==================== pwm_multi
### config.mk
export PLATFORM = sky130hd
export DESIGN_NAME = pwm_multi
export DESIGN_NICKNAME = d
export VERILOG_FILES = /design/src/rtl/pwm_multi.sv
export SDC_FILE = /design/constraint.sdc
export NUM_CORES = 1
export LEC_CHECK = 0
export CAP_MARGIN = 0
export CORE_MARGIN = 1
export CORE_UTILIZATION = 51
export CTS_CLUSTER_DIAMETER = 100
export CTS_CLUSTER_SIZE = 12
export DETAILED_ROUTE_END_ITERATION = 8
export PLACE_DENSITY_LB_ADDON = 0.05
export SKIP_CTS_REPAIR_TIMING = 1
export SLEW_MARGIN = 20
export SYNTH_ARGS = -nofsm -noshare
export SYNTH_HDL_FRONTEND = slang
export SYNTH_SLANG_ARGS = --single-unit
### constraint.sdc
create_clock -name clk -period 3.7 [get_ports clk]
set_clock_uncertainty 0.15 [all_clocks]
set_input_delay 0.74 -clock clk [delete_from_list [all_inputs] [get_ports clk]]
set_output_delay 0.74 -clock clk [all_outputs]
set_load 0.02 [all_outputs]
### src/rtl/pwm_multi.sv
// Multi-channel PWM generator: one shared prescaler and R-bit period counter
// (edge or centre aligned), shadowed duty registers applied at period boundaries.
module pwm_multi #(
  parameter int CH         = 4,
  parameter int R          = 8,
  parameter int TIMER_BITS = 15
) (
  input  logic                  clk,
  input  logic                  reset_n,
  input  logic                  enable,
  input  logic [TIMER_BITS-1:0] prescale,
  input  logic                  center_mode,
  input  logic                  load,
  input  logic [CH*(R+1)-1:0]   duty_in,
  output logic [CH-1:0]         pwm_out,
  output logic                  period_start
);

  localparam logic [R-1:0] MAX = '1;

  typedef enum logic {
    DIR_UP   = 1'b0,
    DIR_DOWN = 1'b1
  } dir_t;

  logic [TIMER_BITS-1:0] pcnt;
  logic [R-1:0]          q;
  logic [R-1:0]          q_next;
  dir_t                  dir;
  dir_t                  dir_next;
  logic                  mode_act;
  logic [CH*(R+1)-1:0]   shadow;
  logic [CH*(R+1)-1:0]   active;
  logic [CH-1:0]         cmp;
  logic                  tick;
  logic                  boundary;

  // ">=" rather than "==" so lowering prescale below pcnt never stalls a wrap.
  assign tick     = enable && (pcnt >= prescale);
  assign boundary = tick && (q != '0) && (q_next == '0);

  always_ff @(posedge clk or negedge reset_n) begin
    if (!reset_n) begin
      pcnt <= '0;
    end else if (!enable || tick) begin
      pcnt <= '0;
    end else begin
      pcnt <= pcnt + 1'b1;
    end
  end

  always_comb begin
    q_next   = q;
    dir_next = dir;
    if (!mode_act) begin
      q_next = q + 1'b1;
    end else if (dir == DIR_UP) begin
      if (q == MAX) begin
        q_next   = MAX - 1'b1;
        dir_next = DIR_DOWN;
      end else begin
        q_next = q + 1'b1;
      end
    end else begin
      if (q == '0) begin
        q_next   = R'(1);
        dir_next = DIR_UP;
      end else begin
        q_next = q - 1'b1;
      end
    end
  end

  // A boundary always restarts from Q=0 counting up, so a mode switch is clean.
  always_ff @(posedge clk or negedge reset_n) begin
    if (!reset_n) begin
      q   <= '0;
      dir <= DIR_UP;
    end else if (!enable) begin
      q   <= '0;
      dir <= DIR_UP;
    end else if (boundary) begin
      q   <= '0;
      dir <= DIR_UP;
    end else if (tick) begin
      q   <= q_next;
      dir <= dir_next;
    end
  end

  always_ff @(posedge clk or negedge reset_n) begin
    if (!reset_n) begin
      shadow <= '0;
    end else if (load) begin
      shadow <= duty_in;
    end
  end

  always_ff @(posedge clk or negedge reset_n) begin
    if (!reset_n) begin
      active   <= '0;
      mode_act <= 1'b0;
    end else if (!enable || boundary) begin
      active   <= shadow;
      mode_act <= center_mode;
    end
  end

  for (genvar i = 0; i < CH; i++) begin : g_ch
    logic [R:0] duty_act;
    assign duty_act = active[i*(R+1) +: R+1];
    assign cmp[i]   = {1'b0, q} < duty_act;
  end

  always_ff @(posedge clk or negedge reset_n) begin
    if (!reset_n) begin
      pwm_out      <= '0;
      period_start <= 1'b0;
    end else if (!enable) begin
      pwm_out      <= '0;
      period_start <= 1'b0;
    end else begin
      period_start <= boundary;
      if (tick) begin
        pwm_out <= cmp;
      end
    end
  end

endmodule

==> impl_metrics.env <==
# physical design summary
export IMPL_swShare_pct=25.25
export IMPL_numCtsBuffers=9
export IMPL_synth_edff_count=0
export IMPL_grt_pass1_vias=3894
export IMPL_grt_pass1_wl_um=18570
export IMPL_grt_remaining_overflow=0
export IMPL_portBuffers=60
export IMPL_crit_buf_inv=2
export IMPL_ys_warn_count=0
export IMPL_largest_area_cell="dfrtp_1"
export IMPL_clk_latency_ps=370
export IMPL_drv_slew=0
export IMPL_cts_buffer_depth=2
export IMPL_met3_length_um=366
export IMPL_final_nets=672
export IMPL_grt_use_met2_pct=34.55
export IMPL_logic_area_um2=2675
export IMPL_async_reset_ff_share_pct=100.0
export IMPL_ir_drop_mv=0.1723
export IMPL_ys_seq_share_pct=46.35
export IMPL_rows=37
export IMPL_met1Wirelength_um=5209
export IMPL_slowest_stage="or4_4"
export IMPL_ys_types=47
export IMPL_flop_area_um2=2552
export IMPL_status="finished clean"
export IMPL_common_cells="dfrtp_1, mux2_2, inv_1"
export IMPL_layout_top_cells="dfrtp_1, clkdlybuf4s50_1, mux2_2"
export IMPL_ys_seq_elements=102
export IMPL_grt_max_degree=55
export IMPL_fillerInstances=859
## worst min-delay path by stage
stage	start	endpoint	slack [ps]	cells past startpoint
global route	reset_n	pcnt[13]	290	1
CTS	reset_n	pcnt[13]	270	1
floorplan	reset_n	active[0]	290	0
finish	reset_n	pcnt[13]	230	1
detailed placement	active[25]	active[25]	330	1
global placement	active[27]	active[27]	320	1
## final cells by class
class	instances	share of cell area (%)
repair buffers	77	11.63
clock inverters	6	1.144
well taps	136	2.592
multi-input cells	328	40.75
flip-flops and latches	102	38.88
clock buffers	10	2.096
inverters	51	2.916
## kinds of logic (layout without fill, tap and decap cells)
group	Yosys count	in the layout
and+or+nand+nor	101	101
muxes	78	78
AOI/OAI and AO/OA	86	86
buffers and inverters	71	144
adders and majority gates	47	47
DFF	102	102
xor gates and xnor gates	16	16
## per-stage QoR
stage | instances | setup WS (ps) | cell area [um^2] | total power [uW]
6_report | 710 | 213.6 | 6565 | 2326
3_5_place_dp | 694 | 112.9 | 6352 | 1606
5_1_grt | 710 | 43.71 | 6565 | 2444
2_1_floorplan | 501 | 193.5 | 5507 | 1467
4_1_cts | 710 | 194.4 | 6565 | 2357
3_3_place_gp | 694 | 185.7 | 6352 | 1590
**pwm_multi: metal layers overlaid**

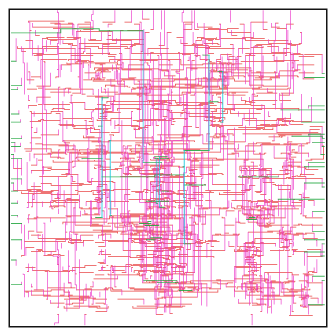
M4 -> cyan  # wire length 222 um
M3 -> green  # wire length 366 um
M2 -> magenta  # wire length 5050 um
M1 -> red  # wire length 5210 um
Post-Route WL: 10850 um
Tot GR Track Use: 21.17%
DR WL/cell: 15.28 um
via count: 3902


==================== snoop_bus_ctrl
### config.mk
export PLATFORM = sky130hd
export DESIGN_NAME = snoop_bus_ctrl
export DESIGN_NICKNAME = d
export VERILOG_FILES = /design/src/rtl/snoop_bus_ctrl_pkg.sv /design/src/rtl/snoop_bus_ctrl_rr_arbiter2.sv /design/src/rtl/snoop_bus_ctrl.sv
export SDC_FILE = /design/constraint.sdc
export NUM_CORES = 1
export LEC_CHECK = 0
export ABC_CLOCK_PERIOD_IN_PS = 2500
export CORE_ASPECT_RATIO = 0.5
export CORE_UTILIZATION = 43
export DETAILED_ROUTE_END_ITERATION = 8
export PLACE_DENSITY = 0.85
export SLEW_MARGIN = 20
export SYNTH_ARGS = -nofsm -noshare
export SYNTH_HDL_FRONTEND = slang
export SYNTH_SLANG_ARGS = --single-unit
### constraint.sdc
create_clock -name clk -period 2.5 [get_ports clk]
set_input_delay 0.25 -clock clk [delete_from_list [all_inputs] [get_ports clk]]
set_output_delay 0.25 -clock clk [all_outputs]
set_load 0.02 [all_outputs]
### src/rtl/snoop_bus_ctrl_pkg.sv
// snoop_bus_ctrl_pkg: shared types and constants for the two-cpu snoop bus controller.
package snoop_bus_ctrl_pkg;
    localparam int BUS_ADDR_W = 11;
    typedef enum logic [1:0] {
        OP_NONE = 2'b00,
        OP_RD   = 2'b01,
        OP_WR   = 2'b10,
        OP_INV  = 2'b11
    } bus_op_t;
    typedef enum logic [2:0] {
        ST_IDLE,
        ST_SNOOP,
        ST_XFER,
        ST_MEM,
        ST_INV,
        ST_DONE
    } bus_state_t;
    typedef logic [1:0] datasel_t;
    localparam datasel_t DSEL_NONE = 2'b00;
    localparam datasel_t DSEL_MEM  = 2'b01;
    localparam datasel_t DSEL_CPU  = 2'b10;
endpackage

### src/rtl/snoop_bus_ctrl_rr_arbiter2.sv
// rr_arbiter2: two-way round-robin pick; on a tie the cpu that did not own the bus last wins.
module rr_arbiter2 (
    input  logic [1:0] req,
    input  logic       last_owner,
    input  logic       en,
    output logic       owner,
    output logic       win
);
    assign win   = en & |req;
    assign owner = &req ? ~last_owner : req[1];
endmodule

### src/rtl/snoop_bus_ctrl.sv
// snoop_bus_ctrl: round-robin coherence bus controller for two cpus, one transaction in flight.
// Optional MEM-state watchdog enabled by defining SNOOP_BUS_TIMEOUT_EN.
module snoop_bus_ctrl
    import snoop_bus_ctrl_pkg::*;
#(
    parameter int unsigned TIMEOUT_CYCLES = 255
) (
    input  logic                  clk,
    input  logic                  rst_n,
    input  logic [1:0]            read_miss,
    input  logic [1:0]            write_miss,
    input  logic [1:0]            invalidate,
    input  logic [BUS_ADDR_W-1:0] BICO0,
    input  logic [BUS_ADDR_W-1:0] BICO1,
    input  logic [1:0]            cpu_search_found,
    input  logic                  u_rdy,
    output logic [1:0]            grant,
    output logic [1:0]            done,
    output logic [BUS_ADDR_W+1:0] BOCI,
    output logic [1:0]            cpu_search,
    output logic [1:0][1:0]       cpu_datasel,
    output logic [1:0]            invalidate_from_other_cpu,
    output logic                  bus_err
);
    bus_state_t            state, state_n;
    bus_op_t               op, new_op;
    logic [BUS_ADDR_W-1:0] addr;
    logic [1:0]            req;
    logic                  owner, last_owner, win, win_owner, timeout;

    assign req    = read_miss | write_miss | invalidate;
    assign new_op = write_miss[win_owner] ? OP_WR : read_miss[win_owner] ? OP_RD : OP_INV;

    rr_arbiter2 u_arb (
        .req        (req),
        .last_owner (last_owner),
        .en         (state == ST_IDLE),
        .owner      (win_owner),
        .win        (win)
    );

`ifdef SNOOP_BUS_TIMEOUT_EN
    localparam logic [7:0] TIMEOUT_LIM = 8'(TIMEOUT_CYCLES);
    logic [7:0] timer;
    assign timeout = state == ST_MEM && !u_rdy && timer == TIMEOUT_LIM;
    // timer sits at zero outside MEM, so it is already clear on MEM entry
    always_ff @(posedge clk or negedge rst_n) begin
        if (!rst_n) begin
            timer   <= '0;
            bus_err <= 1'b0;
        end else begin
            timer <= (state == ST_MEM) ? timer + 8'd1 : 8'd0;
            if (timeout) bus_err <= 1'b1;
        end
    end
`else
    logic unused_timeout;
    assign unused_timeout = ^TIMEOUT_CYCLES;
    assign timeout        = 1'b0;
    assign bus_err        = 1'b0;
`endif

    always_ff @(posedge clk or negedge rst_n) begin
        if (!rst_n) state <= ST_IDLE;
        else        state <= state_n;
    end

    always_comb begin
        state_n = state;
        case (state)
            ST_IDLE:  if (win) state_n = (new_op == OP_INV) ? ST_INV : ST_SNOOP;
            ST_SNOOP: state_n = cpu_search_found[~owner] ? ST_XFER : ST_MEM;
            ST_XFER:  state_n = (op == OP_WR) ? ST_INV : ST_DONE;
            ST_MEM:   state_n = timeout ? ST_DONE : !u_rdy ? ST_MEM : (op == OP_WR) ? ST_INV : ST_DONE;
            ST_INV:   state_n = ST_DONE;
            ST_DONE:  state_n = ST_IDLE;
            default:  state_n = ST_IDLE;
        endcase
    end

    // last_owner resets to 1 so cpu0 takes the first tie
    always_ff @(posedge clk or negedge rst_n) begin
        if (!rst_n) begin
            owner      <= 1'b0;
            last_owner <= 1'b1;
            op         <= OP_NONE;
            addr       <= '0;
        end else if (state == ST_IDLE && win) begin
            owner      <= win_owner;
            last_owner <= win_owner;
            op         <= new_op;
            addr       <= win_owner ? BICO1 : BICO0;
        end
    end

    always_comb begin
        grant                     = '0;
        done                      = '0;
        cpu_search                = '0;
        cpu_datasel               = '0;
        invalidate_from_other_cpu = '0;
        BOCI                      = '0;
        if (state != ST_IDLE) begin
            grant[owner] = 1'b1;
            BOCI         = {op, addr};
        end
        done[owner]                       = state == ST_DONE;
        cpu_search[~owner]                = state == ST_SNOOP;
        invalidate_from_other_cpu[~owner] = state == ST_INV;
        cpu_datasel[owner]                = (state == ST_XFER) ? DSEL_CPU : (state == ST_MEM) ? DSEL_MEM : DSEL_NONE;
    end
endmodule

**snoop_bus_ctrl: pin map**

Pins as bars across the die edge, other pins in grey.
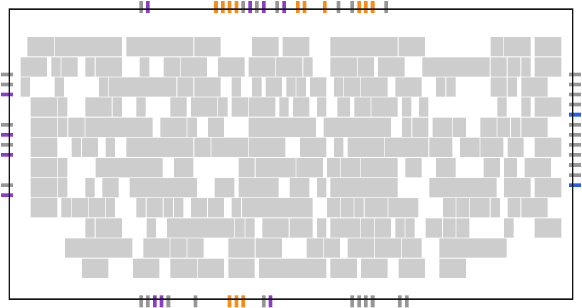
`BICO0` -> purple  # pins 11, direction input, edge 4 west, 4 north, 3 south
`cpu_search` -> blue  # pins 2, direction output, edge east
`BOCI` -> orange  # pins 13, direction output, edge 10 north, 3 south
all pins by edge = 21 north, 17 south, 12 east, 9 west
height of the die: 38.96 um
Port-buffer cells: 57
Die Wd: 75.92 um

==> impl_metrics.env <==
# physical design summary
export IMPL_grt_remaining_overflow=0
export IMPL_required_ps=2250
export IMPL_setup_viol=0
export IMPL_cts_tree="done"
export IMPL_synth_nets=180
export IMPL_criticalPathCategory="reg -> out"
export IMPL_critPathTopFamily="buffers and inverters"
export IMPL_clock_sinks=18
export IMPL_yosys_area_um2=1175
export IMPL_drv_slew=0
export IMPL_p_leak_uw=0.0007144
export IMPL_status="finished clean"
export IMPL_crit_buf_inv=2
export IMPL_ys_types=33
export IMPL_via_count=1138
export IMPL_ioPinCount=59
export IMPL_clk_pin_slew_worst_paths_ps=70
export IMPL_syn_cell_area_um2=1175
export IMPL_period_used_pct=91.54
export IMPL_ys_warn_count=0
export IMPL_ys_seq_elements=18
export IMPL_post_cts_setup_buffer_count=0
## state kept, by name, indices dropped and copies added, names as in the netlist
signal / cells
addr: 11
last_owner: 1
state: 3
op: 2
owner: 1
## report_power, final
part           switching (uW)  internal (uW)
Combinational             797            741
Clock                     101            140
Sequential                139            449
Total                    1040           1330
## worst max-delay path by stage
stage / cells after the start / to / startpoint
after CTS: 4 / BOCI[1] / state[1]
after detailed placement: 6 / addr[4] / write_miss[0]
after floorplan: 5 / op[1] / last_owner
after global routing: 4 / BOCI[1] / state[1]
final: 4 / BOCI[1] / state[1]
after global placement: 5 / addr[9] / write_miss[0]
## kinds of logic after synthesis
group	Yosys count
multiplexers	3
AND-OR/OR-AND	27
buffers and inverters	13
AND/OR/NAND/NOR	85
other	1
flip-flops	18
## cell type report
| type | count | area, um^2 |
|---|---|---|
| Clock buffer | 4 | 55.05 |
| Fill cell | 186 | 601.8 |
| Inverter | 1 | 3.754 |
| Multi-Input combinational cell | 116 | 630.6 |
| Sequential cell | 18 | 451.7 |
| Tap cell | 35 | 43.79 |
| Timing Repair Buffer | 61 | 600.6 |

==================== mem_stage_ctrl
## src/rtl/mem_stage_ctrl.sv

```systemverilog
// Memory-stage access sequencer: decodes RV32I loads/stores, drives a req/ack data port and stalls
// the pipeline until the access completes. Optional watchdog enabled by MEM_TIMEOUT_EN.
module mem_stage_ctrl #(
  parameter int unsigned TIMEOUT_CYCLES = 15
) (
  input  logic        clk,
  input  logic        reset,
  input  logic [6:0]  opcode,
  input  logic [2:0]  func3,
  input  logic [31:0] addr,
  input  logic [31:0] store_data,
  input  logic [31:0] mem_rdata,
  input  logic        mem_ack,
  output logic        mem_req,
  output logic        mem_we,
  output logic [31:0] mem_addr,
  output logic [31:0] mem_wdata,
  output logic [3:0]  mem_be,
  output logic [31:0] load_data,
  output logic        load_valid,
  output logic        stall,
  output logic        misalign,
  output logic        timeout
);

  localparam logic [6:0] OpLoad  = 7'b0000011;
  localparam logic [6:0] OpStore = 7'b0100011;

  typedef enum logic [1:0] {StIdle, StAccess, StDone, StErr} state_e;

  if (TIMEOUT_CYCLES < 1) begin : g_bad_timeout
    $error("TIMEOUT_CYCLES must be at least 1");
  end

  state_e      state;
  logic        supported, misaligned;
  logic [3:0]  be_d;
  logic [31:0] wdata_d;
  logic [1:0]  ld_size_q, ld_off_q;
  logic        ld_unsigned_q;
  logic [31:0] lane, ld_ext;

`ifdef MEM_TIMEOUT_EN
  localparam int unsigned CntW = $clog2(TIMEOUT_CYCLES + 1);
  localparam logic [CntW-1:0] CntLast = CntW'(TIMEOUT_CYCLES - 1);
  logic [CntW-1:0] cnt_q;
`endif

  always_comb begin
    supported  = ((opcode == OpLoad) && (func3 inside {3'b000, 3'b001, 3'b010, 3'b100, 3'b101}))
              || ((opcode == OpStore) && (func3 inside {3'b000, 3'b001, 3'b010}));
    misaligned = ((func3[1:0] == 2'b01) && addr[0])
              || ((func3[1:0] == 2'b10) && (addr[1:0] != 2'b00));
    case (func3[1:0])
      2'b00:   begin
        be_d    = 4'b0001 << addr[1:0];
        wdata_d = {4{store_data[7:0]}};
      end
      2'b01:   begin
        be_d    = 4'b0011 << {addr[1], 1'b0};
        wdata_d = {2{store_data[15:0]}};
      end
      default: begin
        be_d    = 4'b1111;
        wdata_d = store_data;
      end
    endcase
  end

  // Loaded lane is shifted down to bit 0 before extension.
  always_comb begin
    lane = mem_rdata >> {ld_off_q, 3'b000};
    case (ld_size_q)
      2'b00:   ld_ext = {{24{~ld_unsigned_q & lane[7]}}, lane[7:0]};
      2'b01:   ld_ext = {{16{~ld_unsigned_q & lane[15]}}, lane[15:0]};
      default: ld_ext = mem_rdata;
    endcase
  end

  // Gated by reset so an in-flight access releases the pipeline immediately.
  assign stall = reset && (((state == StIdle) && supported && !misaligned) || (state == StAccess));

  always_ff @(posedge clk or negedge reset) begin
    if (!reset) begin
      state         <= StIdle;
      mem_req       <= 1'b0;
      mem_we        <= 1'b0;
      mem_addr      <= '0;
      mem_wdata     <= '0;
      mem_be        <= '0;
      load_data     <= '0;
      load_valid    <= 1'b0;
      misalign      <= 1'b0;
      timeout       <= 1'b0;
      ld_size_q     <= '0;
      ld_off_q      <= '0;
      ld_unsigned_q <= 1'b0;
`ifdef MEM_TIMEOUT_EN
      cnt_q         <= '0;
`endif
    end else begin
      load_valid <= 1'b0;
      misalign   <= 1'b0;
      timeout    <= 1'b0;
      case (state)
        StIdle: begin
          if (supported && !misaligned) begin
            state         <= StAccess;
            mem_req       <= 1'b1;
            mem_we        <= (opcode == OpStore);
            mem_addr      <= {addr[31:2], 2'b00};
            mem_be        <= be_d;
            mem_wdata     <= wdata_d;
            ld_size_q     <= func3[1:0];
            ld_off_q      <= addr[1:0];
            ld_unsigned_q <= func3[2];
`ifdef MEM_TIMEOUT_EN
            cnt_q         <= '0;
`endif
          end else if (supported) begin
            state    <= StErr;
            misalign <= 1'b1;
          end
        end
        StAccess: begin
          if (mem_ack) begin
            state   <= StDone;
            mem_req <= 1'b0;
            if (!mem_we) begin
              load_data  <= ld_ext;
              load_valid <= 1'b1;
            end
          end
`ifdef MEM_TIMEOUT_EN
          else if (cnt_q == CntLast) begin
            state   <= StErr;
            mem_req <= 1'b0;
            timeout <= 1'b1;
          end else begin
            cnt_q <= cnt_q + CntW'(1);
          end
`endif
        end
        StDone:  state <= StIdle;
        StErr:   state <= StIdle;
        default: state <= StIdle;
      endcase
    end
  end

endmodule

```

## config.mk

```make
export PLATFORM = sky130hd
export DESIGN_NAME = mem_stage_ctrl
export DESIGN_NICKNAME = d
export VERILOG_FILES = /design/src/rtl/mem_stage_ctrl.sv
export SDC_FILE = /design/constraint.sdc
export NUM_CORES = 1
export LEC_CHECK = 0
export CAP_MARGIN = 30
export CORE_UTILIZATION = 40
export CTS_CLUSTER_SIZE = 20
export DETAILED_ROUTE_END_ITERATION = 16
export GPL_TIMING_DRIVEN = 0
export MAX_ROUTING_LAYER = met4
export PLACE_DENSITY = 0.74
export SYNTH_ARGS = -nofsm -noshare
export SYNTH_HDL_FRONTEND = slang
export SYNTH_SLANG_ARGS = --single-unit
export TNS_END_PERCENT = 5
```

## constraint.sdc

```tcl
create_clock -name clk -period 4.56 [get_ports clk]
set_input_delay 1.368 -clock clk [delete_from_list [all_inputs] [get_ports clk]]
set_output_delay 1.368 -clock clk [all_outputs]
set_load 0.05 [all_outputs]
```

==> impl_metrics.env <==
# physical design summary
export IMPL_status="finished clean"
export IMPL_cts_tree="done"
export IMPL_postRouteAntennaNets=0
export IMPL_min_from="load_data[3]"
export IMPL_min_to="load_data[3]"
export IMPL_clock_sinks=109
export IMPL_p_sw_uw=1189
export IMPL_flop_cell="dfrtp_1"
export IMPL_initCoreUtil_pct=41.39
export IMPL_ys_types=36
export IMPL_final_area_um2=8189
export IMPL_clk_pin_slew_worst_paths_ps=70
export IMPL_rr_endpoint="load_data[26]"
export IMPL_rows=42
export IMPL_slew_headroom_pct=30.87
export IMPL_critPathCapture="stall"
export IMPL_die_h_um=119.5
export IMPL_die_width_um=119.5
export IMPL_p_comb_share_pct=38.2
export IMPL_avgSynthCellArea_um2=11.76
export IMPL_hold_path_class="reg -> reg"
export IMPL_ff2ff_path_depth=6
export IMPL_warnings=26
export IMPL_cts_root_buf="clkbuf_16"
export IMPL_hold_buffers=0
export IMPL_grt_max_degree=63
export IMPL_fillerInstances=1128
export IMPL_synth_edff_count=0
export IMPL_dp_hpwl_um=11790
export IMPL_ys_seq_elements=109
export IMPL_crit_path_start_kind="input port"
export IMPL_yosys_area_um2=5525
export IMPL_final_nets=803
export IMPL_ys_cells=470
export IMPL_logic_area_um2=2485
export IMPL_total_power_uw=3238
export IMPL_top_area_share_pct=49.37
export IMPL_hold_violations=0
export IMPL_adder_share_pct=0
export IMPL_power_density_nw_per_um2=395.3
export IMPL_seqPwrFrac_pct=37.0
export IMPL_busiest_layer="met2"
export IMPL_flop_area_um2=2728
export IMPL_ioPinCount=215
## final cells by class
cell class	count	area share (%)
Timing Repair Buffer	211	25.93
Clock buffer	12	3.132
Inverter	16	0.7334
Tap cell	176	2.689
Buffer	36	3.316
Sequential cell	109	33.31
Clock inverter	3	0.5500
Multi-Input combinational cell	311	30.34
## sequential cells by signal, summed over array words and instances (netlist names)
register and cells:
mem_addr 30, ld_unsigned_q 1, mem_wdata 32, mem_be 4
misalign 1, state 2, load_data 32, mem_req 1
ld_size_q 2, ld_off_q 2, load_valid 1, mem_we 1
## worst max-delay path, cell delays in order
cell and delay [ps]:
clkdlybuf4s50_1 390, or4_4 490, or2_4 270, o31a_1 240, nor3b_2 200, buf_6 190
## metal layers
layer,vias to the layer above,share of wire [%]
li1,2071,-
met1,2171,42
met2,209,47
met4,0,1.7
met5,-,0
met3,18,8.9
## cells by family (layout without fill, tap and decap cells)
family          count (synthesis)  in the layout
mux                           106            106
other cells                     1              3
simple gates                  117            117
flops                         109            109
compound gates                 85             85
buf+inv                        52            278
## repair_timing
action                                  CTS  global route
gates resized                            10             1
pin swaps                                 4             1
endpoints found under the setup margin    1             1
endpoints found under the hold margin     0             0
setup buffers                             1             0
**mem_stage_ctrl: placed standard cells**

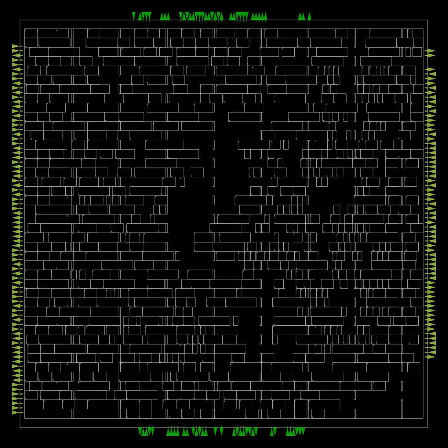
Util after Layout: 61.35%
Final Non-Filler Cells: 874

**mem_stage_ctrl: metal layers overlaid**

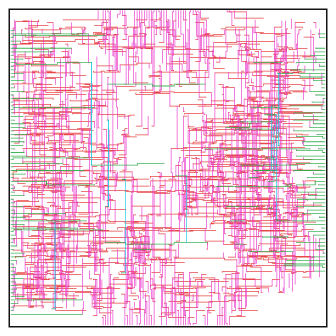
M4 -> cyan  # wire length 277 um
M2 -> magenta  # wire length 7460 um
M1 -> red  # wire length 6680 um
M3 -> green  # wire length 1410 um

**mem_stage_ctrl: clock network drawn from the DEF**

Scale bar: 20 um.
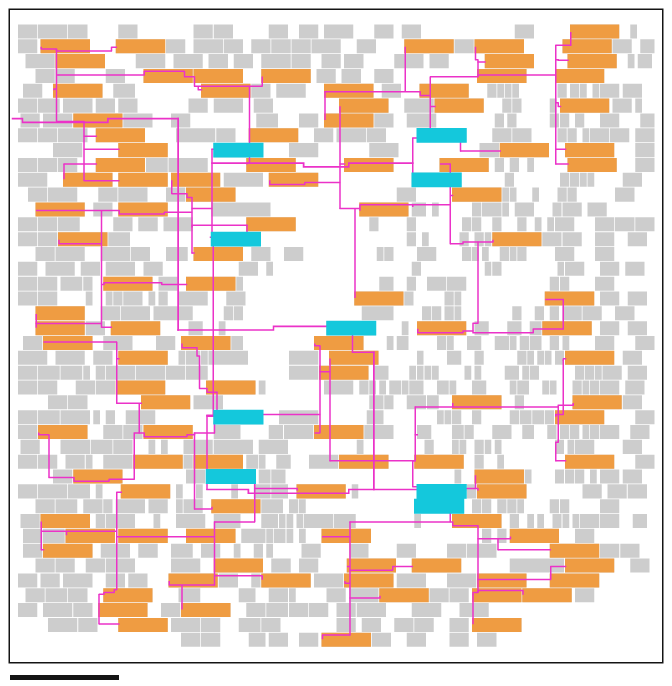
flip-flops -> orange  # count 109
clock-net drivers -> cyan  # count 9
clock wires -> magenta  # length 1370 um
flops lie = spread over the die
routed clock nets = 10
clk_skew: 7.893 ps
clock group total power: 802 uW
Clk Latency, worst-skew pair: 340 ps
Clk pwr share: 24.8%


==================== univ_shift_reg_flat
<file path="config.mk">
export PLATFORM = sky130hd
export DESIGN_NAME = univ_shift_reg_flat
export DESIGN_NICKNAME = d
export VERILOG_FILES = /design/src/rtl/univ_shift_reg_if.sv /design/src/rtl/univ_shift_reg.sv /design/src/flat_wrapper.sv
export SDC_FILE = /design/constraint.sdc
export NUM_CORES = 1
export LEC_CHECK = 0
export ABC_CLOCK_PERIOD_IN_PS = 1600
export CORE_AREA = 3 3 44 46
export CTS_CLUSTER_SIZE = 14
export DETAILED_ROUTE_END_ITERATION = 10
export DIE_AREA = 0 0 47 49
export PLACE_DENSITY = 0.74
export SLEW_MARGIN = 20
export SYNTH_ARGS = -nofsm -noshare
export SYNTH_HDL_FRONTEND = slang
export SYNTH_SLANG_ARGS = --single-unit
</file>
<file path="constraint.sdc">
create_clock -name clk -period 1.6 [get_ports clk]
set_clock_uncertainty 0.05 [all_clocks]
set_input_delay 0.24 -clock clk [delete_from_list [all_inputs] [get_ports clk]]
set_output_delay 0.24 -clock clk [all_outputs]
set_load 0.03 [all_outputs]
</file>
<file path="src/rtl/univ_shift_reg_if.sv">
// Bundles the universal shift register's control, serial and parallel signals.
// Latency: none; this is wiring only.
// Backpressure: none; busy/done are status outputs. USR_ROTATE_EN adds the rot input.
interface univ_shift_reg_if #(
    parameter int WIDTH = 4
);
    logic [1:0]       mode;
    logic             start;
    logic             burst_dir;
    logic             sin_r;
    logic             sin_l;
    logic [WIDTH-1:0] pin;
`ifdef USR_ROTATE_EN
    logic             rot;
`endif
    logic [WIDTH-1:0] q;
    logic             sout;
    logic             busy;
    logic             done;

    // Master side drives the controls and observes the register.
    modport master (
        output mode, start, burst_dir, sin_r, sin_l, pin,
`ifdef USR_ROTATE_EN
        output rot,
`endif
        input  q, sout, busy, done
    );

    // Slave side is the shift register itself.
    modport slave (
        input  mode, start, burst_dir, sin_r, sin_l, pin,
`ifdef USR_ROTATE_EN
        input  rot,
`endif
        output q, sout, busy, done
    );
endinterface

</file>
<file path="src/rtl/univ_shift_reg.sv">
// Universal shift register: hold/shift/load plus a WIDTH-shift burst serdes (busy/done).
// Latency: mode ops take 1 edge; a burst is 1 accept edge + WIDTH shifts + 1 done cycle.
// Backpressure: start/mode ignored while busy or done; USR_ROTATE_EN adds rotate-on-rot.
module univ_shift_reg #(
    parameter int WIDTH = 4,
    parameter int CNT_W = 3
) (
    input  logic           clk,
    input  logic           rst,
    univ_shift_reg_if.slave bus
);
    typedef enum logic [1:0] {
        ST_IDLE  = 2'd0,
        ST_BURST = 2'd1,
        ST_DONE  = 2'd2
    } state_t;

    localparam logic [1:0] MODE_HOLD = 2'b00;
    localparam logic [1:0] MODE_SHR  = 2'b01;
    localparam logic [1:0] MODE_SHL  = 2'b10;
    localparam logic [1:0] MODE_LOAD = 2'b11;

    state_t           state, state_nxt;
    logic [WIDTH-1:0] q_r, q_nxt;
    logic [CNT_W-1:0] cnt_r, cnt_nxt;
    logic             dir_r, dir_nxt;
    logic             busy_r, done_r;
    logic             sout_c;
    logic             rot_en;
    logic [WIDTH-1:0] q_shr, q_shl;

`ifdef USR_ROTATE_EN
    assign rot_en = bus.rot;
`else
    assign rot_en = 1'b0;
`endif

    // With rotation the bit leaving one end re-enters at the other instead of the serial input.
    assign q_shr = {(rot_en ? q_r[0] : bus.sin_r), q_r[WIDTH-1:1]};
    assign q_shl = {q_r[WIDTH-2:0], (rot_en ? q_r[WIDTH-1] : bus.sin_l)};

    // State and datapath registers; busy/done are flopped from the next state so they are glitch-free.
    always_ff @(posedge clk) begin
        if (!rst) begin
            state  <= ST_IDLE;
            q_r    <= '0;
            cnt_r  <= '0;
            dir_r  <= 1'b0;
            busy_r <= 1'b0;
            done_r <= 1'b0;
        end else begin
            state  <= state_nxt;
            q_r    <= q_nxt;
            cnt_r  <= cnt_nxt;
            dir_r  <= dir_nxt;
            busy_r <= (state_nxt == ST_BURST);
            done_r <= (state_nxt == ST_DONE);
        end
    end

    // Next-state: start opens a burst, counter value 1 marks the last shift, DONE lasts one cycle.
    always_comb begin
        state_nxt = state;
        case (state)
            ST_IDLE:  if (bus.start) state_nxt = ST_BURST;
            ST_BURST: if (cnt_r == CNT_W'(1)) state_nxt = ST_DONE;
            ST_DONE:  state_nxt = ST_IDLE;
            default:  state_nxt = ST_IDLE;
        endcase
    end

    // Datapath and serial output: start takes priority over mode; bursts shift in the latched direction.
    always_comb begin
        q_nxt   = q_r;
        cnt_nxt = cnt_r;
        dir_nxt = dir_r;
        sout_c  = (bus.mode == MODE_SHL) ? q_r[WIDTH-1] : q_r[0];
        case (state)
            ST_IDLE: begin
                if (bus.start) begin
                    dir_nxt = bus.burst_dir;
                    cnt_nxt = CNT_W'(WIDTH);
                end else begin
                    case (bus.mode)
                        MODE_HOLD: q_nxt = q_r;
                        MODE_SHR:  q_nxt = q_shr;
                        MODE_SHL:  q_nxt = q_shl;
                        MODE_LOAD: q_nxt = bus.pin;
                        default:   q_nxt = q_r;
                    endcase
                end
            end
            ST_BURST: begin
                q_nxt   = dir_r ? q_shl : q_shr;
                cnt_nxt = cnt_r - CNT_W'(1);
                sout_c  = dir_r ? q_r[WIDTH-1] : q_r[0];
            end
            default: begin
                q_nxt = q_r;
            end
        endcase
    end

    assign bus.q    = q_r;
    assign bus.sout = sout_c;
    assign bus.busy = busy_r;
    assign bus.done = done_r;
endmodule

</file>
<file path="src/flat_wrapper.sv">
// flat-port wrapper written by rule: the top's interface ports become plain ports
module univ_shift_reg_flat 
#(
    parameter int WIDTH = 4,
    parameter int CNT_W = 3
)
  (clk, rst, bus_mode, bus_start, bus_burst_dir, bus_sin_r, bus_sin_l, bus_pin, bus_q, bus_sout, bus_busy, bus_done);
  univ_shift_reg_if #(.WIDTH(WIDTH)) bus_i ();
  input  logic clk;
  input  logic rst;
  input wire logic [$bits(bus_i.mode)-1:0] bus_mode;
  input wire logic [$bits(bus_i.start)-1:0] bus_start;
  input wire logic [$bits(bus_i.burst_dir)-1:0] bus_burst_dir;
  input wire logic [$bits(bus_i.sin_r)-1:0] bus_sin_r;
  input wire logic [$bits(bus_i.sin_l)-1:0] bus_sin_l;
  input wire logic [$bits(bus_i.pin)-1:0] bus_pin;
  output wire logic [$bits(bus_i.q)-1:0] bus_q;
  output wire logic [$bits(bus_i.sout)-1:0] bus_sout;
  output wire logic [$bits(bus_i.busy)-1:0] bus_busy;
  output wire logic [$bits(bus_i.done)-1:0] bus_done;
  assign bus_i.mode = bus_mode;
  assign bus_i.start = bus_start;
  assign bus_i.burst_dir = bus_burst_dir;
  assign bus_i.sin_r = bus_sin_r;
  assign bus_i.sin_l = bus_sin_l;
  assign bus_i.pin = bus_pin;
  assign bus_q = bus_i.q;
  assign bus_sout = bus_i.sout;
  assign bus_busy = bus_i.busy;
  assign bus_done = bus_i.done;
  univ_shift_reg #(.WIDTH(WIDTH), .CNT_W(CNT_W)) u_core (.clk(clk), .rst(rst), .bus(bus_i));
endmodule
</file>
**univ_shift_reg_flat: cells coloured by class**

Fill, decap, tap and diode cells in grey.
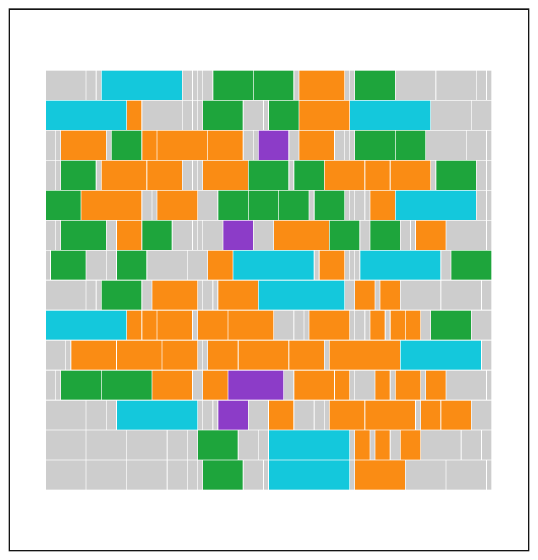
remaining logic cells -> orange  # cells 58, share of their area 47%
remaining buffers and delay cells -> green  # cells 30, share of their area 26%
registers -> cyan  # cells 12, share of their area 24%
clock drivers and dummy loads -> purple  # cells 4, share of their area 3.5%
Cell Rows: 14
Seq/total area: 23.11%
Design Area, Final: 1045 um^2
Util after Layout: 67.78%
CORE AREA: 1541 um^2

==> impl_metrics.env <==
# physical design summary
export IMPL_status="complete, but fails checks"
export IMPL_violations="setup timing"
export IMPL_postRouteAntennaNets=0
export IMPL_yosys_area_um2=744.5
export IMPL_required_ps=1310
export IMPL_setup_viol=1
export IMPL_clk_latency_ps=280
export IMPL_final_nets=119
export IMPL_r2r_slack_ps=220
export IMPL_ys_sh_xor_pct=0
export IMPL_layout_setup_ws_ps=-155.8
export IMPL_area_delta_synth_final_pct=40.34
export IMPL_clkPwrFrac_pct=28.8
export IMPL_layout_top_cells="clkdlybuf4s50_1, buf_4, dfxtp_1"
export IMPL_seqPwrFrac_pct=39.0
**univ_shift_reg_flat: metal layers overlaid**

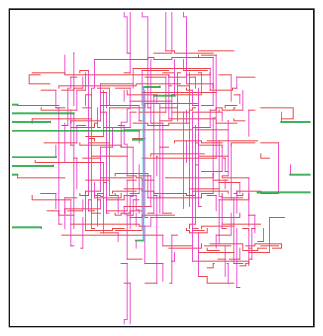
M3 -> green  # wire length 77.3 um
M1 -> red  # wire length 790 um
M2 -> magenta  # wire length 857 um
M4 -> cyan  # wire length 23.8 um
Post-Route WL: 1747 um
Tot GR Track Use: 17.00%
DR WL/cell: 14.56 um

[layout make-up]
| type | count | area [um^2] | share of cell area [%] |
|---|---|---|---|
| Tap cell | 16 | 20.02 | 1.916 |
| Sequential cell | 12 | 241.5 | 23.11 |
| Multi-Input combinational cell | 55 | 465.4 | 44.55 |
| Clock buffer | 4 | 36.28 | 3.473 |
| Inverter | 3 | 11.26 | 1.078 |
| Timing Repair Buffer | 30 | 270.3 | 25.87 |
[critical path, stage by stage (launching register included)]
cell     delay (ps)
dfxtp_2         340
nor2b_4         180
nor3b_2          70
a21oi_2         140
mux2_4          320
buf_6           140
[timing repair]
| action | CTS | global route |
|---|---|---|
| cloned | 0 | 0 |
| hold buffers | 0 | 0 |
| setup buffers | 1 | 0 |
| setup endpoints to repair | 4 | 2 |
| hold endpoints to repair | 0 | 0 |
| gates resized | 15 | 1 |
[path summary, 6_finish.rpt]
| check | start | to | cells past startpoint |
|---|---|---|---|
| setup / recovery | u_core.state[0] | bus_sout | 5 |
| hold reg to reg | u_core.bus.q[0] | u_core.bus.q[0] | 2 |
| setup reg to reg | u_core.state[0] | u_core.bus.q[3] | 5 |
| hold / removal | u_core.bus.q[0] | u_core.bus.q[0] | 2 |

==================== fetch_unit
**fetch_unit: metal layers overlaid**

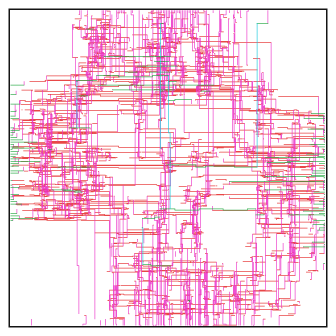
**fetch_unit: placed standard cells**

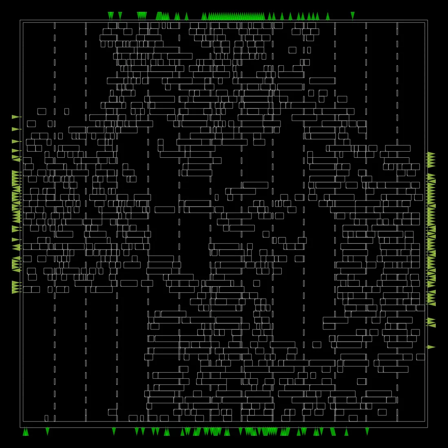
--- config.mk ---
export PLATFORM = sky130hd
export DESIGN_NAME = fetch_unit
export DESIGN_NICKNAME = d
export VERILOG_FILES = /design/src/rtl/fetch_pkg.sv /design/src/rtl/fetch_queue.sv /design/src/rtl/fetch_unit.sv
export SDC_FILE = /design/constraint.sdc
export NUM_CORES = 1
export LEC_CHECK = 0
export CAP_MARGIN = 20
export CORE_UTILIZATION = 25
export CTS_BUF_LIST = sky130_fd_sc_hd__clkbuf_4 sky130_fd_sc_hd__clkbuf_8
export DETAILED_ROUTE_END_ITERATION = 8
export HOLD_SLACK_MARGIN = 0.06
export PLACE_DENSITY = 0.56
export SYNTH_ARGS = -nofsm -noshare
export SYNTH_HDL_FRONTEND = slang
export SYNTH_SLANG_ARGS = --single-unit
--- constraint.sdc ---
create_clock -name clk -period 7.94 [get_ports clk]
set_input_delay 1.588 -clock clk [delete_from_list [all_inputs] [get_ports clk]]
set_output_delay 1.588 -clock clk [all_outputs]
set_load 0.1 [all_outputs]
--- src/rtl/fetch_pkg.sv ---
// Shared defaults and types for the fetch-stage front end.
package fetch_pkg;

    localparam int DEFAULT_ADDRESS_WIDTH = 32;
    localparam int DEFAULT_DATA_WIDTH    = 32;
    localparam logic [DEFAULT_ADDRESS_WIDTH-1:0] DEFAULT_RESET_PC = 32'h0000_0000;
    localparam logic [DEFAULT_DATA_WIDTH-1:0]    NOP_INSTR        = 32'h0000_0013;

    typedef struct packed {
        logic [DEFAULT_ADDRESS_WIDTH-1:0] pc;
        logic [DEFAULT_DATA_WIDTH-1:0]    instr;
    } fetch_entry_t;

endpackage

--- src/rtl/fetch_queue.sv ---
// Circular FIFO holding fetched {pc, instr} entries; flush empties it in one cycle.
module fetch_queue
    import fetch_pkg::*;
#(
    parameter int WIDTH = $bits(fetch_entry_t),
    parameter int DEPTH = 2
) (
    input  logic             clk,
    input  logic             rst_n,
    input  logic             flush,
    input  logic             push,
    input  logic             pop,
    input  logic [WIDTH-1:0] wdata,
    output logic [WIDTH-1:0] rdata,
    output logic             full,
    output logic             empty
);

    localparam int PTR_W = (DEPTH > 1) ? $clog2(DEPTH) : 1;
    localparam int CNT_W = PTR_W + 1;

    logic [WIDTH-1:0] storage [DEPTH];
    logic [PTR_W-1:0] wr_ptr;
    logic [PTR_W-1:0] rd_ptr;
    logic [CNT_W-1:0] count;

    // DEPTH is a power of two, so pointers wrap by natural overflow.
    always_ff @(posedge clk) begin
        if (!rst_n) begin
            wr_ptr <= '0;
            rd_ptr <= '0;
            count  <= '0;
            for (int i = 0; i < DEPTH; i++) begin
                storage[i] <= '0;
            end
        end else if (flush) begin
            wr_ptr <= '0;
            rd_ptr <= '0;
            count  <= '0;
        end else begin
            if (push) begin
                storage[wr_ptr] <= wdata;
                wr_ptr          <= wr_ptr + PTR_W'(1);
            end
            if (pop) begin
                rd_ptr <= rd_ptr + PTR_W'(1);
            end
            count <= count + CNT_W'(push) - CNT_W'(pop);
        end
    end

    assign rdata = storage[rd_ptr];
    assign full  = (count == CNT_W'(DEPTH));
    assign empty = (count == '0);

endmodule

--- src/rtl/fetch_unit.sv ---
// Fetch front end: PC register driving instruction memory, fetch queue toward decode.
module fetch_unit
    import fetch_pkg::*;
#(
    parameter int ADDRESS_WIDTH = DEFAULT_ADDRESS_WIDTH,
    parameter int DATA_WIDTH    = DEFAULT_DATA_WIDTH,
    parameter logic [ADDRESS_WIDTH-1:0] RESET_PC = ADDRESS_WIDTH'(DEFAULT_RESET_PC),
    parameter int QUEUE_DEPTH   = 2
) (
    input  logic                     clk,
    input  logic                     rst_n,
    output logic [ADDRESS_WIDTH-1:0] imem_addr,
    input  logic [DATA_WIDTH-1:0]    imem_instr,
    input  logic                     redirect_valid,
    input  logic [ADDRESS_WIDTH-1:0] redirect_pc,
    output logic                     dec_valid,
    input  logic                     dec_ready,
    output logic [DATA_WIDTH-1:0]    dec_instr,
    output logic [ADDRESS_WIDTH-1:0] dec_pc,
    output logic [ADDRESS_WIDTH-1:0] dec_pc_plus4
);

    typedef struct packed {
        logic [ADDRESS_WIDTH-1:0] pc;
        logic [DATA_WIDTH-1:0]    instr;
    } entry_t;

    function automatic logic [ADDRESS_WIDTH-1:0] next_seq_pc(input logic [ADDRESS_WIDTH-1:0] a);
        return a + ADDRESS_WIDTH'(4);
    endfunction

    function automatic logic [ADDRESS_WIDTH-1:0] word_align(input logic [ADDRESS_WIDTH-1:0] a);
        return {a[ADDRESS_WIDTH-1:2], 2'b00};
    endfunction

    logic [ADDRESS_WIDTH-1:0] pc;
    logic                     enq;
    logic                     deq;
    logic                     q_full;
    logic                     q_empty;
    entry_t                   wr_entry;
    entry_t                   head_entry;

    // Handshake: dec_ready feeds straight into the PC enable so a full queue
    // can still accept a new entry in the cycle its head is consumed.
    assign dec_valid = !q_empty && !redirect_valid && rst_n;
    assign deq       = dec_valid && dec_ready;
    assign enq       = !redirect_valid && (!q_full || deq);

    always_ff @(posedge clk) begin
        if (!rst_n) begin
            pc <= RESET_PC;
        end else if (redirect_valid) begin
            pc <= word_align(redirect_pc);
        end else if (enq) begin
            pc <= next_seq_pc(pc);
        end
    end

    assign imem_addr      = pc;
    assign wr_entry.pc    = pc;
    assign wr_entry.instr = imem_instr;

    fetch_queue #(
        .WIDTH (ADDRESS_WIDTH + DATA_WIDTH),
        .DEPTH (QUEUE_DEPTH)
    ) u_queue (
        .clk   (clk),
        .rst_n (rst_n),
        .flush (redirect_valid),
        .push  (enq),
        .pop   (deq),
        .wdata (wr_entry),
        .rdata (head_entry),
        .full  (q_full),
        .empty (q_empty)
    );

    assign dec_instr    = head_entry.instr;
    assign dec_pc       = head_entry.pc;
    assign dec_pc_plus4 = next_seq_pc(head_entry.pc);

endmodule
==> impl_metrics.env <==
# physical design summary
export IMPL_numCtsBuffers=17
export IMPL_aoi_share_pct=6.774
export IMPL_portBuffers=188
export IMPL_swShare_pct=35.66
export IMPL_seqPwrFrac_pct=43.0
export IMPL_die_h_um=180.7
export IMPL_initCoreUtil_pct=25.35
export IMPL_die_width_um=180.7
export IMPL_mux_share_pct=8.390
export IMPL_vias_per_cell=4.467
export IMPL_ys_seq_elements=159
export IMPL_drtPass1Iterations=5
export IMPL_r2r_start="u_queue.count[1]"
export IMPL_chipArea_um2=32630
export IMPL_cp_cell_sequence="mux2_2 > ha_1 > inv_1 > a211oi_1 > nand4_1 > nor4_1 > xnor2_1 > clkdlybuf4s50_1"
export IMPL_ys_cells=680
export IMPL_place_area_um2=10270
export IMPL_simple_gate_share_pct=19.54
export IMPL_min_from="u_queue.rd_ptr"
export IMPL_flop_cell="edfxtp_1"
export IMPL_crit_buf_inv=2
export IMPL_status="finished clean"
export IMPL_p_leak_uw=0.003937
export IMPL_via_count=5686
export IMPL_dp_cells=1241
export IMPL_syn_cell_area_um2=7979
export IMPL_slowest_stage="clkdlybuf4s50_1"
export IMPL_fmax_mhz=165.1
export IMPL_critPathCapture="dec_pc_plus4[28]"
export IMPL_p_comb_share_pct=27.4
export IMPL_route_detailed_drc=0
export IMPL_drt_iter0_drc=333
export IMPL_pwr_group_combinational_uw=632
export IMPL_max_stage_delay_ps=1200
export IMPL_grt_max_degree=64
export IMPL_syn_inst=680
export IMPL_ys_sh_xor_pct=5.598
export IMPL_slew_headroom_pct=29.08
export IMPL_logic_family="simple AND/OR/NAND/NOR gates"
export IMPL_top_cell="and2_1"
export IMPL_final_nets=930
export IMPL_ir_drop_mv=0.08360
Notes on 'metal layers overlaid' of fetch_unit above:
M1 -> red  # wire length 10100 um
M3 -> green  # wire length 1040 um
M2 -> magenta  # wire length 10100 um
M4 -> cyan  # wire length 279 um

Notes on 'placed standard cells' of fetch_unit above:
CORE AREA: 31470 um^2
layout filler cell count: 3127
TAP cells: 402
Cell Rows: 65

==> flip-flops by register name, indices dropped and copies added, names as in the netlist, named ones only <==
signal           cells
imem_addr           30
u_queue.count        2
u_queue.rd_ptr       1
u_queue.storage    124
u_queue.wr_ptr       1
==> placed cells by master, fill, tap and decap left out, types with 18 or more instances in the layout <==
cell,n
mux2_2,47
inv_1,22
and2_1,130
edfxtp_1,124
a21oi_1,24
clkbuf_8,20
nand2_1,26
o21ai_0,36
dfxtp_1,34
clkdlybuf4s50_1,188
xor2_1,21
xnor2_1,30
nand3_1,18
==> layout make-up <==
class                   instances  area (um^2)
clock buffers                  23        297.8
multi-input cells             463         3319
flip-flops and latches        159         4428
inverters                      22        82.58
clock inverters                 9        155.1
fillers                      3127        20750
repair buffers                195         1934
well taps                     402        503.0
==> layer usage <==
| layer | GRT usage, % | part of all wire, % | routed length (um) | vias up |
|---|---|---|---|---|
| li1 | - | - | - | 2782 |
| met2 | 21.47 | 47 | 10070 | 155 |
| met3 | 2.648 | 4.8 | 1039 | 13 |
| met5 | 0 | 0 | 0 | - |
| met4 | 4.068 | 1.3 | 279 | 0 |
| met1 | 17.90 | 47 | 10070 | 2736 |

==================== dpram_sc
**dpram_sc: clock network drawn from the DEF**

Scale bar: 20 um.
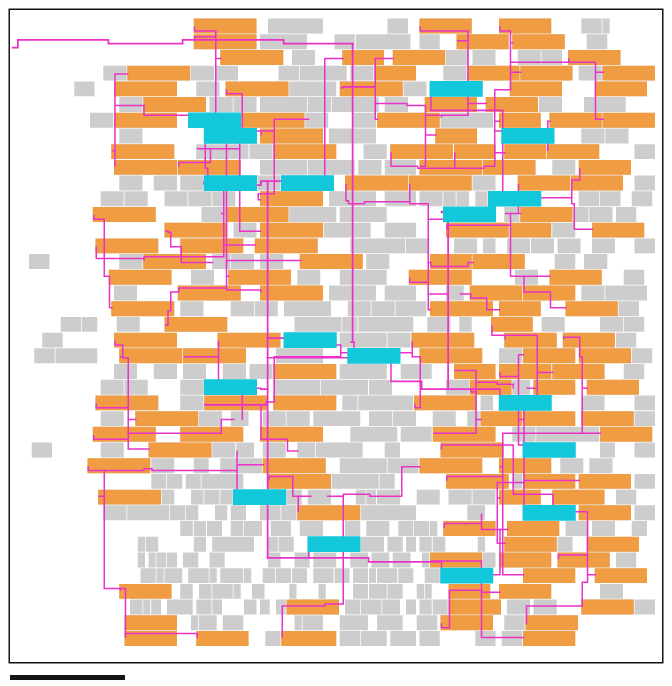
--- src/rtl/dpram_sc.sv ---
// Single-clock true dual-port RAM with a clear sequencer, read-valid strobes,
// held read data and fixed cross-port collision rules.
module dpram_sc #(
   parameter int unsigned DW       = 8,
   parameter int unsigned AW       = 3,
   parameter int unsigned RD_LAT   = 2,
   parameter bit          WR_FIRST = 1'b1
) (
   input  logic          clk,
   input  logic          rst,
   input  logic          clr_req,
   output logic          busy,
   input  logic          ena,
   input  logic          wea,
   input  logic [AW-1:0] addra,
   input  logic [DW-1:0] dina,
   output logic [DW-1:0] douta,
   output logic          valida,
   input  logic          enb,
   input  logic          web,
   input  logic [AW-1:0] addrb,
   input  logic [DW-1:0] dinb,
   output logic [DW-1:0] doutb,
   output logic          validb,
   output logic          collision
);

   localparam int unsigned DEPTH    = 1 << AW;
   localparam logic [AW:0] CNT_LAST = (AW+1)'(DEPTH - 1);
   localparam logic [AW:0] CNT_ONE  = (AW+1)'(1);

   typedef enum logic {ST_CLEAR, ST_READY} state_t;

   state_t        state_q;
   logic [AW:0]   cnt_q;
   logic          busy_q;
   logic          collision_q;
   logic [DW-1:0] mem [DEPTH];

   // Port signals gathered into two-entry vectors: index 0 = A, 1 = B.
   logic [1:0]    en_v;
   logic [1:0]    we_v;
   logic [1:0]    rd_v;
   logic [1:0]    wr_v;
   logic [AW-1:0] addr_v [2];
   logic [DW-1:0] din_v  [2];
   logic          ready;
   logic          same_addr;

   assign ready     = (state_q == ST_READY);
   assign en_v      = {enb, ena};
   assign we_v      = {web, wea};
   assign addr_v[0] = addra;
   assign addr_v[1] = addrb;
   assign din_v[0]  = dina;
   assign din_v[1]  = dinb;
   assign same_addr = (addra == addrb);
   assign wr_v      = ready ? (en_v & we_v)  : 2'b00;
   assign rd_v      = ready ? (en_v & ~we_v) : 2'b00;

   always_ff @(posedge clk or posedge rst) begin
      if (rst) begin
         state_q <= ST_CLEAR;
         cnt_q   <= '0;
         busy_q  <= 1'b1;
      end else begin
         unique case (state_q)
            ST_CLEAR: begin
               cnt_q <= cnt_q + CNT_ONE;
               if (cnt_q == CNT_LAST) begin
                  state_q <= ST_READY;
                  busy_q  <= 1'b0;
               end
            end
            ST_READY: begin
               if (clr_req) begin
                  state_q <= ST_CLEAR;
                  cnt_q   <= '0;
                  busy_q  <= 1'b1;
               end
            end
         endcase
      end
   end

   // Port A is written last so it wins a same-address write/write.
   always_ff @(posedge clk) begin
      if (state_q == ST_CLEAR) begin
         mem[cnt_q[AW-1:0]] <= '0;
      end else begin
         if (wr_v[1]) mem[addr_v[1]] <= din_v[1];
         if (wr_v[0]) mem[addr_v[0]] <= din_v[0];
      end
   end

   always_ff @(posedge clk or posedge rst) begin
      if (rst) collision_q <= 1'b0;
      else     collision_q <= (&wr_v) && same_addr;
   end

   genvar gi;
   for (gi = 0; gi < 2; gi++) begin : g_port
      localparam int OTH = 1 - gi;

      logic [DW-1:0] ram_q;
      logic [DW-1:0] fwd_dat_q;
      logic          fwd_q;
      logic          vld0_q;
      logic [DW-1:0] s0_dat;
      logic [DW-1:0] tail_dat;
      logic          tail_vld;
      logic [DW-1:0] dout_q;
      logic          valid_q;

      always_ff @(posedge clk) begin
         ram_q <= mem[addr_v[gi]];
      end

      // The other port's write data bypasses the array when new-data reads are wanted.
      always_ff @(posedge clk or posedge rst) begin
         if (rst) begin
            vld0_q    <= 1'b0;
            fwd_q     <= 1'b0;
            fwd_dat_q <= '0;
         end else begin
            vld0_q    <= rd_v[gi];
            fwd_q     <= WR_FIRST && rd_v[gi] && wr_v[OTH] && same_addr;
            fwd_dat_q <= din_v[OTH];
         end
      end

      assign s0_dat = fwd_q ? fwd_dat_q : ram_q;

      if (RD_LAT == 2) begin : g_lat2
         logic [DW-1:0] dat1_q;
         logic          vld1_q;

         always_ff @(posedge clk or posedge rst) begin
            if (rst) begin
               dat1_q <= '0;
               vld1_q <= 1'b0;
            end else begin
               dat1_q <= s0_dat;
               vld1_q <= vld0_q;
            end
         end

         assign tail_dat = dat1_q;
         assign tail_vld = vld1_q;
      end else begin : g_lat1
         assign tail_dat = s0_dat;
         assign tail_vld = vld0_q;
      end

      always_ff @(posedge clk or posedge rst) begin
         if (rst) begin
            dout_q  <= '0;
            valid_q <= 1'b0;
         end else begin
            valid_q <= tail_vld;
            if (tail_vld) dout_q <= tail_dat;
         end
      end
   end

   assign busy      = busy_q;
   assign collision = collision_q;
   assign douta     = g_port[0].dout_q;
   assign valida    = g_port[0].valid_q;
   assign doutb     = g_port[1].dout_q;
   assign validb    = g_port[1].valid_q;

endmodule

--- config.mk ---
export PLATFORM = sky130hd
export DESIGN_NAME = dpram_sc
export DESIGN_NICKNAME = d
export VERILOG_FILES = /design/src/rtl/dpram_sc.sv
export SDC_FILE = /design/constraint.sdc
export NUM_CORES = 1
export LEC_CHECK = 0
export CORE_MARGIN = 1
export CORE_UTILIZATION = 53
export DETAILED_ROUTE_END_ITERATION = 6
export MAX_ROUTING_LAYER = met4
export PLACE_DENSITY = 0.74
export SKIP_CTS_REPAIR_TIMING = 1
export SYNTH_ARGS = -nofsm -noshare
export SYNTH_HDL_FRONTEND = slang
export SYNTH_SLANG_ARGS = --single-unit
export TNS_END_PERCENT = 1
--- constraint.sdc ---
create_clock -name clk -period 2 [get_ports clk]
set_input_delay 0.5 -clock clk [delete_from_list [all_inputs] [get_ports clk]]
set_output_delay 0.5 -clock clk [all_outputs]
set_load 0.01 [all_outputs]
==> impl_metrics.env <==
# physical design summary
export IMPL_status="finished clean"
export IMPL_drtPass1Iterations=5
export IMPL_dp_cells=607
export IMPL_cts_tree="done"
export IMPL_tightest_slew_ps=483.7
export IMPL_cts_buffer_depth=2
export IMPL_power_density_nw_per_um2=1236
export IMPL_cp_data_arrival_time_ps=2090
export IMPL_p_comb_share_pct=22.7
export IMPL_rows=40
export IMPL_syn_inst=396
export IMPL_numCtsBuffers=17
export IMPL_crit_cells=6
export IMPL_dp_hpwl_um=10010
export IMPL_logic_gate_count=222
export IMPL_layout_top_cells="mux2_2, edfxtp_1, dfrtp_1"
export IMPL_simple_gate_share_pct=4.853
export IMPL_flop_area_um2=3820
export IMPL_ir_drop_mv=0.6685
export IMPL_pwr_group_combinational_uw=2270
export IMPL_cp_cell_sequence="clkdlybuf4s50_1 > buf_4 > nand2b_4 > or4_4 > o21ai_0 > buf_4"
export IMPL_ff2ff_path_depth=4
export IMPL_seq_power_uw=4470
export IMPL_r2r_slack_ps=200
export IMPL_critPathCapture="mem[0][1]"
export IMPL_drv_slew=0
export IMPL_antenna_cells=0
export IMPL_r2r_start="ready"
export IMPL_logic_family="multiplexers"
export IMPL_antenna_found_initial=0
export IMPL_flop_cell="edfxtp_1"
export IMPL_ctsHtreeMaxLevel=4
export IMPL_fillerInstances=804
export IMPL_clk_pin_slew_worst_paths_ps=60
export IMPL_crit_buf_inv=3
export IMPL_crit_fanout=9
export IMPL_grt_max_degree=32
export IMPL_async_reset_ff_share_pct=44.06
export IMPL_period_used_pct=98.34
export IMPL_ioPinCount=49
export IMPL_p_leak_uw=0.003240
export IMPL_swShare_pct=27.72
About 'clock network drawn from the DEF' of dpram_sc:
clock wires -> magenta  # length 1710 um
flip-flops -> orange  # count 143
clock-net drivers -> cyan  # count 17
flops lie = spread over the die
routed clock nets = 18
Clk Latency, worst-skew pair: 420 ps
Clk pwr share: 32.5%
clk_skew: 5.592 ps
clock group total power: 3250 uW

-- flip-flops by register name, summed over array words and instances (netlist names) --
name,count
mem,64
g_port.fwd_dat_q,16
g_port.g_lat2.dat1_q,16
g_port.ram_q,16
douta,8
doutb,8
cnt_q,4
g_port.fwd_q,2
g_port.g_lat2.vld1_q,2
g_port.vld0_q,2
busy,1
collision,1
ready,1
valida,1
validb,1
-- metrics by stage --
step / hold slack (ps) / TNS, ps / util [%] / total power [uW]
3_5_place_dp: 337.0 / -47830 / 62.10 / 6768
4_1_cts: 330.2 / -12.92 / 67.21 / 10040
5_1_grt: 359.8 / 0 / 67.30 / 10420
2_1_floorplan: 331.2 / -10770 / - / 5654
6_report: 335.7 / 0 / 67.30 / 9991
3_3_place_gp: 332.5 / -44440 / 62.10 / 6674
-- cell families (layout without fill, tap and decap cells) --
kind of cell / Yosys count / in the layout
AND/OR/NAND/NOR: 52 / 52
XOR/XNOR: 4 / 4
flip-flops: 143 / 143
adder cells (fa/ha/maj): 1 / 1
multiplexers: 148 / 148
AND-OR/OR-AND: 17 / 17
buffers and inverters: 31 / 127

==================== mult_div_unit
<file path="src/rtl/mult_div_unit.sv">
// mult_div_unit
//   Iterative multiply/divide unit with HI/LO registers for the MIPS datapath.
//   MULT/MULTU use shift-add and DIV/DIVU use restoring division. Each op
//   retires one bit per cycle over WIDTH RUN cycles. HI/LO hold the last
//   result and can also be written directly (MTHI/MTLO).
//
//   Build option: define MULTDIV_SIGNED_EN to enable signed MULT/DIV, which
//   are selected by op[0]. When it is undefined, op[0] is ignored and every
//   op is unsigned.
//
// Ports
//   clk    in   rising-edge clock
//   rst    in   asynchronous active-low reset
//   start  in   begin an operation (ignored while busy)
//   op     in   00 MULTU, 01 MULT, 10 DIVU, 11 DIV
//   a      in   multiplicand / dividend (rs)
//   b      in   multiplier / divisor (rt)
//   hi_we  in   MTHI strobe (ignored while busy)
//   lo_we  in   MTLO strobe (ignored while busy)
//   wd     in   MTHI/MTLO data
//   busy   out  operation in progress
//   done   out  one-cycle pulse, result valid in hi/lo
//   div0   out  pulses with done when a divide had b == 0
//   hi     out  HI register (product upper half / remainder)
//   lo     out  LO register (product lower half / quotient)
//
// state | meaning
// IDLE  | waiting for start
// RUN   | iterating, one bit per cycle, count = 0..WIDTH-1
// DONE  | result just written to hi/lo; start accepted here as in IDLE

module mult_div_unit #(
  parameter int WIDTH = 32
) (
  input  logic             clk,
  input  logic             rst,
  input  logic             start,
  input  logic [1:0]       op,
  input  logic [WIDTH-1:0] a,
  input  logic [WIDTH-1:0] b,
  input  logic             hi_we,
  input  logic             lo_we,
  input  logic [WIDTH-1:0] wd,
  output logic             busy,
  output logic             done,
  output logic             div0,
  output logic [WIDTH-1:0] hi,
  output logic [WIDTH-1:0] lo
);

  localparam int CW = (WIDTH > 1) ? $clog2(WIDTH) : 1;
  localparam logic [CW-1:0] LAST = CW'(WIDTH - 1);

  typedef enum logic [1:0] {
    IDLE = 2'd0,
    RUN  = 2'd1,
    DONE = 2'd2
  } state_t;

  state_t state, state_n;

  logic [CW-1:0]    count;
  logic             is_div;
  logic             zero_div;
  logic [WIDTH-1:0] a_raw;
  logic [WIDTH-1:0] opnd;     // multiplicand (MUL) or divisor (DIV)
  logic [WIDTH-1:0] acc_hi;   // partial product upper half / remainder
  logic [WIDTH-1:0] acc_lo;   // multiplier shifting out / dividend->quotient
  logic [WIDTH-1:0] hi_r;
  logic [WIDTH-1:0] lo_r;

  logic [WIDTH-1:0] a_mag;
  logic [WIDTH-1:0] b_mag;

`ifdef MULTDIV_SIGNED_EN
  logic a_neg;
  logic b_neg;
  logic neg_res;   // product or quotient must be negated
  logic neg_rem;   // remainder follows the dividend sign

  // Magnitudes of the most-negative value still fit as unsigned WIDTH bits.
  assign a_neg = op[0] & a[WIDTH-1];
  assign b_neg = op[0] & b[WIDTH-1];
  assign a_mag = a_neg ? (~a + WIDTH'(1)) : a;
  assign b_mag = b_neg ? (~b + WIDTH'(1)) : b;
`else
  logic unused_op0;
  assign unused_op0 = op[0];
  assign a_mag = a;
  assign b_mag = b;
`endif

  // ---------------- FSM ----------------
  always_ff @(posedge clk or negedge rst) begin
    if (!rst) state <= IDLE;
    else      state <= state_n;
  end

  always_comb begin
    state_n = state;
    case (state)
      IDLE:    if (start) state_n = RUN;
      RUN:     if (count == LAST) state_n = DONE;
      DONE:    state_n = start ? RUN : IDLE;
      default: state_n = IDLE;
    endcase
  end

  // ---------------- one iteration ----------------
  logic [WIDTH:0]   mul_sum;
  logic [WIDTH-1:0] mul_hi_n;
  logic [WIDTH-1:0] mul_lo_n;
  logic [WIDTH:0]   div_sh;
  logic             div_ok;
  logic [WIDTH-1:0] div_hi_n;
  logic [WIDTH-1:0] div_lo_n;
  logic [WIDTH-1:0] iter_hi;
  logic [WIDTH-1:0] iter_lo;

  always_comb begin
    mul_sum  = {1'b0, acc_hi} + (acc_lo[0] ? {1'b0, opnd} : {(WIDTH+1){1'b0}});
    mul_hi_n = mul_sum[WIDTH:1];
    mul_lo_n = {mul_sum[0], acc_lo[WIDTH-1:1]};

    // Remainder < divisor, so after a successful trial subtract the
    // difference always fits back in WIDTH bits.
    div_sh   = {acc_hi, acc_lo[WIDTH-1]};
    div_ok   = (div_sh >= {1'b0, opnd});
    div_hi_n = div_ok ? (div_sh[WIDTH-1:0] - opnd) : div_sh[WIDTH-1:0];
    div_lo_n = {acc_lo[WIDTH-2:0], div_ok};

    iter_hi  = is_div ? div_hi_n : mul_hi_n;
    iter_lo  = is_div ? div_lo_n : mul_lo_n;
  end

  // ---------------- completion value ----------------
  logic [WIDTH-1:0] res_hi;
  logic [WIDTH-1:0] res_lo;

  always_comb begin
    res_hi = iter_hi;
    res_lo = iter_lo;
    if (zero_div) begin
      res_hi = a_raw;
      res_lo = {WIDTH{1'b1}};
    end
`ifdef MULTDIV_SIGNED_EN
    else if (!is_div) begin
      if (neg_res) {res_hi, res_lo} = ~{iter_hi, iter_lo} + (2*WIDTH)'(1);
    end else begin
      if (neg_res) res_lo = ~iter_lo + WIDTH'(1);
      if (neg_rem) res_hi = ~iter_hi + WIDTH'(1);
    end
`endif
  end

  // ---------------- datapath ----------------
  always_ff @(posedge clk or negedge rst) begin
    if (!rst) begin
      count    <= '0;
      is_div   <= 1'b0;
      zero_div <= 1'b0;
      a_raw    <= '0;
      opnd     <= '0;
      acc_hi   <= '0;
      acc_lo   <= '0;
      hi_r     <= '0;
      lo_r     <= '0;
`ifdef MULTDIV_SIGNED_EN
      neg_res  <= 1'b0;
      neg_rem  <= 1'b0;
`endif
    end else if (state != RUN) begin
      if (hi_we) hi_r <= wd;
      if (lo_we) lo_r <= wd;
      if (start) begin
        count    <= '0;
        is_div   <= op[1];
        zero_div <= op[1] & (b == '0);
        a_raw    <= a;
        acc_hi   <= '0;
        if (op[1]) begin
          opnd   <= b_mag;
          acc_lo <= a_mag;
        end else begin
          opnd   <= a_mag;
          acc_lo <= b_mag;
        end
`ifdef MULTDIV_SIGNED_EN
        neg_res  <= a_neg ^ b_neg;
        neg_rem  <= a_neg;
`endif
      end
    end else begin
      acc_hi <= iter_hi;
      acc_lo <= iter_lo;
      count  <= count + CW'(1);
      if (count == LAST) begin
        hi_r <= res_hi;
        lo_r <= res_lo;
      end
    end
  end

  assign busy = (state == RUN);
  assign done = (state == DONE);
  assign div0 = (state == DONE) & zero_div;
  assign hi   = hi_r;
  assign lo   = lo_r;

endmodule
</file>
<file path="config.mk">
export PLATFORM = sky130hd
export DESIGN_NAME = mult_div_unit
export DESIGN_NICKNAME = d
export VERILOG_FILES = /design/src/rtl/mult_div_unit.sv
export SDC_FILE = /design/constraint.sdc
export NUM_CORES = 1
export LEC_CHECK = 0
export CORE_UTILIZATION = 30
export DETAILED_ROUTE_END_ITERATION = 12
export SYNTH_ARGS = -nofsm -noshare
export SYNTH_HDL_FRONTEND = slang
export SYNTH_SLANG_ARGS = --single-unit
export TNS_END_PERCENT = 100
</file>
<file path="constraint.sdc">
create_clock -name clk -period 4.8 [get_ports clk]
set_input_delay 0.72 -clock clk [delete_from_list [all_inputs] [get_ports clk]]
set_output_delay 0.72 -clock clk [all_outputs]
set_load 0.005 [all_outputs]
</file>
**mult_div_unit: cells coloured by class**

Fill, decap, tap and diode cells in grey.
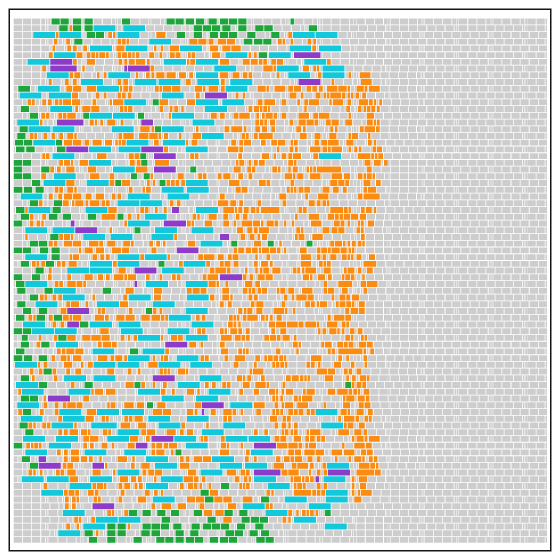
remaining buffers and delay cells -> green  # cells 192, share of their area 11%
remaining logic cells -> orange  # cells 1343, share of their area 53%
clock drivers and dummy loads -> purple  # cells 39, share of their area 4.9%
registers -> cyan  # cells 201, share of their area 31%

**mult_div_unit: pin map**

Pins as bars across the die edge, other pins in grey.
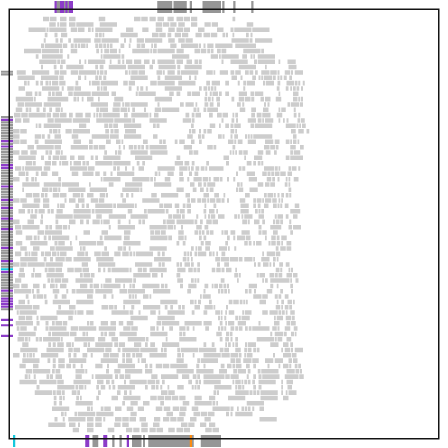
`op` -> cyan  # pins 2, direction input, edge 1 south, 1 west
`hi_we` -> orange  # pins 1, direction input, edge south
`lo` -> purple  # pins 32, direction output, edge 21 west, 6 north, 5 south
all pins by edge = 78 west, 53 south, 39 north

==> impl_metrics.env <==
# physical design summary
export IMPL_ys_cells=1652
export IMPL_r2r_start="acc_lo[0]"
export IMPL_hold_path_class="in -> async"
export IMPL_crit_fanout=21
export IMPL_p_sw_uw=6708
export IMPL_power_leader="combinational cells"
export IMPL_antenna_found_initial=0
export IMPL_power_density_nw_per_um2=824.6
export IMPL_status="finished clean"
export IMPL_layout_min_cycle_time_ps=4003
export IMPL_grt_remaining_overflow=0
export IMPL_area_delta_synth_final_pct=21.52
export IMPL_top_area_share_pct=35.89
export IMPL_clock_sinks=201
export IMPL_met1Wirelength_um=22750
export IMPL_route_detailed_drc=0
[area by class of cell]
| type | instances | area (um^2) | share of cell area [%] |
|---|---|---|---|
| Multi-Input combinational cell | 1287 | 8378 | 49.19 |
| Timing Repair Buffer | 192 | 1858 | 10.91 |
| Inverter | 56 | 211.5 | 1.241 |
| Clock buffer | 30 | 641.9 | 3.768 |
| Tap cell | 600 | 750.7 | 4.408 |
| Clock inverter | 9 | 158.9 | 0.9329 |
| Sequential cell | 201 | 5034 | 29.55 |
[registers in the layout, indices dropped and copies added (netlist names)]
register	count
hi	32
acc_lo	32
opnd	32
zero_div	1
is_div	1
acc_hi	32
a_raw	32
state	2
count	5
lo	32
[worst max-delay path by stage]
| stage | from | cells after the start | end |
|---|---|---|---|
| 3_3_place_gp | acc_lo[0] | 12 | hi[31] |
| 2_1_floorplan | acc_lo[0] | 12 | hi[31] |
| 5_1_grt | acc_lo[0] | 11 | hi[26] |
| 4_1_cts | acc_lo[0] | 12 | hi[31] |
| 6_report | acc_lo[0] | 12 | hi[31] |
| 3_5_place_dp | acc_lo[0] | 12 | hi[31] |

==================== dff_pipe
**dff_pipe: metal layers overlaid**

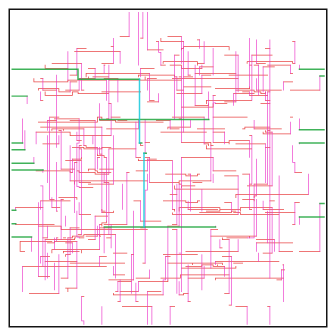
**dff_pipe: placed standard cells**

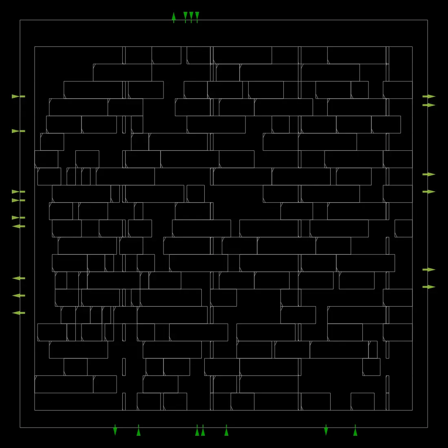
## src/rtl/dff_pipe.sv

```systemverilog
// dff_pipe: DEPTH-stage enabled register pipeline with a valid flag per stage,
// a synchronous flush and a running count of occupied stages.
// Data stages load whatever is on d when the pipe advances; only the valid
// flags describe which stages hold real items.

module dff_pipe #(
    parameter int                 WIDTH   = 8,
    parameter int                 DEPTH   = 4,
    parameter logic [WIDTH-1:0]   RST_VAL = {WIDTH{1'b0}}
) (
    input  logic                         clk,
    input  logic                         reset,
    input  logic [WIDTH-1:0]             d,
    input  logic                         d_valid,
    input  logic                         en,
    input  logic                         flush,
    output logic [WIDTH-1:0]             q,
    output logic                         q_valid,
    output logic [$clog2(DEPTH+1)-1:0]   count,
    output logic                         busy
);

    localparam int CW = $clog2(DEPTH+1);

    logic [WIDTH-1:0] data_q [DEPTH];
    logic [WIDTH-1:0] data_d [DEPTH];
    logic [DEPTH-1:0] v_q;
    logic [DEPTH-1:0] v_d;
    logic [CW-1:0]    count_q;
    logic [CW-1:0]    count_d;

    // Data stages: hold unless advancing; flush leaves the data untouched.
    always_comb begin
        for (int i = 0; i < DEPTH; i++) begin
            data_d[i] = data_q[i];
        end
        if (en && !flush) begin
            data_d[0] = d;
            for (int i = 1; i < DEPTH; i++) begin
                data_d[i] = data_q[i-1];
            end
        end else begin
            for (int i = 0; i < DEPTH; i++) begin
                data_d[i] = data_q[i];
            end
        end
    end

    // Valid flags: flush clears all, advance shifts d_valid in, otherwise hold.
    always_comb begin
        v_d = v_q;
        if (flush) begin
            v_d = {DEPTH{1'b0}};
        end else if (en) begin
            v_d[0] = d_valid;
            for (int i = 1; i < DEPTH; i++) begin
                v_d[i] = v_q[i-1];
            end
        end else begin
            v_d = v_q;
        end
    end

    // Occupancy: one in from d_valid, one out from the last stage per advance.
    // When full, the exiting item always frees a slot, so the sum stays in range.
    always_comb begin
        count_d = count_q;
        if (flush) begin
            count_d = {CW{1'b0}};
        end else if (en) begin
            count_d = count_q + CW'(d_valid) - CW'(v_q[DEPTH-1]);
        end else begin
            count_d = count_q;
        end
    end

    // State flops with asynchronous reset to the idle, empty pipeline.
    always_ff @(posedge clk or posedge reset) begin
        if (reset) begin
            for (int i = 0; i < DEPTH; i++) begin
                data_q[i] <= RST_VAL;
            end
            v_q     <= {DEPTH{1'b0}};
            count_q <= {CW{1'b0}};
        end else begin
            for (int i = 0; i < DEPTH; i++) begin
                data_q[i] <= data_d[i];
            end
            v_q     <= v_d;
            count_q <= count_d;
        end
    end

    assign q       = data_q[DEPTH-1];
    assign q_valid = v_q[DEPTH-1];
    assign count   = count_q;
    assign busy    = (count_q != {CW{1'b0}});

endmodule

```

## config.mk

```make
export PLATFORM = sky130hd
export DESIGN_NAME = dff_pipe
export DESIGN_NICKNAME = d
export VERILOG_FILES = /design/src/rtl/dff_pipe.sv
export SDC_FILE = /design/constraint.sdc
export NUM_CORES = 1
export LEC_CHECK = 0
export ABC_AREA = 0
export CAP_MARGIN = 20
export CORE_MARGIN = 2
export CORE_UTILIZATION = 50
export DETAILED_ROUTE_END_ITERATION = 8
export PLACE_DENSITY_LB_ADDON = 0.15
export SETUP_SLACK_MARGIN = 0.5
export SKIP_CTS_REPAIR_TIMING = 1
export SYNTH_ARGS = -nofsm -noshare
export SYNTH_HDL_FRONTEND = slang
export SYNTH_SLANG_ARGS = --single-unit
```

## constraint.sdc

```tcl
create_clock -name clk -period 2 [get_ports clk]
set_input_delay 0.4 -clock clk [delete_from_list [all_inputs] [get_ports clk]]
set_output_delay 0.4 -clock clk [all_outputs]
set_load 0.01 [all_outputs]
```

==> impl_metrics.env <==
# physical design summary
export IMPL_cts_buffer_depth=2
export IMPL_grt_pass1_vias=908
export IMPL_mux_share_pct=29.58
export IMPL_adder_share_pct=2.500
export IMPL_p_comb_share_pct=26.4
export IMPL_buf_share_pct=15.66
export IMPL_avgSynthCellArea_um2=16.09
export IMPL_antenna_cells=0
export IMPL_drtPass1Iterations=4
export IMPL_ctsHtreeMaxLevel=2
export IMPL_flop_area_um2=977.2
export IMPL_power_density_nw_per_um2=1035
export IMPL_seq_power_uw=1090
export IMPL_syn_cell_area_um2=1802
export IMPL_tightest_slew_ps=477.7
export IMPL_portBuffers=25
export IMPL_crit_cells=9
export IMPL_max_stage_delay_ps=410
export IMPL_drt_wl_total_um=2482
export IMPL_syn_inst=112
export IMPL_warnings=28
export IMPL_status="finished clean"
export IMPL_ys_sh_xor_pct=0.4861
export IMPL_required_ps=2230
export IMPL_crit_start="count[0]"
export IMPL_numCtsBuffers=5
export IMPL_yosys_area_um2=1802
export IMPL_logic_area_um2=665.6
export IMPL_taps=46
export IMPL_clock_sinks=39
## Picture notes: 'metal layers overlaid' of dff_pipe
M2 -> magenta  # wire length 1180 um
M1 -> red  # wire length 1150 um
M3 -> green  # wire length 118 um
M4 -> cyan  # wire length 27.9 um
via count: 893
Tot GR Track Use: 13.51%

## Picture notes: 'placed standard cells' of dff_pipe
layout filler cell count: 262
Seq/total area: 45.65%
Final Non-Filler Cells: 184
Seq cells: 39
Cell Rows: 21

## layout by cell type (no fill, tap or decap)
cell type,instances
a21oi_1,1
a31o_2,1
buf_12,1
buf_4,6
bufinv_16,1
clkbuf_2,1
clkbuf_4,5
clkbuf_8,1
clkdlybuf4s50_1,14
clkinv_2,1
dfrtp_1,38
dfrtp_2,1
dlymetal6s2s_1,10
fa_2,1
ha_1,1
ha_2,1
inv_1,4
inv_2,1
mux2_2,2
mux2_4,30
mux2i_1,6
nand2b_1,1
nor2_1,7
nor2b_4,1
or3_1,1
xor2_2,1
## flip-flops by register name, summed over array words and instances (netlist names)
name	flops
count	3
data_q	24
q	8
v_q	4
## stage by stage
stage | hold slack, ps | setup TNS [ps]
6_report | 469.1 | 0
5_1_grt | 518.2 | 0
4_1_cts | 479.6 | -46.82
3_5_place_dp | 495.1 | -6.760
3_3_place_gp | 486.5 | 0
2_1_floorplan | 477.4 | 0
## Yosys cell counts
library cell	number
a31o_2	1
fa_1	1
or3_1	1
mux2i_1	6
buf_12	3
buf_4	8
buf_6	3
ha_1	2
nand2b_1	1
xor2_1	1
mux2_2	2
dfrtp_1	39
nor2b_4	1
a21oi_1	1
mux2_4	30
nor2_1	7
inv_1	5

==================== adc_frame_feeder
File: config.mk
export PLATFORM = sky130hd
export DESIGN_NAME = adc_frame_feeder
export DESIGN_NICKNAME = d
export VERILOG_FILES = /design/src/rtl/adc_frame_feeder.sv
export SDC_FILE = /design/constraint.sdc
export NUM_CORES = 2
export LEC_CHECK = 0
export CORE_ASPECT_RATIO = 1.75
export CORE_MARGIN = 5
export CORE_UTILIZATION = 30
export DETAILED_ROUTE_END_ITERATION = 7
export SYNTH_ARGS = -nofsm -noshare
export SYNTH_HDL_FRONTEND = slang
export SYNTH_SLANG_ARGS = --single-unit
File: constraint.sdc
create_clock -name clk -period 2.55 [get_ports clk]
set_input_delay 0.51 -clock clk [delete_from_list [all_inputs] [get_ports clk]]
set_output_delay 0.51 -clock clk [all_outputs]
set_load 0.05 [all_outputs]
File: src/rtl/adc_frame_feeder.sv
// ADC frame feeder: captures FRAME_LEN strobed ADC samples, then streams them to an FFT over AXI-Stream.
// Optional FEEDER_SIGNED_CONV_EN converts offset-binary samples to sign-extended two's complement.
module adc_frame_feeder #(
    parameter int unsigned FRAME_LEN   = 256,
    parameter int unsigned AUTO_PERIOD = 25000000
) (
    input  logic        clk,
    input  logic        rst_n,
    input  logic        start,
    input  logic        auto_en,
    input  logic        sample_en,
    input  logic [9:0]  ad_data,
    input  logic        ad_otr,
    output logic [15:0] m_axis_tdata,
    output logic        m_axis_tvalid,
    input  logic        m_axis_tready,
    output logic        m_axis_tlast,
    output logic        busy,
    output logic        frame_done,
    output logic        frame_otr
);

    localparam int unsigned PW = $clog2(FRAME_LEN);
    localparam int unsigned TW = (AUTO_PERIOD > 1) ? $clog2(AUTO_PERIOD) : 1;

    typedef enum logic [1:0] {IDLE, CAPTURE, STREAM} state_t;

    state_t         state_q;
    logic [PW-1:0]  wr_ptr_q;
    logic [PW-1:0]  rd_ptr_q;
    logic           loaded_all_q;
    logic [TW-1:0]  timer_q;
    logic           pending_q;
    logic [15:0]    tdata_q;
    logic           tvalid_q;
    logic           tlast_q;
    logic           busy_q;
    logic           frame_done_q;
    logic           frame_otr_q;
    logic [9:0]     mem_q [FRAME_LEN];

    logic           timer_wrap_c;
    logic           enter_cap_c;
    logic           sample_wr_c;

    assign timer_wrap_c = auto_en && (timer_q == TW'(AUTO_PERIOD - 1));
    assign enter_cap_c  = (state_q == IDLE) && (start || (pending_q && auto_en));
    assign sample_wr_c  = (state_q == CAPTURE) && sample_en;

    function automatic logic [15:0] conv(input logic [9:0] d);
`ifdef FEEDER_SIGNED_CONV_EN
        logic [9:0] s;
        s = d ^ 10'h200;
        return {{6{s[9]}}, s};
`else
        return {6'b0, d};
`endif
    endfunction

    // Auto-trigger timer; a wrap while busy stays pending until the next capture starts
    always_ff @(posedge clk or negedge rst_n) begin
        if (!rst_n) begin
            timer_q   <= '0;
            pending_q <= 1'b0;
        end else if (!auto_en) begin
            timer_q   <= '0;
            pending_q <= 1'b0;
        end else begin
            timer_q   <= timer_wrap_c ? '0 : timer_q + TW'(1);
            pending_q <= timer_wrap_c || (pending_q && !enter_cap_c);
        end
    end

    // Sample buffer, contents intentionally not reset
    always_ff @(posedge clk) begin
        if (sample_wr_c) begin
            mem_q[wr_ptr_q] <= ad_data;
        end
    end

    always_ff @(posedge clk or negedge rst_n) begin
        if (!rst_n) begin
            state_q      <= IDLE;
            wr_ptr_q     <= '0;
            rd_ptr_q     <= '0;
            loaded_all_q <= 1'b0;
            tdata_q      <= '0;
            tvalid_q     <= 1'b0;
            tlast_q      <= 1'b0;
            busy_q       <= 1'b0;
            frame_done_q <= 1'b0;
            frame_otr_q  <= 1'b0;
        end else begin
            frame_done_q <= 1'b0;
            case (state_q)
                IDLE: begin
                    if (enter_cap_c) begin
                        state_q     <= CAPTURE;
                        wr_ptr_q    <= '0;
                        frame_otr_q <= 1'b0;
                        busy_q      <= 1'b1;
                    end
                end
                CAPTURE: begin
                    if (sample_en) begin
                        wr_ptr_q    <= wr_ptr_q + PW'(1);
                        frame_otr_q <= frame_otr_q | ad_otr;
                        if (wr_ptr_q == PW'(FRAME_LEN - 1)) begin
                            state_q      <= STREAM;
                            rd_ptr_q     <= '0;
                            loaded_all_q <= 1'b0;
                        end
                    end
                end
                STREAM: begin
                    // Output register refills whenever it is empty or its beat is being taken
                    if (tvalid_q && m_axis_tready && tlast_q) begin
                        tvalid_q     <= 1'b0;
                        tlast_q      <= 1'b0;
                        frame_done_q <= 1'b1;
                        busy_q       <= 1'b0;
                        state_q      <= IDLE;
                    end else if ((!tvalid_q || m_axis_tready) && !loaded_all_q) begin
                        tdata_q  <= conv(mem_q[rd_ptr_q]);
                        tvalid_q <= 1'b1;
                        tlast_q  <= (rd_ptr_q == PW'(FRAME_LEN - 1));
                        rd_ptr_q <= rd_ptr_q + PW'(1);
                        if (rd_ptr_q == PW'(FRAME_LEN - 1)) begin
                            loaded_all_q <= 1'b1;
                        end
                    end
                end
                default: begin
                    state_q  <= IDLE;
                    tvalid_q <= 1'b0;
                    tlast_q  <= 1'b0;
                    busy_q   <= 1'b0;
                end
            endcase
        end
    end

    assign m_axis_tdata  = tdata_q;
    assign m_axis_tvalid = tvalid_q;
    assign m_axis_tlast  = tlast_q;
    assign busy          = busy_q;
    assign frame_done    = frame_done_q;
    assign frame_otr     = frame_otr_q;

endmodule

==> impl_metrics.env <==
# physical design summary
export IMPL_buf_share_pct=9.650
export IMPL_crit_buf_inv=3
export IMPL_hold_path_class="in -> reg"
export IMPL_clk_pin_slew_worst_paths_ps=70
export IMPL_mux_share_pct=14.81
export IMPL_layout_setup_ws_ps=-601.5
export IMPL_antenna_cells=3
export IMPL_ys_seq_elements=2620
export IMPL_crit_fanout=10
export IMPL_drv_slew=0
export IMPL_largest_area_cell="edfxtp_1"
export IMPL_violations="setup timing"
export IMPL_ys_types=70
export IMPL_cp_data_arrival_time_ps=3920
export IMPL_clock_sinks=2620
export IMPL_met1_usage_pct=18.39
export IMPL_setup_viol=12
export IMPL_die_width_um=452.1
export IMPL_fillerInstances=30852
export IMPL_flop_cell="edfxtp_1"
export IMPL_top_register="mem_q"
export IMPL_top_cell="edfxtp_1"
export IMPL_grt_max_degree=109
export IMPL_route_detailed_drc=0
export IMPL_top_layer_used="met5"
export IMPL_grt_setup_unrepaired="yes"
export IMPL_finClkSkew_ps=63.08
export IMPL_clkPwrFrac_pct=39.2
export IMPL_status="complete, but fails checks"
export IMPL_swShare_pct=21.73
export IMPL_drtPass1Iterations=6
export IMPL_yosys_area_um2=102600
export IMPL_layout_min_cycle_time_ps=3151
export IMPL_top_area_share_pct=74.91
export IMPL_busiest_layer="met2"
export IMPL_final_nets=6088
## final timing paths
check / startpoint / to / slack, ps / cells after the start
setup / recovery: rd_ptr_q[0] / m_axis_tdata[8] / -600 / 9
hold / removal: ad_data[8] / mem_q[197][8] / 100 / 1
setup reg to reg: rd_ptr_q[0] / m_axis_tdata[8] / -600 / 9
hold reg to reg: timer_q[0] / timer_q[0] / 500 / 1
max in group asynchronous: rst_n / rd_ptr_q[1] / 1500 / 2
min in group asynchronous: rst_n / timer_q[2] / 330 / 2
## power groups by stage
stage / clock [uW] / combinational, uW / sequential (uW)
floorplan: 0 / 1760 / 48700
global placement: 0 / 4370 / 48700
detailed placement: 0 / 4460 / 48700
CTS: 34400 / 4660 / 47800
global route: 36000 / 4870 / 47800
finish: 33900 / 4720 / 47800
## through the flow
step	setup TNS (ps)	std cells	total power, uW	setup WS (ps)
global placement	-498760	10160	53090	-1406
detailed placement	-494560	10161	53200	-1332
CTS	-5874	10637	86840	-654.8
finish	-5468	10668	86390	-601.5
global route	-5738	10666	88690	-691.7
floorplan	-13390	5044	50470	-28.70
**adc_frame_feeder: placed standard cells**

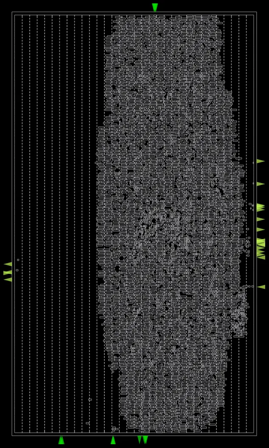
Seq cells: 2620
Cell Rows: 284
Seq/total area: 61.79%

**adc_frame_feeder: metal layers overlaid**

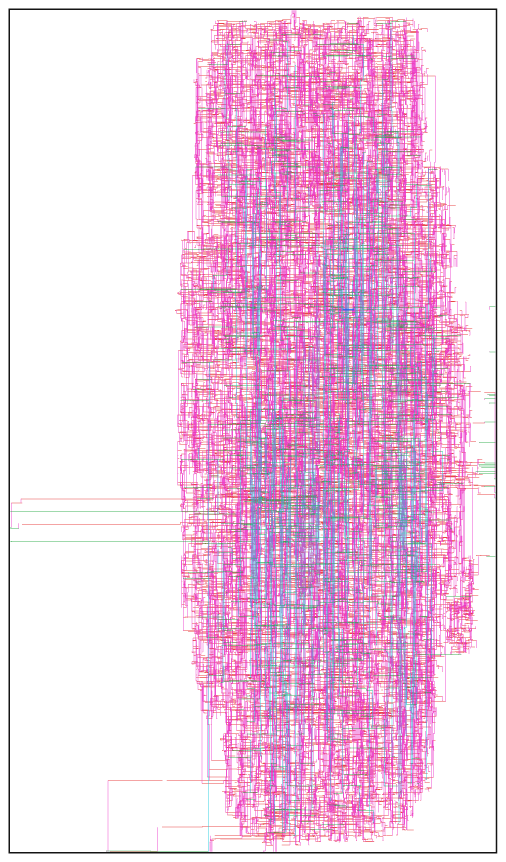
M1 -> red  # wire length 104 mm
M4 -> cyan  # wire length 27.8 mm
M5 -> blue  # wire length 9.20 um
M3 -> green  # wire length 15100 um
M2 -> magenta  # wire length 168 mm
Post-Route WL: 315400 um
via count: 54927
Tot GR Track Use: 17.47%
DR WL/cell: 29.56 um

**adc_frame_feeder: pin map**

Pins as bars across the die edge, other pins in grey.
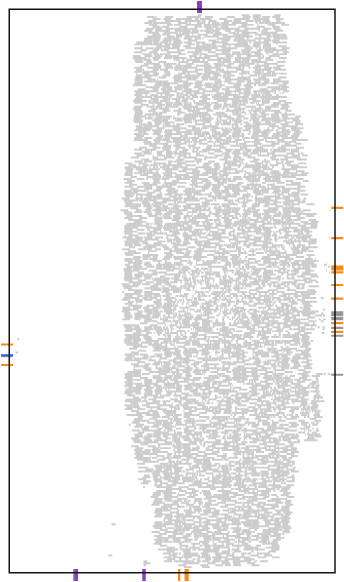
`ad_data` -> purple  # pins 10, direction input, edge 5 south, 5 north
`m_axis_tdata` -> orange  # pins 16, direction output, edge 10 east, 4 south, 2 west
`frame_otr` -> blue  # pins 1, direction output, edge west


==================== svreal_addsub_arbiter
**svreal_addsub_arbiter: pin map**

Pins as bars across the die edge, other pins in grey.
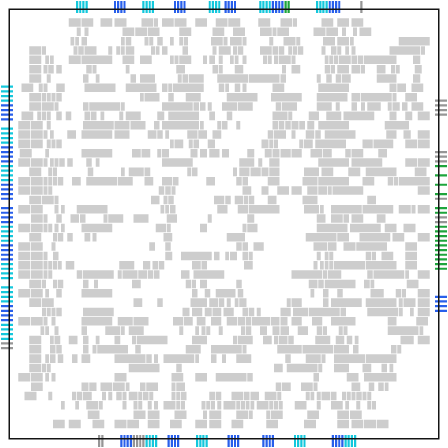
**svreal_addsub_arbiter: clock network drawn from the DEF**

Scale bar: 20 um.
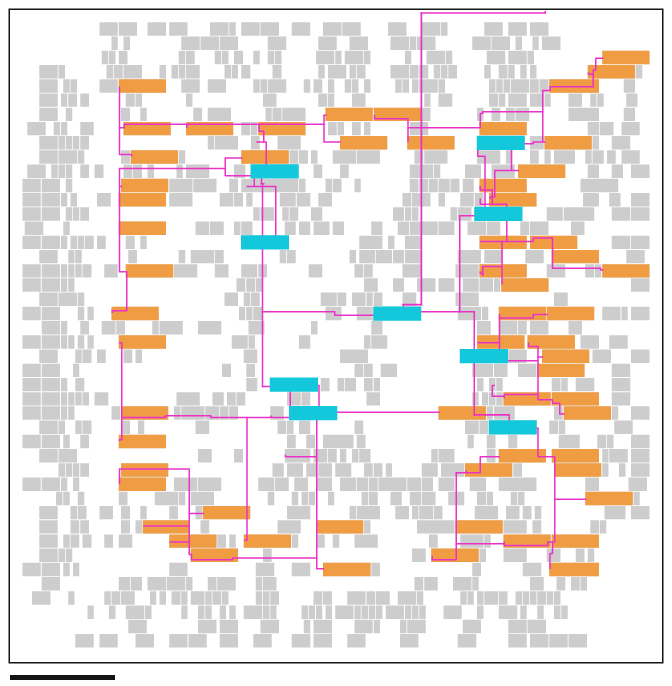
**svreal_addsub_arbiter: cells coloured by class**

Fill, decap, tap and diode cells in grey.
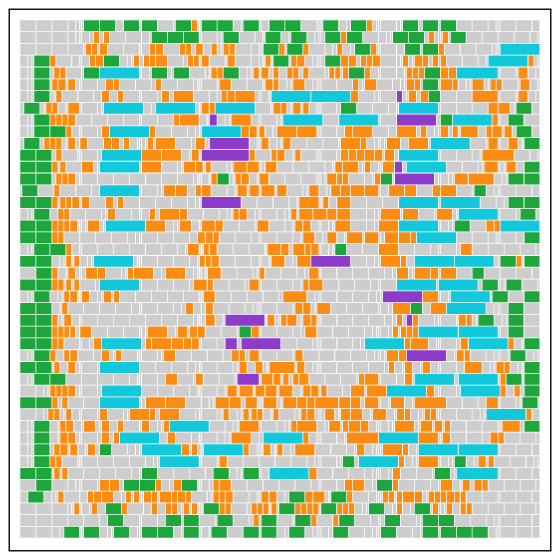
--- config.mk ---
export PLATFORM = sky130hd
export DESIGN_NAME = svreal_addsub_arbiter
export DESIGN_NICKNAME = d
export VERILOG_FILES = /design/src/rtl/svreal_addsub_arbiter.sv
export SDC_FILE = /design/constraint.sdc
export NUM_CORES = 1
export LEC_CHECK = 0
export CAP_MARGIN = 25
export CORE_MARGIN = 2
export CORE_UTILIZATION = 35
export CTS_CLUSTER_DIAMETER = 100
export DETAILED_ROUTE_END_ITERATION = 8
export REMOVE_ABC_BUFFERS = 1
export SYNTH_ARGS = -nofsm -noshare
export SYNTH_HDL_FRONTEND = slang
export SYNTH_SLANG_ARGS = --single-unit
--- constraint.sdc ---
create_clock -name clk -period 4.2 [get_ports clk]
set_clock_uncertainty 0.05 [all_clocks]
set_input_delay 0.63 -clock clk [delete_from_list [all_inputs] [get_ports clk]]
set_output_delay 0.63 -clock clk [all_outputs]
set_load 0.02 [all_outputs]
--- src/rtl/svreal_addsub_arbiter.sv ---
// Round-robin arbiter that shares one two-stage svreal add/sub datapath among N_REQ requesters.
// Operands are aligned to OUT_EXP, combined with one guard bit, then saturated to OUT_WIDTH.
module svreal_addsub_arbiter #(
   parameter int N_REQ     = 4,
   parameter int A_WIDTH   = 16,
   parameter int A_EXP     = -8,
   parameter int B_WIDTH   = 17,
   parameter int B_EXP     = -9,
   parameter int OUT_WIDTH = 18,
   parameter int OUT_EXP   = -10,
   localparam int ID_W     = (N_REQ > 1) ? $clog2(N_REQ) : 1
) (
   input  logic                       clk,
   input  logic                       rst,
   input  logic [N_REQ-1:0]           req_valid,
   output logic [N_REQ-1:0]           req_ready,
   input  logic [N_REQ*A_WIDTH-1:0]   req_a,
   input  logic [N_REQ*B_WIDTH-1:0]   req_b,
   input  logic [N_REQ-1:0]           req_op,
   output logic                       rsp_valid,
   input  logic                       rsp_ready,
   output logic [ID_W-1:0]            rsp_id,
   output logic [OUT_WIDTH-1:0]       rsp_result,
   output logic                       rsp_overflow
);

   localparam int A_SH   = A_EXP - OUT_EXP;
   localparam int A_LS   = (A_SH > 0) ? A_SH : 0;
   localparam int A_RS   = (A_SH > 0) ? 0 : -A_SH;
   localparam int B_SH   = B_EXP - OUT_EXP;
   localparam int B_LS   = (B_SH > 0) ? B_SH : 0;
   localparam int B_RS   = (B_SH > 0) ? 0 : -B_SH;
   localparam int A_AW   = A_WIDTH + A_LS;
   localparam int B_AW   = B_WIDTH + B_LS;
   localparam int MAX_AW = (A_AW > B_AW) ? A_AW : B_AW;
   // Wide enough for either aligned operand or the output, plus one guard bit.
   localparam int IW     = ((MAX_AW > OUT_WIDTH) ? MAX_AW : OUT_WIDTH) + 1;

   logic [ID_W-1:0]    last_grant;
   logic               s1_valid;
   logic [A_WIDTH-1:0] s1_a;
   logic [B_WIDTH-1:0] s1_b;
   logic               s1_op;
   logic [ID_W-1:0]    s1_id;

   logic               s2_can_load;
   logic               s1_can_load;
   logic               found;
   logic               fire;
   logic [ID_W-1:0]    win;

   assign s2_can_load = !rsp_valid || rsp_ready;
   assign s1_can_load = !s1_valid || s2_can_load;
   assign fire        = found && s1_can_load;

   // First valid requester strictly after last_grant, wrapping around.
   always_comb begin
      found = 1'b0;
      win   = '0;
      for (int k = 1; k <= N_REQ; k++) begin
         logic [ID_W-1:0] cand;
         cand = ID_W'((int'(last_grant) + k) % N_REQ);
         if (!found && req_valid[cand]) begin
            found = 1'b1;
            win   = cand;
         end
      end
   end

   always_comb begin
      req_ready = '0;
      if (fire) req_ready[win] = 1'b1;
   end

   always_ff @(posedge clk or posedge rst) begin
      if (rst) begin
         last_grant <= ID_W'(N_REQ - 1);
         s1_valid   <= 1'b0;
         s1_a       <= '0;
         s1_b       <= '0;
         s1_op      <= 1'b0;
         s1_id      <= '0;
      end else begin
         if (s1_can_load) s1_valid <= fire;
         if (fire) begin
            last_grant <= win;
            s1_a       <= req_a[win*A_WIDTH +: A_WIDTH];
            s1_b       <= req_b[win*B_WIDTH +: B_WIDTH];
            s1_op      <= req_op[win];
            s1_id      <= win;
         end
      end
   end

   logic signed [IW-1:0] a_ext, b_ext, a_al, b_al, sum;
   logic signed [IW-1:0] sat_max, sat_min;
   logic [OUT_WIDTH-1:0] res;
   logic                 ovf;

   assign sat_max = {{(IW-OUT_WIDTH+1){1'b0}}, {(OUT_WIDTH-1){1'b1}}};
   assign sat_min = {{(IW-OUT_WIDTH+1){1'b1}}, {(OUT_WIDTH-1){1'b0}}};

   // Left shift is lossless thanks to IW; right shift floors (arithmetic).
   always_comb begin
      a_ext = {{(IW-A_WIDTH){s1_a[A_WIDTH-1]}}, s1_a};
      b_ext = {{(IW-B_WIDTH){s1_b[B_WIDTH-1]}}, s1_b};
      a_al  = (a_ext <<< A_LS) >>> A_RS;
      b_al  = (b_ext <<< B_LS) >>> B_RS;
      sum   = s1_op ? (a_al - b_al) : (a_al + b_al);
      res   = sum[OUT_WIDTH-1:0];
      ovf   = 1'b0;
      if (sum > sat_max) begin
         res = sat_max[OUT_WIDTH-1:0];
         ovf = 1'b1;
      end else if (sum < sat_min) begin
         res = sat_min[OUT_WIDTH-1:0];
         ovf = 1'b1;
      end
   end

   always_ff @(posedge clk or posedge rst) begin
      if (rst) begin
         rsp_valid    <= 1'b0;
         rsp_id       <= '0;
         rsp_result   <= '0;
         rsp_overflow <= 1'b0;
      end else if (s2_can_load) begin
         rsp_valid <= s1_valid;
         if (s1_valid) begin
            rsp_id       <= s1_id;
            rsp_result   <= res;
            rsp_overflow <= ovf;
         end
      end
   end

endmodule
==> impl_metrics.env <==
# physical design summary
export IMPL_min_path_cells=2
export IMPL_r2r_slack_ps=470
export IMPL_crit_path_start_kind="register"
export IMPL_seq_power_uw=973
export IMPL_final_core_util_pct=50.32
export IMPL_synth_edff_count=0
export IMPL_largest_area_cell="dfrtp_1"
export IMPL_criticalPathCategory="reg -> reg"
export IMPL_async_reset_ff_share_pct=100.0
export IMPL_clkPwrFrac_pct=16.4
export IMPL_hold_path_class="reg -> reg"
export IMPL_met1_usage_pct=26.42
export IMPL_top_layer_used="met4"
export IMPL_cap_violations=0
export IMPL_p_comb_share_pct=62.0
export IMPL_flop_cell="dfrtp_1"
export IMPL_ys_types=61
export IMPL_dp_cells=1020
export IMPL_portBuffers=168
export IMPL_yosys_area_um2=5097
export IMPL_drv_slew=0
export IMPL_busiest_layer="met2"
export IMPL_ioPinCount=169
export IMPL_route_detailed_drc=0
export IMPL_endpoint_kind="register"
export IMPL_cts_resized=0
export IMPL_ff2ff_path_depth=11
export IMPL_place_area_um2=6937
export IMPL_area_delta_synth_final_pct=41.85
export IMPL_rr_endpoint="rsp_result[6]"
export IMPL_grt_pass1_wl_um=25410
export IMPL_die_width_um=124.7
export IMPL_stdcell_count=1036
export IMPL_final_area_um2=7231
export IMPL_p_sw_uw=2039
export IMPL_ir_drop_mv=0.2352
export IMPL_status="finished clean"
export IMPL_route_met2_wl_um=7267
export IMPL_layout_top_cell="nand2_1"
export IMPL_warnings=44
export IMPL_ys_warn_count=0
export IMPL_swShare_pct=45.25
export IMPL_drt_wl_total_um=15670
About 'pin map' of svreal_addsub_arbiter:
`rsp_result` -> green  # pins 18, direction output, edge 16 east, 2 north
`req_a` -> cyan  # pins 64, direction input, edge 28 west, 20 north, 16 south
`req_b` -> blue  # pins 68, direction input, edge 24 west, 20 north, 20 south, 4 east
all pins by edge = 54 west, 43 north, 42 south, 30 east

About 'clock network drawn from the DEF' of svreal_addsub_arbiter:
clock wires -> magenta  # length 954 um
clock-net drivers -> cyan  # count 9
flip-flops -> orange  # count 61
routed clock nets = 10

About 'cells coloured by class' of svreal_addsub_arbiter:
clock drivers and dummy loads -> purple  # cells 16, share of their area 4.2%
remaining logic cells -> orange  # cells 595, share of their area 49%
registers -> cyan  # cells 61, share of their area 22%
remaining buffers and delay cells -> green  # cells 180, share of their area 25%

-- critical path, cell delays in order, from the launching register on --
cell	delay (ps)
dfrtp_1	430
fa_1	500
a211oi_2	290
nor4_1	90
nor3_1	370
o21bai_1	160
and3_1	180
a221o_1	350
xnor2_1	280
ha_1	320
nor2_1	180
a221o_1	400
-- area by class of cell --
cell class | count | area [um^2]
repair buffers | 180 | 1772
flip-flops and latches | 61 | 1529
clock inverters | 4 | 47.55
multi-input cells | 562 | 3282
well taps | 184 | 230.2
clock buffers | 12 | 246.5
fillers | 1398 | 7138
inverters | 33 | 123.9
-- state kept, by name, summed over array words and instances (netlist names) --
| name | flops |
|---|---|
| last_grant | 2 |
| rsp_id | 2 |
| rsp_overflow | 1 |
| rsp_result | 18 |
| rsp_valid | 1 |
| s1_a | 16 |
| s1_b | 17 |
| s1_id | 2 |
| s1_op | 1 |
| s1_valid | 1 |
-- kinds of logic after synthesis --
logic type / Yosys count / share of synthesized area, %
XOR/XNOR: 16 / 2.749
adder cells (fa/ha/maj): 38 / 9.622
multiplexers: 6 / 1.301
AND-OR/OR-AND: 183 / 23.15
AND/OR/NAND/NOR: 319 / 26.85
buffers and inverters: 82 / 6.333
flip-flops: 61 / 30.00

==================== key_link_arbiter
==> config.mk <==
export PLATFORM = sky130hd
export DESIGN_NAME = key_link_arbiter
export DESIGN_NICKNAME = d
export VERILOG_FILES = /design/src/rtl/key_link_pkg.sv /design/src/rtl/key_link_rr_arb.sv /design/src/rtl/key_link_arbiter.sv
export SDC_FILE = /design/constraint.sdc
export NUM_CORES = 1
export LEC_CHECK = 0
export CAP_MARGIN = 0
export CELL_PAD_IN_SITES_DETAIL_PLACEMENT = 2
export CELL_PAD_IN_SITES_GLOBAL_PLACEMENT = 2
export CORE_MARGIN = 10
export CORE_UTILIZATION = 32
export DETAILED_ROUTE_END_ITERATION = 8
export PLACE_DENSITY_LB_ADDON = 0.1
export SLEW_MARGIN = 20
export SYNTH_ARGS = -nofsm -noshare
export SYNTH_HDL_FRONTEND = slang
export SYNTH_SLANG_ARGS = --single-unit
==> constraint.sdc <==
create_clock -name clk -period 3.45 [get_ports clk]
set_input_delay 0.345 -clock clk [delete_from_list [all_inputs] [get_ports clk]]
set_output_delay 0.345 -clock clk [all_outputs]
set_load 0.02 [all_outputs]
==> src/rtl/key_link_pkg.sv <==
// rtl/key_link_pkg.sv - shared state encoding and line levels for the serial key link
package key_link_pkg;

  typedef enum logic [2:0] {
    IDLE  = 3'd0,
    START = 3'd1,
    DATA  = 3'd2,
    STOP  = 3'd3,
    GAP   = 3'd4
  } state_e;

  localparam int   NIBBLE_W  = 4;
  localparam logic START_LVL = 1'b0;
  localparam logic STOP_LVL  = 1'b1;
  localparam logic IDLE_LVL  = 1'b1;

endpackage

==> src/rtl/key_link_rr_arb.sv <==
// rtl/key_link_rr_arb.sv - two-way round-robin arbiter with grant enable
// The pointer names the requester that wins a tie; it flips to the other side after each grant.
module key_link_rr_arb (
  input  logic       clk,
  input  logic       rst,
  input  logic [1:0] req,
  input  logic       gnt_en,
  output logic [1:0] gnt
);

  logic prio_q, prio_d;

  always_ff @(posedge clk or negedge rst) begin
    if (!rst) begin
      prio_q <= 1'b0;
    end else begin
      prio_q <= prio_d;
    end
  end

  always_comb begin
    gnt = 2'b00;
    if (gnt_en) begin
      if (prio_q == 1'b0) begin
        if (req[0]) begin
          gnt = 2'b01;
        end else if (req[1]) begin
          gnt = 2'b10;
        end
      end else begin
        if (req[1]) begin
          gnt = 2'b10;
        end else if (req[0]) begin
          gnt = 2'b01;
        end
      end
    end
  end

  always_comb begin
    prio_d = prio_q;
    if (gnt[0]) begin
      prio_d = 1'b1;
    end else if (gnt[1]) begin
      prio_d = 1'b0;
    end
  end

endmodule

==> src/rtl/key_link_arbiter.sv <==
// rtl/key_link_arbiter.sv - shares the serial key link between two sources
// Each granted code goes out as framed nibbles (start, 4 data LSB first, stop), MS nibble first.
module key_link_arbiter
  import key_link_pkg::*;
#(
  parameter int  NIBBLES = 6,
  parameter int  GAP_CYC = 2,
  localparam int CODE_W  = 4 * NIBBLES
) (
  input  logic              clk,
  input  logic              rst,
  input  logic              req0,
  input  logic [CODE_W-1:0] code0,
  input  logic              req1,
  input  logic [CODE_W-1:0] code1,
  output logic              gnt0,
  output logic              gnt1,
  output logic              tx_bit,
  output logic              busy,
  output logic              done,
  output logic              owner
);

  localparam logic [2:0] LAST_NIB = 3'(NIBBLES - 1);
  localparam logic [3:0] GAP_LOAD = 4'((GAP_CYC > 0) ? (GAP_CYC - 1) : 0);

  state_e              state_q, state_d;
  logic [CODE_W-1:0]   shift_q, shift_d;
  logic [2:0]          nib_cnt_q, nib_cnt_d;
  logic [1:0]          bit_cnt_q, bit_cnt_d;
  logic [3:0]          gap_cnt_q, gap_cnt_d;
  logic                tx_bit_q, tx_bit_d;
  logic                gnt0_q, gnt0_d;
  logic                gnt1_q, gnt1_d;
  logic                busy_q, busy_d;
  logic                done_q, done_d;
  logic                owner_q, owner_d;

  logic [1:0]          arb_gnt;
  logic                arb_en;
  logic                grant;
  logic                last_nib;
  logic [NIBBLE_W-1:0] cur_nib;

  assign arb_en   = (state_q == IDLE);
  assign grant    = |arb_gnt;
  assign last_nib = (nib_cnt_q == LAST_NIB);
  assign cur_nib  = shift_q[CODE_W-1 -: NIBBLE_W];

  key_link_rr_arb u_arb (
    .clk    (clk),
    .rst    (rst),
    .req    ({req1, req0}),
    .gnt_en (arb_en),
    .gnt    (arb_gnt)
  );

  always_ff @(posedge clk or negedge rst) begin
    if (!rst) begin
      state_q   <= IDLE;
      shift_q   <= '0;
      nib_cnt_q <= 3'd0;
      bit_cnt_q <= 2'd0;
      gap_cnt_q <= 4'd0;
      tx_bit_q  <= IDLE_LVL;
      gnt0_q    <= 1'b0;
      gnt1_q    <= 1'b0;
      busy_q    <= 1'b0;
      done_q    <= 1'b0;
      owner_q   <= 1'b0;
    end else begin
      state_q   <= state_d;
      shift_q   <= shift_d;
      nib_cnt_q <= nib_cnt_d;
      bit_cnt_q <= bit_cnt_d;
      gap_cnt_q <= gap_cnt_d;
      tx_bit_q  <= tx_bit_d;
      gnt0_q    <= gnt0_d;
      gnt1_q    <= gnt1_d;
      busy_q    <= busy_d;
      done_q    <= done_d;
      owner_q   <= owner_d;
    end
  end

  always_comb begin
    state_d = state_q;
    case (state_q)
      IDLE:    if (grant) state_d = START;
      START:   state_d = DATA;
      DATA:    if (bit_cnt_q == 2'd3) state_d = STOP;
      STOP: begin
        if (!last_nib) begin
          state_d = START;
        end else if (GAP_CYC == 0) begin
          state_d = IDLE;
        end else begin
          state_d = GAP;
        end
      end
      GAP:     if (gap_cnt_q == 4'd0) state_d = IDLE;
      default: state_d = IDLE;
    endcase
  end

  always_comb begin
    shift_d   = shift_q;
    nib_cnt_d = nib_cnt_q;
    bit_cnt_d = bit_cnt_q;
    gap_cnt_d = gap_cnt_q;
    case (state_q)
      IDLE: begin
        if (arb_gnt[0]) begin
          shift_d   = code0;
          nib_cnt_d = 3'd0;
        end else if (arb_gnt[1]) begin
          shift_d   = code1;
          nib_cnt_d = 3'd0;
        end
      end
      START: bit_cnt_d = 2'd0;
      DATA:  if (bit_cnt_q != 2'd3) bit_cnt_d = bit_cnt_q + 2'd1;
      STOP: begin
        if (!last_nib) begin
          shift_d   = shift_q << NIBBLE_W;
          nib_cnt_d = nib_cnt_q + 3'd1;
        end else begin
          gap_cnt_d = GAP_LOAD;
        end
      end
      GAP:   if (gap_cnt_q != 4'd0) gap_cnt_d = gap_cnt_q - 4'd1;
      default: ;
    endcase
  end

  // Outputs follow the current state one edge later, so the start bit appears the edge after gnt.
  always_comb begin
    case (state_q)
      START:     tx_bit_d = START_LVL;
      DATA:      tx_bit_d = cur_nib[bit_cnt_q];
      STOP, GAP: tx_bit_d = STOP_LVL;
      default:   tx_bit_d = IDLE_LVL;
    endcase
    gnt0_d  = arb_gnt[0];
    gnt1_d  = arb_gnt[1];
    owner_d = grant ? arb_gnt[1] : owner_q;
    busy_d  = (state_q != IDLE) || grant;
    done_d  = (state_q == STOP) && last_nib;
  end

  assign tx_bit = tx_bit_q;
  assign gnt0   = gnt0_q;
  assign gnt1   = gnt1_q;
  assign busy   = busy_q;
  assign done   = done_q;
  assign owner  = owner_q;

endmodule

==> impl_metrics.env <==
# physical design summary
export IMPL_max_stage_delay_ps=600
export IMPL_final_nets=342
export IMPL_final_area_um2=3019
export IMPL_ys_warn_count=0
export IMPL_required_ps=3650
export IMPL_ys_seq_elements=43
export IMPL_grtUsageTotal_pct=12.64
export IMPL_crit_start="state_q[2]"
export IMPL_dp_slack_ps=1152
export IMPL_period_used_pct=64.29
export IMPL_status="finished clean"
export IMPL_ff2ff_path_depth=5
export IMPL_holdWs_ps=34.83
export IMPL_crit_cells=5
export IMPL_tns_ps=0
export IMPL_met3_usage_pct=2.801
export IMPL_ir_drop_mv=0.2640
export IMPL_grt_pass1_wl_um=11390
export IMPL_drive_above_1_share_pct=13.24
export IMPL_stdcell_count=386
export IMPL_ys_cells=236
export IMPL_ys_sh_xor_pct=0
export IMPL_yosys_area_um2=2349
export IMPL_layout_setup_ws_ps=1232
export IMPL_total_power_uw=2321
export IMPL_hold_buffers=0
export IMPL_tightest_slew_ps=980.0
export IMPL_power_density_nw_per_um2=768.8
export IMPL_slowest_stage="dfrtp_1"
export IMPL_p_leak_uw=0.001383
export IMPL_route_detailed_drc=0
export IMPL_ioPinCount=58
export IMPL_r2r_start="state_q[2]"
export IMPL_r2r_slack_ps=1230
export IMPL_hold_violations=0
layer usage:
metal	wire length [um]	share of wire (%)	vias to the layer above
li1	-	-	916
met1	3170	46	944
met2	3296	48	41
met3	229	3.4	9
met4	129	1.9	0
met5	0	0	-
flip-flops by register name, summed over array words and instances, names as in the netlist:
name          flops
done              1
busy              1
owner             1
bit_cnt_q         2
gnt1              1
u_arb.prio_q      1
state_q           3
nib_cnt_q         3
gnt0              1
shift_q          24
gap_cnt_q         4
tx_bit            1
power by group:
part,internal [uW],switching [uW]
registers,717,145
clock network,144,177
logic,514,624
total,1380,945
kinds of logic (layout without fill, tap and decap cells):
group,Yosys count,after routing
mux,4,4
fa+ha+maj,4,4
simple gates,75,75
buf+inv,44,95
compound gates,66,66
flops,43,43
layout make-up:
type                       count  area [um^2]  share of cell area [%]
tap                           99        123.9                   4.103
inverter                      30        113.9                   3.771
clock buffer                   8        80.08                   2.652
timing repair buffer          57        568.0                   18.81
sequential                    43         1077                   35.68
multi-input combinational    149         1056                   34.98
**key_link_arbiter: placed standard cells**

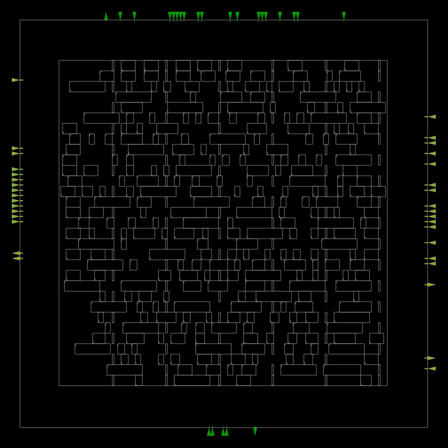
CORE AREA: 7176 um^2
layout filler cell count: 785
Util after Layout: 42.08%
TAP cells: 99

**key_link_arbiter: pin map**

Pins as bars across the die edge, other pins in grey.
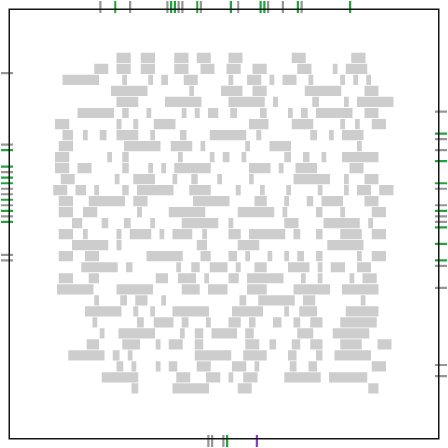
`done` -> purple  # pins 1, direction output, edge south
`code1` -> green  # pins 24, direction input, edge 9 north, 7 west, 7 east, 1 south
all pins by edge = 19 north, 18 east, 16 west, 5 south


==================== mac_pipe
**mac_pipe: pin map**

Pins as bars across the die edge, other pins in grey.
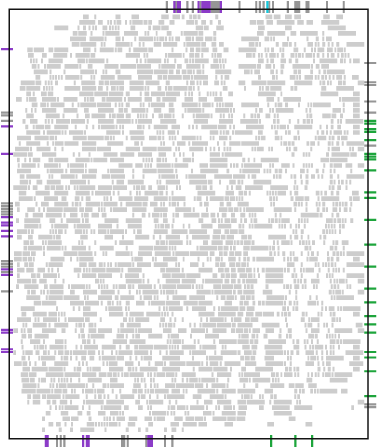
`config.mk`:
```
export PLATFORM = sky130hd
export DESIGN_NAME = mac_pipe
export DESIGN_NICKNAME = d
export VERILOG_FILES = /design/src/rtl/mac_pipe.sv
export SDC_FILE = /design/constraint.sdc
export NUM_CORES = 1
export LEC_CHECK = 0
export ABC_AREA = 1
export CORE_ASPECT_RATIO = 1.2
export CORE_UTILIZATION = 45
export DETAILED_ROUTE_END_ITERATION = 6
export PLACE_DENSITY_LB_ADDON = 0.05
export REMOVE_ABC_BUFFERS = 1
export SYNTH_ARGS = -nofsm -noshare
export SYNTH_HDL_FRONTEND = slang
export SYNTH_SLANG_ARGS = --single-unit
```
`constraint.sdc`:
```
create_clock -name clk -period 3.3 [get_ports clk]
set_clock_uncertainty 0.15 [all_clocks]
set_input_delay 0.33 -clock clk [delete_from_list [all_inputs] [get_ports clk]]
set_output_delay 0.33 -clock clk [all_outputs]
set_load 0.01 [all_outputs]
```
`src/rtl/mac_pipe.sv`:
```
// Two-stage multi-lane signed multiply-accumulate with framed sums, beat count and sticky overflow.
// Optional saturation of the accumulator on overflow: define MAC_PIPE_SAT_EN.
module mac_pipe #(
  parameter int DATA_W = 8,
  parameter int LANES  = 4,
  parameter int ACC_W  = 26,
  parameter int CNT_W  = 16
) (
  input  logic                     clk,
  input  logic                     rst_n,
  input  logic                     clr_n,
  input  logic                     in_vld,
  input  logic                     in_last,
  input  logic [LANES*DATA_W-1:0]  in1,
  input  logic [LANES*DATA_W-1:0]  in2,
  output logic signed [ACC_W-1:0]  acc,
  output logic                     acc_vld,
  output logic [CNT_W-1:0]         cnt,
  output logic                     ovf
);

  localparam int PROD_W = 2 * DATA_W;
  localparam int PSUM_W = 2 * DATA_W + $clog2(LANES) + 1;
  localparam logic signed [ACC_W-1:0] ACC_MAX = {1'b0, {(ACC_W-1){1'b1}}};
  localparam logic signed [ACC_W-1:0] ACC_MIN = {1'b1, {(ACC_W-1){1'b0}}};

  typedef enum logic {ST_CLOSED = 1'b0, ST_OPEN = 1'b1} sum_state_e;

  sum_state_e                r_state, w_state_nxt;
  logic                      w_first;

  logic signed [PROD_W-1:0]  w_prod [LANES];
  logic signed [PSUM_W-1:0]  w_psum;
  logic signed [PSUM_W-1:0]  r_psum;
  logic                      r_p_vld;
  logic                      r_p_last;

  logic signed [ACC_W-1:0]   w_ext;
  logic signed [ACC_W-1:0]   w_sum;
  logic signed [ACC_W-1:0]   w_acc_nxt;
  logic                      w_add_ovf;
  logic [CNT_W-1:0]          w_cnt_inc;

  logic signed [ACC_W-1:0]   r_acc;
  logic                      r_acc_vld;
  logic [CNT_W-1:0]          r_cnt;
  logic                      r_ovf;

  // NOTE: every variable written in always_comb gets a default first, so no path can infer a latch.
  always_comb begin
    w_psum = '0;
    for (int i = 0; i < LANES; i++) begin
      w_prod[i] = $signed(in1[i*DATA_W +: DATA_W]) * $signed(in2[i*DATA_W +: DATA_W]);
      w_psum    = w_psum + PSUM_W'(w_prod[i]);
    end
  end

  // NOTE: sequential state uses non-blocking assignments only; reset is asynchronous, clear synchronous.
  always_ff @(posedge clk or negedge rst_n) begin
    if (!rst_n) begin
      r_p_vld  <= 1'b0;
      r_p_last <= 1'b0;
      r_psum   <= '0;
    end else if (!clr_n) begin
      r_p_vld  <= 1'b0;
      r_p_last <= 1'b0;
      r_psum   <= '0;
    end else begin
      r_p_vld  <= in_vld;
      r_p_last <= in_vld & in_last;
      if (in_vld) r_psum <= w_psum;
    end
  end

  always_ff @(posedge clk or negedge rst_n) begin
    if (!rst_n)       r_state <= ST_CLOSED;
    else if (!clr_n)  r_state <= ST_CLOSED;
    else              r_state <= w_state_nxt;
  end

  always_comb begin
    w_state_nxt = r_state;
    if (r_p_vld) w_state_nxt = r_p_last ? ST_CLOSED : ST_OPEN;
  end

  always_comb begin
    w_first = (r_state == ST_CLOSED);
  end

  // Overflow: equal operand signs with a result sign that differs from them.
  always_comb begin
    w_ext     = ACC_W'(r_psum);
    w_sum     = r_acc + w_ext;
    w_add_ovf = (r_acc[ACC_W-1] == w_ext[ACC_W-1]) && (w_sum[ACC_W-1] != r_acc[ACC_W-1]);
    w_cnt_inc = (&r_cnt) ? r_cnt : r_cnt + 1'b1;
`ifdef MAC_PIPE_SAT_EN
    w_acc_nxt = w_add_ovf ? (w_ext[ACC_W-1] ? ACC_MIN : ACC_MAX) : w_sum;
`else
    w_acc_nxt = w_sum;
`endif
  end

  always_ff @(posedge clk or negedge rst_n) begin
    if (!rst_n) begin
      r_acc     <= '0;
      r_acc_vld <= 1'b0;
      r_cnt     <= '0;
      r_ovf     <= 1'b0;
    end else if (!clr_n) begin
      r_acc     <= '0;
      r_acc_vld <= 1'b0;
      r_cnt     <= '0;
      r_ovf     <= 1'b0;
    end else begin
      r_acc_vld <= r_p_vld & r_p_last;
      if (r_p_vld) begin
        if (w_first) begin
          r_acc <= w_ext;
          r_cnt <= CNT_W'(1);
          r_ovf <= 1'b0;
        end else begin
          r_acc <= w_acc_nxt;
          r_cnt <= w_cnt_inc;
          r_ovf <= r_ovf | w_add_ovf;
        end
      end
    end
  end

  assign acc     = r_acc;
  assign acc_vld = r_acc_vld;
  assign cnt     = r_cnt;
  assign ovf     = r_ovf;

endmodule

```
==> impl_metrics.env <==
# physical design summary
export IMPL_period_used_pct=184.8
export IMPL_violations="setup timing"
export IMPL_setup_viol=17
export IMPL_adder_share_pct=49.29
export IMPL_clk_pin_slew_worst_paths_ps=50
export IMPL_hold_violations=0
export IMPL_cts_buffer_depth=2
export IMPL_status="complete, but fails checks"
export IMPL_crit_path_start_kind="input port"
export IMPL_flop_cell="dfrtp_1"
export IMPL_route_detailed_drc=0
export IMPL_slowest_stage="fa_2"
export IMPL_avgSynthCellArea_um2=7.788
export IMPL_drive_above_1_share_pct=27.48
export IMPL_cap_violations=0
export IMPL_cts_resized=592
export IMPL_layout_setup_ws_ps=-2799
export IMPL_ctsHtreeMaxLevel=3
export IMPL_dp_slack_ps=-3945
export IMPL_top_area_share_pct=39.78
export IMPL_postRouteAntennaNets=0
## Picture notes: 'pin map' of mac_pipe
`acc_vld` -> cyan  # pins 1, direction output, edge north
`in2` -> purple  # pins 32, direction input, edge 14 west, 10 north, 8 south
`acc` -> green  # pins 26, direction output, edge 23 east, 3 south

==> critical path, delay by kind of cell <==
| family | cells | cell delay, ps |
|---|---|---|
| adder cells (fa/ha/maj) | 9 | 4270 |
| AND-OR/OR-AND | 3 | 370 |
| buffers and inverters | 12 | 890 |
| AND/OR/NAND/NOR | 2 | 320 |
==> layer usage <==
layer / up-vias / part of all wire (%)
li1: 6679 / -
met1: 6814 / 37
met2: 234 / 57
met3: 92 / 1.8
met4: 0 / 4.4
met5: - / 0
==> cell type report <==
type	instances	area, um^2
clock buffer	12	256.5
inverter	630	2387
tap	468	585.6
sequential	66	1652
multi-input combinational	1342	13210
timing repair buffer	348	3072
fill	3338	14750
clock inverter	4	26.28
==> sequential cells by signal (all words and copies together) (netlist names) <==
name,cells
r_p_vld,1
acc,26
r_psum,19
ovf,1
r_p_last,1
r_state,1
cnt,16
acc_vld,1
==> path summary, 6_finish.rpt <==
check,from,endpoint,slack (ps),cells after the start
worst max-delay path,in1[23],r_psum[17],-2800,26
worst min-delay path,r_p_last,r_state,290,1
worst max register to register,r_psum[0],acc[10],720,14
worst min register to register,r_p_last,r_state,290,1
max in group asynchronous,rst_n,cnt[15],1900,3
min in group asynchronous,rst_n,acc[1],440,2

==================== mips_bus_mem_ctrl
**mips_bus_mem_ctrl: cells coloured by class**

Fill, decap, tap and diode cells in grey.
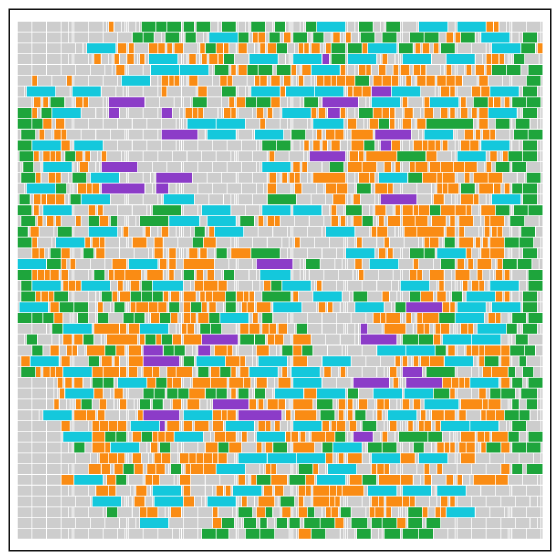
**mips_bus_mem_ctrl: metal layers overlaid**

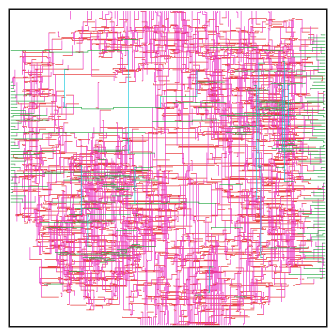
===== src/rtl/mips_bus_pkg.sv =====
// Shared types and constants for the bus-CPU memory controller.
// mem_size_t encodes access width; mem_ctrl_state_t is the controller FSM state.
package mips_bus_pkg;

   typedef enum logic [1:0] {
      SIZE_BYTE = 2'd0,
      SIZE_HALF = 2'd1,
      SIZE_WORD = 2'd2
   } mem_size_t;

   typedef enum logic [1:0] {
      IDLE   = 2'd0,
      ACCESS = 2'd1,
      RESP   = 2'd2
   } mem_ctrl_state_t;

   localparam logic [3:0] BE_NONE    = 4'b0000;
   localparam logic [3:0] BE_BYTE0   = 4'b0001;
   localparam logic [3:0] BE_HALF_LO = 4'b0011;
   localparam logic [3:0] BE_HALF_HI = 4'b1100;
   localparam logic [3:0] BE_WORD    = 4'b1111;

   // The raw size code 3 has no dedicated meaning and behaves as a word access.
   function automatic mem_size_t decode_size(input logic [1:0] raw);
      case (raw)
         2'd0:    return SIZE_BYTE;
         2'd1:    return SIZE_HALF;
         default: return SIZE_WORD;
      endcase
   endfunction

endpackage


===== src/rtl/mem_lane_align.sv =====
// Little-endian lane steering: byteenable/writedata generation for stores and
// extraction plus sign/zero extension for loads. Purely combinational.
module mem_lane_align
   import mips_bus_pkg::*;
(
   input  mem_size_t   size,
   input  logic [1:0]  offset,
   input  logic [31:0] store_data,
   input  logic [31:0] bus_rdata,
   input  logic        is_signed,
   output logic [3:0]  byteenable,
   output logic [31:0] writedata,
   output logic [31:0] load_data
);

   logic [7:0]  sel_byte;
   logic [15:0] sel_half;

   assign sel_byte = bus_rdata[{offset, 3'b000} +: 8];
   assign sel_half = offset[1] ? bus_rdata[31:16] : bus_rdata[15:0];

   // Misaligned half/word offsets are folded down to the containing lane group.
   always_comb begin
      byteenable = BE_NONE;
      writedata  = '0;
      load_data  = '0;
      case (size)
         SIZE_BYTE: begin
            byteenable = BE_BYTE0 << offset;
            writedata  = {4{store_data[7:0]}};
            load_data  = is_signed ? {{24{sel_byte[7]}}, sel_byte}
                                   : {24'b0, sel_byte};
         end
         SIZE_HALF: begin
            byteenable = offset[1] ? BE_HALF_HI : BE_HALF_LO;
            writedata  = {2{store_data[15:0]}};
            load_data  = is_signed ? {{16{sel_half[15]}}, sel_half}
                                   : {16'b0, sel_half};
         end
         default: begin
            byteenable = BE_WORD;
            writedata  = store_data;
            load_data  = bus_rdata;
         end
      endcase
   end

endmodule


===== src/rtl/mips_bus_mem_ctrl.sv =====
// Avalon-MM master sequencer for the multicycle bus CPU: one fetch/load/store at a time.
// Optional build macro MEM_CTRL_ALIGN_CHECK_EN faults misaligned half/word requests in IDLE.
module mips_bus_mem_ctrl
   import mips_bus_pkg::*;
#(
   parameter int unsigned TIMEOUT_CYCLES = 1024
) (
   input  logic        clk,
   input  logic        reset,
   input  logic        req_valid,
   input  logic        req_write,
   input  logic [1:0]  req_size,
   input  logic        req_signed,
   input  logic [31:0] req_addr,
   input  logic [31:0] req_wdata,
   output logic        busy,
   output logic        done,
   output logic        fault,
   output logic [31:0] rdata,
   output logic [31:0] address,
   output logic        read,
   output logic        write,
   input  logic        waitrequest,
   output logic [31:0] writedata,
   output logic [3:0]  byteenable,
   input  logic [31:0] readdata
);

   localparam logic [31:0] TIMEOUT_LAST = 32'(TIMEOUT_CYCLES - 1);
   localparam logic        TIMEOUT_EN   = (TIMEOUT_CYCLES != 0);

   mem_ctrl_state_t state_q, state_d;
   mem_size_t       size_q, size_d;
   logic            write_q, write_d;
   logic            signed_q, signed_d;
   logic [31:0]     addr_q, addr_d;
   logic [31:0]     wdata_q, wdata_d;
   logic [31:0]     rdata_q, rdata_d;
   logic            fault_q, fault_d;
   logic [31:0]     wait_cnt_q, wait_cnt_d;

   mem_size_t       req_size_dec;
   logic            req_misaligned;
   logic [3:0]      lane_be;
   logic [31:0]     lane_wdata;
   logic [31:0]     lane_load;

   assign req_size_dec = decode_size(req_size);

`ifdef MEM_CTRL_ALIGN_CHECK_EN
   assign req_misaligned = ((req_size_dec == SIZE_HALF) && req_addr[0]) ||
                           ((req_size_dec == SIZE_WORD) && (req_addr[1:0] != 2'b00));
`else
   assign req_misaligned = 1'b0;
`endif

   mem_lane_align u_lane (
      .size       (size_q),
      .offset     (addr_q[1:0]),
      .store_data (wdata_q),
      .bus_rdata  (readdata),
      .is_signed  (signed_q),
      .byteenable (lane_be),
      .writedata  (lane_wdata),
      .load_data  (lane_load)
   );

   always_ff @(posedge clk) begin
      if (reset) begin
         state_q    <= IDLE;
         size_q     <= SIZE_BYTE;
         write_q    <= 1'b0;
         signed_q   <= 1'b0;
         addr_q     <= '0;
         wdata_q    <= '0;
         rdata_q    <= '0;
         fault_q    <= 1'b0;
         wait_cnt_q <= '0;
      end else begin
         state_q    <= state_d;
         size_q     <= size_d;
         write_q    <= write_d;
         signed_q   <= signed_d;
         addr_q     <= addr_d;
         wdata_q    <= wdata_d;
         rdata_q    <= rdata_d;
         fault_q    <= fault_d;
         wait_cnt_q <= wait_cnt_d;
      end
   end

   always_comb begin
      state_d    = state_q;
      size_d     = size_q;
      write_d    = write_q;
      signed_d   = signed_q;
      addr_d     = addr_q;
      wdata_d    = wdata_q;
      rdata_d    = rdata_q;
      fault_d    = fault_q;
      wait_cnt_d = wait_cnt_q;
      case (state_q)
         IDLE: begin
            if (req_valid) begin
               size_d     = req_size_dec;
               write_d    = req_write;
               signed_d   = req_signed;
               addr_d     = req_addr;
               wdata_d    = req_wdata;
               wait_cnt_d = '0;
               fault_d    = req_misaligned;
               state_d    = req_misaligned ? RESP : ACCESS;
            end
         end
         ACCESS: begin
            if (waitrequest) begin
               // Timeout fires on the last permitted wait cycle; rdata is left untouched.
               if (TIMEOUT_EN && (wait_cnt_q == TIMEOUT_LAST)) begin
                  fault_d = 1'b1;
                  state_d = RESP;
               end else begin
                  wait_cnt_d = wait_cnt_q + 32'd1;
               end
            end else begin
               if (!write_q) begin
                  rdata_d = lane_load;
               end
               state_d = RESP;
            end
         end
         RESP: begin
            state_d = IDLE;
         end
         default: begin
            state_d = IDLE;
         end
      endcase
   end

   always_comb begin
      busy       = (state_q != IDLE);
      done       = (state_q == RESP);
      fault      = (state_q == RESP) && fault_q;
      rdata      = rdata_q;
      read       = 1'b0;
      write      = 1'b0;
      address    = '0;
      byteenable = BE_NONE;
      writedata  = '0;
      if (state_q == ACCESS) begin
         read       = !write_q;
         write      = write_q;
         address    = {addr_q[31:2], 2'b00};
         byteenable = lane_be;
         writedata  = lane_wdata;
      end
   end

endmodule

===== config.mk =====
export PLATFORM = sky130hd
export DESIGN_NAME = mips_bus_mem_ctrl
export DESIGN_NICKNAME = d
export VERILOG_FILES = /design/src/rtl/mips_bus_pkg.sv /design/src/rtl/mem_lane_align.sv /design/src/rtl/mips_bus_mem_ctrl.sv
export SDC_FILE = /design/constraint.sdc
export NUM_CORES = 1
export LEC_CHECK = 0
export CORE_MARGIN = 1.5
export CORE_UTILIZATION = 40
export CTS_CLUSTER_SIZE = 25
export DETAILED_ROUTE_END_ITERATION = 8
export PLACE_DENSITY = 0.72
export SLEW_MARGIN = 20
export SYNTH_ARGS = -nofsm -noshare
export SYNTH_HDL_FRONTEND = slang
export SYNTH_HIERARCHICAL = 1
export SYNTH_SLANG_ARGS = --single-unit

===== constraint.sdc =====
create_clock -name clk -period 2.2 [get_ports clk]
set_input_delay 0.44 -clock clk [delete_from_list [all_inputs] [get_ports clk]]
set_output_delay 0.44 -clock clk [all_outputs]
set_load 0.03 [all_outputs]

==> impl_metrics.env <==
# physical design summary
export IMPL_met3_length_um=1806
export IMPL_die_h_um=136.1
export IMPL_slew_headroom_pct=51.64
export IMPL_busiest_layer="met2"
export IMPL_layout_setup_ws_ps=-15.43
export IMPL_seqPwrFrac_pct=39.1
export IMPL_ys_seq_share_pct=38.12
export IMPL_mux_share_pct=6.423
export IMPL_syn_inst=924
export IMPL_hold_path_class="reg -> reg"
export IMPL_syn_cell_area_um2=7091
export IMPL_cts_buffer_depth=2
export IMPL_p_comb_share_pct=17.7
export IMPL_cts_resized=52
export IMPL_violations="setup timing"
export IMPL_status="complete, but fails checks"
export IMPL_grt_setup_unrepaired="yes"
export IMPL_logic_family="simple AND/OR/NAND/NOR gates"
export IMPL_aoi_share_pct=19.36
export IMPL_drtPass1Iterations=6
export IMPL_setup_viol=5
export IMPL_synth_edff_count=0
export IMPL_grt_max_degree=69
export IMPL_finClkSkew_ps=10.16
export IMPL_area_delta_synth_final_pct=46.53
export IMPL_route_detailed_drc=0
export IMPL_chipArea_um2=18530
export IMPL_clkPwrFrac_pct=43.2
export IMPL_adder_share_pct=0.1765
export IMPL_clock_sinks=135
export IMPL_endpoint_kind="output pin"
export IMPL_top_layer_used="met4"
About 'cells coloured by class' of mips_bus_mem_ctrl:
clock drivers and dummy loads -> purple  # cells 32, share of their area 6.0%
remaining buffers and delay cells -> green  # cells 292, share of their area 27%
remaining logic cells -> orange  # cells 708, share of their area 41%
registers -> cyan  # cells 135, share of their area 27%
Seq/total area: 26.11%
Util after Layout: 60.07%
Design Area, Final: 10390 um^2
Cell Rows: 48

About 'metal layers overlaid' of mips_bus_mem_ctrl:
M2 -> magenta  # wire length 11000 um
M3 -> green  # wire length 1810 um
M4 -> cyan  # wire length 367 um
M1 -> red  # wire length 9610 um

final timing paths:
path	end	slack, ps	cells past startpoint
hold / removal	addr_q[8]	450	2
setup reg to reg	wait_cnt_q[4]	10	6
hold reg to reg	addr_q[8]	450	2
setup / recovery	writedata[13]	-20	5
cell type report:
| class | instances | area, um^2 |
|---|---|---|
| diodes | 2 | 5.005 |
| flip-flops and latches | 135 | 2713 |
| clock buffers | 22 | 484.2 |
| well taps | 225 | 281.5 |
| clock inverters | 10 | 118.9 |
| inverters | 9 | 33.78 |
| repair buffers | 292 | 2685 |
| fillers | 1575 | 6907 |
| multi-input cells | 699 | 4069 |
through the flow:
stage / std cells / hold WS (ps) / total power, uW / area [um^2] / util [%]
detailed placement: 1351 / 441.8 / 3809 / 9593 / 55.46
floorplan: 925 / 428.6 / 3308 / 7102 / -
CTS: 1387 / 448.7 / 6746 / 10350 / 59.82
finish: 1394 / 449.7 / 6693 / 10390 / 60.07
global route: 1393 / 462.4 / 6964 / 10390 / 60.06
global placement: 1351 / 437.1 / 3796 / 9593 / 55.46

==================== regfile_wb_arbiter_flat
**regfile_wb_arbiter_flat: clock network drawn from the DEF**

Scale bar: 20 um.
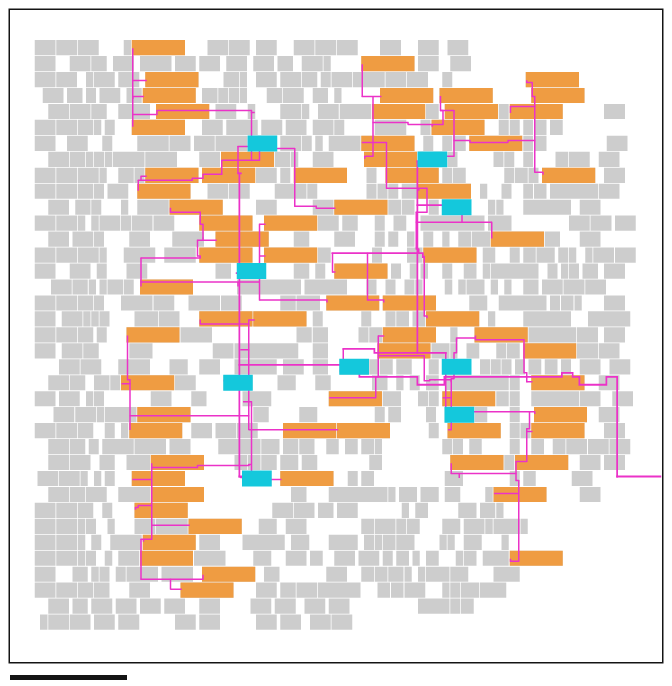
**regfile_wb_arbiter_flat: pin map**

Pins as bars across the die edge, other pins in grey.
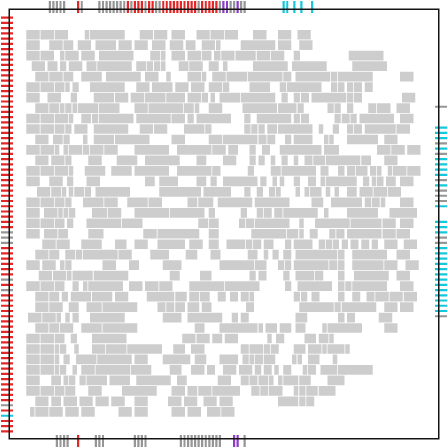
$ cat src/rtl/regfile_wb_arbiter_if.sv
// Write-back / issue bus of the register-file write-port arbiter.
// master: requesters + decode side; slave: the arbiter itself.
interface regfile_wb_arbiter_if #(
    parameter int NREQ = 3,
    parameter int AW   = 5,
    parameter int DW   = 32
);
    logic [NREQ-1:0]    req_valid;
    logic [NREQ*AW-1:0] req_addr;
    logic [NREQ*DW-1:0] req_data;
    logic [NREQ-1:0]    req_ready;
    logic               wr_en;
    logic [AW-1:0]      wr_addr;
    logic [DW-1:0]      wr_data;
    logic               issue_valid;
    logic [AW-1:0]      issue_addr;
    logic               issue_ready;
    logic [31:0]        busy;
    logic               flush;

    modport master (
        output req_valid, req_addr, req_data,
        output issue_valid, issue_addr, flush,
        input  req_ready, wr_en, wr_addr, wr_data,
        input  issue_ready, busy
    );

    modport slave (
        input  req_valid, req_addr, req_data,
        input  issue_valid, issue_addr, flush,
        output req_ready, wr_en, wr_addr, wr_data,
        output issue_ready, busy
    );
endinterface

$ cat src/rtl/regfile_wb_arbiter.sv
// Round-robin arbiter for the register-file write port plus busy scoreboard.
// Ports: elk, nrst (async, active-high), bus (slave side of regfile_wb_arbiter_if).
module regfile_wb_arbiter #(
    parameter int NREQ = 3,
    parameter int AW   = 5,
    parameter int DW   = 32
) (
    input logic                  elk,
    input logic                  nrst,
    regfile_wb_arbiter_if.slave  bus
);
    localparam int PW = (NREQ > 2) ? 2 : 1;

    logic [PW-1:0]   rr_ptr_q, rr_ptr_d;
    logic            wr_en_q, wr_en_d;
    logic [AW-1:0]   wr_addr_q, wr_addr_d;
    logic [DW-1:0]   wr_data_q, wr_data_d;
    logic [31:0]     busy_q, busy_d;

    logic [NREQ-1:0] grant;
    logic [PW-1:0]   gidx;
    logic            xfer;
    logic [AW-1:0]   sel_addr;
    logic [DW-1:0]   sel_data;
    logic            issue_ok;

    // First valid requester at or after rr_ptr, wrapping modulo NREQ.
    always_comb begin : arb_comb
        int idx;
        idx   = 0;
        grant = '0;
        gidx  = '0;
        xfer  = 1'b0;
        for (int k = 0; k < NREQ; k++) begin
            idx = (int'(rr_ptr_q) + k) % NREQ;
            if (!xfer && bus.req_valid[idx]) begin
                grant[idx] = 1'b1;
                gidx       = PW'(idx);
                xfer       = 1'b1;
            end
        end
    end

    always_comb begin
        sel_addr = '0;
        sel_data = '0;
        for (int i = 0; i < NREQ; i++) begin
            if (grant[i]) begin
                sel_addr = bus.req_addr[i*AW +: AW];
                sel_data = bus.req_data[i*DW +: DW];
            end
        end
    end

    // r0 is never reserved, so issues to it always pass.
    assign issue_ok = ~busy_q[bus.issue_addr] | (bus.issue_addr == '0);

    always_comb begin
        rr_ptr_d  = rr_ptr_q;
        wr_en_d   = 1'b0;
        wr_addr_d = wr_addr_q;
        wr_data_d = wr_data_q;
        busy_d    = busy_q;
        if (xfer) begin
            rr_ptr_d = (gidx == PW'(NREQ - 1)) ? '0 : gidx + 1'b1;
            // A write-back to r0 consumes the grant but never reaches the file.
            if (sel_addr != '0) begin
                wr_en_d          = 1'b1;
                wr_addr_d        = sel_addr;
                wr_data_d        = sel_data;
                busy_d[sel_addr] = 1'b0;
            end
        end
        if (bus.flush) begin
            busy_d = '0;
        end else if (bus.issue_valid && issue_ok && bus.issue_addr != '0) begin
            busy_d[bus.issue_addr] = 1'b1;
        end
        busy_d[0] = 1'b0;
    end

    always_ff @(posedge elk or posedge nrst) begin
        if (nrst) begin
            rr_ptr_q  <= '0;
            wr_en_q   <= 1'b0;
            wr_addr_q <= '0;
            wr_data_q <= '0;
            busy_q    <= '0;
        end else begin
            rr_ptr_q  <= rr_ptr_d;
            wr_en_q   <= wr_en_d;
            wr_addr_q <= wr_addr_d;
            wr_data_q <= wr_data_d;
            busy_q    <= busy_d;
        end
    end

    assign bus.req_ready   = nrst ? '0 : grant;
    assign bus.issue_ready = issue_ok;
    assign bus.wr_en       = wr_en_q;
    assign bus.wr_addr     = wr_addr_q;
    assign bus.wr_data     = wr_data_q;
    assign bus.busy        = busy_q;
endmodule

$ cat src/flat_wrapper.sv
// flat-port wrapper written by rule: the top's interface ports become plain ports
module regfile_wb_arbiter_flat 
#(
    parameter int NREQ = 3,
    parameter int AW   = 5,
    parameter int DW   = 32
)
  (elk, nrst, bus_req_valid, bus_req_addr, bus_req_data, bus_issue_valid, bus_issue_addr, bus_flush, bus_req_ready, bus_wr_en, bus_wr_addr, bus_wr_data, bus_issue_ready, bus_busy);
  regfile_wb_arbiter_if #(.NREQ(NREQ), .AW(AW), .DW(DW)) bus_i ();
  input logic elk;
  input logic nrst;
  input wire logic [$bits(bus_i.req_valid)-1:0] bus_req_valid;
  input wire logic [$bits(bus_i.req_addr)-1:0] bus_req_addr;
  input wire logic [$bits(bus_i.req_data)-1:0] bus_req_data;
  input wire logic [$bits(bus_i.issue_valid)-1:0] bus_issue_valid;
  input wire logic [$bits(bus_i.issue_addr)-1:0] bus_issue_addr;
  input wire logic [$bits(bus_i.flush)-1:0] bus_flush;
  output wire logic [$bits(bus_i.req_ready)-1:0] bus_req_ready;
  output wire logic [$bits(bus_i.wr_en)-1:0] bus_wr_en;
  output wire logic [$bits(bus_i.wr_addr)-1:0] bus_wr_addr;
  output wire logic [$bits(bus_i.wr_data)-1:0] bus_wr_data;
  output wire logic [$bits(bus_i.issue_ready)-1:0] bus_issue_ready;
  output wire logic [$bits(bus_i.busy)-1:0] bus_busy;
  assign bus_i.req_valid = bus_req_valid;
  assign bus_i.req_addr = bus_req_addr;
  assign bus_i.req_data = bus_req_data;
  assign bus_i.issue_valid = bus_issue_valid;
  assign bus_i.issue_addr = bus_issue_addr;
  assign bus_i.flush = bus_flush;
  assign bus_req_ready = bus_i.req_ready;
  assign bus_wr_en = bus_i.wr_en;
  assign bus_wr_addr = bus_i.wr_addr;
  assign bus_wr_data = bus_i.wr_data;
  assign bus_issue_ready = bus_i.issue_ready;
  assign bus_busy = bus_i.busy;
  regfile_wb_arbiter #(.NREQ(NREQ), .AW(AW), .DW(DW)) u_core (.elk(elk), .nrst(nrst), .bus(bus_i));
endmodule
$ cat config.mk
export PLATFORM = sky130hd
export DESIGN_NAME = regfile_wb_arbiter_flat
export DESIGN_NICKNAME = d
export VERILOG_FILES = /design/src/rtl/regfile_wb_arbiter_if.sv /design/src/rtl/regfile_wb_arbiter.sv /design/src/flat_wrapper.sv
export SDC_FILE = /design/constraint.sdc
export NUM_CORES = 1
export LEC_CHECK = 0
export CAP_MARGIN = 25
export CORE_MARGIN = 4
export CORE_UTILIZATION = 43
export CTS_CLUSTER_SIZE = 16
export DETAILED_ROUTE_END_ITERATION = 10
export GPL_ROUTABILITY_DRIVEN = 1
export PLACE_DENSITY = 0.81
export SLEW_MARGIN = 20
export SYNTH_ARGS = -nofsm -noshare
export SYNTH_HDL_FRONTEND = slang
export SYNTH_SLANG_ARGS = --single-unit
$ cat constraint.sdc
create_clock -name elk -period 5.7 [get_ports elk]
set_input_delay 1.71 -clock elk [delete_from_list [all_inputs] [get_ports elk]]
set_output_delay 1.71 -clock elk [all_outputs]
set_load 0.05 [all_outputs]
==> impl_metrics.env <==
# physical design summary
export IMPL_status="finished clean"
export IMPL_via_count=4466
export IMPL_setup_viol=0
export IMPL_layout_min_cycle_time_ps=5500
export IMPL_buffers=205
export IMPL_logic_area_um2=2567
export IMPL_drtPass1Iterations=5
export IMPL_swShare_pct=45.47
export IMPL_grt_pass1_wl_um=23980
export IMPL_ioPinCount=197
export IMPL_antenna_found_initial=0
export IMPL_comb_share_pct=37.15
export IMPL_gp_congestion=0.8909
export IMPL_yosys_area_um2=4574
export IMPL_seq_share_pct=25.71
export IMPL_common_cells="o21ai_0, dfrtp_1, nand2_1"
export IMPL_warnings=29
export IMPL_ys_sh_xor_pct=0
export IMPL_ys_seq_elements=71
export IMPL_aoi_share_pct=21.94
export IMPL_busiest_layer="met2"
export IMPL_grt_max_degree=76
export IMPL_slew_headroom_pct=62.19
export IMPL_async_reset_ff_share_pct=100.0
export IMPL_postRouteAntennaNets=0
export IMPL_ff_count=71
export IMPL_crit_buf_inv=3
export IMPL_top_cell="o21ai_0"
export IMPL_numCtsBuffers=9
export IMPL_drt_wl_total_um=14780
export IMPL_seqPwrFrac_pct=17.9
export IMPL_clk_latency_ps=340
export IMPL_buf_share_pct=30.09
## Picture notes: 'clock network drawn from the DEF' of regfile_wb_arbiter_flat
flip-flops -> orange  # count 71
clock wires -> magenta  # length 909 um
clock-net drivers -> cyan  # count 9
routed clock nets = 10

## Picture notes: 'pin map' of regfile_wb_arbiter_flat
`bus_busy` -> cyan  # pins 32, direction output, edge 26 east, 5 north, 1 west
`bus_wr_addr` -> purple  # pins 5, direction output, edge 3 north, 2 south
`bus_req_data` -> red  # pins 96, direction input, edge 73 west, 22 north, 1 south
all pins by edge = 80 west, 54 north, 36 east, 27 south
Port-buffer cells: 195
height of the die: 111.1 um
Die Wd: 111.1 um

flip-flops by register name (all words and copies together) (netlist names):
name                flops
u_core.bus.busy        31
u_core.bus.wr_data     32
u_core.rr_ptr_q         2
u_core.bus.wr_en        1
u_core.bus.wr_addr      5
how the worst max path moves through the flow:
stage | end | cells past startpoint | slack, ps
detailed placement | bus_issue_ready | 7 | 220
global route | bus_issue_ready | 7 | 90
finish | bus_issue_ready | 7 | 200
CTS | bus_issue_ready | 7 | 210
global placement | bus_issue_ready | 7 | 280
floorplan | bus_issue_ready | 5 | 160
through the flow:
step | setup slack (ps) | total power (uW) | utilization (%) | std cells | hold WS (ps)
6_report | 200.4 | 4180 | 66.94 | 793 | 475.0
5_1_grt | 88.49 | 4440 | 66.94 | 793 | 499.8
4_1_cts | 206.1 | 4200 | 66.94 | 793 | 482.4
3_5_place_dp | 218.7 | 3663 | 64.32 | 777 | 465.7
3_3_place_gp | 283.3 | 3595 | 64.32 | 777 | 469.8
2_1_floorplan | 159.8 | 2977 | - | 467 | 502.8
cells by family after synthesis:
family | Yosys count
simple gates | 142
buf+inv | 42
mux | 47
compound gates | 160
fa+ha+maj | 4
flops | 71
other cells | 1

==================== mem_arbiter
**config.mk**
```make
export PLATFORM = sky130hd
export DESIGN_NAME = mem_arbiter
export DESIGN_NICKNAME = d
export VERILOG_FILES = /design/src/rtl/mem_arbiter.sv
export SDC_FILE = /design/constraint.sdc
export NUM_CORES = 1
export LEC_CHECK = 0
export CAP_MARGIN = 20
export CORE_AREA = 2 2 107 109
export CTS_CLUSTER_DIAMETER = 150
export DETAILED_ROUTE_END_ITERATION = 10
export DIE_AREA = 0 0 109 111
export GPL_TIMING_DRIVEN = 0
export PLACE_DENSITY = 0.68
export SLEW_MARGIN = 10
export SYNTH_ARGS = -nofsm -noshare
export SYNTH_HDL_FRONTEND = slang
export SYNTH_SLANG_ARGS = --single-unit
```
**constraint.sdc**
```tcl
create_clock -name clk -period 3.35 [get_ports clk]
set_input_delay 1.005 -clock clk [delete_from_list [all_inputs] [get_ports clk]]
set_output_delay 1.005 -clock clk [all_outputs]
set_load 0.01 [all_outputs]
```
**src/rtl/mem_arbiter.sv**
```systemverilog
// mem_arbiter: two-master (instruction fetch, data) to one-slave memory arbiter.
// Latency: request seen in IDLE at edge N is granted at N+1 and can complete there (2 cycles).
// Backpressure: masters hold requests while their wait is high; memory stalls via mready.
//
// Ports:
//   clk, rst                              clock and synchronous active-high reset
//   ireq/iaddr -> iwait/irdata            instruction-fetch master (read only)
//   dreq/dwe/daddr/dwdata/dstrb/dlock     data master; dlock keeps the grant for the next access
//   dwait/drdata                          data master stall and read data
//   mren/mwen/maddr/mwdata/mstrb          memory request, driven only while a master is granted
//   mrdata/mready                         memory read data and completion
module mem_arbiter #(
    parameter int LOCK_MAX = 4
) (
    input  logic        clk,
    input  logic        rst,
    input  logic        ireq,
    input  logic [31:0] iaddr,
    output logic        iwait,
    output logic [31:0] irdata,
    input  logic        dreq,
    input  logic        dwe,
    input  logic [31:0] daddr,
    input  logic [31:0] dwdata,
    input  logic [3:0]  dstrb,
    input  logic        dlock,
    output logic        dwait,
    output logic [31:0] drdata,
    output logic        mren,
    output logic        mwen,
    output logic [31:0] maddr,
    output logic [31:0] mwdata,
    output logic [3:0]  mstrb,
    input  logic [31:0] mrdata,
    input  logic        mready
);

    localparam int LCW = $clog2(LOCK_MAX + 1);

    typedef enum logic [1:0] {
        IDLE = 2'd0,
        IGNT = 2'd1,
        DGNT = 2'd2
    } state_t;

    state_t         state_q, state_d;
    logic           last_q, last_d;        // last master served: 0 = fetch, 1 = data
    logic [LCW-1:0] lockcnt_q, lockcnt_d;  // locked completions already taken in this run

    always_ff @(posedge clk) begin
        if (rst) begin
            state_q   <= IDLE;
            last_q    <= 1'b1;             // first conflict after reset goes to fetch
            lockcnt_q <= '0;
        end else begin
            state_q   <= state_d;
            last_q    <= last_d;
            lockcnt_q <= lockcnt_d;
        end
    end

    // Next-state logic
    always_comb begin
        state_d   = state_q;
        last_d    = last_q;
        lockcnt_d = lockcnt_q;
        case (state_q)
            IDLE: begin
                if (ireq && dreq) begin
                    // Round-robin: serve whichever master was not served last
                    state_d = last_q ? IGNT : DGNT;
                end else if (dreq) begin
                    state_d = DGNT;
                end else if (ireq) begin
                    state_d = IGNT;
                end
            end
            IGNT: begin
                if (!ireq) begin
                    state_d = IDLE;
                end else if (mready) begin
                    state_d = IDLE;
                    last_d  = 1'b0;
                end
            end
            DGNT: begin
                if (!dreq) begin
                    // Master abandoned its request; give the port back
                    state_d   = IDLE;
                    lockcnt_d = '0;
                end else if (mready) begin
                    last_d = 1'b1;
                    // Stay granted for a locked sequence, but never more than
                    // LOCK_MAX completions in a row so fetch cannot starve.
                    if (dlock && (lockcnt_q < LCW'(LOCK_MAX - 1))) begin
                        lockcnt_d = lockcnt_q + LCW'(1);
                    end else begin
                        state_d   = IDLE;
                        lockcnt_d = '0;
                    end
                end
            end
            default: begin
                state_d   = IDLE;
                lockcnt_d = '0;
            end
        endcase
    end

    // Output logic. Reset gates everything combinationally so an in-flight
    // access is abandoned in the same cycle rst rises.
    always_comb begin
        mren   = 1'b0;
        mwen   = 1'b0;
        maddr  = '0;
        mwdata = '0;
        mstrb  = '0;
        irdata = '0;
        drdata = '0;
        iwait  = ireq;
        dwait  = dreq;
        if (!rst) begin
            case (state_q)
                IGNT: begin
                    mren   = ireq;
                    maddr  = iaddr;
                    irdata = mrdata;
                    iwait  = ireq & ~mready;
                end
                DGNT: begin
                    mren   = dreq & ~dwe;
                    mwen   = dreq & dwe;
                    maddr  = daddr;
                    mwdata = dwdata;
                    mstrb  = dstrb;
                    drdata = mrdata;
                    dwait  = dreq & ~mready;
                end
                default: begin
                end
            endcase
        end
    end

endmodule

```
**mem_arbiter: placed standard cells**

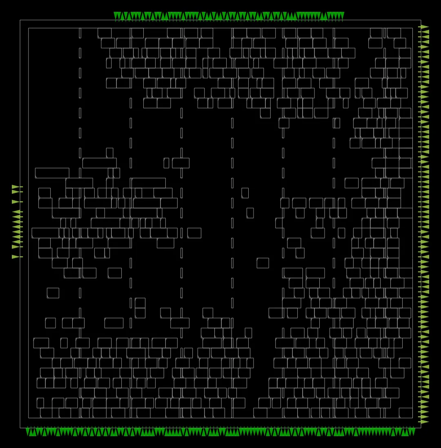
Seq cells: 6
Util after Layout: 40.26%
layout filler cell count: 1181
Cell Rows: 39

**mem_arbiter: pin map**

Pins as bars across the die edge, other pins in grey.
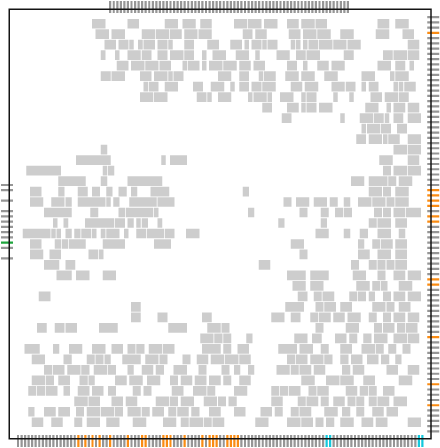
`mwen` -> green  # pins 1, direction output, edge west
`dwdata` -> orange  # pins 32, direction input, edge 20 south, 12 east
`mstrb` -> cyan  # pins 4, direction output, edge south
all pins by edge = 115 south, 80 east, 68 north, 12 west
height of the die: 111 um
Die Wd: 109 um
Port-buffer cells: 273

==> impl_metrics.env <==
# physical design summary
export IMPL_adder_share_pct=3.268
export IMPL_via_count=2718
export IMPL_grt_setup_unrepaired="no"
export IMPL_drive_above_1_share_pct=10.88
export IMPL_ys_types=31
export IMPL_core_region_area_um2=11080
export IMPL_ioPinCount=275
export IMPL_r2r_start="state_q[0]"
export IMPL_p_sw_uw=264.8
export IMPL_cp_data_arrival_time_ps=2260
export IMPL_status="finished clean"
export IMPL_area_delta_synth_final_pct=191.2
export IMPL_syn_cell_area_um2=1531
export IMPL_reg_top3="lockcnt_q: 3 flops, state_q: 2 flops, last_q: 1 flops"
export IMPL_clk_pin_slew_worst_paths_ps=30
export IMPL_endpoint_kind="output pin"
layout make-up:
| class | count | area, um^2 | area share, % |
|---|---|---|---|
| sequential | 6 | 120.1 | 2.694 |
| inverter | 3 | 11.26 | 0.2525 |
| timing repair buffer | 282 | 2566 | 57.55 |
| multi-input combinational | 208 | 1303 | 29.21 |
| clock buffer | 3 | 75.07 | 1.684 |
| buffer | 22 | 205.2 | 4.602 |
| tap | 143 | 178.9 | 4.012 |
what timing repair did:
| action | CTS | global route |
|---|---|---|
| gates resized | 198 | 28 |
| setup buffers | 5 | 4 |
| endpoints found under the setup margin | 136 | 27 |
| hold buffers | 0 | 0 |
layer usage:
layer  track usage (%)  up-vias  wire length (um)
li1                  -     1367                 -
met1             18.40     1223              4068
met2             30.06      116              5372
met3             6.937       12              1178
met4             2.735        0               170
met5                 0        -                 0
metrics by stage:
stage | instance area (um^2) | setup TNS, ps | hold slack (ps) | std cells
2_1_floorplan | 1531 | 0 | 426.7 | 241
3_3_place_gp | 4443 | -69140 | 442.8 | 657
3_5_place_dp | 4443 | -71240 | 451.0 | 657
4_1_cts | 4516 | 0 | 451.9 | 664
5_1_grt | 4459 | 0 | 461.8 | 667
6_report | 4459 | 0 | 447.8 | 667

==================== uart_cmd_parser
**uart_cmd_parser: pin map**

Pins as bars across the die edge, other pins in grey.
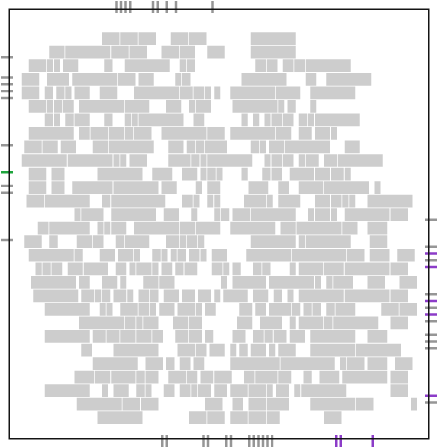
### config.mk
export PLATFORM = sky130hd
export DESIGN_NAME = uart_cmd_parser
export DESIGN_NICKNAME = d
export VERILOG_FILES = /design/src/rtl/uart_cmd_pkg.sv /design/src/rtl/uart_cmd_reply.sv /design/src/rtl/uart_cmd_parser.sv
export SDC_FILE = /design/constraint.sdc
export NUM_CORES = 1
export LEC_CHECK = 0
export ABC_AREA = 0
export CAP_MARGIN = 40
export CORE_AREA = 2 2 82 84
export DETAILED_ROUTE_END_ITERATION = 6
export DIE_AREA = 0 0 84 86
export PLACE_DENSITY = 0.79
export RECOVER_POWER = 100
export SLEW_MARGIN = 20
export SYNTH_ARGS = -nofsm -noshare
export SYNTH_HDL_FRONTEND = slang
export SYNTH_SLANG_ARGS = --single-unit
### constraint.sdc
create_clock -name clk -period 3.1 [get_ports clk]
set_input_delay 0.62 -clock clk [delete_from_list [all_inputs] [get_ports clk]]
set_output_delay 0.62 -clock clk [all_outputs]
set_load 0.01 [all_outputs]
### src/rtl/uart_cmd_pkg.sv
// Shared definitions for the UART command parser: state encoding, ASCII codes, hex helpers.
package uart_cmd_pkg;

  typedef logic [3:0] state_t;

  // Parse states come first so "accepting rx bytes" is a simple range compare.
  localparam state_t StIdle = 4'd0;
  localparam state_t StAh   = 4'd1;
  localparam state_t StAl   = 4'd2;
  localparam state_t StDh   = 4'd3;
  localparam state_t StDl   = 4'd4;
  localparam state_t StEol  = 4'd5;
  localparam state_t StSkip = 4'd6;
  localparam state_t StExec = 4'd7;
  localparam state_t StWait = 4'd8;
  localparam state_t StResp = 4'd9;

  localparam logic [7:0] AsciiCr   = 8'h0D;
  localparam logic [7:0] AsciiLf   = 8'h0A;
  localparam logic [7:0] AsciiSp   = 8'h20;
  localparam logic [7:0] AsciiW    = 8'h57;
  localparam logic [7:0] AsciiR    = 8'h52;
  localparam logic [7:0] AsciiK    = 8'h4B;
  localparam logic [7:0] AsciiQm   = 8'h3F;
  localparam logic [7:0] AsciiBang = 8'h21;

  // Returns {valid, nibble} for 0-9, a-f, A-F; valid=0 for anything else.
  function automatic logic [4:0] to_nibble(input logic [7:0] c);
    logic [4:0] res;
    res = 5'd0;
    if (c >= 8'h30 && c <= 8'h39) begin
      res = {1'b1, c[3:0]};
    end else if ((c >= 8'h41 && c <= 8'h46) || (c >= 8'h61 && c <= 8'h66)) begin
      res = {1'b1, c[3:0] + 4'd9};
    end
    return res;
  endfunction

  // Uppercase ASCII hex digit for a nibble.
  function automatic logic [7:0] to_hex(input logic [3:0] n);
    logic [7:0] res;
    if (n < 4'd10) res = {4'h3, n};
    else           res = 8'h37 + {4'h0, n};
    return res;
  endfunction

endpackage

### src/rtl/uart_cmd_reply.sv
// Reply byte buffer: holds up to four bytes and presents them on a valid/ready stream.
module uart_cmd_reply
  import uart_cmd_pkg::*;
(
  input  logic            clk,
  input  logic            reset,
  input  logic            load,
  input  logic [1:0]      load_last,
  input  logic [3:0][7:0] load_bytes,
  output logic            tx_valid,
  input  logic            tx_ready,
  output logic [7:0]      tx_data,
  output logic            done
);

  logic [3:0][7:0] bytes_q, bytes_d;
  logic [1:0]      idx_q, idx_d;
  logic [1:0]      last_q, last_d;
  logic            valid_q, valid_d;
  logic            xfer;

  // Next-state: a load restarts the buffer; each accepted byte advances the index.
  always_comb begin
    bytes_d = bytes_q;
    idx_d   = idx_q;
    last_d  = last_q;
    valid_d = valid_q;
    xfer    = valid_q & tx_ready;
    done    = xfer && (idx_q == last_q);
    if (load) begin
      bytes_d = load_bytes;
      idx_d   = 2'd0;
      last_d  = load_last;
      valid_d = 1'b1;
    end else if (xfer) begin
      if (idx_q == last_q) begin
        valid_d = 1'b0;
        idx_d   = 2'd0;
      end else begin
        idx_d = idx_q + 2'd1;
      end
    end
  end

  // Buffer state registers.
  always_ff @(posedge clk or posedge reset) begin
    if (reset) begin
      bytes_q <= '0;
      idx_q   <= 2'd0;
      last_q  <= 2'd0;
      valid_q <= 1'b0;
    end else begin
      bytes_q <= bytes_d;
      idx_q   <= idx_d;
      last_q  <= last_d;
      valid_q <= valid_d;
    end
  end

  // Data is forced to zero when idle so the reset/idle value is well defined.
  always_comb begin
    tx_valid = valid_q;
    tx_data  = valid_q ? bytes_q[idx_q] : 8'h00;
  end

endmodule

### src/rtl/uart_cmd_parser.sv
// ASCII hex command parser: "Waadd<CR>" writes, "Raa<CR>" reads, replies over the tx stream.
module uart_cmd_parser
  import uart_cmd_pkg::*;
#(
  parameter int unsigned TIMEOUT = 255
) (
  input  logic       clk,
  input  logic       reset,
  input  logic       rx_valid,
  output logic       rx_ready,
  input  logic [7:0] rx_data,
  output logic       tx_valid,
  input  logic       tx_ready,
  output logic [7:0] tx_data,
  output logic [7:0] bus_addr,
  output logic [7:0] bus_wdata,
  output logic       bus_we,
  output logic       bus_re,
  input  logic [7:0] bus_rdata,
  input  logic       bus_rvalid
);

  // Last WAIT count value at which the read is still accepted; 16-bit clamped.
  localparam logic [15:0] TimeoutLast =
      (TIMEOUT > 32'd65535) ? 16'hFFFE :
      (TIMEOUT > 32'd1)     ? 16'(TIMEOUT - 32'd1) : 16'd0;

  state_t          state_q, state_d;
  logic            is_wr_q, is_wr_d;
  logic [7:0]      addr_q, addr_d;
  logic [7:0]      wdata_q, wdata_d;
  logic [15:0]     cnt_q, cnt_d;
  logic            rx_ready_q, rx_ready_d;
  logic            we_q, we_d;
  logic            re_q, re_d;

  logic            rx_fire;
  logic [4:0]      nib;
  logic [7:0]      letter;
  logic            is_sp, is_cr, is_lf;
  logic            load;
  logic [1:0]      load_last;
  logic [3:0][7:0] load_bytes;
  logic            reply_done;

  // Parser FSM next-state, field shifting, bus sequencing and reply loading.
  always_comb begin
    state_d    = state_q;
    is_wr_d    = is_wr_q;
    addr_d     = addr_q;
    wdata_d    = wdata_q;
    cnt_d      = cnt_q;
    load       = 1'b0;
    load_last  = 2'd2;
    load_bytes = {8'h00, AsciiLf, AsciiCr, AsciiQm};

    rx_fire = rx_valid & rx_ready_q;
    nib     = to_nibble(rx_data);
    letter  = rx_data & 8'hDF;  // case-fold; only W/w and R/r can map onto 'W'/'R'
    is_sp   = (rx_data == AsciiSp);
    is_cr   = (rx_data == AsciiCr);
    is_lf   = (rx_data == AsciiLf);

    case (state_q)
      StIdle: begin
        if (rx_fire && !is_sp && !is_lf && !is_cr) begin
          if (letter == AsciiW) begin
            is_wr_d = 1'b1;
            state_d = StAh;
          end else if (letter == AsciiR) begin
            is_wr_d = 1'b0;
            state_d = StAh;
          end else begin
            state_d = StSkip;
          end
        end
      end
      StAh, StAl, StDh, StDl: begin
        if (rx_fire && !is_sp) begin
          if (nib[4]) begin
            if (state_q == StAh || state_q == StAl) addr_d  = {addr_q[3:0], nib[3:0]};
            else                                    wdata_d = {wdata_q[3:0], nib[3:0]};
            case (state_q)
              StAh:    state_d = StAl;
              StAl:    state_d = is_wr_q ? StDh : StEol;
              StDh:    state_d = StDl;
              default: state_d = StEol;
            endcase
          end else if (is_cr) begin
            // Truncated line: the CR itself terminates it, so reply at once.
            load    = 1'b1;
            state_d = StResp;
          end else begin
            state_d = StSkip;
          end
        end
      end
      StEol: begin
        if (rx_fire && !is_sp) begin
          state_d = is_cr ? StExec : StSkip;
        end
      end
      StSkip: begin
        if (rx_fire && is_cr) begin
          load    = 1'b1;
          state_d = StResp;
        end
      end
      StExec: begin
        cnt_d = 16'd1;
        if (is_wr_q) begin
          load       = 1'b1;
          load_bytes = {8'h00, AsciiLf, AsciiCr, AsciiK};
          state_d    = StResp;
        end else begin
          state_d = StWait;
        end
      end
      StWait: begin
        if (bus_rvalid) begin
          load       = 1'b1;
          load_last  = 2'd3;
          load_bytes = {AsciiLf, AsciiCr, to_hex(bus_rdata[3:0]), to_hex(bus_rdata[7:4])};
          state_d    = StResp;
        end else if (cnt_q >= TimeoutLast) begin
          load       = 1'b1;
          load_bytes = {8'h00, AsciiLf, AsciiCr, AsciiBang};
          state_d    = StResp;
        end else begin
          cnt_d = cnt_q + 16'd1;
        end
      end
      StResp: begin
        if (reply_done) state_d = StIdle;
      end
      default: state_d = StIdle;
    endcase

    // Strobes and rx_ready are registered from the next state so they align with it.
    we_d       = (state_d == StExec) && is_wr_d;
    re_d       = (state_d == StExec) && !is_wr_d;
    rx_ready_d = (state_d <= StSkip);
  end

  // Parser state registers.
  always_ff @(posedge clk or posedge reset) begin
    if (reset) begin
      state_q    <= StIdle;
      is_wr_q    <= 1'b0;
      addr_q     <= 8'h00;
      wdata_q    <= 8'h00;
      cnt_q      <= 16'd0;
      rx_ready_q <= 1'b0;
      we_q       <= 1'b0;
      re_q       <= 1'b0;
    end else begin
      state_q    <= state_d;
      is_wr_q    <= is_wr_d;
      addr_q     <= addr_d;
      wdata_q    <= wdata_d;
      cnt_q      <= cnt_d;
      rx_ready_q <= rx_ready_d;
      we_q       <= we_d;
      re_q       <= re_d;
    end
  end

  // Output mapping.
  always_comb begin
    rx_ready  = rx_ready_q;
    bus_addr  = addr_q;
    bus_wdata = wdata_q;
    bus_we    = we_q;
    bus_re    = re_q;
  end

  uart_cmd_reply u_reply (
    .clk        (clk),
    .reset      (reset),
    .load       (load),
    .load_last  (load_last),
    .load_bytes (load_bytes),
    .tx_valid   (tx_valid),
    .tx_ready   (tx_ready),
    .tx_data    (tx_data),
    .done       (reply_done)
  );

endmodule
==> impl_metrics.env <==
# physical design summary
export IMPL_core_region_area_um2=6277
export IMPL_initCoreUtil_pct=53.92
export IMPL_die_h_um=86
export IMPL_ys_warn_count=0
export IMPL_cp_cell_sequence="mux4_2 > and2_1 > dlygate4sd3_1"
export IMPL_top_area_share_pct=44.36
export IMPL_period_used_pct=94.88
export IMPL_setup_viol=0
export IMPL_status="finished clean"
export IMPL_area_delta_synth_final_pct=24.14
export IMPL_crit_fanout=9
export IMPL_taps=77
export IMPL_clk_latency_ps=350
export IMPL_place_area_um2=3988
export IMPL_cts_resized=0
export IMPL_antenna_cells=0
export IMPL_layout_min_cycle_time_ps=2941
export IMPL_wire_per_inst_um=15.45
export IMPL_mux_share_pct=6.617
export IMPL_hold_path_class="reg -> reg"
## Picture notes: 'pin map' of uart_cmd_parser
`tx_valid` -> green  # pins 1, direction output, edge west
`bus_wdata` -> purple  # pins 8, direction output, edge 5 east, 3 south

==> metrics by stage <==
stage	hold slack (ps)	TNS (ps)	setup slack, ps	instances
detailed placement	481.7	-14.19	-11.38	463
floorplan	455.9	0	466.1	339
finish	496.6	0	158.9	479
global placement	472.4	0	56.28	463
global route	519.8	0	71.13	479
CTS	496.5	0	272.1	479
==> per-layer routing <==
metal	part of all wire, %	track usage, %
met5	0	0
met1	45	29.22
met3	3.9	4.042
met4	1.8	8.358
met2	49	36.36
==> worst register-to-register path: cells and delay by family, from the launching register on <==
family / cells / cell delay [ps]
adders and majority gates: 1 / 320
and+or+nand+nor: 2 / 380
buffers and inverters: 1 / 140
DFF: 1 / 630
AOI/OAI and AO/OA: 4 / 910
==> state kept, by name, summed over array words and instances, names as in the netlist <==
name              cells
bus_re                1
u_reply.last_q        1
cnt_q                16
state_q               4
is_wr_q               1
u_reply.bytes_q      16
u_reply.tx_valid      1
rx_ready              1
bus_we                1
bus_addr              8
u_reply.idx_q         2
bus_wdata             8
==> report_power, final <==
group	internal, uW	switching, uW	total, uW
sequential	1010	264	1280
clock	555	315	871
combinational	562	440	1000
total	2130	1020	3150

==================== gpo_pad_ctrl
## src/rtl/gpo_pad_ctrl.sv

```systemverilog
// Sequencing controller for one general-purpose output pad: applies new pad
// settings break-before-make and falls back to DS=00 when the bias supply is missing.
module gpo_pad_ctrl #(
  parameter int SETTLE_CYCLES = 4,
  parameter int BIAS_TIMEOUT  = 255,
  parameter int CNT_W         = 8
) (
  input  logic       clk,
  input  logic       rst,
  input  logic       cfg_valid_i,
  output logic       cfg_ready_o,
  input  logic [1:0] cfg_ds_i,
  input  logic       cfg_sr_i,
  input  logic       cfg_co_i,
  input  logic [1:0] cfg_mode_i,
  input  logic       cfg_oe_i,
  input  logic       data_i,
  input  logic       vbias_ok_i,
  input  logic       err_clr_i,
  output logic       do_o,
  output logic [1:0] ds_o,
  output logic       sr_o,
  output logic       co_o,
  output logic       oe_o,
  output logic       odp_o,
  output logic       odn_o,
  output logic       busy_o,
  output logic       err_bias_o
);

  typedef enum logic [1:0] {
    ST_ACTIVE,
    ST_DRAIN,
    ST_APPLY,
    ST_BIAS_WAIT
  } state_t;

  typedef struct packed {
    logic [1:0] ds;
    logic       sr;
    logic       co;
    logic [1:0] mode;
    logic       oe;
  } pad_cfg_t;

  localparam logic [CNT_W-1:0] SETTLE_LAST = CNT_W'(SETTLE_CYCLES - 1);
  localparam logic [CNT_W-1:0] BIAS_LAST   = CNT_W'(BIAS_TIMEOUT - 1);

  state_t           r_state, w_state_nxt;
  logic [CNT_W-1:0] r_cnt, w_cnt_nxt;
  pad_cfg_t         r_sh, w_sh_nxt;

  logic       r_do;
  logic [1:0] r_ds, w_ds_nxt;
  logic       r_sr, w_sr_nxt;
  logic       r_co, w_co_nxt;
  logic       r_oe, w_oe_nxt;
  logic       r_odp, w_odp_nxt;
  logic       r_odn, w_odn_nxt;
  logic       r_busy;
  logic       r_err, w_err_nxt;
  logic       w_err_set;

  logic       w_fault;
  logic       w_xfer;

  assign w_fault     = (r_state == ST_ACTIVE) && (r_ds != 2'b00) && !vbias_ok_i;
  assign cfg_ready_o = (r_state == ST_ACTIVE) && !w_fault;
  assign w_xfer      = cfg_valid_i && cfg_ready_o;

  always_comb begin
    w_state_nxt = r_state;
    w_cnt_nxt   = r_cnt;
    w_sh_nxt    = r_sh;
    w_ds_nxt    = r_ds;
    w_sr_nxt    = r_sr;
    w_co_nxt    = r_co;
    w_oe_nxt    = r_oe;
    w_odp_nxt   = r_odp;
    w_odn_nxt   = r_odn;
    w_err_set   = 1'b0;

    unique case (r_state)
      ST_ACTIVE: begin
        // A bias fault outranks a pending request: re-apply what is on the pad with DS dropped.
        if (w_fault) begin
          w_sh_nxt.ds   = 2'b00;
          w_sh_nxt.sr   = r_sr;
          w_sh_nxt.co   = r_co;
          w_sh_nxt.mode = {r_odn, r_odp};
          w_sh_nxt.oe   = r_oe;
          w_err_set     = 1'b1;
          w_oe_nxt      = 1'b0;
          w_cnt_nxt     = '0;
          w_state_nxt   = ST_DRAIN;
        end else if (w_xfer) begin
          w_sh_nxt.ds   = cfg_ds_i;
          w_sh_nxt.sr   = cfg_sr_i;
          w_sh_nxt.co   = cfg_co_i;
          w_sh_nxt.mode = cfg_mode_i;
          w_sh_nxt.oe   = cfg_oe_i;
          w_oe_nxt      = 1'b0;
          w_cnt_nxt     = '0;
          w_state_nxt   = ST_DRAIN;
        end
      end

      ST_DRAIN: begin
        w_oe_nxt = 1'b0;
        if (r_cnt == SETTLE_LAST) begin
          w_ds_nxt    = r_sh.ds;
          w_sr_nxt    = r_sh.sr;
          w_co_nxt    = r_sh.co;
          w_odp_nxt   = r_sh.mode[0];
          w_odn_nxt   = r_sh.mode[1];
          w_state_nxt = ST_APPLY;
        end else begin
          w_cnt_nxt = r_cnt + 1'b1;
        end
      end

      ST_APPLY: begin
        w_oe_nxt = 1'b0;
        if ((r_sh.ds == 2'b00) || vbias_ok_i) begin
          w_oe_nxt    = r_sh.oe;
          w_state_nxt = ST_ACTIVE;
        end else begin
          w_cnt_nxt   = '0;
          w_state_nxt = ST_BIAS_WAIT;
        end
      end

      ST_BIAS_WAIT: begin
        w_oe_nxt = 1'b0;
        if (vbias_ok_i) begin
          w_oe_nxt    = r_sh.oe;
          w_state_nxt = ST_ACTIVE;
        end else if (r_cnt == BIAS_LAST) begin
          // DS drops while OE is still low; APPLY then re-enables one cycle later.
          w_ds_nxt    = 2'b00;
          w_sh_nxt.ds = 2'b00;
          w_err_set   = 1'b1;
          w_state_nxt = ST_APPLY;
        end else begin
          w_cnt_nxt = r_cnt + 1'b1;
        end
      end

      default: begin
        w_oe_nxt    = 1'b0;
        w_state_nxt = ST_ACTIVE;
      end
    endcase

    w_err_nxt = w_err_set | (r_err & ~err_clr_i);
  end

  always_ff @(posedge clk) begin
    if (rst) begin
      r_state <= ST_ACTIVE;
      r_cnt   <= '0;
      r_do    <= 1'b0;
      r_ds    <= 2'b00;
      r_sr    <= 1'b0;
      r_co    <= 1'b0;
      r_oe    <= 1'b0;
      r_odp   <= 1'b0;
      r_odn   <= 1'b0;
      r_busy  <= 1'b0;
      r_err   <= 1'b0;
    end else begin
      r_state <= w_state_nxt;
      r_cnt   <= w_cnt_nxt;
      r_do    <= data_i;
      r_ds    <= w_ds_nxt;
      r_sr    <= w_sr_nxt;
      r_co    <= w_co_nxt;
      r_oe    <= w_oe_nxt;
      r_odp   <= w_odp_nxt;
      r_odn   <= w_odn_nxt;
      r_busy  <= (w_state_nxt != ST_ACTIVE);
      r_err   <= w_err_nxt;
    end
  end

  // Shadow is only read after a fresh capture, so it needs no reset.
  always_ff @(posedge clk) begin
    r_sh <= w_sh_nxt;
  end

  assign do_o       = r_do;
  assign ds_o       = r_ds;
  assign sr_o       = r_sr;
  assign co_o       = r_co;
  assign oe_o       = r_oe;
  assign odp_o      = r_odp;
  assign odn_o      = r_odn;
  assign busy_o     = r_busy;
  assign err_bias_o = r_err;

endmodule
```

## config.mk

```make
export PLATFORM = sky130hd
export DESIGN_NAME = gpo_pad_ctrl
export DESIGN_NICKNAME = d
export VERILOG_FILES = /design/src/rtl/gpo_pad_ctrl.sv
export SDC_FILE = /design/constraint.sdc
export NUM_CORES = 1
export LEC_CHECK = 0
export CORE_AREA = 8 8 89 91
export CTS_CLUSTER_DIAMETER = 100
export CTS_CLUSTER_SIZE = 40
export DETAILED_ROUTE_END_ITERATION = 7
export DIE_AREA = 0 0 97 99
export RECOVER_POWER = 50
export SKIP_LAST_GASP = 1
export SYNTH_ARGS = -nofsm -noshare
export SYNTH_HDL_FRONTEND = slang
export SYNTH_SLANG_ARGS = --single-unit
```

## constraint.sdc

```tcl
create_clock -name clk -period 3 [get_ports clk]
set_input_delay 0.6 -clock clk [delete_from_list [all_inputs] [get_ports clk]]
set_output_delay 0.6 -clock clk [all_outputs]
set_load 0.05 [all_outputs]
```

**gpo_pad_ctrl: placed standard cells**

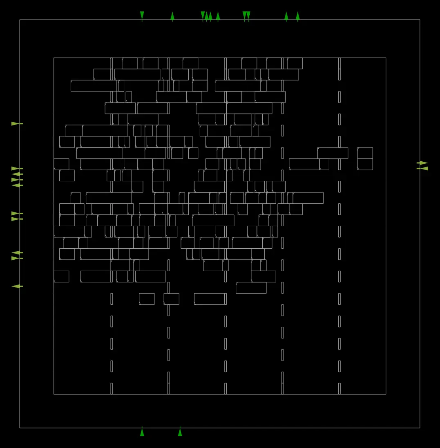
layout filler cell count: 695
CORE AREA: 6569 um^2
Final Non-Filler Cells: 264
Cell Rows: 30
TAP cells: 80

**gpo_pad_ctrl: pin map**

Pins as bars across the die edge, other pins in grey.
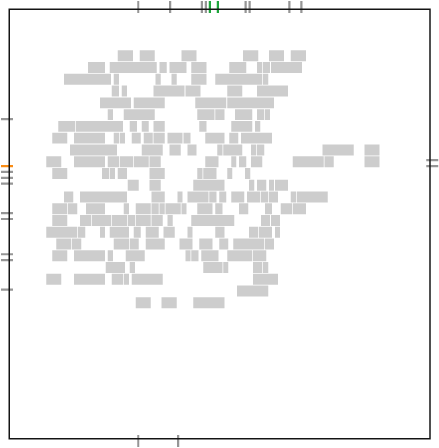
`ds_o` -> green  # pins 2, direction output, edge north
`cfg_oe_i` -> orange  # pins 1, direction input, edge west
all pins by edge = 10 west, 10 north, 2 east, 2 south
Die Wd: 97 um
height of the die: 99 um

**gpo_pad_ctrl: cells coloured by class**

Fill, decap, tap and diode cells in grey.
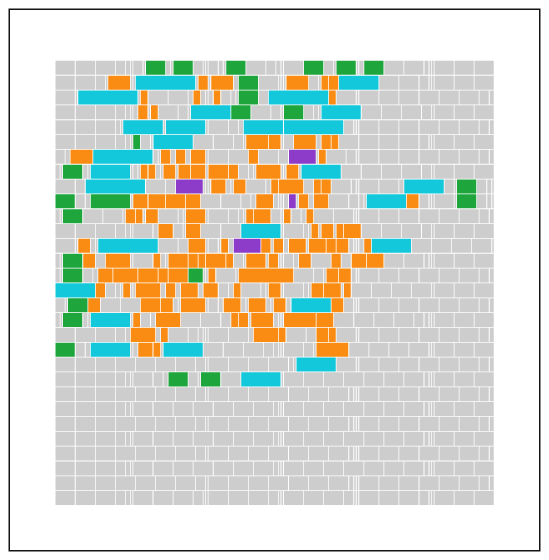
remaining buffers and delay cells -> green  # cells 25, share of their area 14%
registers -> cyan  # cells 27, share of their area 34%
clock drivers and dummy loads -> purple  # cells 4, share of their area 2.5%
remaining logic cells -> orange  # cells 128, share of their area 50%

==> impl_metrics.env <==
# physical design summary
export IMPL_swShare_pct=39.36
export IMPL_critPathCapture="cfg_ready_o"
export IMPL_period_used_pct=81.58
export IMPL_min_to="err_bias_o"
export IMPL_r2r_start="r_cnt[0]"
export IMPL_drv_slew=0
export IMPL_setup_viol=0
export IMPL_p_int_uw=787.1
export IMPL_ys_seq_elements=27
export IMPL_tightest_slew_ps=857.2
export IMPL_seq_power_uw=488
export IMPL_cp_cell_sequence="dlygate4sd3_1 > o21bai_1 > and2_2 > buf_12"
export IMPL_min_path_cells=2
export IMPL_wire_per_inst_um=14.52
export IMPL_rr_endpoint="r_cnt[1]"
export IMPL_clk_latency_ps=270
export IMPL_endpoint_kind="output pin"
export IMPL_cts_tree="done"
export IMPL_postRouteAntennaNets=0
export IMPL_flop_cell="dfxtp_1"
export IMPL_r2r_slack_ps=680
export IMPL_slew_headroom_pct=42.66
export IMPL_status="finished clean"
export IMPL_drt_iter0_drc=55
[worst reg2reg max path, delay by kind of cell, from the launching register on]
family / cells / cell delay [ps]
flops: 1 / 390
simple gates: 3 / 1270
fa+ha+maj: 1 / 270
mux: 1 / 290
[through the flow]
step	hold WS (ps)	worst slack, ps	instances	cell area [um^2]	util [%]
floorplan	447.0	951.7	165	1587	-
global route	493.5	412.3	264	1913	29.12
detailed placement	462.0	441.1	260	1883	28.67
CTS	477.9	672.2	264	1928	29.35
global placement	458.0	470.7	260	1883	28.67
finish	468.9	552.6	264	1913	29.12
[cell type report]
| cell class | count | area, um^2 |
|---|---|---|
| Tap cell | 80 | 100.1 |
| Inverter | 9 | 33.78 |
| Fill cell | 695 | 4656 |
| Multi-Input combinational cell | 119 | 872.1 |
| Clock buffer | 4 | 45.04 |
| Timing Repair Buffer | 25 | 251.5 |
| Sequential cell | 27 | 610.6 |
[metal layers]
metal	GRT usage (%)	share of wire (%)	up-vias
li1	-	-	657
met1	9.319	47	619
met2	13.91	48	21
met3	2.309	4.2	5
met4	1.893	0.70	0
met5	0	0	-
[registers in the layout (all words and copies together), names as in the netlist, 2 cells and up]
signal   count
r_sh         7
ds_o         2
r_cnt        8
r_state      2

==================== rv_hazard_ctrl_flat
===== src/rtl/rv_hazard_ctrl_if.sv =====
// Decode-side tags, EX branch outcome and the hazard controls returned to the pipeline.
interface rv_hazard_ctrl_if #(
  parameter int REG_AW = 5
);
  logic              validD;
  logic [REG_AW-1:0] rs1D;
  logic [REG_AW-1:0] rs2D;
  logic [REG_AW-1:0] rdD;
  logic              reg_writeD;
  logic              mem_readD;
  logic              mdD;
  logic              branch_takenE;
  logic              stallF;
  logic              stallD;
  logic              stallE;
  logic              flushD;
  logic              flushE;
  logic              flushM;
  logic [1:0]        forward_rs1E;
  logic [1:0]        forward_rs2E;
  logic              md_busy;

  // Pipeline side: presents decode tags and the branch outcome, consumes controls.
  modport master (
    output validD, rs1D, rs2D, rdD, reg_writeD, mem_readD, mdD, branch_takenE,
    input  stallF, stallD, stallE, flushD, flushE, flushM,
    input  forward_rs1E, forward_rs2E, md_busy
  );

  // Hazard controller side.
  modport slave (
    input  validD, rs1D, rs2D, rdD, reg_writeD, mem_readD, mdD, branch_takenE,
    output stallF, stallD, stallE, flushD, flushE, flushM,
    output forward_rs1E, forward_rs2E, md_busy
  );
endinterface


===== src/rtl/rv_hazard_ctrl.sv =====
// Hazard and forwarding controller for a 5-stage RV32I pipeline.
// Keeps its own E/M/W shadow copies of the in-flight register tags, so it only
// needs decode-stage tags plus the EX branch outcome.
module rv_hazard_ctrl #(
  parameter int REG_AW     = 5,
  parameter int MD_LATENCY = 4   // EX residency of a MUL/DIV op, 2..16
) (
  input  logic clk,
  input  logic rst,
  rv_hazard_ctrl_if.slave hz
);

  localparam logic [0:0] ST_IDLE = 1'b0;
  localparam logic [0:0] ST_BUSY = 1'b1;
  localparam logic [3:0] MD_INIT = 4'(MD_LATENCY - 2);

  // E shadow
  logic              e_valid_reg, e_rw_reg, e_mr_reg, e_md_reg;
  logic [REG_AW-1:0] e_rs1_reg, e_rs2_reg, e_rd_reg;
  // M shadow
  logic              m_valid_reg, m_rw_reg, m_mr_reg;
  logic [REG_AW-1:0] m_rd_reg;
  // W shadow
  logic              w_valid_reg, w_rw_reg;
  logic [REG_AW-1:0] w_rd_reg;
  // MUL/DIV residency tracker
  logic [0:0]        md_state_reg, md_state_next;
  logic [3:0]        md_cnt_reg, md_cnt_next;

  logic              branch_eff;
  logic              load_use;
  logic              md_hold;
  logic              flush_e;
  logic              stall_fd;

  logic [1:0][REG_AW-1:0] rs_e;
  logic [1:0][1:0]        fwd_sel;

  // Outputs are forced quiet while reset is held, even if EX signals a branch.
  assign branch_eff = hz.branch_takenE & ~rst;

  assign load_use = e_valid_reg & e_mr_reg & (e_rd_reg != '0) & hz.validD &
                    ((e_rd_reg == hz.rs1D) | (e_rd_reg == hz.rs2D));

  // The op is released in the BUSY cycle whose counter has reached zero.
  assign md_hold = e_valid_reg & e_md_reg &
                   ~((md_state_reg == ST_BUSY) & (md_cnt_reg == 4'd0));

  assign stall_fd = ~branch_eff & (load_use | md_hold);
  assign flush_e  = branch_eff | (load_use & ~md_hold);

  assign hz.stallF  = stall_fd;
  assign hz.stallD  = stall_fd;
  assign hz.stallE  = md_hold;
  assign hz.flushM  = md_hold;
  assign hz.flushD  = branch_eff;
  assign hz.flushE  = flush_e;
  assign hz.md_busy = md_hold;

  assign rs_e[0] = e_rs1_reg;
  assign rs_e[1] = e_rs2_reg;

  // Per-operand forward select: MEM beats WB, loads in MEM and x0 never forward.
  for (genvar gi = 0; gi < 2; gi++) begin : g_fwd
    logic m_hit;
    logic w_hit;
    assign m_hit = m_valid_reg & m_rw_reg & ~m_mr_reg &
                   (m_rd_reg != '0) & (m_rd_reg == rs_e[gi]);
    assign w_hit = w_valid_reg & w_rw_reg &
                   (w_rd_reg != '0) & (w_rd_reg == rs_e[gi]);
    assign fwd_sel[gi] = m_hit ? 2'b10 : (w_hit ? 2'b01 : 2'b00);
  end

  assign hz.forward_rs1E = fwd_sel[0];
  assign hz.forward_rs2E = fwd_sel[1];

  // MUL/DIV FSM next state: load counter on entry, count down, release at zero.
  always_comb begin
    md_state_next = md_state_reg;
    md_cnt_next   = md_cnt_reg;
    case (md_state_reg)
      ST_IDLE: begin
        if (md_hold) begin
          md_cnt_next   = MD_INIT;
          md_state_next = ST_BUSY;
        end
      end
      ST_BUSY: begin
        if (md_cnt_reg != 4'd0) begin
          md_cnt_next = md_cnt_reg - 4'd1;
        end else begin
          md_state_next = ST_IDLE;
        end
      end
      default: begin
        md_state_next = ST_IDLE;
        md_cnt_next   = 4'd0;
      end
    endcase
  end

  // MUL/DIV FSM state register.
  always_ff @(posedge clk or posedge rst) begin
    if (rst) begin
      md_state_reg <= ST_IDLE;
      md_cnt_reg   <= 4'd0;
    end else begin
      md_state_reg <= md_state_next;
      md_cnt_reg   <= md_cnt_next;
    end
  end

  // Shadow pipeline advance: W<=M, M<=E or bubble, E holds / bubbles / loads D.
  always_ff @(posedge clk or posedge rst) begin
    if (rst) begin
      e_valid_reg <= 1'b0;
      e_rw_reg    <= 1'b0;
      e_mr_reg    <= 1'b0;
      e_md_reg    <= 1'b0;
      e_rs1_reg   <= '0;
      e_rs2_reg   <= '0;
      e_rd_reg    <= '0;
      m_valid_reg <= 1'b0;
      m_rw_reg    <= 1'b0;
      m_mr_reg    <= 1'b0;
      m_rd_reg    <= '0;
      w_valid_reg <= 1'b0;
      w_rw_reg    <= 1'b0;
      w_rd_reg    <= '0;
    end else begin
      w_valid_reg <= m_valid_reg;
      w_rw_reg    <= m_rw_reg;
      w_rd_reg    <= m_rd_reg;
      if (md_hold) begin
        m_valid_reg <= 1'b0;
        m_rw_reg    <= 1'b0;
        m_mr_reg    <= 1'b0;
        m_rd_reg    <= '0;
      end else begin
        m_valid_reg <= e_valid_reg;
        m_rw_reg    <= e_rw_reg;
        m_mr_reg    <= e_mr_reg;
        m_rd_reg    <= e_rd_reg;
        if (flush_e) begin
          e_valid_reg <= 1'b0;
          e_rw_reg    <= 1'b0;
          e_mr_reg    <= 1'b0;
          e_md_reg    <= 1'b0;
          e_rs1_reg   <= '0;
          e_rs2_reg   <= '0;
          e_rd_reg    <= '0;
        end else begin
          e_valid_reg <= hz.validD;
          e_rw_reg    <= hz.reg_writeD;
          e_mr_reg    <= hz.mem_readD;
          e_md_reg    <= hz.mdD;
          e_rs1_reg   <= hz.rs1D;
          e_rs2_reg   <= hz.rs2D;
          e_rd_reg    <= hz.rdD;
        end
      end
    end
  end

endmodule


===== src/flat_wrapper.sv =====
// flat-port wrapper written by rule: the top's interface ports become plain ports
module rv_hazard_ctrl_flat 
#(
  parameter int REG_AW     = 5,
  parameter int MD_LATENCY = 4                                         
)
  (clk, rst, hz_validD, hz_rs1D, hz_rs2D, hz_rdD, hz_reg_writeD, hz_mem_readD, hz_mdD, hz_branch_takenE, hz_stallF, hz_stallD, hz_stallE, hz_flushD, hz_flushE, hz_flushM, hz_forward_rs1E, hz_forward_rs2E, hz_md_busy);
  rv_hazard_ctrl_if #(.REG_AW(REG_AW)) hz_i ();
  input  logic clk;
  input  logic rst;
  input wire logic [$bits(hz_i.validD)-1:0] hz_validD;
  input wire logic [$bits(hz_i.rs1D)-1:0] hz_rs1D;
  input wire logic [$bits(hz_i.rs2D)-1:0] hz_rs2D;
  input wire logic [$bits(hz_i.rdD)-1:0] hz_rdD;
  input wire logic [$bits(hz_i.reg_writeD)-1:0] hz_reg_writeD;
  input wire logic [$bits(hz_i.mem_readD)-1:0] hz_mem_readD;
  input wire logic [$bits(hz_i.mdD)-1:0] hz_mdD;
  input wire logic [$bits(hz_i.branch_takenE)-1:0] hz_branch_takenE;
  output wire logic [$bits(hz_i.stallF)-1:0] hz_stallF;
  output wire logic [$bits(hz_i.stallD)-1:0] hz_stallD;
  output wire logic [$bits(hz_i.stallE)-1:0] hz_stallE;
  output wire logic [$bits(hz_i.flushD)-1:0] hz_flushD;
  output wire logic [$bits(hz_i.flushE)-1:0] hz_flushE;
  output wire logic [$bits(hz_i.flushM)-1:0] hz_flushM;
  output wire logic [$bits(hz_i.forward_rs1E)-1:0] hz_forward_rs1E;
  output wire logic [$bits(hz_i.forward_rs2E)-1:0] hz_forward_rs2E;
  output wire logic [$bits(hz_i.md_busy)-1:0] hz_md_busy;
  assign hz_i.validD = hz_validD;
  assign hz_i.rs1D = hz_rs1D;
  assign hz_i.rs2D = hz_rs2D;
  assign hz_i.rdD = hz_rdD;
  assign hz_i.reg_writeD = hz_reg_writeD;
  assign hz_i.mem_readD = hz_mem_readD;
  assign hz_i.mdD = hz_mdD;
  assign hz_i.branch_takenE = hz_branch_takenE;
  assign hz_stallF = hz_i.stallF;
  assign hz_stallD = hz_i.stallD;
  assign hz_stallE = hz_i.stallE;
  assign hz_flushD = hz_i.flushD;
  assign hz_flushE = hz_i.flushE;
  assign hz_flushM = hz_i.flushM;
  assign hz_forward_rs1E = hz_i.forward_rs1E;
  assign hz_forward_rs2E = hz_i.forward_rs2E;
  assign hz_md_busy = hz_i.md_busy;
  rv_hazard_ctrl #(.REG_AW(REG_AW), .MD_LATENCY(MD_LATENCY)) u_core (.clk(clk), .rst(rst), .hz(hz_i));
endmodule

===== config.mk =====
export PLATFORM = sky130hd
export DESIGN_NAME = rv_hazard_ctrl_flat
export DESIGN_NICKNAME = d
export VERILOG_FILES = /design/src/rtl/rv_hazard_ctrl_if.sv /design/src/rtl/rv_hazard_ctrl.sv /design/src/flat_wrapper.sv
export SDC_FILE = /design/constraint.sdc
export NUM_CORES = 1
export LEC_CHECK = 0
export CORE_MARGIN = 3
export CORE_UTILIZATION = 50
export DETAILED_ROUTE_END_ITERATION = 10
export PLACE_DENSITY = 0.85
export SLEW_MARGIN = 40
export SYNTH_ARGS = -nofsm -noshare
export SYNTH_HDL_FRONTEND = slang
export SYNTH_SLANG_ARGS = --single-unit

===== constraint.sdc =====
create_clock -name clk -period 3.05 [get_ports clk]
set_input_delay 0.7625 -clock clk [delete_from_list [all_inputs] [get_ports clk]]
set_output_delay 0.7625 -clock clk [all_outputs]
set_load 0.005 [all_outputs]

**rv_hazard_ctrl_flat: metal layers overlaid**

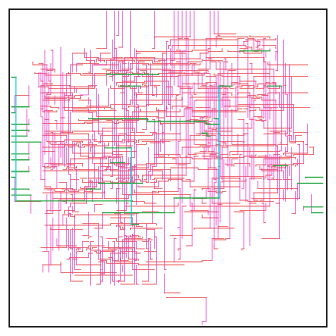
M4 -> cyan  # wire length 72.1 um
M1 -> red  # wire length 2280 um
M3 -> green  # wire length 207 um
M2 -> magenta  # wire length 2560 um
Tot GR Track Use: 19.70%
via count: 1820
Post-Route WL: 5118 um

**rv_hazard_ctrl_flat: cells coloured by class**

Fill, decap, tap and diode cells in grey.
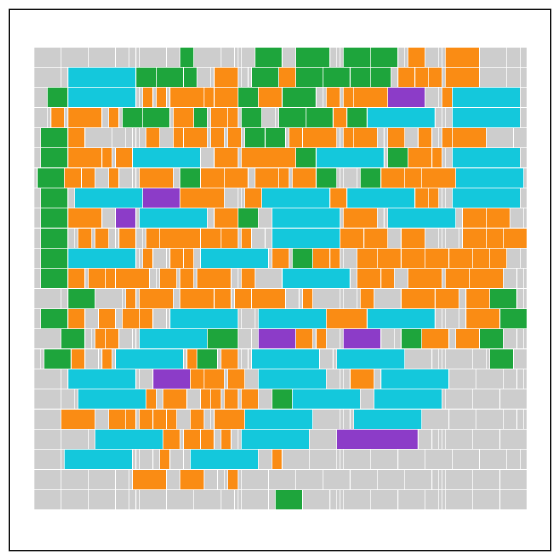
registers -> cyan  # cells 39, share of their area 36%
remaining buffers and delay cells -> green  # cells 53, share of their area 17%
remaining logic cells -> orange  # cells 162, share of their area 43%
clock drivers and dummy loads -> purple  # cells 7, share of their area 3.9%

==> impl_metrics.env <==
# physical design summary
export IMPL_grt_pass1_wl_um=8162
export IMPL_syn_inst=219
export IMPL_crit_start="u_core.m_rd_reg[0]"
export IMPL_postRouteAntennaNets=0
export IMPL_status="finished clean"
export IMPL_synth_edff_count=0
export IMPL_logic_family="simple AND/OR/NAND/NOR gates"
export IMPL_route_detailed_drc=0
export IMPL_power_density_nw_per_um2=1092
export IMPL_yosys_area_um2=2246
export IMPL_ys_warn_count=0
export IMPL_mux_share_pct=0
export IMPL_hold_path_class="reg -> reg"
export IMPL_seqPwrFrac_pct=34.3
export IMPL_ys_seq_share_pct=43.45
export IMPL_p_sw_uw=1294
export IMPL_cap_violations=0
cell type report:
cell class                 count  area [um^2]
fill                         314         1391
multi-input combinational    155         1142
sequential                    39        975.9
timing repair buffer          53        467.9
clock buffer                   5        68.82
tap                           50        62.56
clock inverter                 2        37.54
inverter                       7        26.28
worst max-delay path: stages, from the launching register on:
cell,delay (ps)
dfrtp_1,420
or4_1,550
o2111ai_2,230
buf_4,150
nor4_2,40
nor4_2,260
dlygate4sd2_1,260
logic make-up after synthesis:
family,count (synthesis)
xor+xnor,30
buf+inv,25
flops,39
fa+ha+maj,1
simple gates,89
compound gates,35
metrics by stage:
step	setup TNS (ps)	power [uW]
2_1_floorplan	0	2186
3_3_place_gp	-944.3	2523
3_5_place_dp	-1051	2595
4_1_cts	-2.972	3018
5_1_grt	0	3242
6_report	0	3038
per-layer routing:
metal / up-vias / track usage (%) / wire [um] / share of wire (%)
met5: - / 0 / 0 / 0
met4: 0 / 8.811 / 72 / 1.4
met3: 7 / 3.857 / 206 / 4.0
met2: 46 / 31.58 / 2557 / 50
met1: 894 / 25.70 / 2282 / 45
li1: 873 / - / - / -
timing repair:
item,CTS,global route
endpoints found under the setup margin,5,7
gates resized,8,9
pin swaps,1,3
setup buffers,2,1

==================== key_schedule
[config.mk]
export PLATFORM = sky130hd
export DESIGN_NAME = key_schedule
export DESIGN_NICKNAME = d
export VERILOG_FILES = /design/src/rtl/key_schedule.sv
export SDC_FILE = /design/constraint.sdc
export NUM_CORES = 1
export LEC_CHECK = 0
export CAP_MARGIN = 10
export CORE_MARGIN = 2
export CORE_UTILIZATION = 34
export DETAILED_ROUTE_END_ITERATION = 16
export PLACE_DENSITY = 0.61
export SYNTH_ARGS = -nofsm -noshare
export SYNTH_HDL_FRONTEND = slang
export SYNTH_SLANG_ARGS = --single-unit
[constraint.sdc]
create_clock -name clk -period 1.9 [get_ports clk]
set_input_delay 0.19 -clock clk [delete_from_list [all_inputs] [get_ports clk]]
set_output_delay 0.19 -clock clk [all_outputs]
set_load 0.02 [all_outputs]
[src/rtl/key_schedule.sv]
// SIMON64/96 sequential key expander: streams ROUNDS 32-bit round keys from a
// 96-bit master key under valid/ready flow control, rk0 first.
module key_schedule #(
  parameter int unsigned ROUNDS  = 42,
  parameter logic [61:0] Z_SEQ   = 62'h3369f885192c0ef5,
  parameter logic [31:0] C_CONST = 32'hfffffffc
) (
  input  logic        clk,
  input  logic        rst,
  input  logic        start,
  input  logic [95:0] key_in,
  output logic        busy,
  output logic        rk_valid,
  input  logic        rk_ready,
  output logic [5:0]  rk_index,
  output logic [31:0] round_key,
  output logic        done
);

  typedef enum logic {IDLE, STREAM} state_t;

  localparam logic [5:0] LAST_IDX = 6'(ROUNDS - 1);

  state_t      state;
  logic [31:0] w0, w1, w2;
  logic [61:0] zReg;
  logic [31:0] ror3W2, ror4W2, newWord;
  logic        transfer, lastKey;

  assign ror3W2   = {w2[2:0], w2[31:3]};
  assign ror4W2   = {w2[3:0], w2[31:4]};
  // The z bit only ever touches bit 0 of the new word.
  assign newWord  = C_CONST ^ {31'b0, zReg[0]} ^ w0 ^ ror3W2 ^ ror4W2;
  assign transfer = rk_valid && rk_ready;
  assign lastKey  = (rk_index == LAST_IDX);

  // The oldest window word is the key on display, so no separate output register.
  assign round_key = w0;

  always_ff @(posedge clk) begin
    if (rst) begin
      state    <= IDLE;
      w0       <= '0;
      w1       <= '0;
      w2       <= '0;
      zReg     <= '0;
      rk_index <= '0;
      rk_valid <= 1'b0;
      busy     <= 1'b0;
      done     <= 1'b0;
    end else begin
      case (state)
        IDLE: begin
          if (start) begin
            w0       <= key_in[31:0];
            w1       <= key_in[63:32];
            w2       <= key_in[95:64];
            zReg     <= Z_SEQ;
            rk_index <= '0;
            rk_valid <= 1'b1;
            busy     <= 1'b1;
            done     <= (LAST_IDX == 6'd0);
            state    <= STREAM;
          end
        end
        STREAM: begin
          if (transfer) begin
            if (lastKey) begin
              rk_valid <= 1'b0;
              busy     <= 1'b0;
              done     <= 1'b0;
              state    <= IDLE;
            end else begin
              w0       <= w1;
              w1       <= w2;
              w2       <= newWord;
              zReg     <= {zReg[0], zReg[61:1]};
              rk_index <= rk_index + 6'd1;
              // done is registered, so it is precomputed for the incoming index.
              done     <= ((rk_index + 6'd1) == LAST_IDX);
            end
          end
        end
        default: state <= IDLE;
      endcase
    end
  end

endmodule

==> impl_metrics.env <==
# physical design summary
export IMPL_status="finished clean"
export IMPL_p_leak_uw=0.003571
export IMPL_drt_wl_total_um=21500
export IMPL_nonClockInverterCount=4
export IMPL_comb_share_pct=38.72
export IMPL_dp_hpwl_um=13210
export IMPL_synth_nets=984
export IMPL_die_h_um=155.1
export IMPL_cts_buffer_depth=2
export IMPL_required_ps=2180
export IMPL_initCoreUtil_pct=34.49
export IMPL_dp_slack_ps=14.96
export IMPL_logic_family="simple AND/OR/NAND/NOR gates"
export IMPL_cp_data_arrival_time_ps=2120
export IMPL_top_area_share_pct=43.08
worst max path at each step:
stage           startpoint           to  slack, ps  depth (start not counted)
2_1_floorplan  rk_index[0]  rk_index[2]         80                          8
3_3_place_gp      rk_ready     zReg[51]         60                          7
3_5_place_dp      rk_ready     zReg[21]         10                          7
4_1_cts        rk_index[1]     zReg[18]         50                          8
5_1_grt        rk_index[1]       w2[12]        -20                          8
6_report       rk_index[1]       w2[12]         60                          8
per-layer routing:
| metal | wire [um] | up-vias | global-route usage (%) |
|---|---|---|---|
| li1 | - | 3389 | - |
| met1 | 10200 | 3214 | 23.37 |
| met2 | 10140 | 185 | 28.19 |
| met3 | 988 | 13 | 3.287 |
| met4 | 167 | 0 | 3.748 |
| met5 | 0 | - | 0 |
critical path: cells and delay by family, from the launching register on:
| family | cells | cell delay [ps] |
|---|---|---|
| AOI/OAI and AO/OA | 3 | 640 |
| adders and majority gates | 1 | 150 |
| buffers and inverters | 3 | 460 |
| DFF | 1 | 310 |
| and+or+nand+nor | 1 | 120 |
**key_schedule: cells coloured by class**

Fill, decap, tap and diode cells in grey.
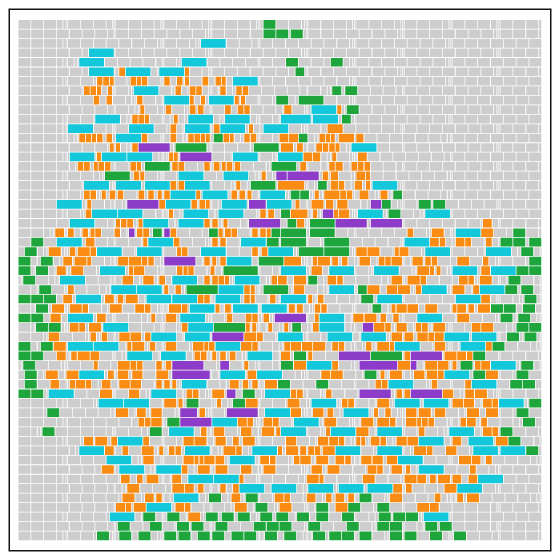
remaining buffers and delay cells -> green  # cells 178, share of their area 20%
registers -> cyan  # cells 167, share of their area 34%
remaining logic cells -> orange  # cells 620, share of their area 40%
clock drivers and dummy loads -> purple  # cells 30, share of their area 5.9%
Design Area, Final: 10210 um^2
CORE AREA: 22500 um^2
Seq/total area: 32.77%

**key_schedule: clock network drawn from the DEF**

Scale bar: 50 um.
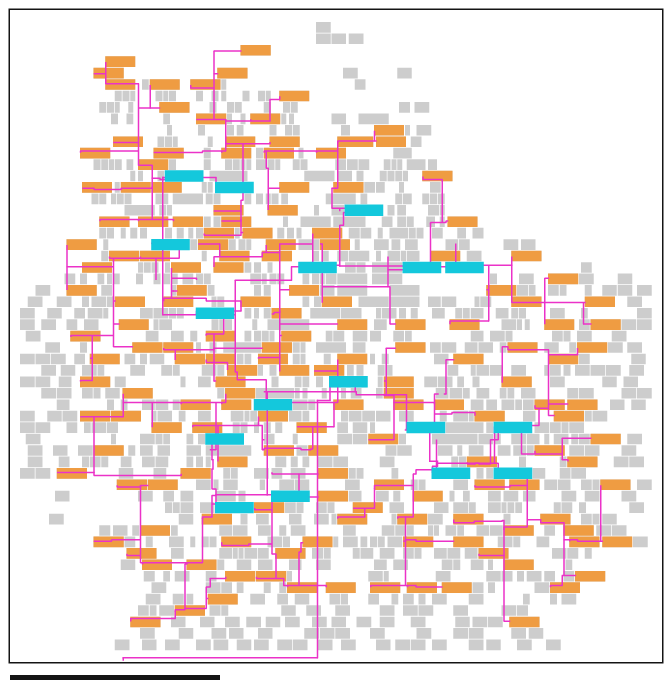
flip-flops -> orange  # count 167
clock-net drivers -> cyan  # count 17
clock wires -> magenta  # length 2090 um
flops lie = spread over the die
routed clock nets = 18
clk_skew: 9.969 ps
clock group total power: 3430 uW
Clk pwr share: 37.8%
Clk Latency, worst-skew pair: 420 ps


==================== mul_div_unit
### src/rtl/mul_div_unit.sv
// Iterative radix-2 multiply / restoring divide unit with architectural HI/LO registers.
// Works on operand magnitudes for WIDTH cycles, then applies a sign fix-up and writes HI/LO.
module mul_div_unit #(
  parameter int unsigned WIDTH = 32
) (
  input  logic             clk,
  input  logic             reset,
  input  logic             start,
  input  logic [1:0]       op,
  input  logic [WIDTH-1:0] a,
  input  logic [WIDTH-1:0] b,
  input  logic             wr_hi,
  input  logic             wr_lo,
  input  logic [WIDTH-1:0] wdata,
  output logic             busy,
  output logic             done,
  output logic             div_by_zero,
  output logic [WIDTH-1:0] hi,
  output logic [WIDTH-1:0] lo
);

  localparam int unsigned CW = $clog2(WIDTH);

  typedef enum logic [1:0] {S_IDLE, S_RUN, S_FINISH} state_t;

  state_t             r_state, w_next;
  logic [CW-1:0]      r_cnt;
  logic               r_is_div, r_neg_q, r_neg_r, r_dz, r_done, r_dbz;
  logic [2*WIDTH-1:0] r_p;
  logic [WIDTH-1:0]   r_opa, r_opb, r_hi, r_lo;

  logic               w_signed, w_neg_a, w_neg_b;
  logic [WIDTH-1:0]   w_abs_a, w_abs_b, w_rem, w_quo;
  logic [WIDTH:0]     w_mul_sum, w_div_cand, w_div_diff;
  logic [2*WIDTH-1:0] w_step, w_res;

  always_comb begin
    w_signed = ~op[0];
    w_neg_a  = w_signed & a[WIDTH-1];
    w_neg_b  = w_signed & b[WIDTH-1];
    w_abs_a  = w_neg_a ? -a : a;
    w_abs_b  = w_neg_b ? -b : b;
  end

  // r_p holds {partial product, multiplier} for MUL and {remainder, dividend/quotient} for DIV.
  always_comb begin
    w_mul_sum  = {1'b0, r_p[2*WIDTH-1:WIDTH]} + (r_p[0] ? {1'b0, r_opa} : '0);
    w_div_cand = r_p[2*WIDTH-1:WIDTH-1];
    w_div_diff = w_div_cand - {1'b0, r_opb};
    if (!r_is_div)
      w_step = {w_mul_sum, r_p[WIDTH-1:1]};
    else if (w_div_diff[WIDTH])
      w_step = {w_div_cand[WIDTH-1:0], r_p[WIDTH-2:0], 1'b0};
    else
      w_step = {w_div_diff[WIDTH-1:0], r_p[WIDTH-2:0], 1'b1};
  end

  always_comb begin
    w_quo = r_p[WIDTH-1:0];
    w_rem = r_p[2*WIDTH-1:WIDTH];
    if (!r_is_div)
      w_res = r_neg_q ? -r_p : r_p;
    else if (r_dz)
      w_res = {r_opa, {WIDTH{1'b1}}};
    else
      w_res = {(r_neg_r ? -w_rem : w_rem), (r_neg_q ? -w_quo : w_quo)};
  end

  always_ff @(posedge clk) begin
    if (reset) r_state <= S_IDLE;
    else       r_state <= w_next;
  end

  always_comb begin
    w_next = r_state;
    case (r_state)
      S_IDLE:   if (start) w_next = S_RUN;
      S_RUN:    if (r_cnt == '0) w_next = S_FINISH;
      S_FINISH: w_next = S_IDLE;
      default:  w_next = S_IDLE;
    endcase
  end

  always_ff @(posedge clk) begin
    if (reset) begin
      r_cnt    <= '0;
      r_is_div <= 1'b0;
      r_neg_q  <= 1'b0;
      r_neg_r  <= 1'b0;
      r_dz     <= 1'b0;
      r_done   <= 1'b0;
      r_dbz    <= 1'b0;
      r_p      <= '0;
      r_opa    <= '0;
      r_opb    <= '0;
      r_hi     <= '0;
      r_lo     <= '0;
    end else begin
      r_done <= 1'b0;
      r_dbz  <= 1'b0;
      case (r_state)
        S_IDLE: begin
          if (start) begin
            r_is_div <= op[1];
            r_cnt    <= CW'(WIDTH - 1);
            r_neg_q  <= w_neg_a ^ w_neg_b;
            r_neg_r  <= op[1] & w_neg_a;
            r_dz     <= op[1] & (b == '0);
            r_p      <= {{WIDTH{1'b0}}, (op[1] ? w_abs_a : w_abs_b)};
            // DIV keeps the raw dividend for the divide-by-zero result.
            r_opa    <= op[1] ? a : w_abs_a;
            r_opb    <= w_abs_b;
          end else begin
            if (wr_hi) r_hi <= wdata;
            if (wr_lo) r_lo <= wdata;
          end
        end
        S_RUN: begin
          r_p   <= w_step;
          r_cnt <= r_cnt - CW'(1);
        end
        S_FINISH: begin
          {r_hi, r_lo} <= w_res;
          r_done       <= 1'b1;
          r_dbz        <= r_is_div & r_dz;
        end
        default: ;
      endcase
    end
  end

  assign busy        = (r_state != S_IDLE);
  assign done        = r_done;
  assign div_by_zero = r_dbz;
  assign hi          = r_hi;
  assign lo          = r_lo;

endmodule
### config.mk
export PLATFORM = sky130hd
export DESIGN_NAME = mul_div_unit
export DESIGN_NICKNAME = d
export VERILOG_FILES = /design/src/rtl/mul_div_unit.sv
export SDC_FILE = /design/constraint.sdc
export NUM_CORES = 1
export LEC_CHECK = 0
export ABC_CLOCK_PERIOD_IN_PS = 3650
export CORE_MARGIN = 2
export CORE_UTILIZATION = 53
export DETAILED_ROUTE_END_ITERATION = 10
export PLACE_DENSITY_LB_ADDON = 0.25
export SLEW_MARGIN = 20
export SYNTH_ARGS = -nofsm -noshare
export SYNTH_HDL_FRONTEND = slang
export SYNTH_SLANG_ARGS = --single-unit
### constraint.sdc
create_clock -name clk -period 3.65 [get_ports clk]
set_input_delay 0.365 -clock clk [delete_from_list [all_inputs] [get_ports clk]]
set_output_delay 0.365 -clock clk [all_outputs]
set_load 0.01 [all_outputs]
**mul_div_unit: cells coloured by class**

Fill, decap, tap and diode cells in grey.
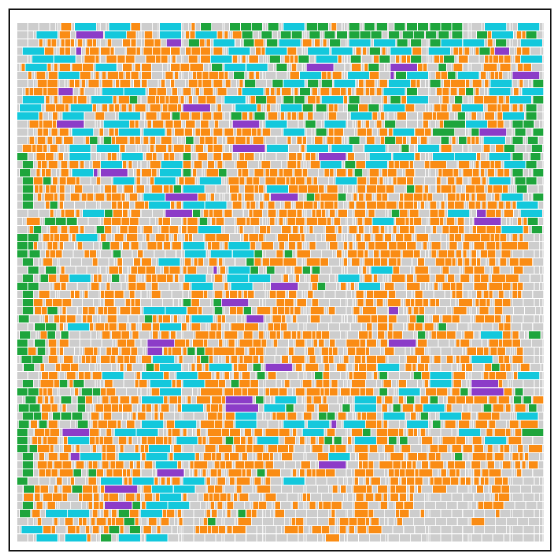
clock drivers and dummy loads -> purple  # cells 42, share of their area 4.5%
remaining logic cells -> orange  # cells 1831, share of their area 61%
remaining buffers and delay cells -> green  # cells 274, share of their area 13%
registers -> cyan  # cells 205, share of their area 21%

==> impl_metrics.env <==
# physical design summary
export IMPL_grt_remaining_overflow=0
export IMPL_postRouteAntennaNets=0
export IMPL_syn_cell_area_um2=16610
export IMPL_required_ps=4090
export IMPL_top_cell="nor2_1"
export IMPL_holdWs_ps=330.2
export IMPL_logic_family="AND-OR/OR-AND gates"
export IMPL_taps=396
export IMPL_buf_share_pct=12.63
export IMPL_yosys_area_um2=16610
export IMPL_simple_gate_share_pct=20.92
export IMPL_drt_iter0_drc=1937
export IMPL_clk_latency_ps=550
export IMPL_cp_cell_sequence="or3_1 > or3_4 > or4_4 > or3_4 > or4_4 > or2_1 > o21ai_2 > xnor2_1 > nor3_2 > a2111oi_2"
export IMPL_dp_slack_ps=13.84
export IMPL_cp_data_arrival_time_ps=3910
export IMPL_hold_violations=0
export IMPL_clkCellAreaFrac_pct=4.370
export IMPL_tightest_slew_ps=1117
export IMPL_grt_pass1_wl_um=94500
export IMPL_synth_nets=2389
export IMPL_ioPinCount=170
export IMPL_fillerInstances=2793
export IMPL_via_count=17836
export IMPL_criticalPathCategory="reg -> reg"
export IMPL_buffers=274
export IMPL_clock_sinks=205
export IMPL_ir_drop_mv=0.3279
export IMPL_status="finished clean"
export IMPL_ys_seq_elements=205
export IMPL_tns_ps=0
export IMPL_aoi_share_pct=27.19
export IMPL_met3_length_um=5211
export IMPL_power_density_nw_per_um2=390.2
export IMPL_logic_area_um2=11670
export IMPL_critPathCapture="hi[29]"
export IMPL_r2r_start="r_p[32]"
export IMPL_antenna_cells=0
## cell usage in the layout, fill, tap and decap left out, types with 12 or more instances in the layout
cell,n
nor2b_1,13
xor2_1,64
a311oi_1,30
o21ai_0,128
nand3_1,22
inv_1,64
ha_1,70
a221oi_1,21
a211oi_1,59
a21o_1,35
o221ai_1,38
and2_1,46
buf_4,102
or4_1,21
nor2_1,217
clkbuf_16,24
nor4_1,15
mux2i_1,80
o31ai_1,36
o211ai_1,33
a21oi_1,174
clkdlybuf4s50_1,167
a31oi_1,18
or3_1,46
and3_1,12
nand2b_1,28
nor3_1,46
xnor2_1,148
nand2_1,199
dfxtp_1,201
or2_2,12
a22oi_1,23
## registers in the layout (all words and copies together), names as in the netlist
| name | flops |
|---|---|
| r_cnt | 5 |
| r_neg_q | 1 |
| r_state | 2 |
| done | 1 |
| r_p | 64 |
| r_opb | 32 |
| hi | 32 |
| r_dz | 1 |
| lo | 32 |
| r_opa | 32 |
| r_is_div | 1 |
| r_neg_r | 1 |
| div_by_zero | 1 |

==================== ps2_key_decoder
**ps2_key_decoder: metal layers overlaid**

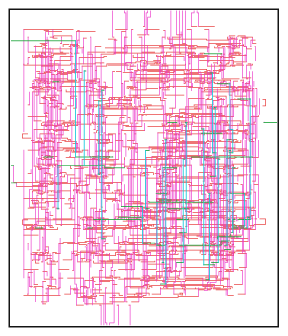
**ps2_key_decoder: placed standard cells**

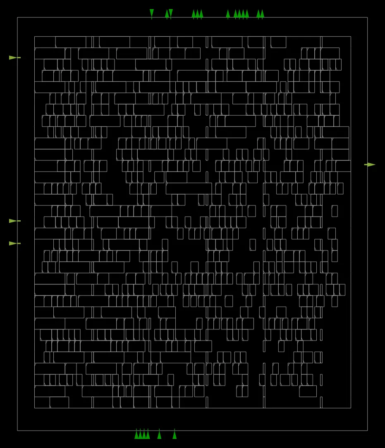
## config.mk

```make
export PLATFORM = sky130hd
export DESIGN_NAME = ps2_key_decoder
export DESIGN_NICKNAME = d
export VERILOG_FILES = /design/src/rtl/ps2_kbd_pkg.sv /design/src/rtl/ps2_scan2ascii.sv /design/src/rtl/ps2_key_decoder.sv
export SDC_FILE = /design/constraint.sdc
export NUM_CORES = 1
export LEC_CHECK = 0
export ABC_AREA = 1
export ABC_CLOCK_PERIOD_IN_PS = 3930
export CORE_ASPECT_RATIO = 1.2
export CORE_MARGIN = 4
export CORE_UTILIZATION = 50
export CTS_CLUSTER_DIAMETER = 50
export CTS_CLUSTER_SIZE = 28
export DETAILED_ROUTE_END_ITERATION = 10
export GPL_TIMING_DRIVEN = 0
export PLACE_DENSITY = 0.69
export SYNTH_ARGS = -nofsm -noshare
export SYNTH_HDL_FRONTEND = slang
export SYNTH_SLANG_ARGS = --single-unit
export TNS_END_PERCENT = 20
```

## constraint.sdc

```tcl
create_clock -name clk -period 3.93 [get_ports clk]
set_input_delay 1.179 -clock clk [delete_from_list [all_inputs] [get_ports clk]]
set_output_delay 1.179 -clock clk [all_outputs]
set_load 0.01 [all_outputs]
```

## src/rtl/ps2_kbd_pkg.sv

```systemverilog
// Shared types and scancode constants for the PS/2 set-2 keyboard decoder.
package ps2_kbd_pkg;

    typedef enum logic [1:0] {
        ST_IDLE    = 2'd0,
        ST_BRK     = 2'd1,
        ST_EXT     = 2'd2,
        ST_EXT_BRK = 2'd3
    } kbd_state_e;

    localparam logic [7:0] SC_BREAK    = 8'hF0;
    localparam logic [7:0] SC_EXT      = 8'hE0;
    localparam logic [7:0] SC_LSHIFT   = 8'h12;
    localparam logic [7:0] SC_RSHIFT   = 8'h59;
    localparam logic [7:0] SC_CAPS     = 8'h58;
    localparam logic [7:0] SC_ENTER    = 8'h5A;
    localparam logic [7:0] SC_KP_SLASH = 8'h4A;

    // Letters arrive lowercase from the table; raise them when shift XOR caps.
    function automatic logic [7:0] apply_case(input logic [7:0] ch, input logic upper);
        logic is_letter;
        is_letter = (ch >= 8'h61) && (ch <= 8'h7A);
        return (is_letter && upper) ? (ch - 8'h20) : ch;
    endfunction

endpackage

```

## src/rtl/ps2_scan2ascii.sv

```systemverilog
// Combinational set-2 scancode to ASCII table; letters come out lowercase.
module ps2_scan2ascii (
    input  logic [7:0] scan_code_i,
    input  logic       shift_i,
    output logic [7:0] ascii_o,
    output logic       hit_o
);

    logic [7:0] lo;
    logic [7:0] hi;

    // NOTE: every combinational output gets a default first so no path leaves it unassigned (no latch).
    always_comb begin
        lo    = 8'h00;
        hi    = 8'h00;
        hit_o = 1'b1;
        unique case (scan_code_i)
            8'h1C: lo = "a";   8'h32: lo = "b";   8'h21: lo = "c";   8'h23: lo = "d";
            8'h24: lo = "e";   8'h2B: lo = "f";   8'h34: lo = "g";   8'h33: lo = "h";
            8'h43: lo = "i";   8'h3B: lo = "j";   8'h42: lo = "k";   8'h4B: lo = "l";
            8'h3A: lo = "m";   8'h31: lo = "n";   8'h44: lo = "o";   8'h4D: lo = "p";
            8'h15: lo = "q";   8'h2D: lo = "r";   8'h1B: lo = "s";   8'h2C: lo = "t";
            8'h3C: lo = "u";   8'h2A: lo = "v";   8'h1D: lo = "w";   8'h22: lo = "x";
            8'h35: lo = "y";   8'h1A: lo = "z";
            8'h29: lo = " ";
            8'h45: {lo, hi} = {"0", ")"};
            8'h16: {lo, hi} = {"1", "!"};
            8'h1E: {lo, hi} = {"2", "@"};
            8'h26: {lo, hi} = {"3", "#"};
            8'h25: {lo, hi} = {"4", "$"};
            8'h2E: {lo, hi} = {"5", "%"};
            8'h36: {lo, hi} = {"6", "^"};
            8'h3D: {lo, hi} = {"7", "&"};
            8'h3E: {lo, hi} = {"8", "*"};
            8'h46: {lo, hi} = {"9", "("};
            8'h0E: {lo, hi} = {8'h60, "~"};
            8'h4E: {lo, hi} = {"-", "_"};
            8'h55: {lo, hi} = {"=", "+"};
            8'h54: {lo, hi} = {"[", "{"};
            8'h5B: {lo, hi} = {"]", "}"};
            8'h5D: {lo, hi} = {"\\", "|"};
            8'h4C: {lo, hi} = {";", ":"};
            8'h52: {lo, hi} = {"'", "\""};
            8'h41: {lo, hi} = {",", "<"};
            8'h49: {lo, hi} = {".", ">"};
            8'h4A: {lo, hi} = {"/", "?"};
            default: hit_o = 1'b0;
        endcase
        // Letters carry no shifted glyph; their case is decided by the parent.
        ascii_o = (shift_i && (hi != 8'h00)) ? hi : lo;
    end

endmodule

```

## src/rtl/ps2_key_decoder.sv

```systemverilog
// PS/2 set-2 byte stream to ASCII with break/extended handling, Shift, Caps Lock and prefix timeout.
// Build macro KBD_AUTOREPEAT_EN: typematic repeats emit characters; undefined: one pulse per press.
module ps2_key_decoder
    import ps2_kbd_pkg::*;
#(
    parameter logic [7:0] ENTER_ASCII = 8'd10,
    parameter int         SEQ_TIMEOUT = 2000000
) (
    input  logic       clk,
    input  logic       reset,
    input  logic [7:0] scan_code,
    input  logic       scan_valid,
    output logic [7:0] ascii_out,
    output logic       p_valid,
    output logic       shift_o,
    output logic       caps_o,
    output logic       seq_err
);

    localparam int              CTR_W    = $clog2(SEQ_TIMEOUT) + 1;
    localparam logic [CTR_W-1:0] TMO_LAST = CTR_W'(SEQ_TIMEOUT - 1);

`ifdef KBD_AUTOREPEAT_EN
    localparam bit AUTOREPEAT = 1'b1;
`else
    localparam bit AUTOREPEAT = 1'b0;
`endif

    kbd_state_e       state_q, state_d;
    logic [CTR_W-1:0] ctr_q, ctr_d;
    logic [7:0]       ascii_q, ascii_d;
    logic             p_valid_q, p_valid_d;
    logic             seq_err_q, seq_err_d;
    logic             lshift_q, lshift_d;
    logic             rshift_q, rshift_d;
    logic             caps_q, caps_d;
    logic [7:0]       held_q, held_d;

    logic [7:0] lut_ascii;
    logic       lut_hit;
    logic       shift;
    logic       timeout;
    logic       is_repeat;
    logic       emit_req;
    logic [7:0] emit_char;

    assign shift     = lshift_q | rshift_q;
    assign is_repeat = (scan_code == held_q);
    // An arriving byte always beats an expiring timeout.
    assign timeout   = (state_q != ST_IDLE) && !scan_valid && (ctr_q == TMO_LAST);

    ps2_scan2ascii u_lut (
        .scan_code_i (scan_code),
        .shift_i     (shift),
        .ascii_o     (lut_ascii),
        .hit_o       (lut_hit)
    );

    // NOTE: clocked state uses non-blocking assignments so every register samples pre-edge values.
    always_ff @(posedge clk) begin
        if (reset) state_q <= ST_IDLE;
        else       state_q <= state_d;
    end

    always_comb begin
        state_d = state_q;
        if (scan_valid) begin
            unique case (state_q)
                ST_IDLE: begin
                    if (scan_code == SC_BREAK)    state_d = ST_BRK;
                    else if (scan_code == SC_EXT) state_d = ST_EXT;
                end
                ST_EXT:  state_d = (scan_code == SC_BREAK) ? ST_EXT_BRK : ST_IDLE;
                default: state_d = ST_IDLE;
            endcase
        end else if (timeout) begin
            state_d = ST_IDLE;
        end
    end

    always_comb begin
        lshift_d  = lshift_q;
        rshift_d  = rshift_q;
        caps_d    = caps_q;
        held_d    = held_q;
        ascii_d   = ascii_q;
        emit_req  = 1'b0;
        emit_char = 8'h00;
        seq_err_d = timeout;
        ctr_d     = (scan_valid || state_q == ST_IDLE || timeout) ? '0 : ctr_q + 1'b1;

        if (scan_valid) begin
            unique case (state_q)
                ST_IDLE: begin
                    if (scan_code != SC_BREAK && scan_code != SC_EXT) begin
                        held_d = scan_code;
                        unique case (scan_code)
                            SC_LSHIFT: lshift_d = 1'b1;
                            SC_RSHIFT: rshift_d = 1'b1;
                            SC_CAPS:   if (!is_repeat) caps_d = ~caps_q;
                            SC_ENTER: begin
                                emit_req  = AUTOREPEAT || !is_repeat;
                                emit_char = ENTER_ASCII;
                            end
                            default: begin
                                emit_req  = lut_hit && (AUTOREPEAT || !is_repeat);
                                emit_char = apply_case(lut_ascii, shift ^ caps_q);
                            end
                        endcase
                    end
                end
                ST_BRK: begin
                    if (scan_code == SC_LSHIFT) lshift_d = 1'b0;
                    if (scan_code == SC_RSHIFT) rshift_d = 1'b0;
                    if (scan_code == held_q)    held_d   = 8'h00;
                end
                ST_EXT: begin
                    if (scan_code == SC_ENTER) begin
                        emit_req  = 1'b1;
                        emit_char = ENTER_ASCII;
                    end else if (scan_code == SC_KP_SLASH) begin
                        emit_req  = 1'b1;
                        emit_char = "/";
                    end
                end
                default: ;
            endcase
        end

        // Back-to-back bytes must never stretch the strobe into two cycles.
        p_valid_d = emit_req && !p_valid_q;
        if (p_valid_d) ascii_d = emit_char;
    end

    always_ff @(posedge clk) begin
        if (reset) begin
            ctr_q     <= '0;
            ascii_q   <= 8'h00;
            p_valid_q <= 1'b0;
            seq_err_q <= 1'b0;
            lshift_q  <= 1'b0;
            rshift_q  <= 1'b0;
            caps_q    <= 1'b0;
            held_q    <= 8'h00;
        end else begin
            ctr_q     <= ctr_d;
            ascii_q   <= ascii_d;
            p_valid_q <= p_valid_d;
            seq_err_q <= seq_err_d;
            lshift_q  <= lshift_d;
            rshift_q  <= rshift_d;
            caps_q    <= caps_d;
            held_q    <= held_d;
        end
    end

    assign ascii_out = ascii_q;
    assign p_valid   = p_valid_q;
    assign shift_o   = shift;
    assign caps_o    = caps_q;
    assign seq_err   = seq_err_q;

endmodule

```

==> impl_metrics.env <==
# physical design summary
export IMPL_status="finished clean"
export IMPL_async_reset_ff_share_pct=0
export IMPL_numCtsBuffers=5
export IMPL_ys_top_cells_by_area="dfxtp_1, nand2_1, nor2_1"
export IMPL_grt_setup_unrepaired="no"
export IMPL_via_count=3933
export IMPL_avgSynthCellArea_um2=5.788
export IMPL_drt_iter0_drc=222
export IMPL_cts_root_buf="clkbuf_8"
export IMPL_ioPinCount=23
export IMPL_grt_max_degree=15
export IMPL_ys_seq_share_pct=25.64
export IMPL_fillerInstances=737
export IMPL_ir_drop_mv=0.2809
export IMPL_largest_area_cell="dfxtp_1"
export IMPL_grt_pass1_vias=4035
export IMPL_drv_slew=0
export IMPL_syn_cell_area_um2=3513
export IMPL_clk_latency_ps=300
export IMPL_top_cell="nand2_1"
export IMPL_finClkSkew_ps=7.923
export IMPL_ys_cells=607
export IMPL_dp_cells=713
About 'metal layers overlaid' of ps2_key_decoder:
M3 -> green  # wire length 262 um
M2 -> magenta  # wire length 5210 um
M1 -> red  # wire length 4310 um
M4 -> cyan  # wire length 636 um

About 'placed standard cells' of ps2_key_decoder:
TAP cells: 87
CORE AREA: 6854 um^2
Util after Layout: 57.38%
Final Non-Filler Cells: 721
Seq cells: 45

## routing by layer
metal	GRT usage (%)	part of all wire, %	up-vias
li1	-	-	2024
met1	29.30	41	1766
met2	47.62	50	95
met3	2.791	2.5	48
met4	15.83	6.1	0
met5	0	0	-
## path summary, 6_finish.rpt
| path | from | to | slack (ps) | cells after the start |
|---|---|---|---|---|
| worst max register to register | ctr_q[0] | ctr_q[19] | 1700 | 12 |
| worst min register to register | ctr_q[0] | ctr_q[0] | 450 | 1 |
| worst min-delay path | ctr_q[0] | ctr_q[0] | 450 | 1 |
| worst max-delay path | scan_code[2] | ascii_out[6] | 270 | 15 |
## area by class of cell
| cell class | instances | area, um^2 | area share, % |
|---|---|---|---|
| multi-input cells | 493 | 2350 | 59.75 |
| plain buffers | 7 | 30.03 | 0.7636 |
| inverters | 62 | 232.7 | 5.918 |
| flip-flops and latches | 45 | 900.9 | 22.91 |
| repair buffers | 19 | 190.2 | 4.836 |
| well taps | 87 | 108.9 | 2.768 |
| clock inverters | 2 | 37.54 | 0.9545 |
| clock buffers | 6 | 82.58 | 2.100 |
## where the power goes
group / internal (uW) / switching, uW
logic: 68.5 / 131
registers: 471 / 10.9
clock network: 207 / 157
total: 746 / 298

==================== uart_tx
--- src/rtl/uart_tx_pkg.sv ---
// Shared UART framing constants, FSM state encodings and a clog2 helper.
package uart_tx_pkg;

   localparam int unsigned DATA_BITS = 8;
   localparam int unsigned BIT_IDX_W = 3;

   localparam logic [1:0] ST_IDLE  = 2'd0;
   localparam logic [1:0] ST_START = 2'd1;
   localparam logic [1:0] ST_DATA  = 2'd2;
   localparam logic [1:0] ST_STOP  = 2'd3;

   // Ceiling log2, minimum 1 so a counter always has at least one bit.
   function automatic int unsigned clog2(input int unsigned v);
      int unsigned r;
      r = 1;
      for (int i = 1; i < 32; i++) begin
         if ((64'd1 << i) < 64'(v)) r = 32'(i + 1);
      end
      return r;
   endfunction

endpackage

--- src/rtl/uart_baud_tick.sv ---
// Bit-period timer: counts 0..DIV-1 and flags the last cycle of each bit.
module uart_baud_tick
   import uart_tx_pkg::*;
#(
   parameter int unsigned DIV = 16
) (
   input  logic clk,
   input  logic rst,
   input  logic clear,
   output logic tick
);

   localparam int unsigned CW = clog2(DIV);

   logic [CW-1:0] cnt_q, cnt_d;
   logic          tick_q, tick_d;

   // Next count; tick is pre-computed so it is high exactly while cnt_q == DIV-1.
   always_comb begin
      cnt_d  = cnt_q;
      tick_d = 1'b0;
      if (clear || (cnt_q == CW'(DIV - 1))) begin
         cnt_d = '0;
      end else begin
         cnt_d = cnt_q + CW'(1);
      end
      tick_d = (cnt_d == CW'(DIV - 1));
   end

   // Counter and tick registers.
   always_ff @(posedge clk) begin
      if (rst) begin
         cnt_q  <= '0;
         tick_q <= 1'b0;
      end else begin
         cnt_q  <= cnt_d;
         tick_q <= tick_d;
      end
   end

   assign tick = tick_q;

endmodule

--- src/rtl/uart_tx.sv ---
// UART transmitter: wr/tbe handshake in, 8N1 LSB-first serial out on txd.
module uart_tx
   import uart_tx_pkg::*;
#(
   parameter int unsigned CLK_HZ = 50000000,
   parameter int unsigned BAUD   = 9600
) (
   input  logic                 clk,
   input  logic                 rst,
   input  logic [DATA_BITS-1:0] data_in,
   input  logic                 wr,
   output logic                 tbe,
   output logic                 txd
);

   localparam int unsigned DIV = CLK_HZ / BAUD;

   if (DIV < 2) begin : g_div_check
      $error("uart_tx: CLK_HZ/BAUD must be at least 2");
   end

   logic [1:0]           state_q, state_d;
   logic [DATA_BITS-1:0] shift_q, shift_d;
   logic [BIT_IDX_W-1:0] bit_idx_q, bit_idx_d;
   logic                 wr_q, wr_d;
   logic                 txd_q, txd_d;
   logic                 tbe_q, tbe_d;
   logic                 tick;
   logic                 baud_clear;

   // Timer held at zero while idle so each frame is phase-aligned to its request.
   assign baud_clear = (state_q == ST_IDLE);

   uart_baud_tick #(
      .DIV (DIV)
   ) u_baud (
      .clk   (clk),
      .rst   (rst),
      .clear (baud_clear),
      .tick  (tick)
   );

   // Next-state, shift register and registered-output decode.
   always_comb begin
      state_d   = state_q;
      shift_d   = shift_q;
      bit_idx_d = bit_idx_q;
      wr_d      = wr;
      txd_d     = 1'b1;
      tbe_d     = 1'b1;

      case (state_q)
         ST_IDLE: begin
            if (wr && !wr_q) begin
               shift_d = data_in;
               state_d = ST_START;
            end
         end
         ST_START: begin
            if (tick) begin
               state_d   = ST_DATA;
               bit_idx_d = '0;
            end
         end
         ST_DATA: begin
            if (tick) begin
               shift_d = {1'b0, shift_q[DATA_BITS-1:1]};
               if (bit_idx_q == BIT_IDX_W'(DATA_BITS - 1)) begin
                  state_d = ST_STOP;
               end else begin
                  bit_idx_d = bit_idx_q + BIT_IDX_W'(1);
               end
            end
         end
         ST_STOP: begin
            if (tick) state_d = ST_IDLE;
         end
         default: state_d = ST_IDLE;
      endcase

      // Outputs reflect the state being entered, so they line up with it.
      case (state_d)
         ST_START: txd_d = 1'b0;
         ST_DATA:  txd_d = shift_d[0];
         default:  txd_d = 1'b1;
      endcase
      tbe_d = (state_d == ST_IDLE);
   end

   // State and output registers; wr_q resets high so a held wr cannot start a frame.
   always_ff @(posedge clk) begin
      if (rst) begin
         state_q   <= ST_IDLE;
         shift_q   <= '0;
         bit_idx_q <= '0;
         wr_q      <= 1'b1;
         txd_q     <= 1'b1;
         tbe_q     <= 1'b1;
      end else begin
         state_q   <= state_d;
         shift_q   <= shift_d;
         bit_idx_q <= bit_idx_d;
         wr_q      <= wr_d;
         txd_q     <= txd_d;
         tbe_q     <= tbe_d;
      end
   end

   assign txd = txd_q;
   assign tbe = tbe_q;

endmodule
--- config.mk ---
export PLATFORM = sky130hd
export DESIGN_NAME = uart_tx
export DESIGN_NICKNAME = d
export VERILOG_FILES = /design/src/rtl/uart_tx_pkg.sv /design/src/rtl/uart_baud_tick.sv /design/src/rtl/uart_tx.sv
export SDC_FILE = /design/constraint.sdc
export NUM_CORES = 1
export LEC_CHECK = 0
export CAP_MARGIN = 15
export CORE_ASPECT_RATIO = 0.7
export CORE_MARGIN = 2
export CORE_UTILIZATION = 45
export DETAILED_ROUTE_END_ITERATION = 8
export PLACE_DENSITY = 0.71
export RECOVER_POWER = 100
export SETUP_SLACK_MARGIN = 0.4
export SYNTH_ARGS = -nofsm -noshare
export SYNTH_HDL_FRONTEND = slang
export SYNTH_SLANG_ARGS = --single-unit
--- constraint.sdc ---
create_clock -name clk -period 3 [get_ports clk]
set_input_delay 0.3 -clock clk [delete_from_list [all_inputs] [get_ports clk]]
set_output_delay 0.3 -clock clk [all_outputs]
set_load 0.02 [all_outputs]
**uart_tx: placed standard cells**

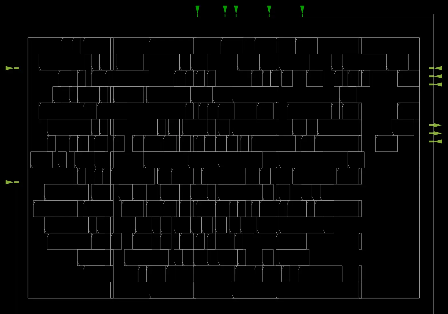
TAP cells: 36
Seq/total area: 36.89%

**uart_tx: clock network drawn from the DEF**

Scale bar: 20 um.
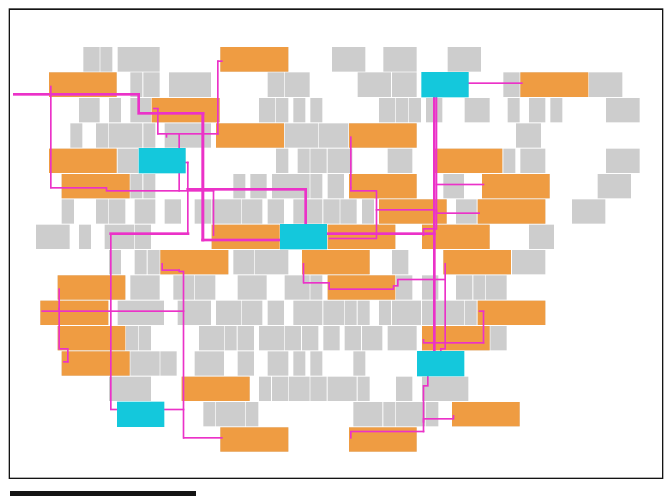
clock wires -> magenta  # length 386 um
clock-net drivers -> cyan  # count 5
flip-flops -> orange  # count 30
flops lie = spread over the die
Clk Latency, worst-skew pair: 280 ps
clock group total power: 377 uW
Clk pwr share: 45.6%

==> impl_metrics.env <==
# physical design summary
export IMPL_required_ps=3200
export IMPL_power_leader="sequential cells"
export IMPL_endpoint_kind="register"
export IMPL_cts_tree="done"
export IMPL_tns_ps=0
export IMPL_rr_endpoint="u_baud.tick"
export IMPL_min_to="bit_idx_q[1]"
export IMPL_place_area_um2=1521
export IMPL_slew_headroom_pct=53.39
export IMPL_logic_family="simple AND/OR/NAND/NOR gates"
export IMPL_gp_congestion=0.9360
export IMPL_crit_start="u_baud.cnt_q[0]"
export IMPL_cts_resized=0
export IMPL_total_power_uw=826.8
export IMPL_yosys_area_um2=1371
export IMPL_warnings=26
export IMPL_min_from="bit_idx_q[1]"
export IMPL_status="finished clean"
export IMPL_flop_cell="dfxtp_1"
export IMPL_p_int_uw=657.7
export IMPL_synth_edff_count=0
export IMPL_grt_pass1_vias=1081
export IMPL_seq_power_uw=410
export IMPL_seqPwrFrac_pct=49.6
export IMPL_grt_setup_unrepaired="no"
export IMPL_pwr_group_combinational_uw=39.5
export IMPL_stdcell_count=218
export IMPL_drt_iter0_drc=67
export IMPL_cts_root_buf="clkbuf_8"
export IMPL_mux_share_pct=1.551
export IMPL_syn_cell_area_um2=1371
export IMPL_ctsHtreeMaxLevel=2
export IMPL_portBuffers=12
export IMPL_ys_sh_xor_pct=7.026
export IMPL_layout_min_cycle_time_ps=2286
**uart_tx: metal layers overlaid**

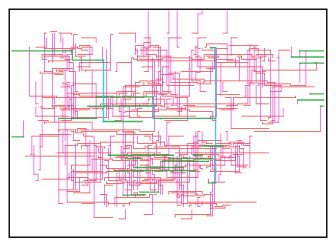
M1 -> red  # wire length 1410 um
M2 -> magenta  # wire length 1190 um
M4 -> cyan  # wire length 48.3 um
M3 -> green  # wire length 196 um

state kept, by name, summed over array words and instances, names as in the netlist:
| signal | cells |
|---|---|
| u_baud.tick | 1 |
| bit_idx_q | 3 |
| txd | 1 |
| wr_q | 1 |
| tbe | 1 |
| state_q | 2 |
| u_baud.cnt_q | 13 |
| shift_q | 8 |
routing by layer:
metal	wire [um]	GRT usage, %
met1	1406	24.15
met2	1190	25.87
met3	195	5.823
met5	0	0
met4	48	9.615
worst max-delay path: stages (launching register included):
cell,delay (ps)
dfxtp_1,410
ha_1,300
xnor2_1,100
or3_1,300
or4_1,400
or4b_1,470
a211oi_1,220
synth_stat cells, types with 2 or more instances:
master / count
a21oi_1: 12
a22oi_1: 7
clkbuf_1: 5
dfxtp_1: 30
ha_1: 3
inv_1: 3
nand2_1: 21
nand2b_1: 6
nand3_1: 10
nor2_1: 22
nor3_1: 4
nor4_1: 2
o21ai_0: 9
or3_1: 4
xnor2_1: 4
xor2_1: 7
area by class of cell:
cell class / instances / area [um^2]
fillers: 257 / 1215
multi-input cells: 127 / 729.5
flip-flops and latches: 30 / 600.6
repair buffers: 14 / 131.4
clock buffers: 8 / 110.1
well taps: 36 / 45.04
inverters: 3 / 11.26

==================== crc16_engine
[config.mk]
export PLATFORM = sky130hd
export DESIGN_NAME = crc16_engine
export DESIGN_NICKNAME = d
export VERILOG_FILES = /design/src/rtl/crc_pkg.sv /design/src/rtl/crc16_engine.sv
export SDC_FILE = /design/constraint.sdc
export NUM_CORES = 1
export LEC_CHECK = 0
export CAP_MARGIN = 5
export CORE_ASPECT_RATIO = 0.7
export CORE_UTILIZATION = 55
export CTS_CLUSTER_DIAMETER = 200
export DETAILED_ROUTE_END_ITERATION = 8
export PLACE_DENSITY = 0.82
export SYNTH_ARGS = -nofsm -noshare
export SYNTH_HDL_FRONTEND = slang
export SYNTH_SLANG_ARGS = --single-unit
[constraint.sdc]
create_clock -name clk -period 4.4 [get_ports clk]
set_input_delay 0.88 -clock clk [delete_from_list [all_inputs] [get_ports clk]]
set_output_delay 0.88 -clock clk [all_outputs]
set_load 0.01 [all_outputs]
[src/rtl/crc_pkg.sv]
// Shared definitions for the bit-serial CRC-16 engine: state encoding, CCITT defaults and
// the single-bit CRC step used by both the engine and its reference model.
package crc_pkg;

    localparam logic [1:0] ST_IDLE  = 2'd0;
    localparam logic [1:0] ST_FRAME = 2'd1;
    localparam logic [1:0] ST_SHIFT = 2'd2;
    localparam logic [1:0] ST_DONE  = 2'd3;

    typedef enum logic [1:0] {
        StIdle  = ST_IDLE,
        StFrame = ST_FRAME,
        StShift = ST_SHIFT,
        StDone  = ST_DONE
    } crc_state_e;

    localparam logic [15:0] CRC16_CCITT_POLY = 16'h1021;
    localparam logic [15:0] CRC16_CCITT_INIT = 16'hFFFF;

    // One MSB-first step of a 16-bit CRC; the x^16 term is implicit.
    function automatic logic [15:0] crc16_bit_step(input logic [15:0] crc,
                                                   input logic        data_bit,
                                                   input logic [15:0] poly);
        logic fb;
        fb = crc[15] ^ data_bit;
        return {crc[14:0], 1'b0} ^ (fb ? poly : 16'h0000);
    endfunction

endpackage

[src/rtl/crc16_engine.sv]
// Bit-serial CRC-16 engine: takes a byte frame over valid/ready, folds one bit per clock and
// publishes the result with a single-cycle done pulse that feeds a downstream toggle crossing.
module crc16_engine
    import crc_pkg::*;
#(
    parameter logic [15:0] POLY   = CRC16_CCITT_POLY,
    parameter logic [15:0] INIT   = CRC16_CCITT_INIT,
    parameter logic [15:0] XOROUT = 16'h0000
) (
    input  logic        clk,
    input  logic        rst_n,
    input  logic        start_i,
    input  logic [7:0]  din_i,
    input  logic        din_valid_i,
    input  logic        din_last_i,
    output logic        din_ready_o,
    output logic [15:0] crc_out_o,
    output logic        done_o,
    output logic        busy_o
);

    crc_state_e  state_q, state_d;
    logic [15:0] crc_q, crc_d;
    logic [15:0] crc_out_q, crc_out_d;
    logic [7:0]  shreg_q, shreg_d;
    logic [2:0]  bitcnt_q, bitcnt_d;
    logic        last_q, last_d;

    always_ff @(posedge clk or negedge rst_n) begin
        if (!rst_n) begin
            state_q   <= StIdle;
            crc_q     <= 16'h0000;
            crc_out_q <= 16'h0000;
            shreg_q   <= 8'h00;
            bitcnt_q  <= 3'd0;
            last_q    <= 1'b0;
        end else begin
            state_q   <= state_d;
            crc_q     <= crc_d;
            crc_out_q <= crc_out_d;
            shreg_q   <= shreg_d;
            bitcnt_q  <= bitcnt_d;
            last_q    <= last_d;
        end
    end

    always_comb begin
        state_d   = state_q;
        crc_d     = crc_q;
        crc_out_d = crc_out_q;
        shreg_d   = shreg_q;
        bitcnt_d  = bitcnt_q;
        last_d    = last_q;

        unique case (state_q)
            StIdle: begin
                if (start_i) begin
                    crc_d   = INIT;
                    state_d = StFrame;
                end
            end
            StFrame: begin
                // din_ready_o is high exactly in this state, so valid alone completes the handshake.
                if (din_valid_i) begin
                    shreg_d  = din_i;
                    last_d   = din_last_i;
                    bitcnt_d = 3'd0;
                    state_d  = StShift;
                end
            end
            StShift: begin
                crc_d    = crc16_bit_step(crc_q, shreg_q[7], POLY);
                shreg_d  = {shreg_q[6:0], 1'b0};
                bitcnt_d = bitcnt_q + 3'd1;
                if (bitcnt_q == 3'd7) begin
                    if (last_q) begin
                        state_d   = StDone;
                        crc_out_d = crc_d ^ XOROUT;
                    end else begin
                        state_d = StFrame;
                    end
                end
            end
            StDone: begin
                state_d = StIdle;
            end
            default: begin
                state_d = StIdle;
            end
        endcase
    end

    assign din_ready_o = (state_q == StFrame);
    assign done_o      = (state_q == StDone);
    assign busy_o      = (state_q != StIdle);
    assign crc_out_o   = crc_out_q;

endmodule

**crc16_engine: metal layers overlaid**

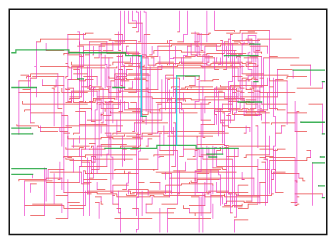
M2 -> magenta  # wire length 1850 um
M4 -> cyan  # wire length 30.6 um
M3 -> green  # wire length 145 um
M1 -> red  # wire length 1830 um

**crc16_engine: clock network drawn from the DEF**

Scale bar: 20 um.
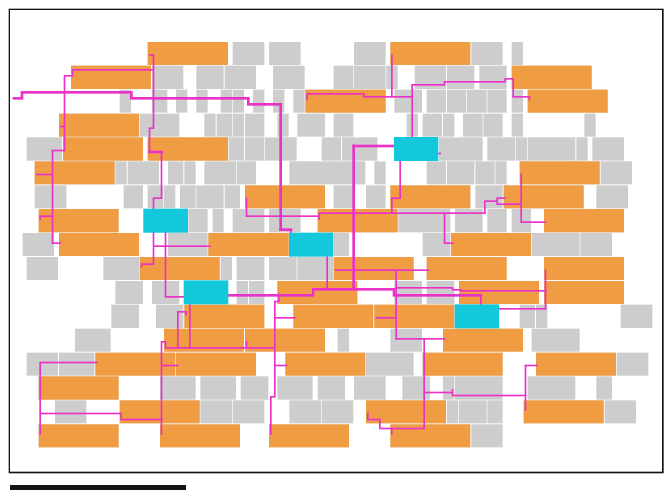
clock-net drivers -> cyan  # count 5
flip-flops -> orange  # count 46
clock wires -> magenta  # length 493 um
routed clock nets = 6
Clk pwr share: 16.2%
clk_skew: 10.13 ps
clock group total power: 262 uW

**crc16_engine: cells coloured by class**

Fill, decap, tap and diode cells in grey.
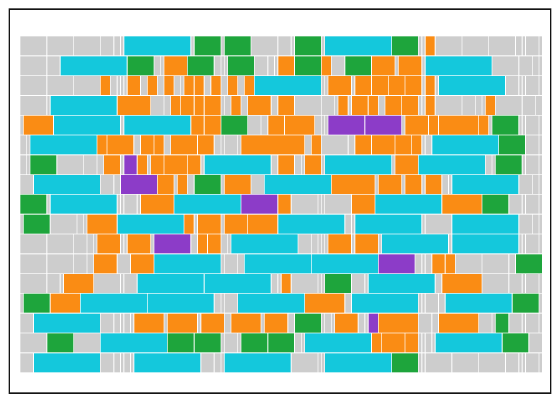
registers -> cyan  # cells 46, share of their area 49%
remaining logic cells -> orange  # cells 107, share of their area 34%
remaining buffers and delay cells -> green  # cells 31, share of their area 13%
clock drivers and dummy loads -> purple  # cells 8, share of their area 3.9%

==> impl_metrics.env <==
# physical design summary
export IMPL_avgSynthCellArea_um2=12.16
export IMPL_taps=47
export IMPL_clock_buffers=7
export IMPL_logic_gate_count=98
export IMPL_drtPass1Iterations=4
export IMPL_status="finished clean"
export IMPL_slowest_stage="dfrtp_1"
export IMPL_portBuffers=31
export IMPL_period_used_pct=75.24
export IMPL_cp_data_arrival_time_ps=2430
export IMPL_busiest_layer="met2"
export IMPL_cts_resized=0
export IMPL_core_region_area_um2=3318
export IMPL_hold_buffers=0
export IMPL_logic_family="AND-OR/OR-AND gates"
export IMPL_grtUsageTotal_pct=22.90
export IMPL_synth_nets=180
export IMPL_ys_seq_share_pct=57.36
export IMPL_flop_area_um2=1151
export IMPL_area_delta_synth_final_pct=19.20
export IMPL_comb_share_pct=31.43
export IMPL_ys_sh_xor_pct=1.683
export IMPL_drt_wl_total_um=3862
export IMPL_stdcell_count=239
export IMPL_ir_drop_mv=0.3978
export IMPL_yosys_area_um2=2007
export IMPL_endpoint_kind="output pin"
export IMPL_dp_cells=231
export IMPL_antenna_found_initial=0
export IMPL_min_from="crc_out_o[7]"
export IMPL_gp_congestion=0.8123
export IMPL_setup_viol=0
export IMPL_die_h_um=52.54
export IMPL_synth_edff_count=0
export IMPL_layout_min_cycle_time_ps=3310
export IMPL_grt_remaining_overflow=0
export IMPL_cap_violations=0
export IMPL_rows=17
export IMPL_final_core_util_pct=72.10
export IMPL_met3_usage_pct=5.962
export IMPL_drv_slew=0
export IMPL_dp_slack_ps=1451
==> cell usage in the layout, fill, tap and decap left out, types with 2 or more instances in the layout <==
master	count
dfrtp_1	46
nor2_1	8
mux2_4	6
o22a_1	14
xnor2_1	2
nor2b_1	3
clkbuf_8	6
inv_1	8
a21oi_1	6
nand2_1	14
clkdlybuf4s50_1	30
and3_1	7
mux2_2	9
o311ai_0	7
a31oi_1	7
o22ai_1	3
o21ai_0	4
ha_1	2
==> per-layer routing <==
| metal | vias to the layer above | part of all wire, % |
|---|---|---|
| li1 | 644 | - |
| met1 | 707 | 47 |
| met2 | 35 | 48 |
| met3 | 4 | 3.7 |
| met4 | 0 | 0.78 |
| met5 | - | 0 |
==> power breakdown <==
group,leakage [uW],internal [uW],switching [uW]
Sequential,0.000541,585,158
Clock,0.0000482,127,136
Combinational,0.000453,336,274
==> metrics by stage <==
| stage | total power [uW] | area, um^2 |
|---|---|---|
| 2_1_floorplan | 1106 | 2007 |
| 6_report | 1615 | 2392 |
| 3_3_place_gp | 1310 | 2301 |
| 4_1_cts | 1615 | 2392 |
| 5_1_grt | 1718 | 2392 |
| 3_5_place_dp | 1353 | 2301 |

==================== character_ring_buffer
**character_ring_buffer: placed standard cells**

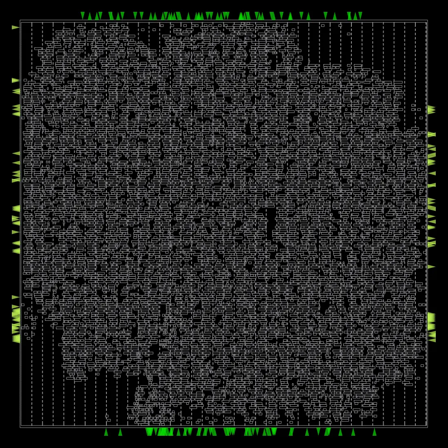
**character_ring_buffer: cells coloured by class**

Fill, decap, tap and diode cells in grey.
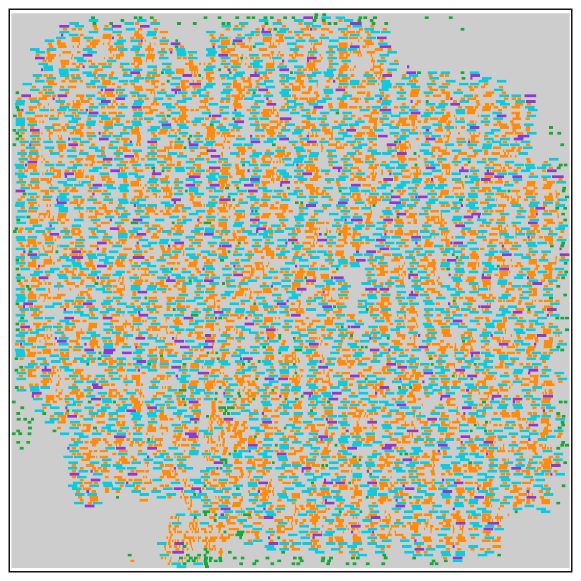
**character_ring_buffer: pin map**

Pins as bars across the die edge, other pins in grey.
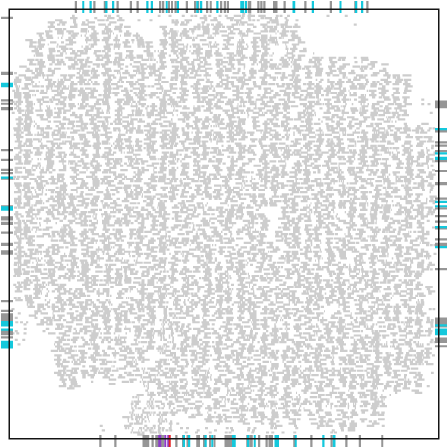
==> src/rtl/character_ring_buffer.sv <==
// Circular FIFO for keyboard character data with show-ahead head output,
// random-access peek by offset from head, occupancy and sticky error flags.
module character_ring_buffer #(
   parameter int unsigned WIDTH     = 64,
   parameter int unsigned DEPTH     = 32,
   parameter int unsigned ADDR_BITS = 5
) (
   input  logic                 clock,
   input  logic                 reset,
   input  logic                 clear,
   input  logic                 push,
   input  logic [WIDTH-1:0]     data_in,
   input  logic                 pop,
   output logic [WIDTH-1:0]     data_out,
   input  logic [ADDR_BITS-1:0] peek_index,
   output logic [WIDTH-1:0]     peek_data,
   output logic                 peek_valid,
   output logic [ADDR_BITS:0]   count,
   output logic                 full,
   output logic                 empty,
   output logic                 overflow,
   output logic                 underflow
);

   localparam logic [ADDR_BITS:0] FULL_COUNT = (ADDR_BITS+1)'(DEPTH);

   logic [WIDTH-1:0]     mem [DEPTH];
   logic [ADDR_BITS-1:0] head;
   logic [ADDR_BITS-1:0] tail;
   logic [ADDR_BITS-1:0] peek_addr;
   logic                 push_ok;
   logic                 pop_ok;

   assign full  = (count == FULL_COUNT);
   assign empty = (count == '0);

   // A push into a full buffer is still taken when a pop frees the head slot.
   always_comb begin
      pop_ok  = pop && !empty;
      push_ok = push && (!full || pop);
   end

   always_ff @(posedge clock or posedge reset) begin
      if (reset) begin
         head      <= '0;
         tail      <= '0;
         count     <= '0;
         overflow  <= 1'b0;
         underflow <= 1'b0;
         for (int unsigned i = 0; i < DEPTH; i++) begin
            mem[i] <= '0;
         end
      end else if (clear) begin
         head      <= '0;
         tail      <= '0;
         count     <= '0;
         overflow  <= 1'b0;
         underflow <= 1'b0;
      end else begin
         if (push_ok) begin
            mem[tail] <= data_in;
            tail      <= tail + ADDR_BITS'(1);
         end
         if (pop_ok) begin
            head <= head + ADDR_BITS'(1);
         end
         case ({push_ok, pop_ok})
            2'b10:   count <= count + (ADDR_BITS+1)'(1);
            2'b01:   count <= count - (ADDR_BITS+1)'(1);
            default: count <= count;
         endcase
         if (push && !push_ok) begin
            overflow <= 1'b1;
         end
         if (pop && !pop_ok) begin
            underflow <= 1'b1;
         end
      end
   end

   assign peek_addr = head + peek_index;

   always_comb begin
      peek_valid = ({1'b0, peek_index} < count);
      data_out   = empty      ? '0 : mem[head];
      peek_data  = peek_valid ? mem[peek_addr] : '0;
   end

endmodule

==> config.mk <==
export PLATFORM = sky130hd
export DESIGN_NAME = character_ring_buffer
export DESIGN_NICKNAME = d
export VERILOG_FILES = /design/src/rtl/character_ring_buffer.sv
export SDC_FILE = /design/constraint.sdc
export NUM_CORES = 2
export LEC_CHECK = 0
export CELL_PAD_IN_SITES_DETAIL_PLACEMENT = 1
export CELL_PAD_IN_SITES_GLOBAL_PLACEMENT = 2
export CORE_UTILIZATION = 40
export CTS_BUF_LIST = sky130_fd_sc_hd__clkbuf_16
export DETAILED_ROUTE_END_ITERATION = 16
export PLACE_DENSITY = 0.68
export SLEW_MARGIN = 0
export SYNTH_ARGS = -nofsm -noshare
export SYNTH_HDL_FRONTEND = slang
export SYNTH_SLANG_ARGS = --single-unit
export TNS_END_PERCENT = 30
==> constraint.sdc <==
create_clock -name clock -period 162.3 [get_ports clock]
set_clock_uncertainty 0.2 [all_clocks]
set_input_delay 32.46 -clock clock [delete_from_list [all_inputs] [get_ports clock]]
set_output_delay 32.46 -clock clock [all_outputs]
set_load 0.005 [all_outputs]
==> impl_metrics.env <==
# physical design summary
export IMPL_status="finished clean"
export IMPL_chipArea_um2=278900
export IMPL_warnings=42
export IMPL_hold_buffers=0
export IMPL_grt_setup_unrepaired="no"
export IMPL_route_detailed_drc=0
export IMPL_postRouteAntennaNets=0
export IMPL_top_area_share_pct=46.70
export IMPL_ys_cells=7133
export IMPL_grtUsageTotal_pct=26.84
export IMPL_initCoreUtil_pct=40.36
export IMPL_cap_violations=0
export IMPL_max_stage_delay_ps=1200
export IMPL_taps=3686
export IMPL_fmax_mhz=13.89
export IMPL_clkCellAreaFrac_pct=6.223
export IMPL_drv_slew=0
## Picture notes: 'placed standard cells' of character_ring_buffer
Final Non-Filler Cells: 10883
Util after Layout: 44.96%
Seq cells: 2066
layout filler cell count: 26444

## Picture notes: 'cells coloured by class' of character_ring_buffer
registers -> cyan  # cells 2066, share of their area 44%
remaining buffers and delay cells -> green  # cells 370, share of their area 2.9%
clock drivers and dummy loads -> purple  # cells 442, share of their area 6.5%
remaining logic cells -> orange  # cells 4307, share of their area 47%
CORE AREA: 274300 um^2
Seq/total area: 41.93%
Design Area, Final: 123300 um^2

## Picture notes: 'pin map' of character_ring_buffer
`peek_data` -> cyan  # pins 64, direction output, edge 20 north, 16 west, 14 south, 14 east
`peek_index` -> purple  # pins 5, direction input, edge south
`underflow` -> red  # pins 1, direction output, edge south
all pins by edge = 63 south, 52 north, 51 west, 47 east
height of the die: 528.1 um
Die Wd: 528.1 um
Port-buffer cells: 212

[Yosys cell counts (all sizes together)]
cell type / count
a2111oi: 1
or3: 3
clkinv: 1
o21a: 2
mux2i: 238
mux2: 2094
nand3b: 4
a21o: 5
mux4: 1108
clkbuf: 373
and3: 6
buf: 387
nand2: 286
fa: 1
xnor2: 6
nand3: 187
xor2: 7
o221a: 1
o31ai: 3
dfrtp: 2066
nor2b: 3
o21ai: 53
nor3b: 3
a211oi: 1
nor3: 3
nor4: 1
a31oi: 5
or4: 2
ha: 16
a21oi: 57
a32o: 64
nand4: 1
and3b: 1
o22ai: 17
nor2: 73
inv: 45
o31a: 1
and2: 1
or2: 2
nand2b: 5
[registers in the layout, indices dropped and copies added (netlist names)]
name / cells
mem: 2048
count: 6
head: 5
tail: 5
overflow: 1
underflow: 1
[layer usage]
layer	part of all wire, %	routed length (um)	GRT usage (%)
met1	43	159200	36.69
met2	49	180900	44.47
met3	4.1	15190	3.145
met4	3.5	12800	8.923
met5	0.014	50	0
[stage by stage]
step	util [%]	cells	total power [uW]
finish	44.96	10883	1639
global route	44.95	10877	1705
CTS	44.95	10871	1661
detailed placement	42.15	10429	1118
global placement	42.15	10429	1113
floorplan	-	7133	915.5


==> screenshots <==
Clock network drawn from the DEF.
picture 1
Scale bar: 20 um.
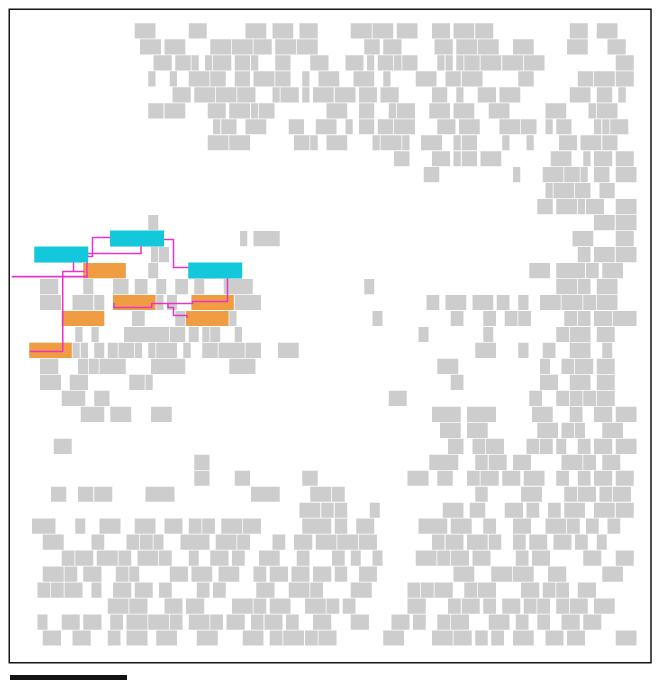
picture 2
Scale bar: 20 um.
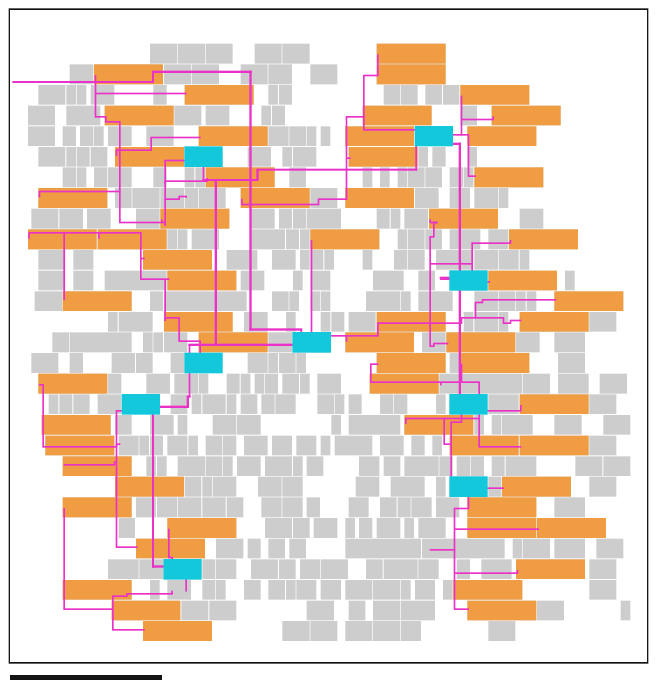
picture 3
Scale bar: 20 um.
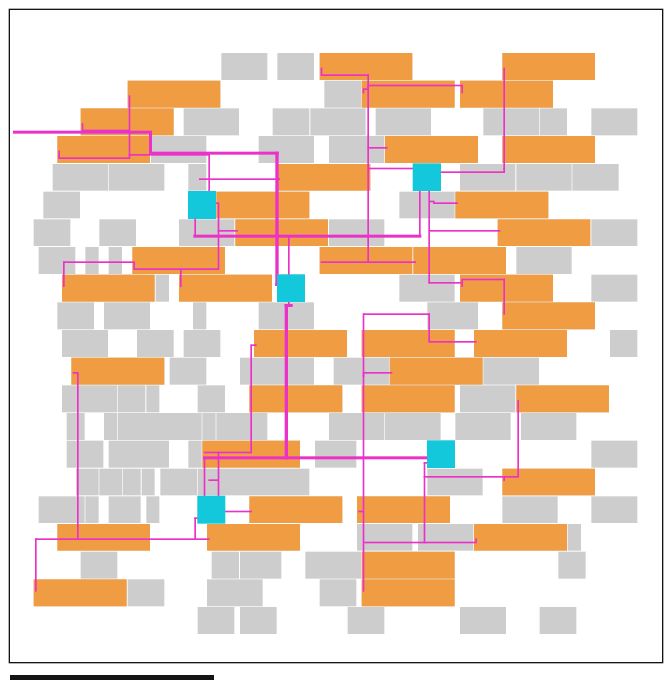
picture 4
Scale bar: 50 um.
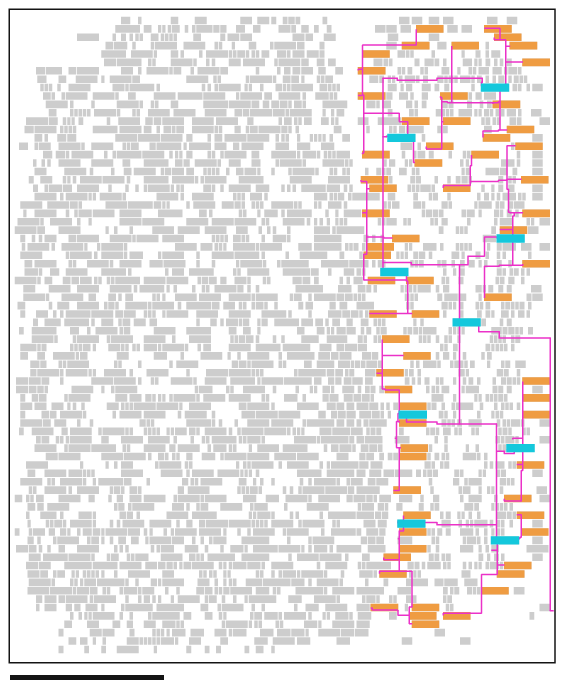
picture 5
Scale bar: 20 um.
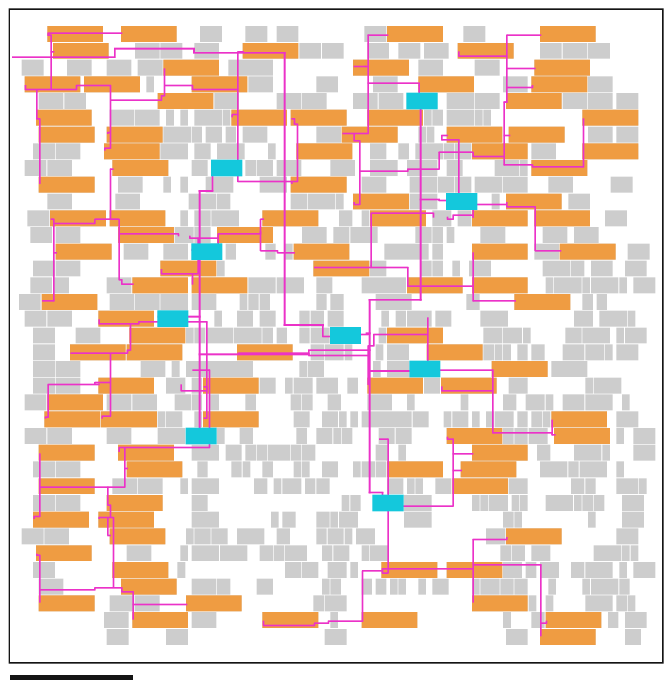
picture 6
Scale bar: 20 um.
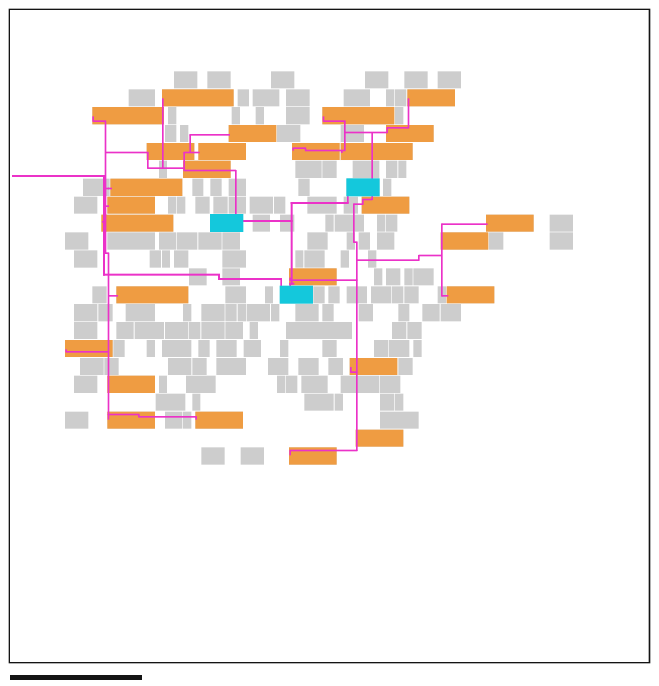
Picture 4 comes from mac_pipe.
Picture 1 comes from mem_arbiter.
Picture 2 comes from uart_cmd_parser.
Picture 3 comes from dff_pipe.
Picture 5 comes from pwm_multi.
Picture 6 comes from gpo_pad_ctrl.

Key to picture 4:
clock wires -> magenta  # length 1130 um
flip-flops -> orange  # count 66
clock-net drivers -> cyan  # count 9
routed clock nets = 10


==> layout pictures side by side <==
Pin map.
Pins as bars across the die edge, other pins in grey.
(a)
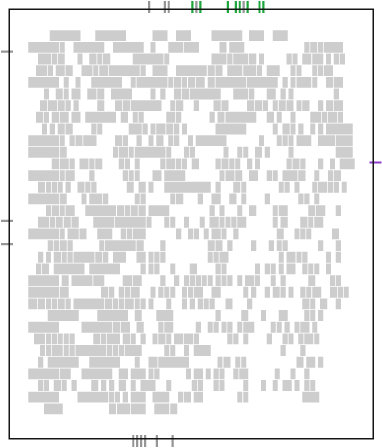
(b)
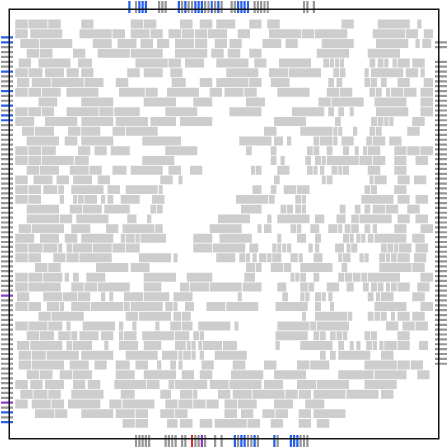
(c)
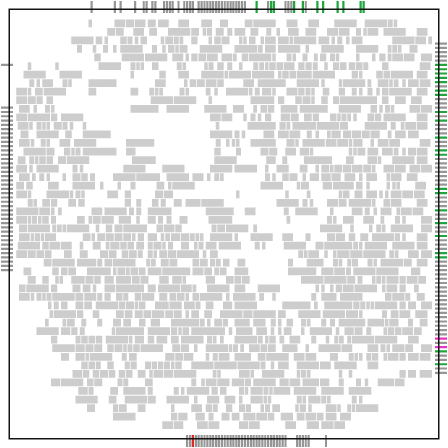
(d)
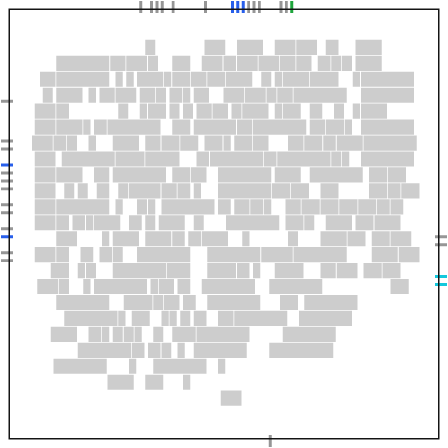
(e)
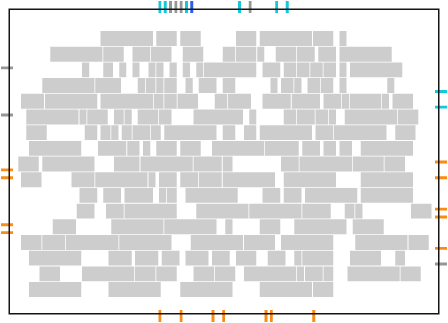
(f)
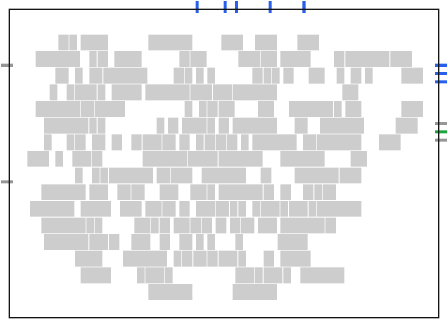
- fewest pins: (f)
(c) comes from mips_bus_mem_ctrl.
(b) comes from mem_stage_ctrl.
(a) comes from ps2_key_decoder.
(e) comes from crc16_engine.
(f) comes from uart_tx.
(d) comes from rv_hazard_ctrl_flat.

Key to (c):
`req_valid` -> red  # pins 1, direction input, edge south
`rdata` -> green  # pins 32, direction output, edge 21 east, 11 north
`req_size` -> magenta  # pins 2, direction input, edge east
all pins by edge = 78 east, 50 north, 41 south, 40 west

Power and IR drop assume default switching activity.
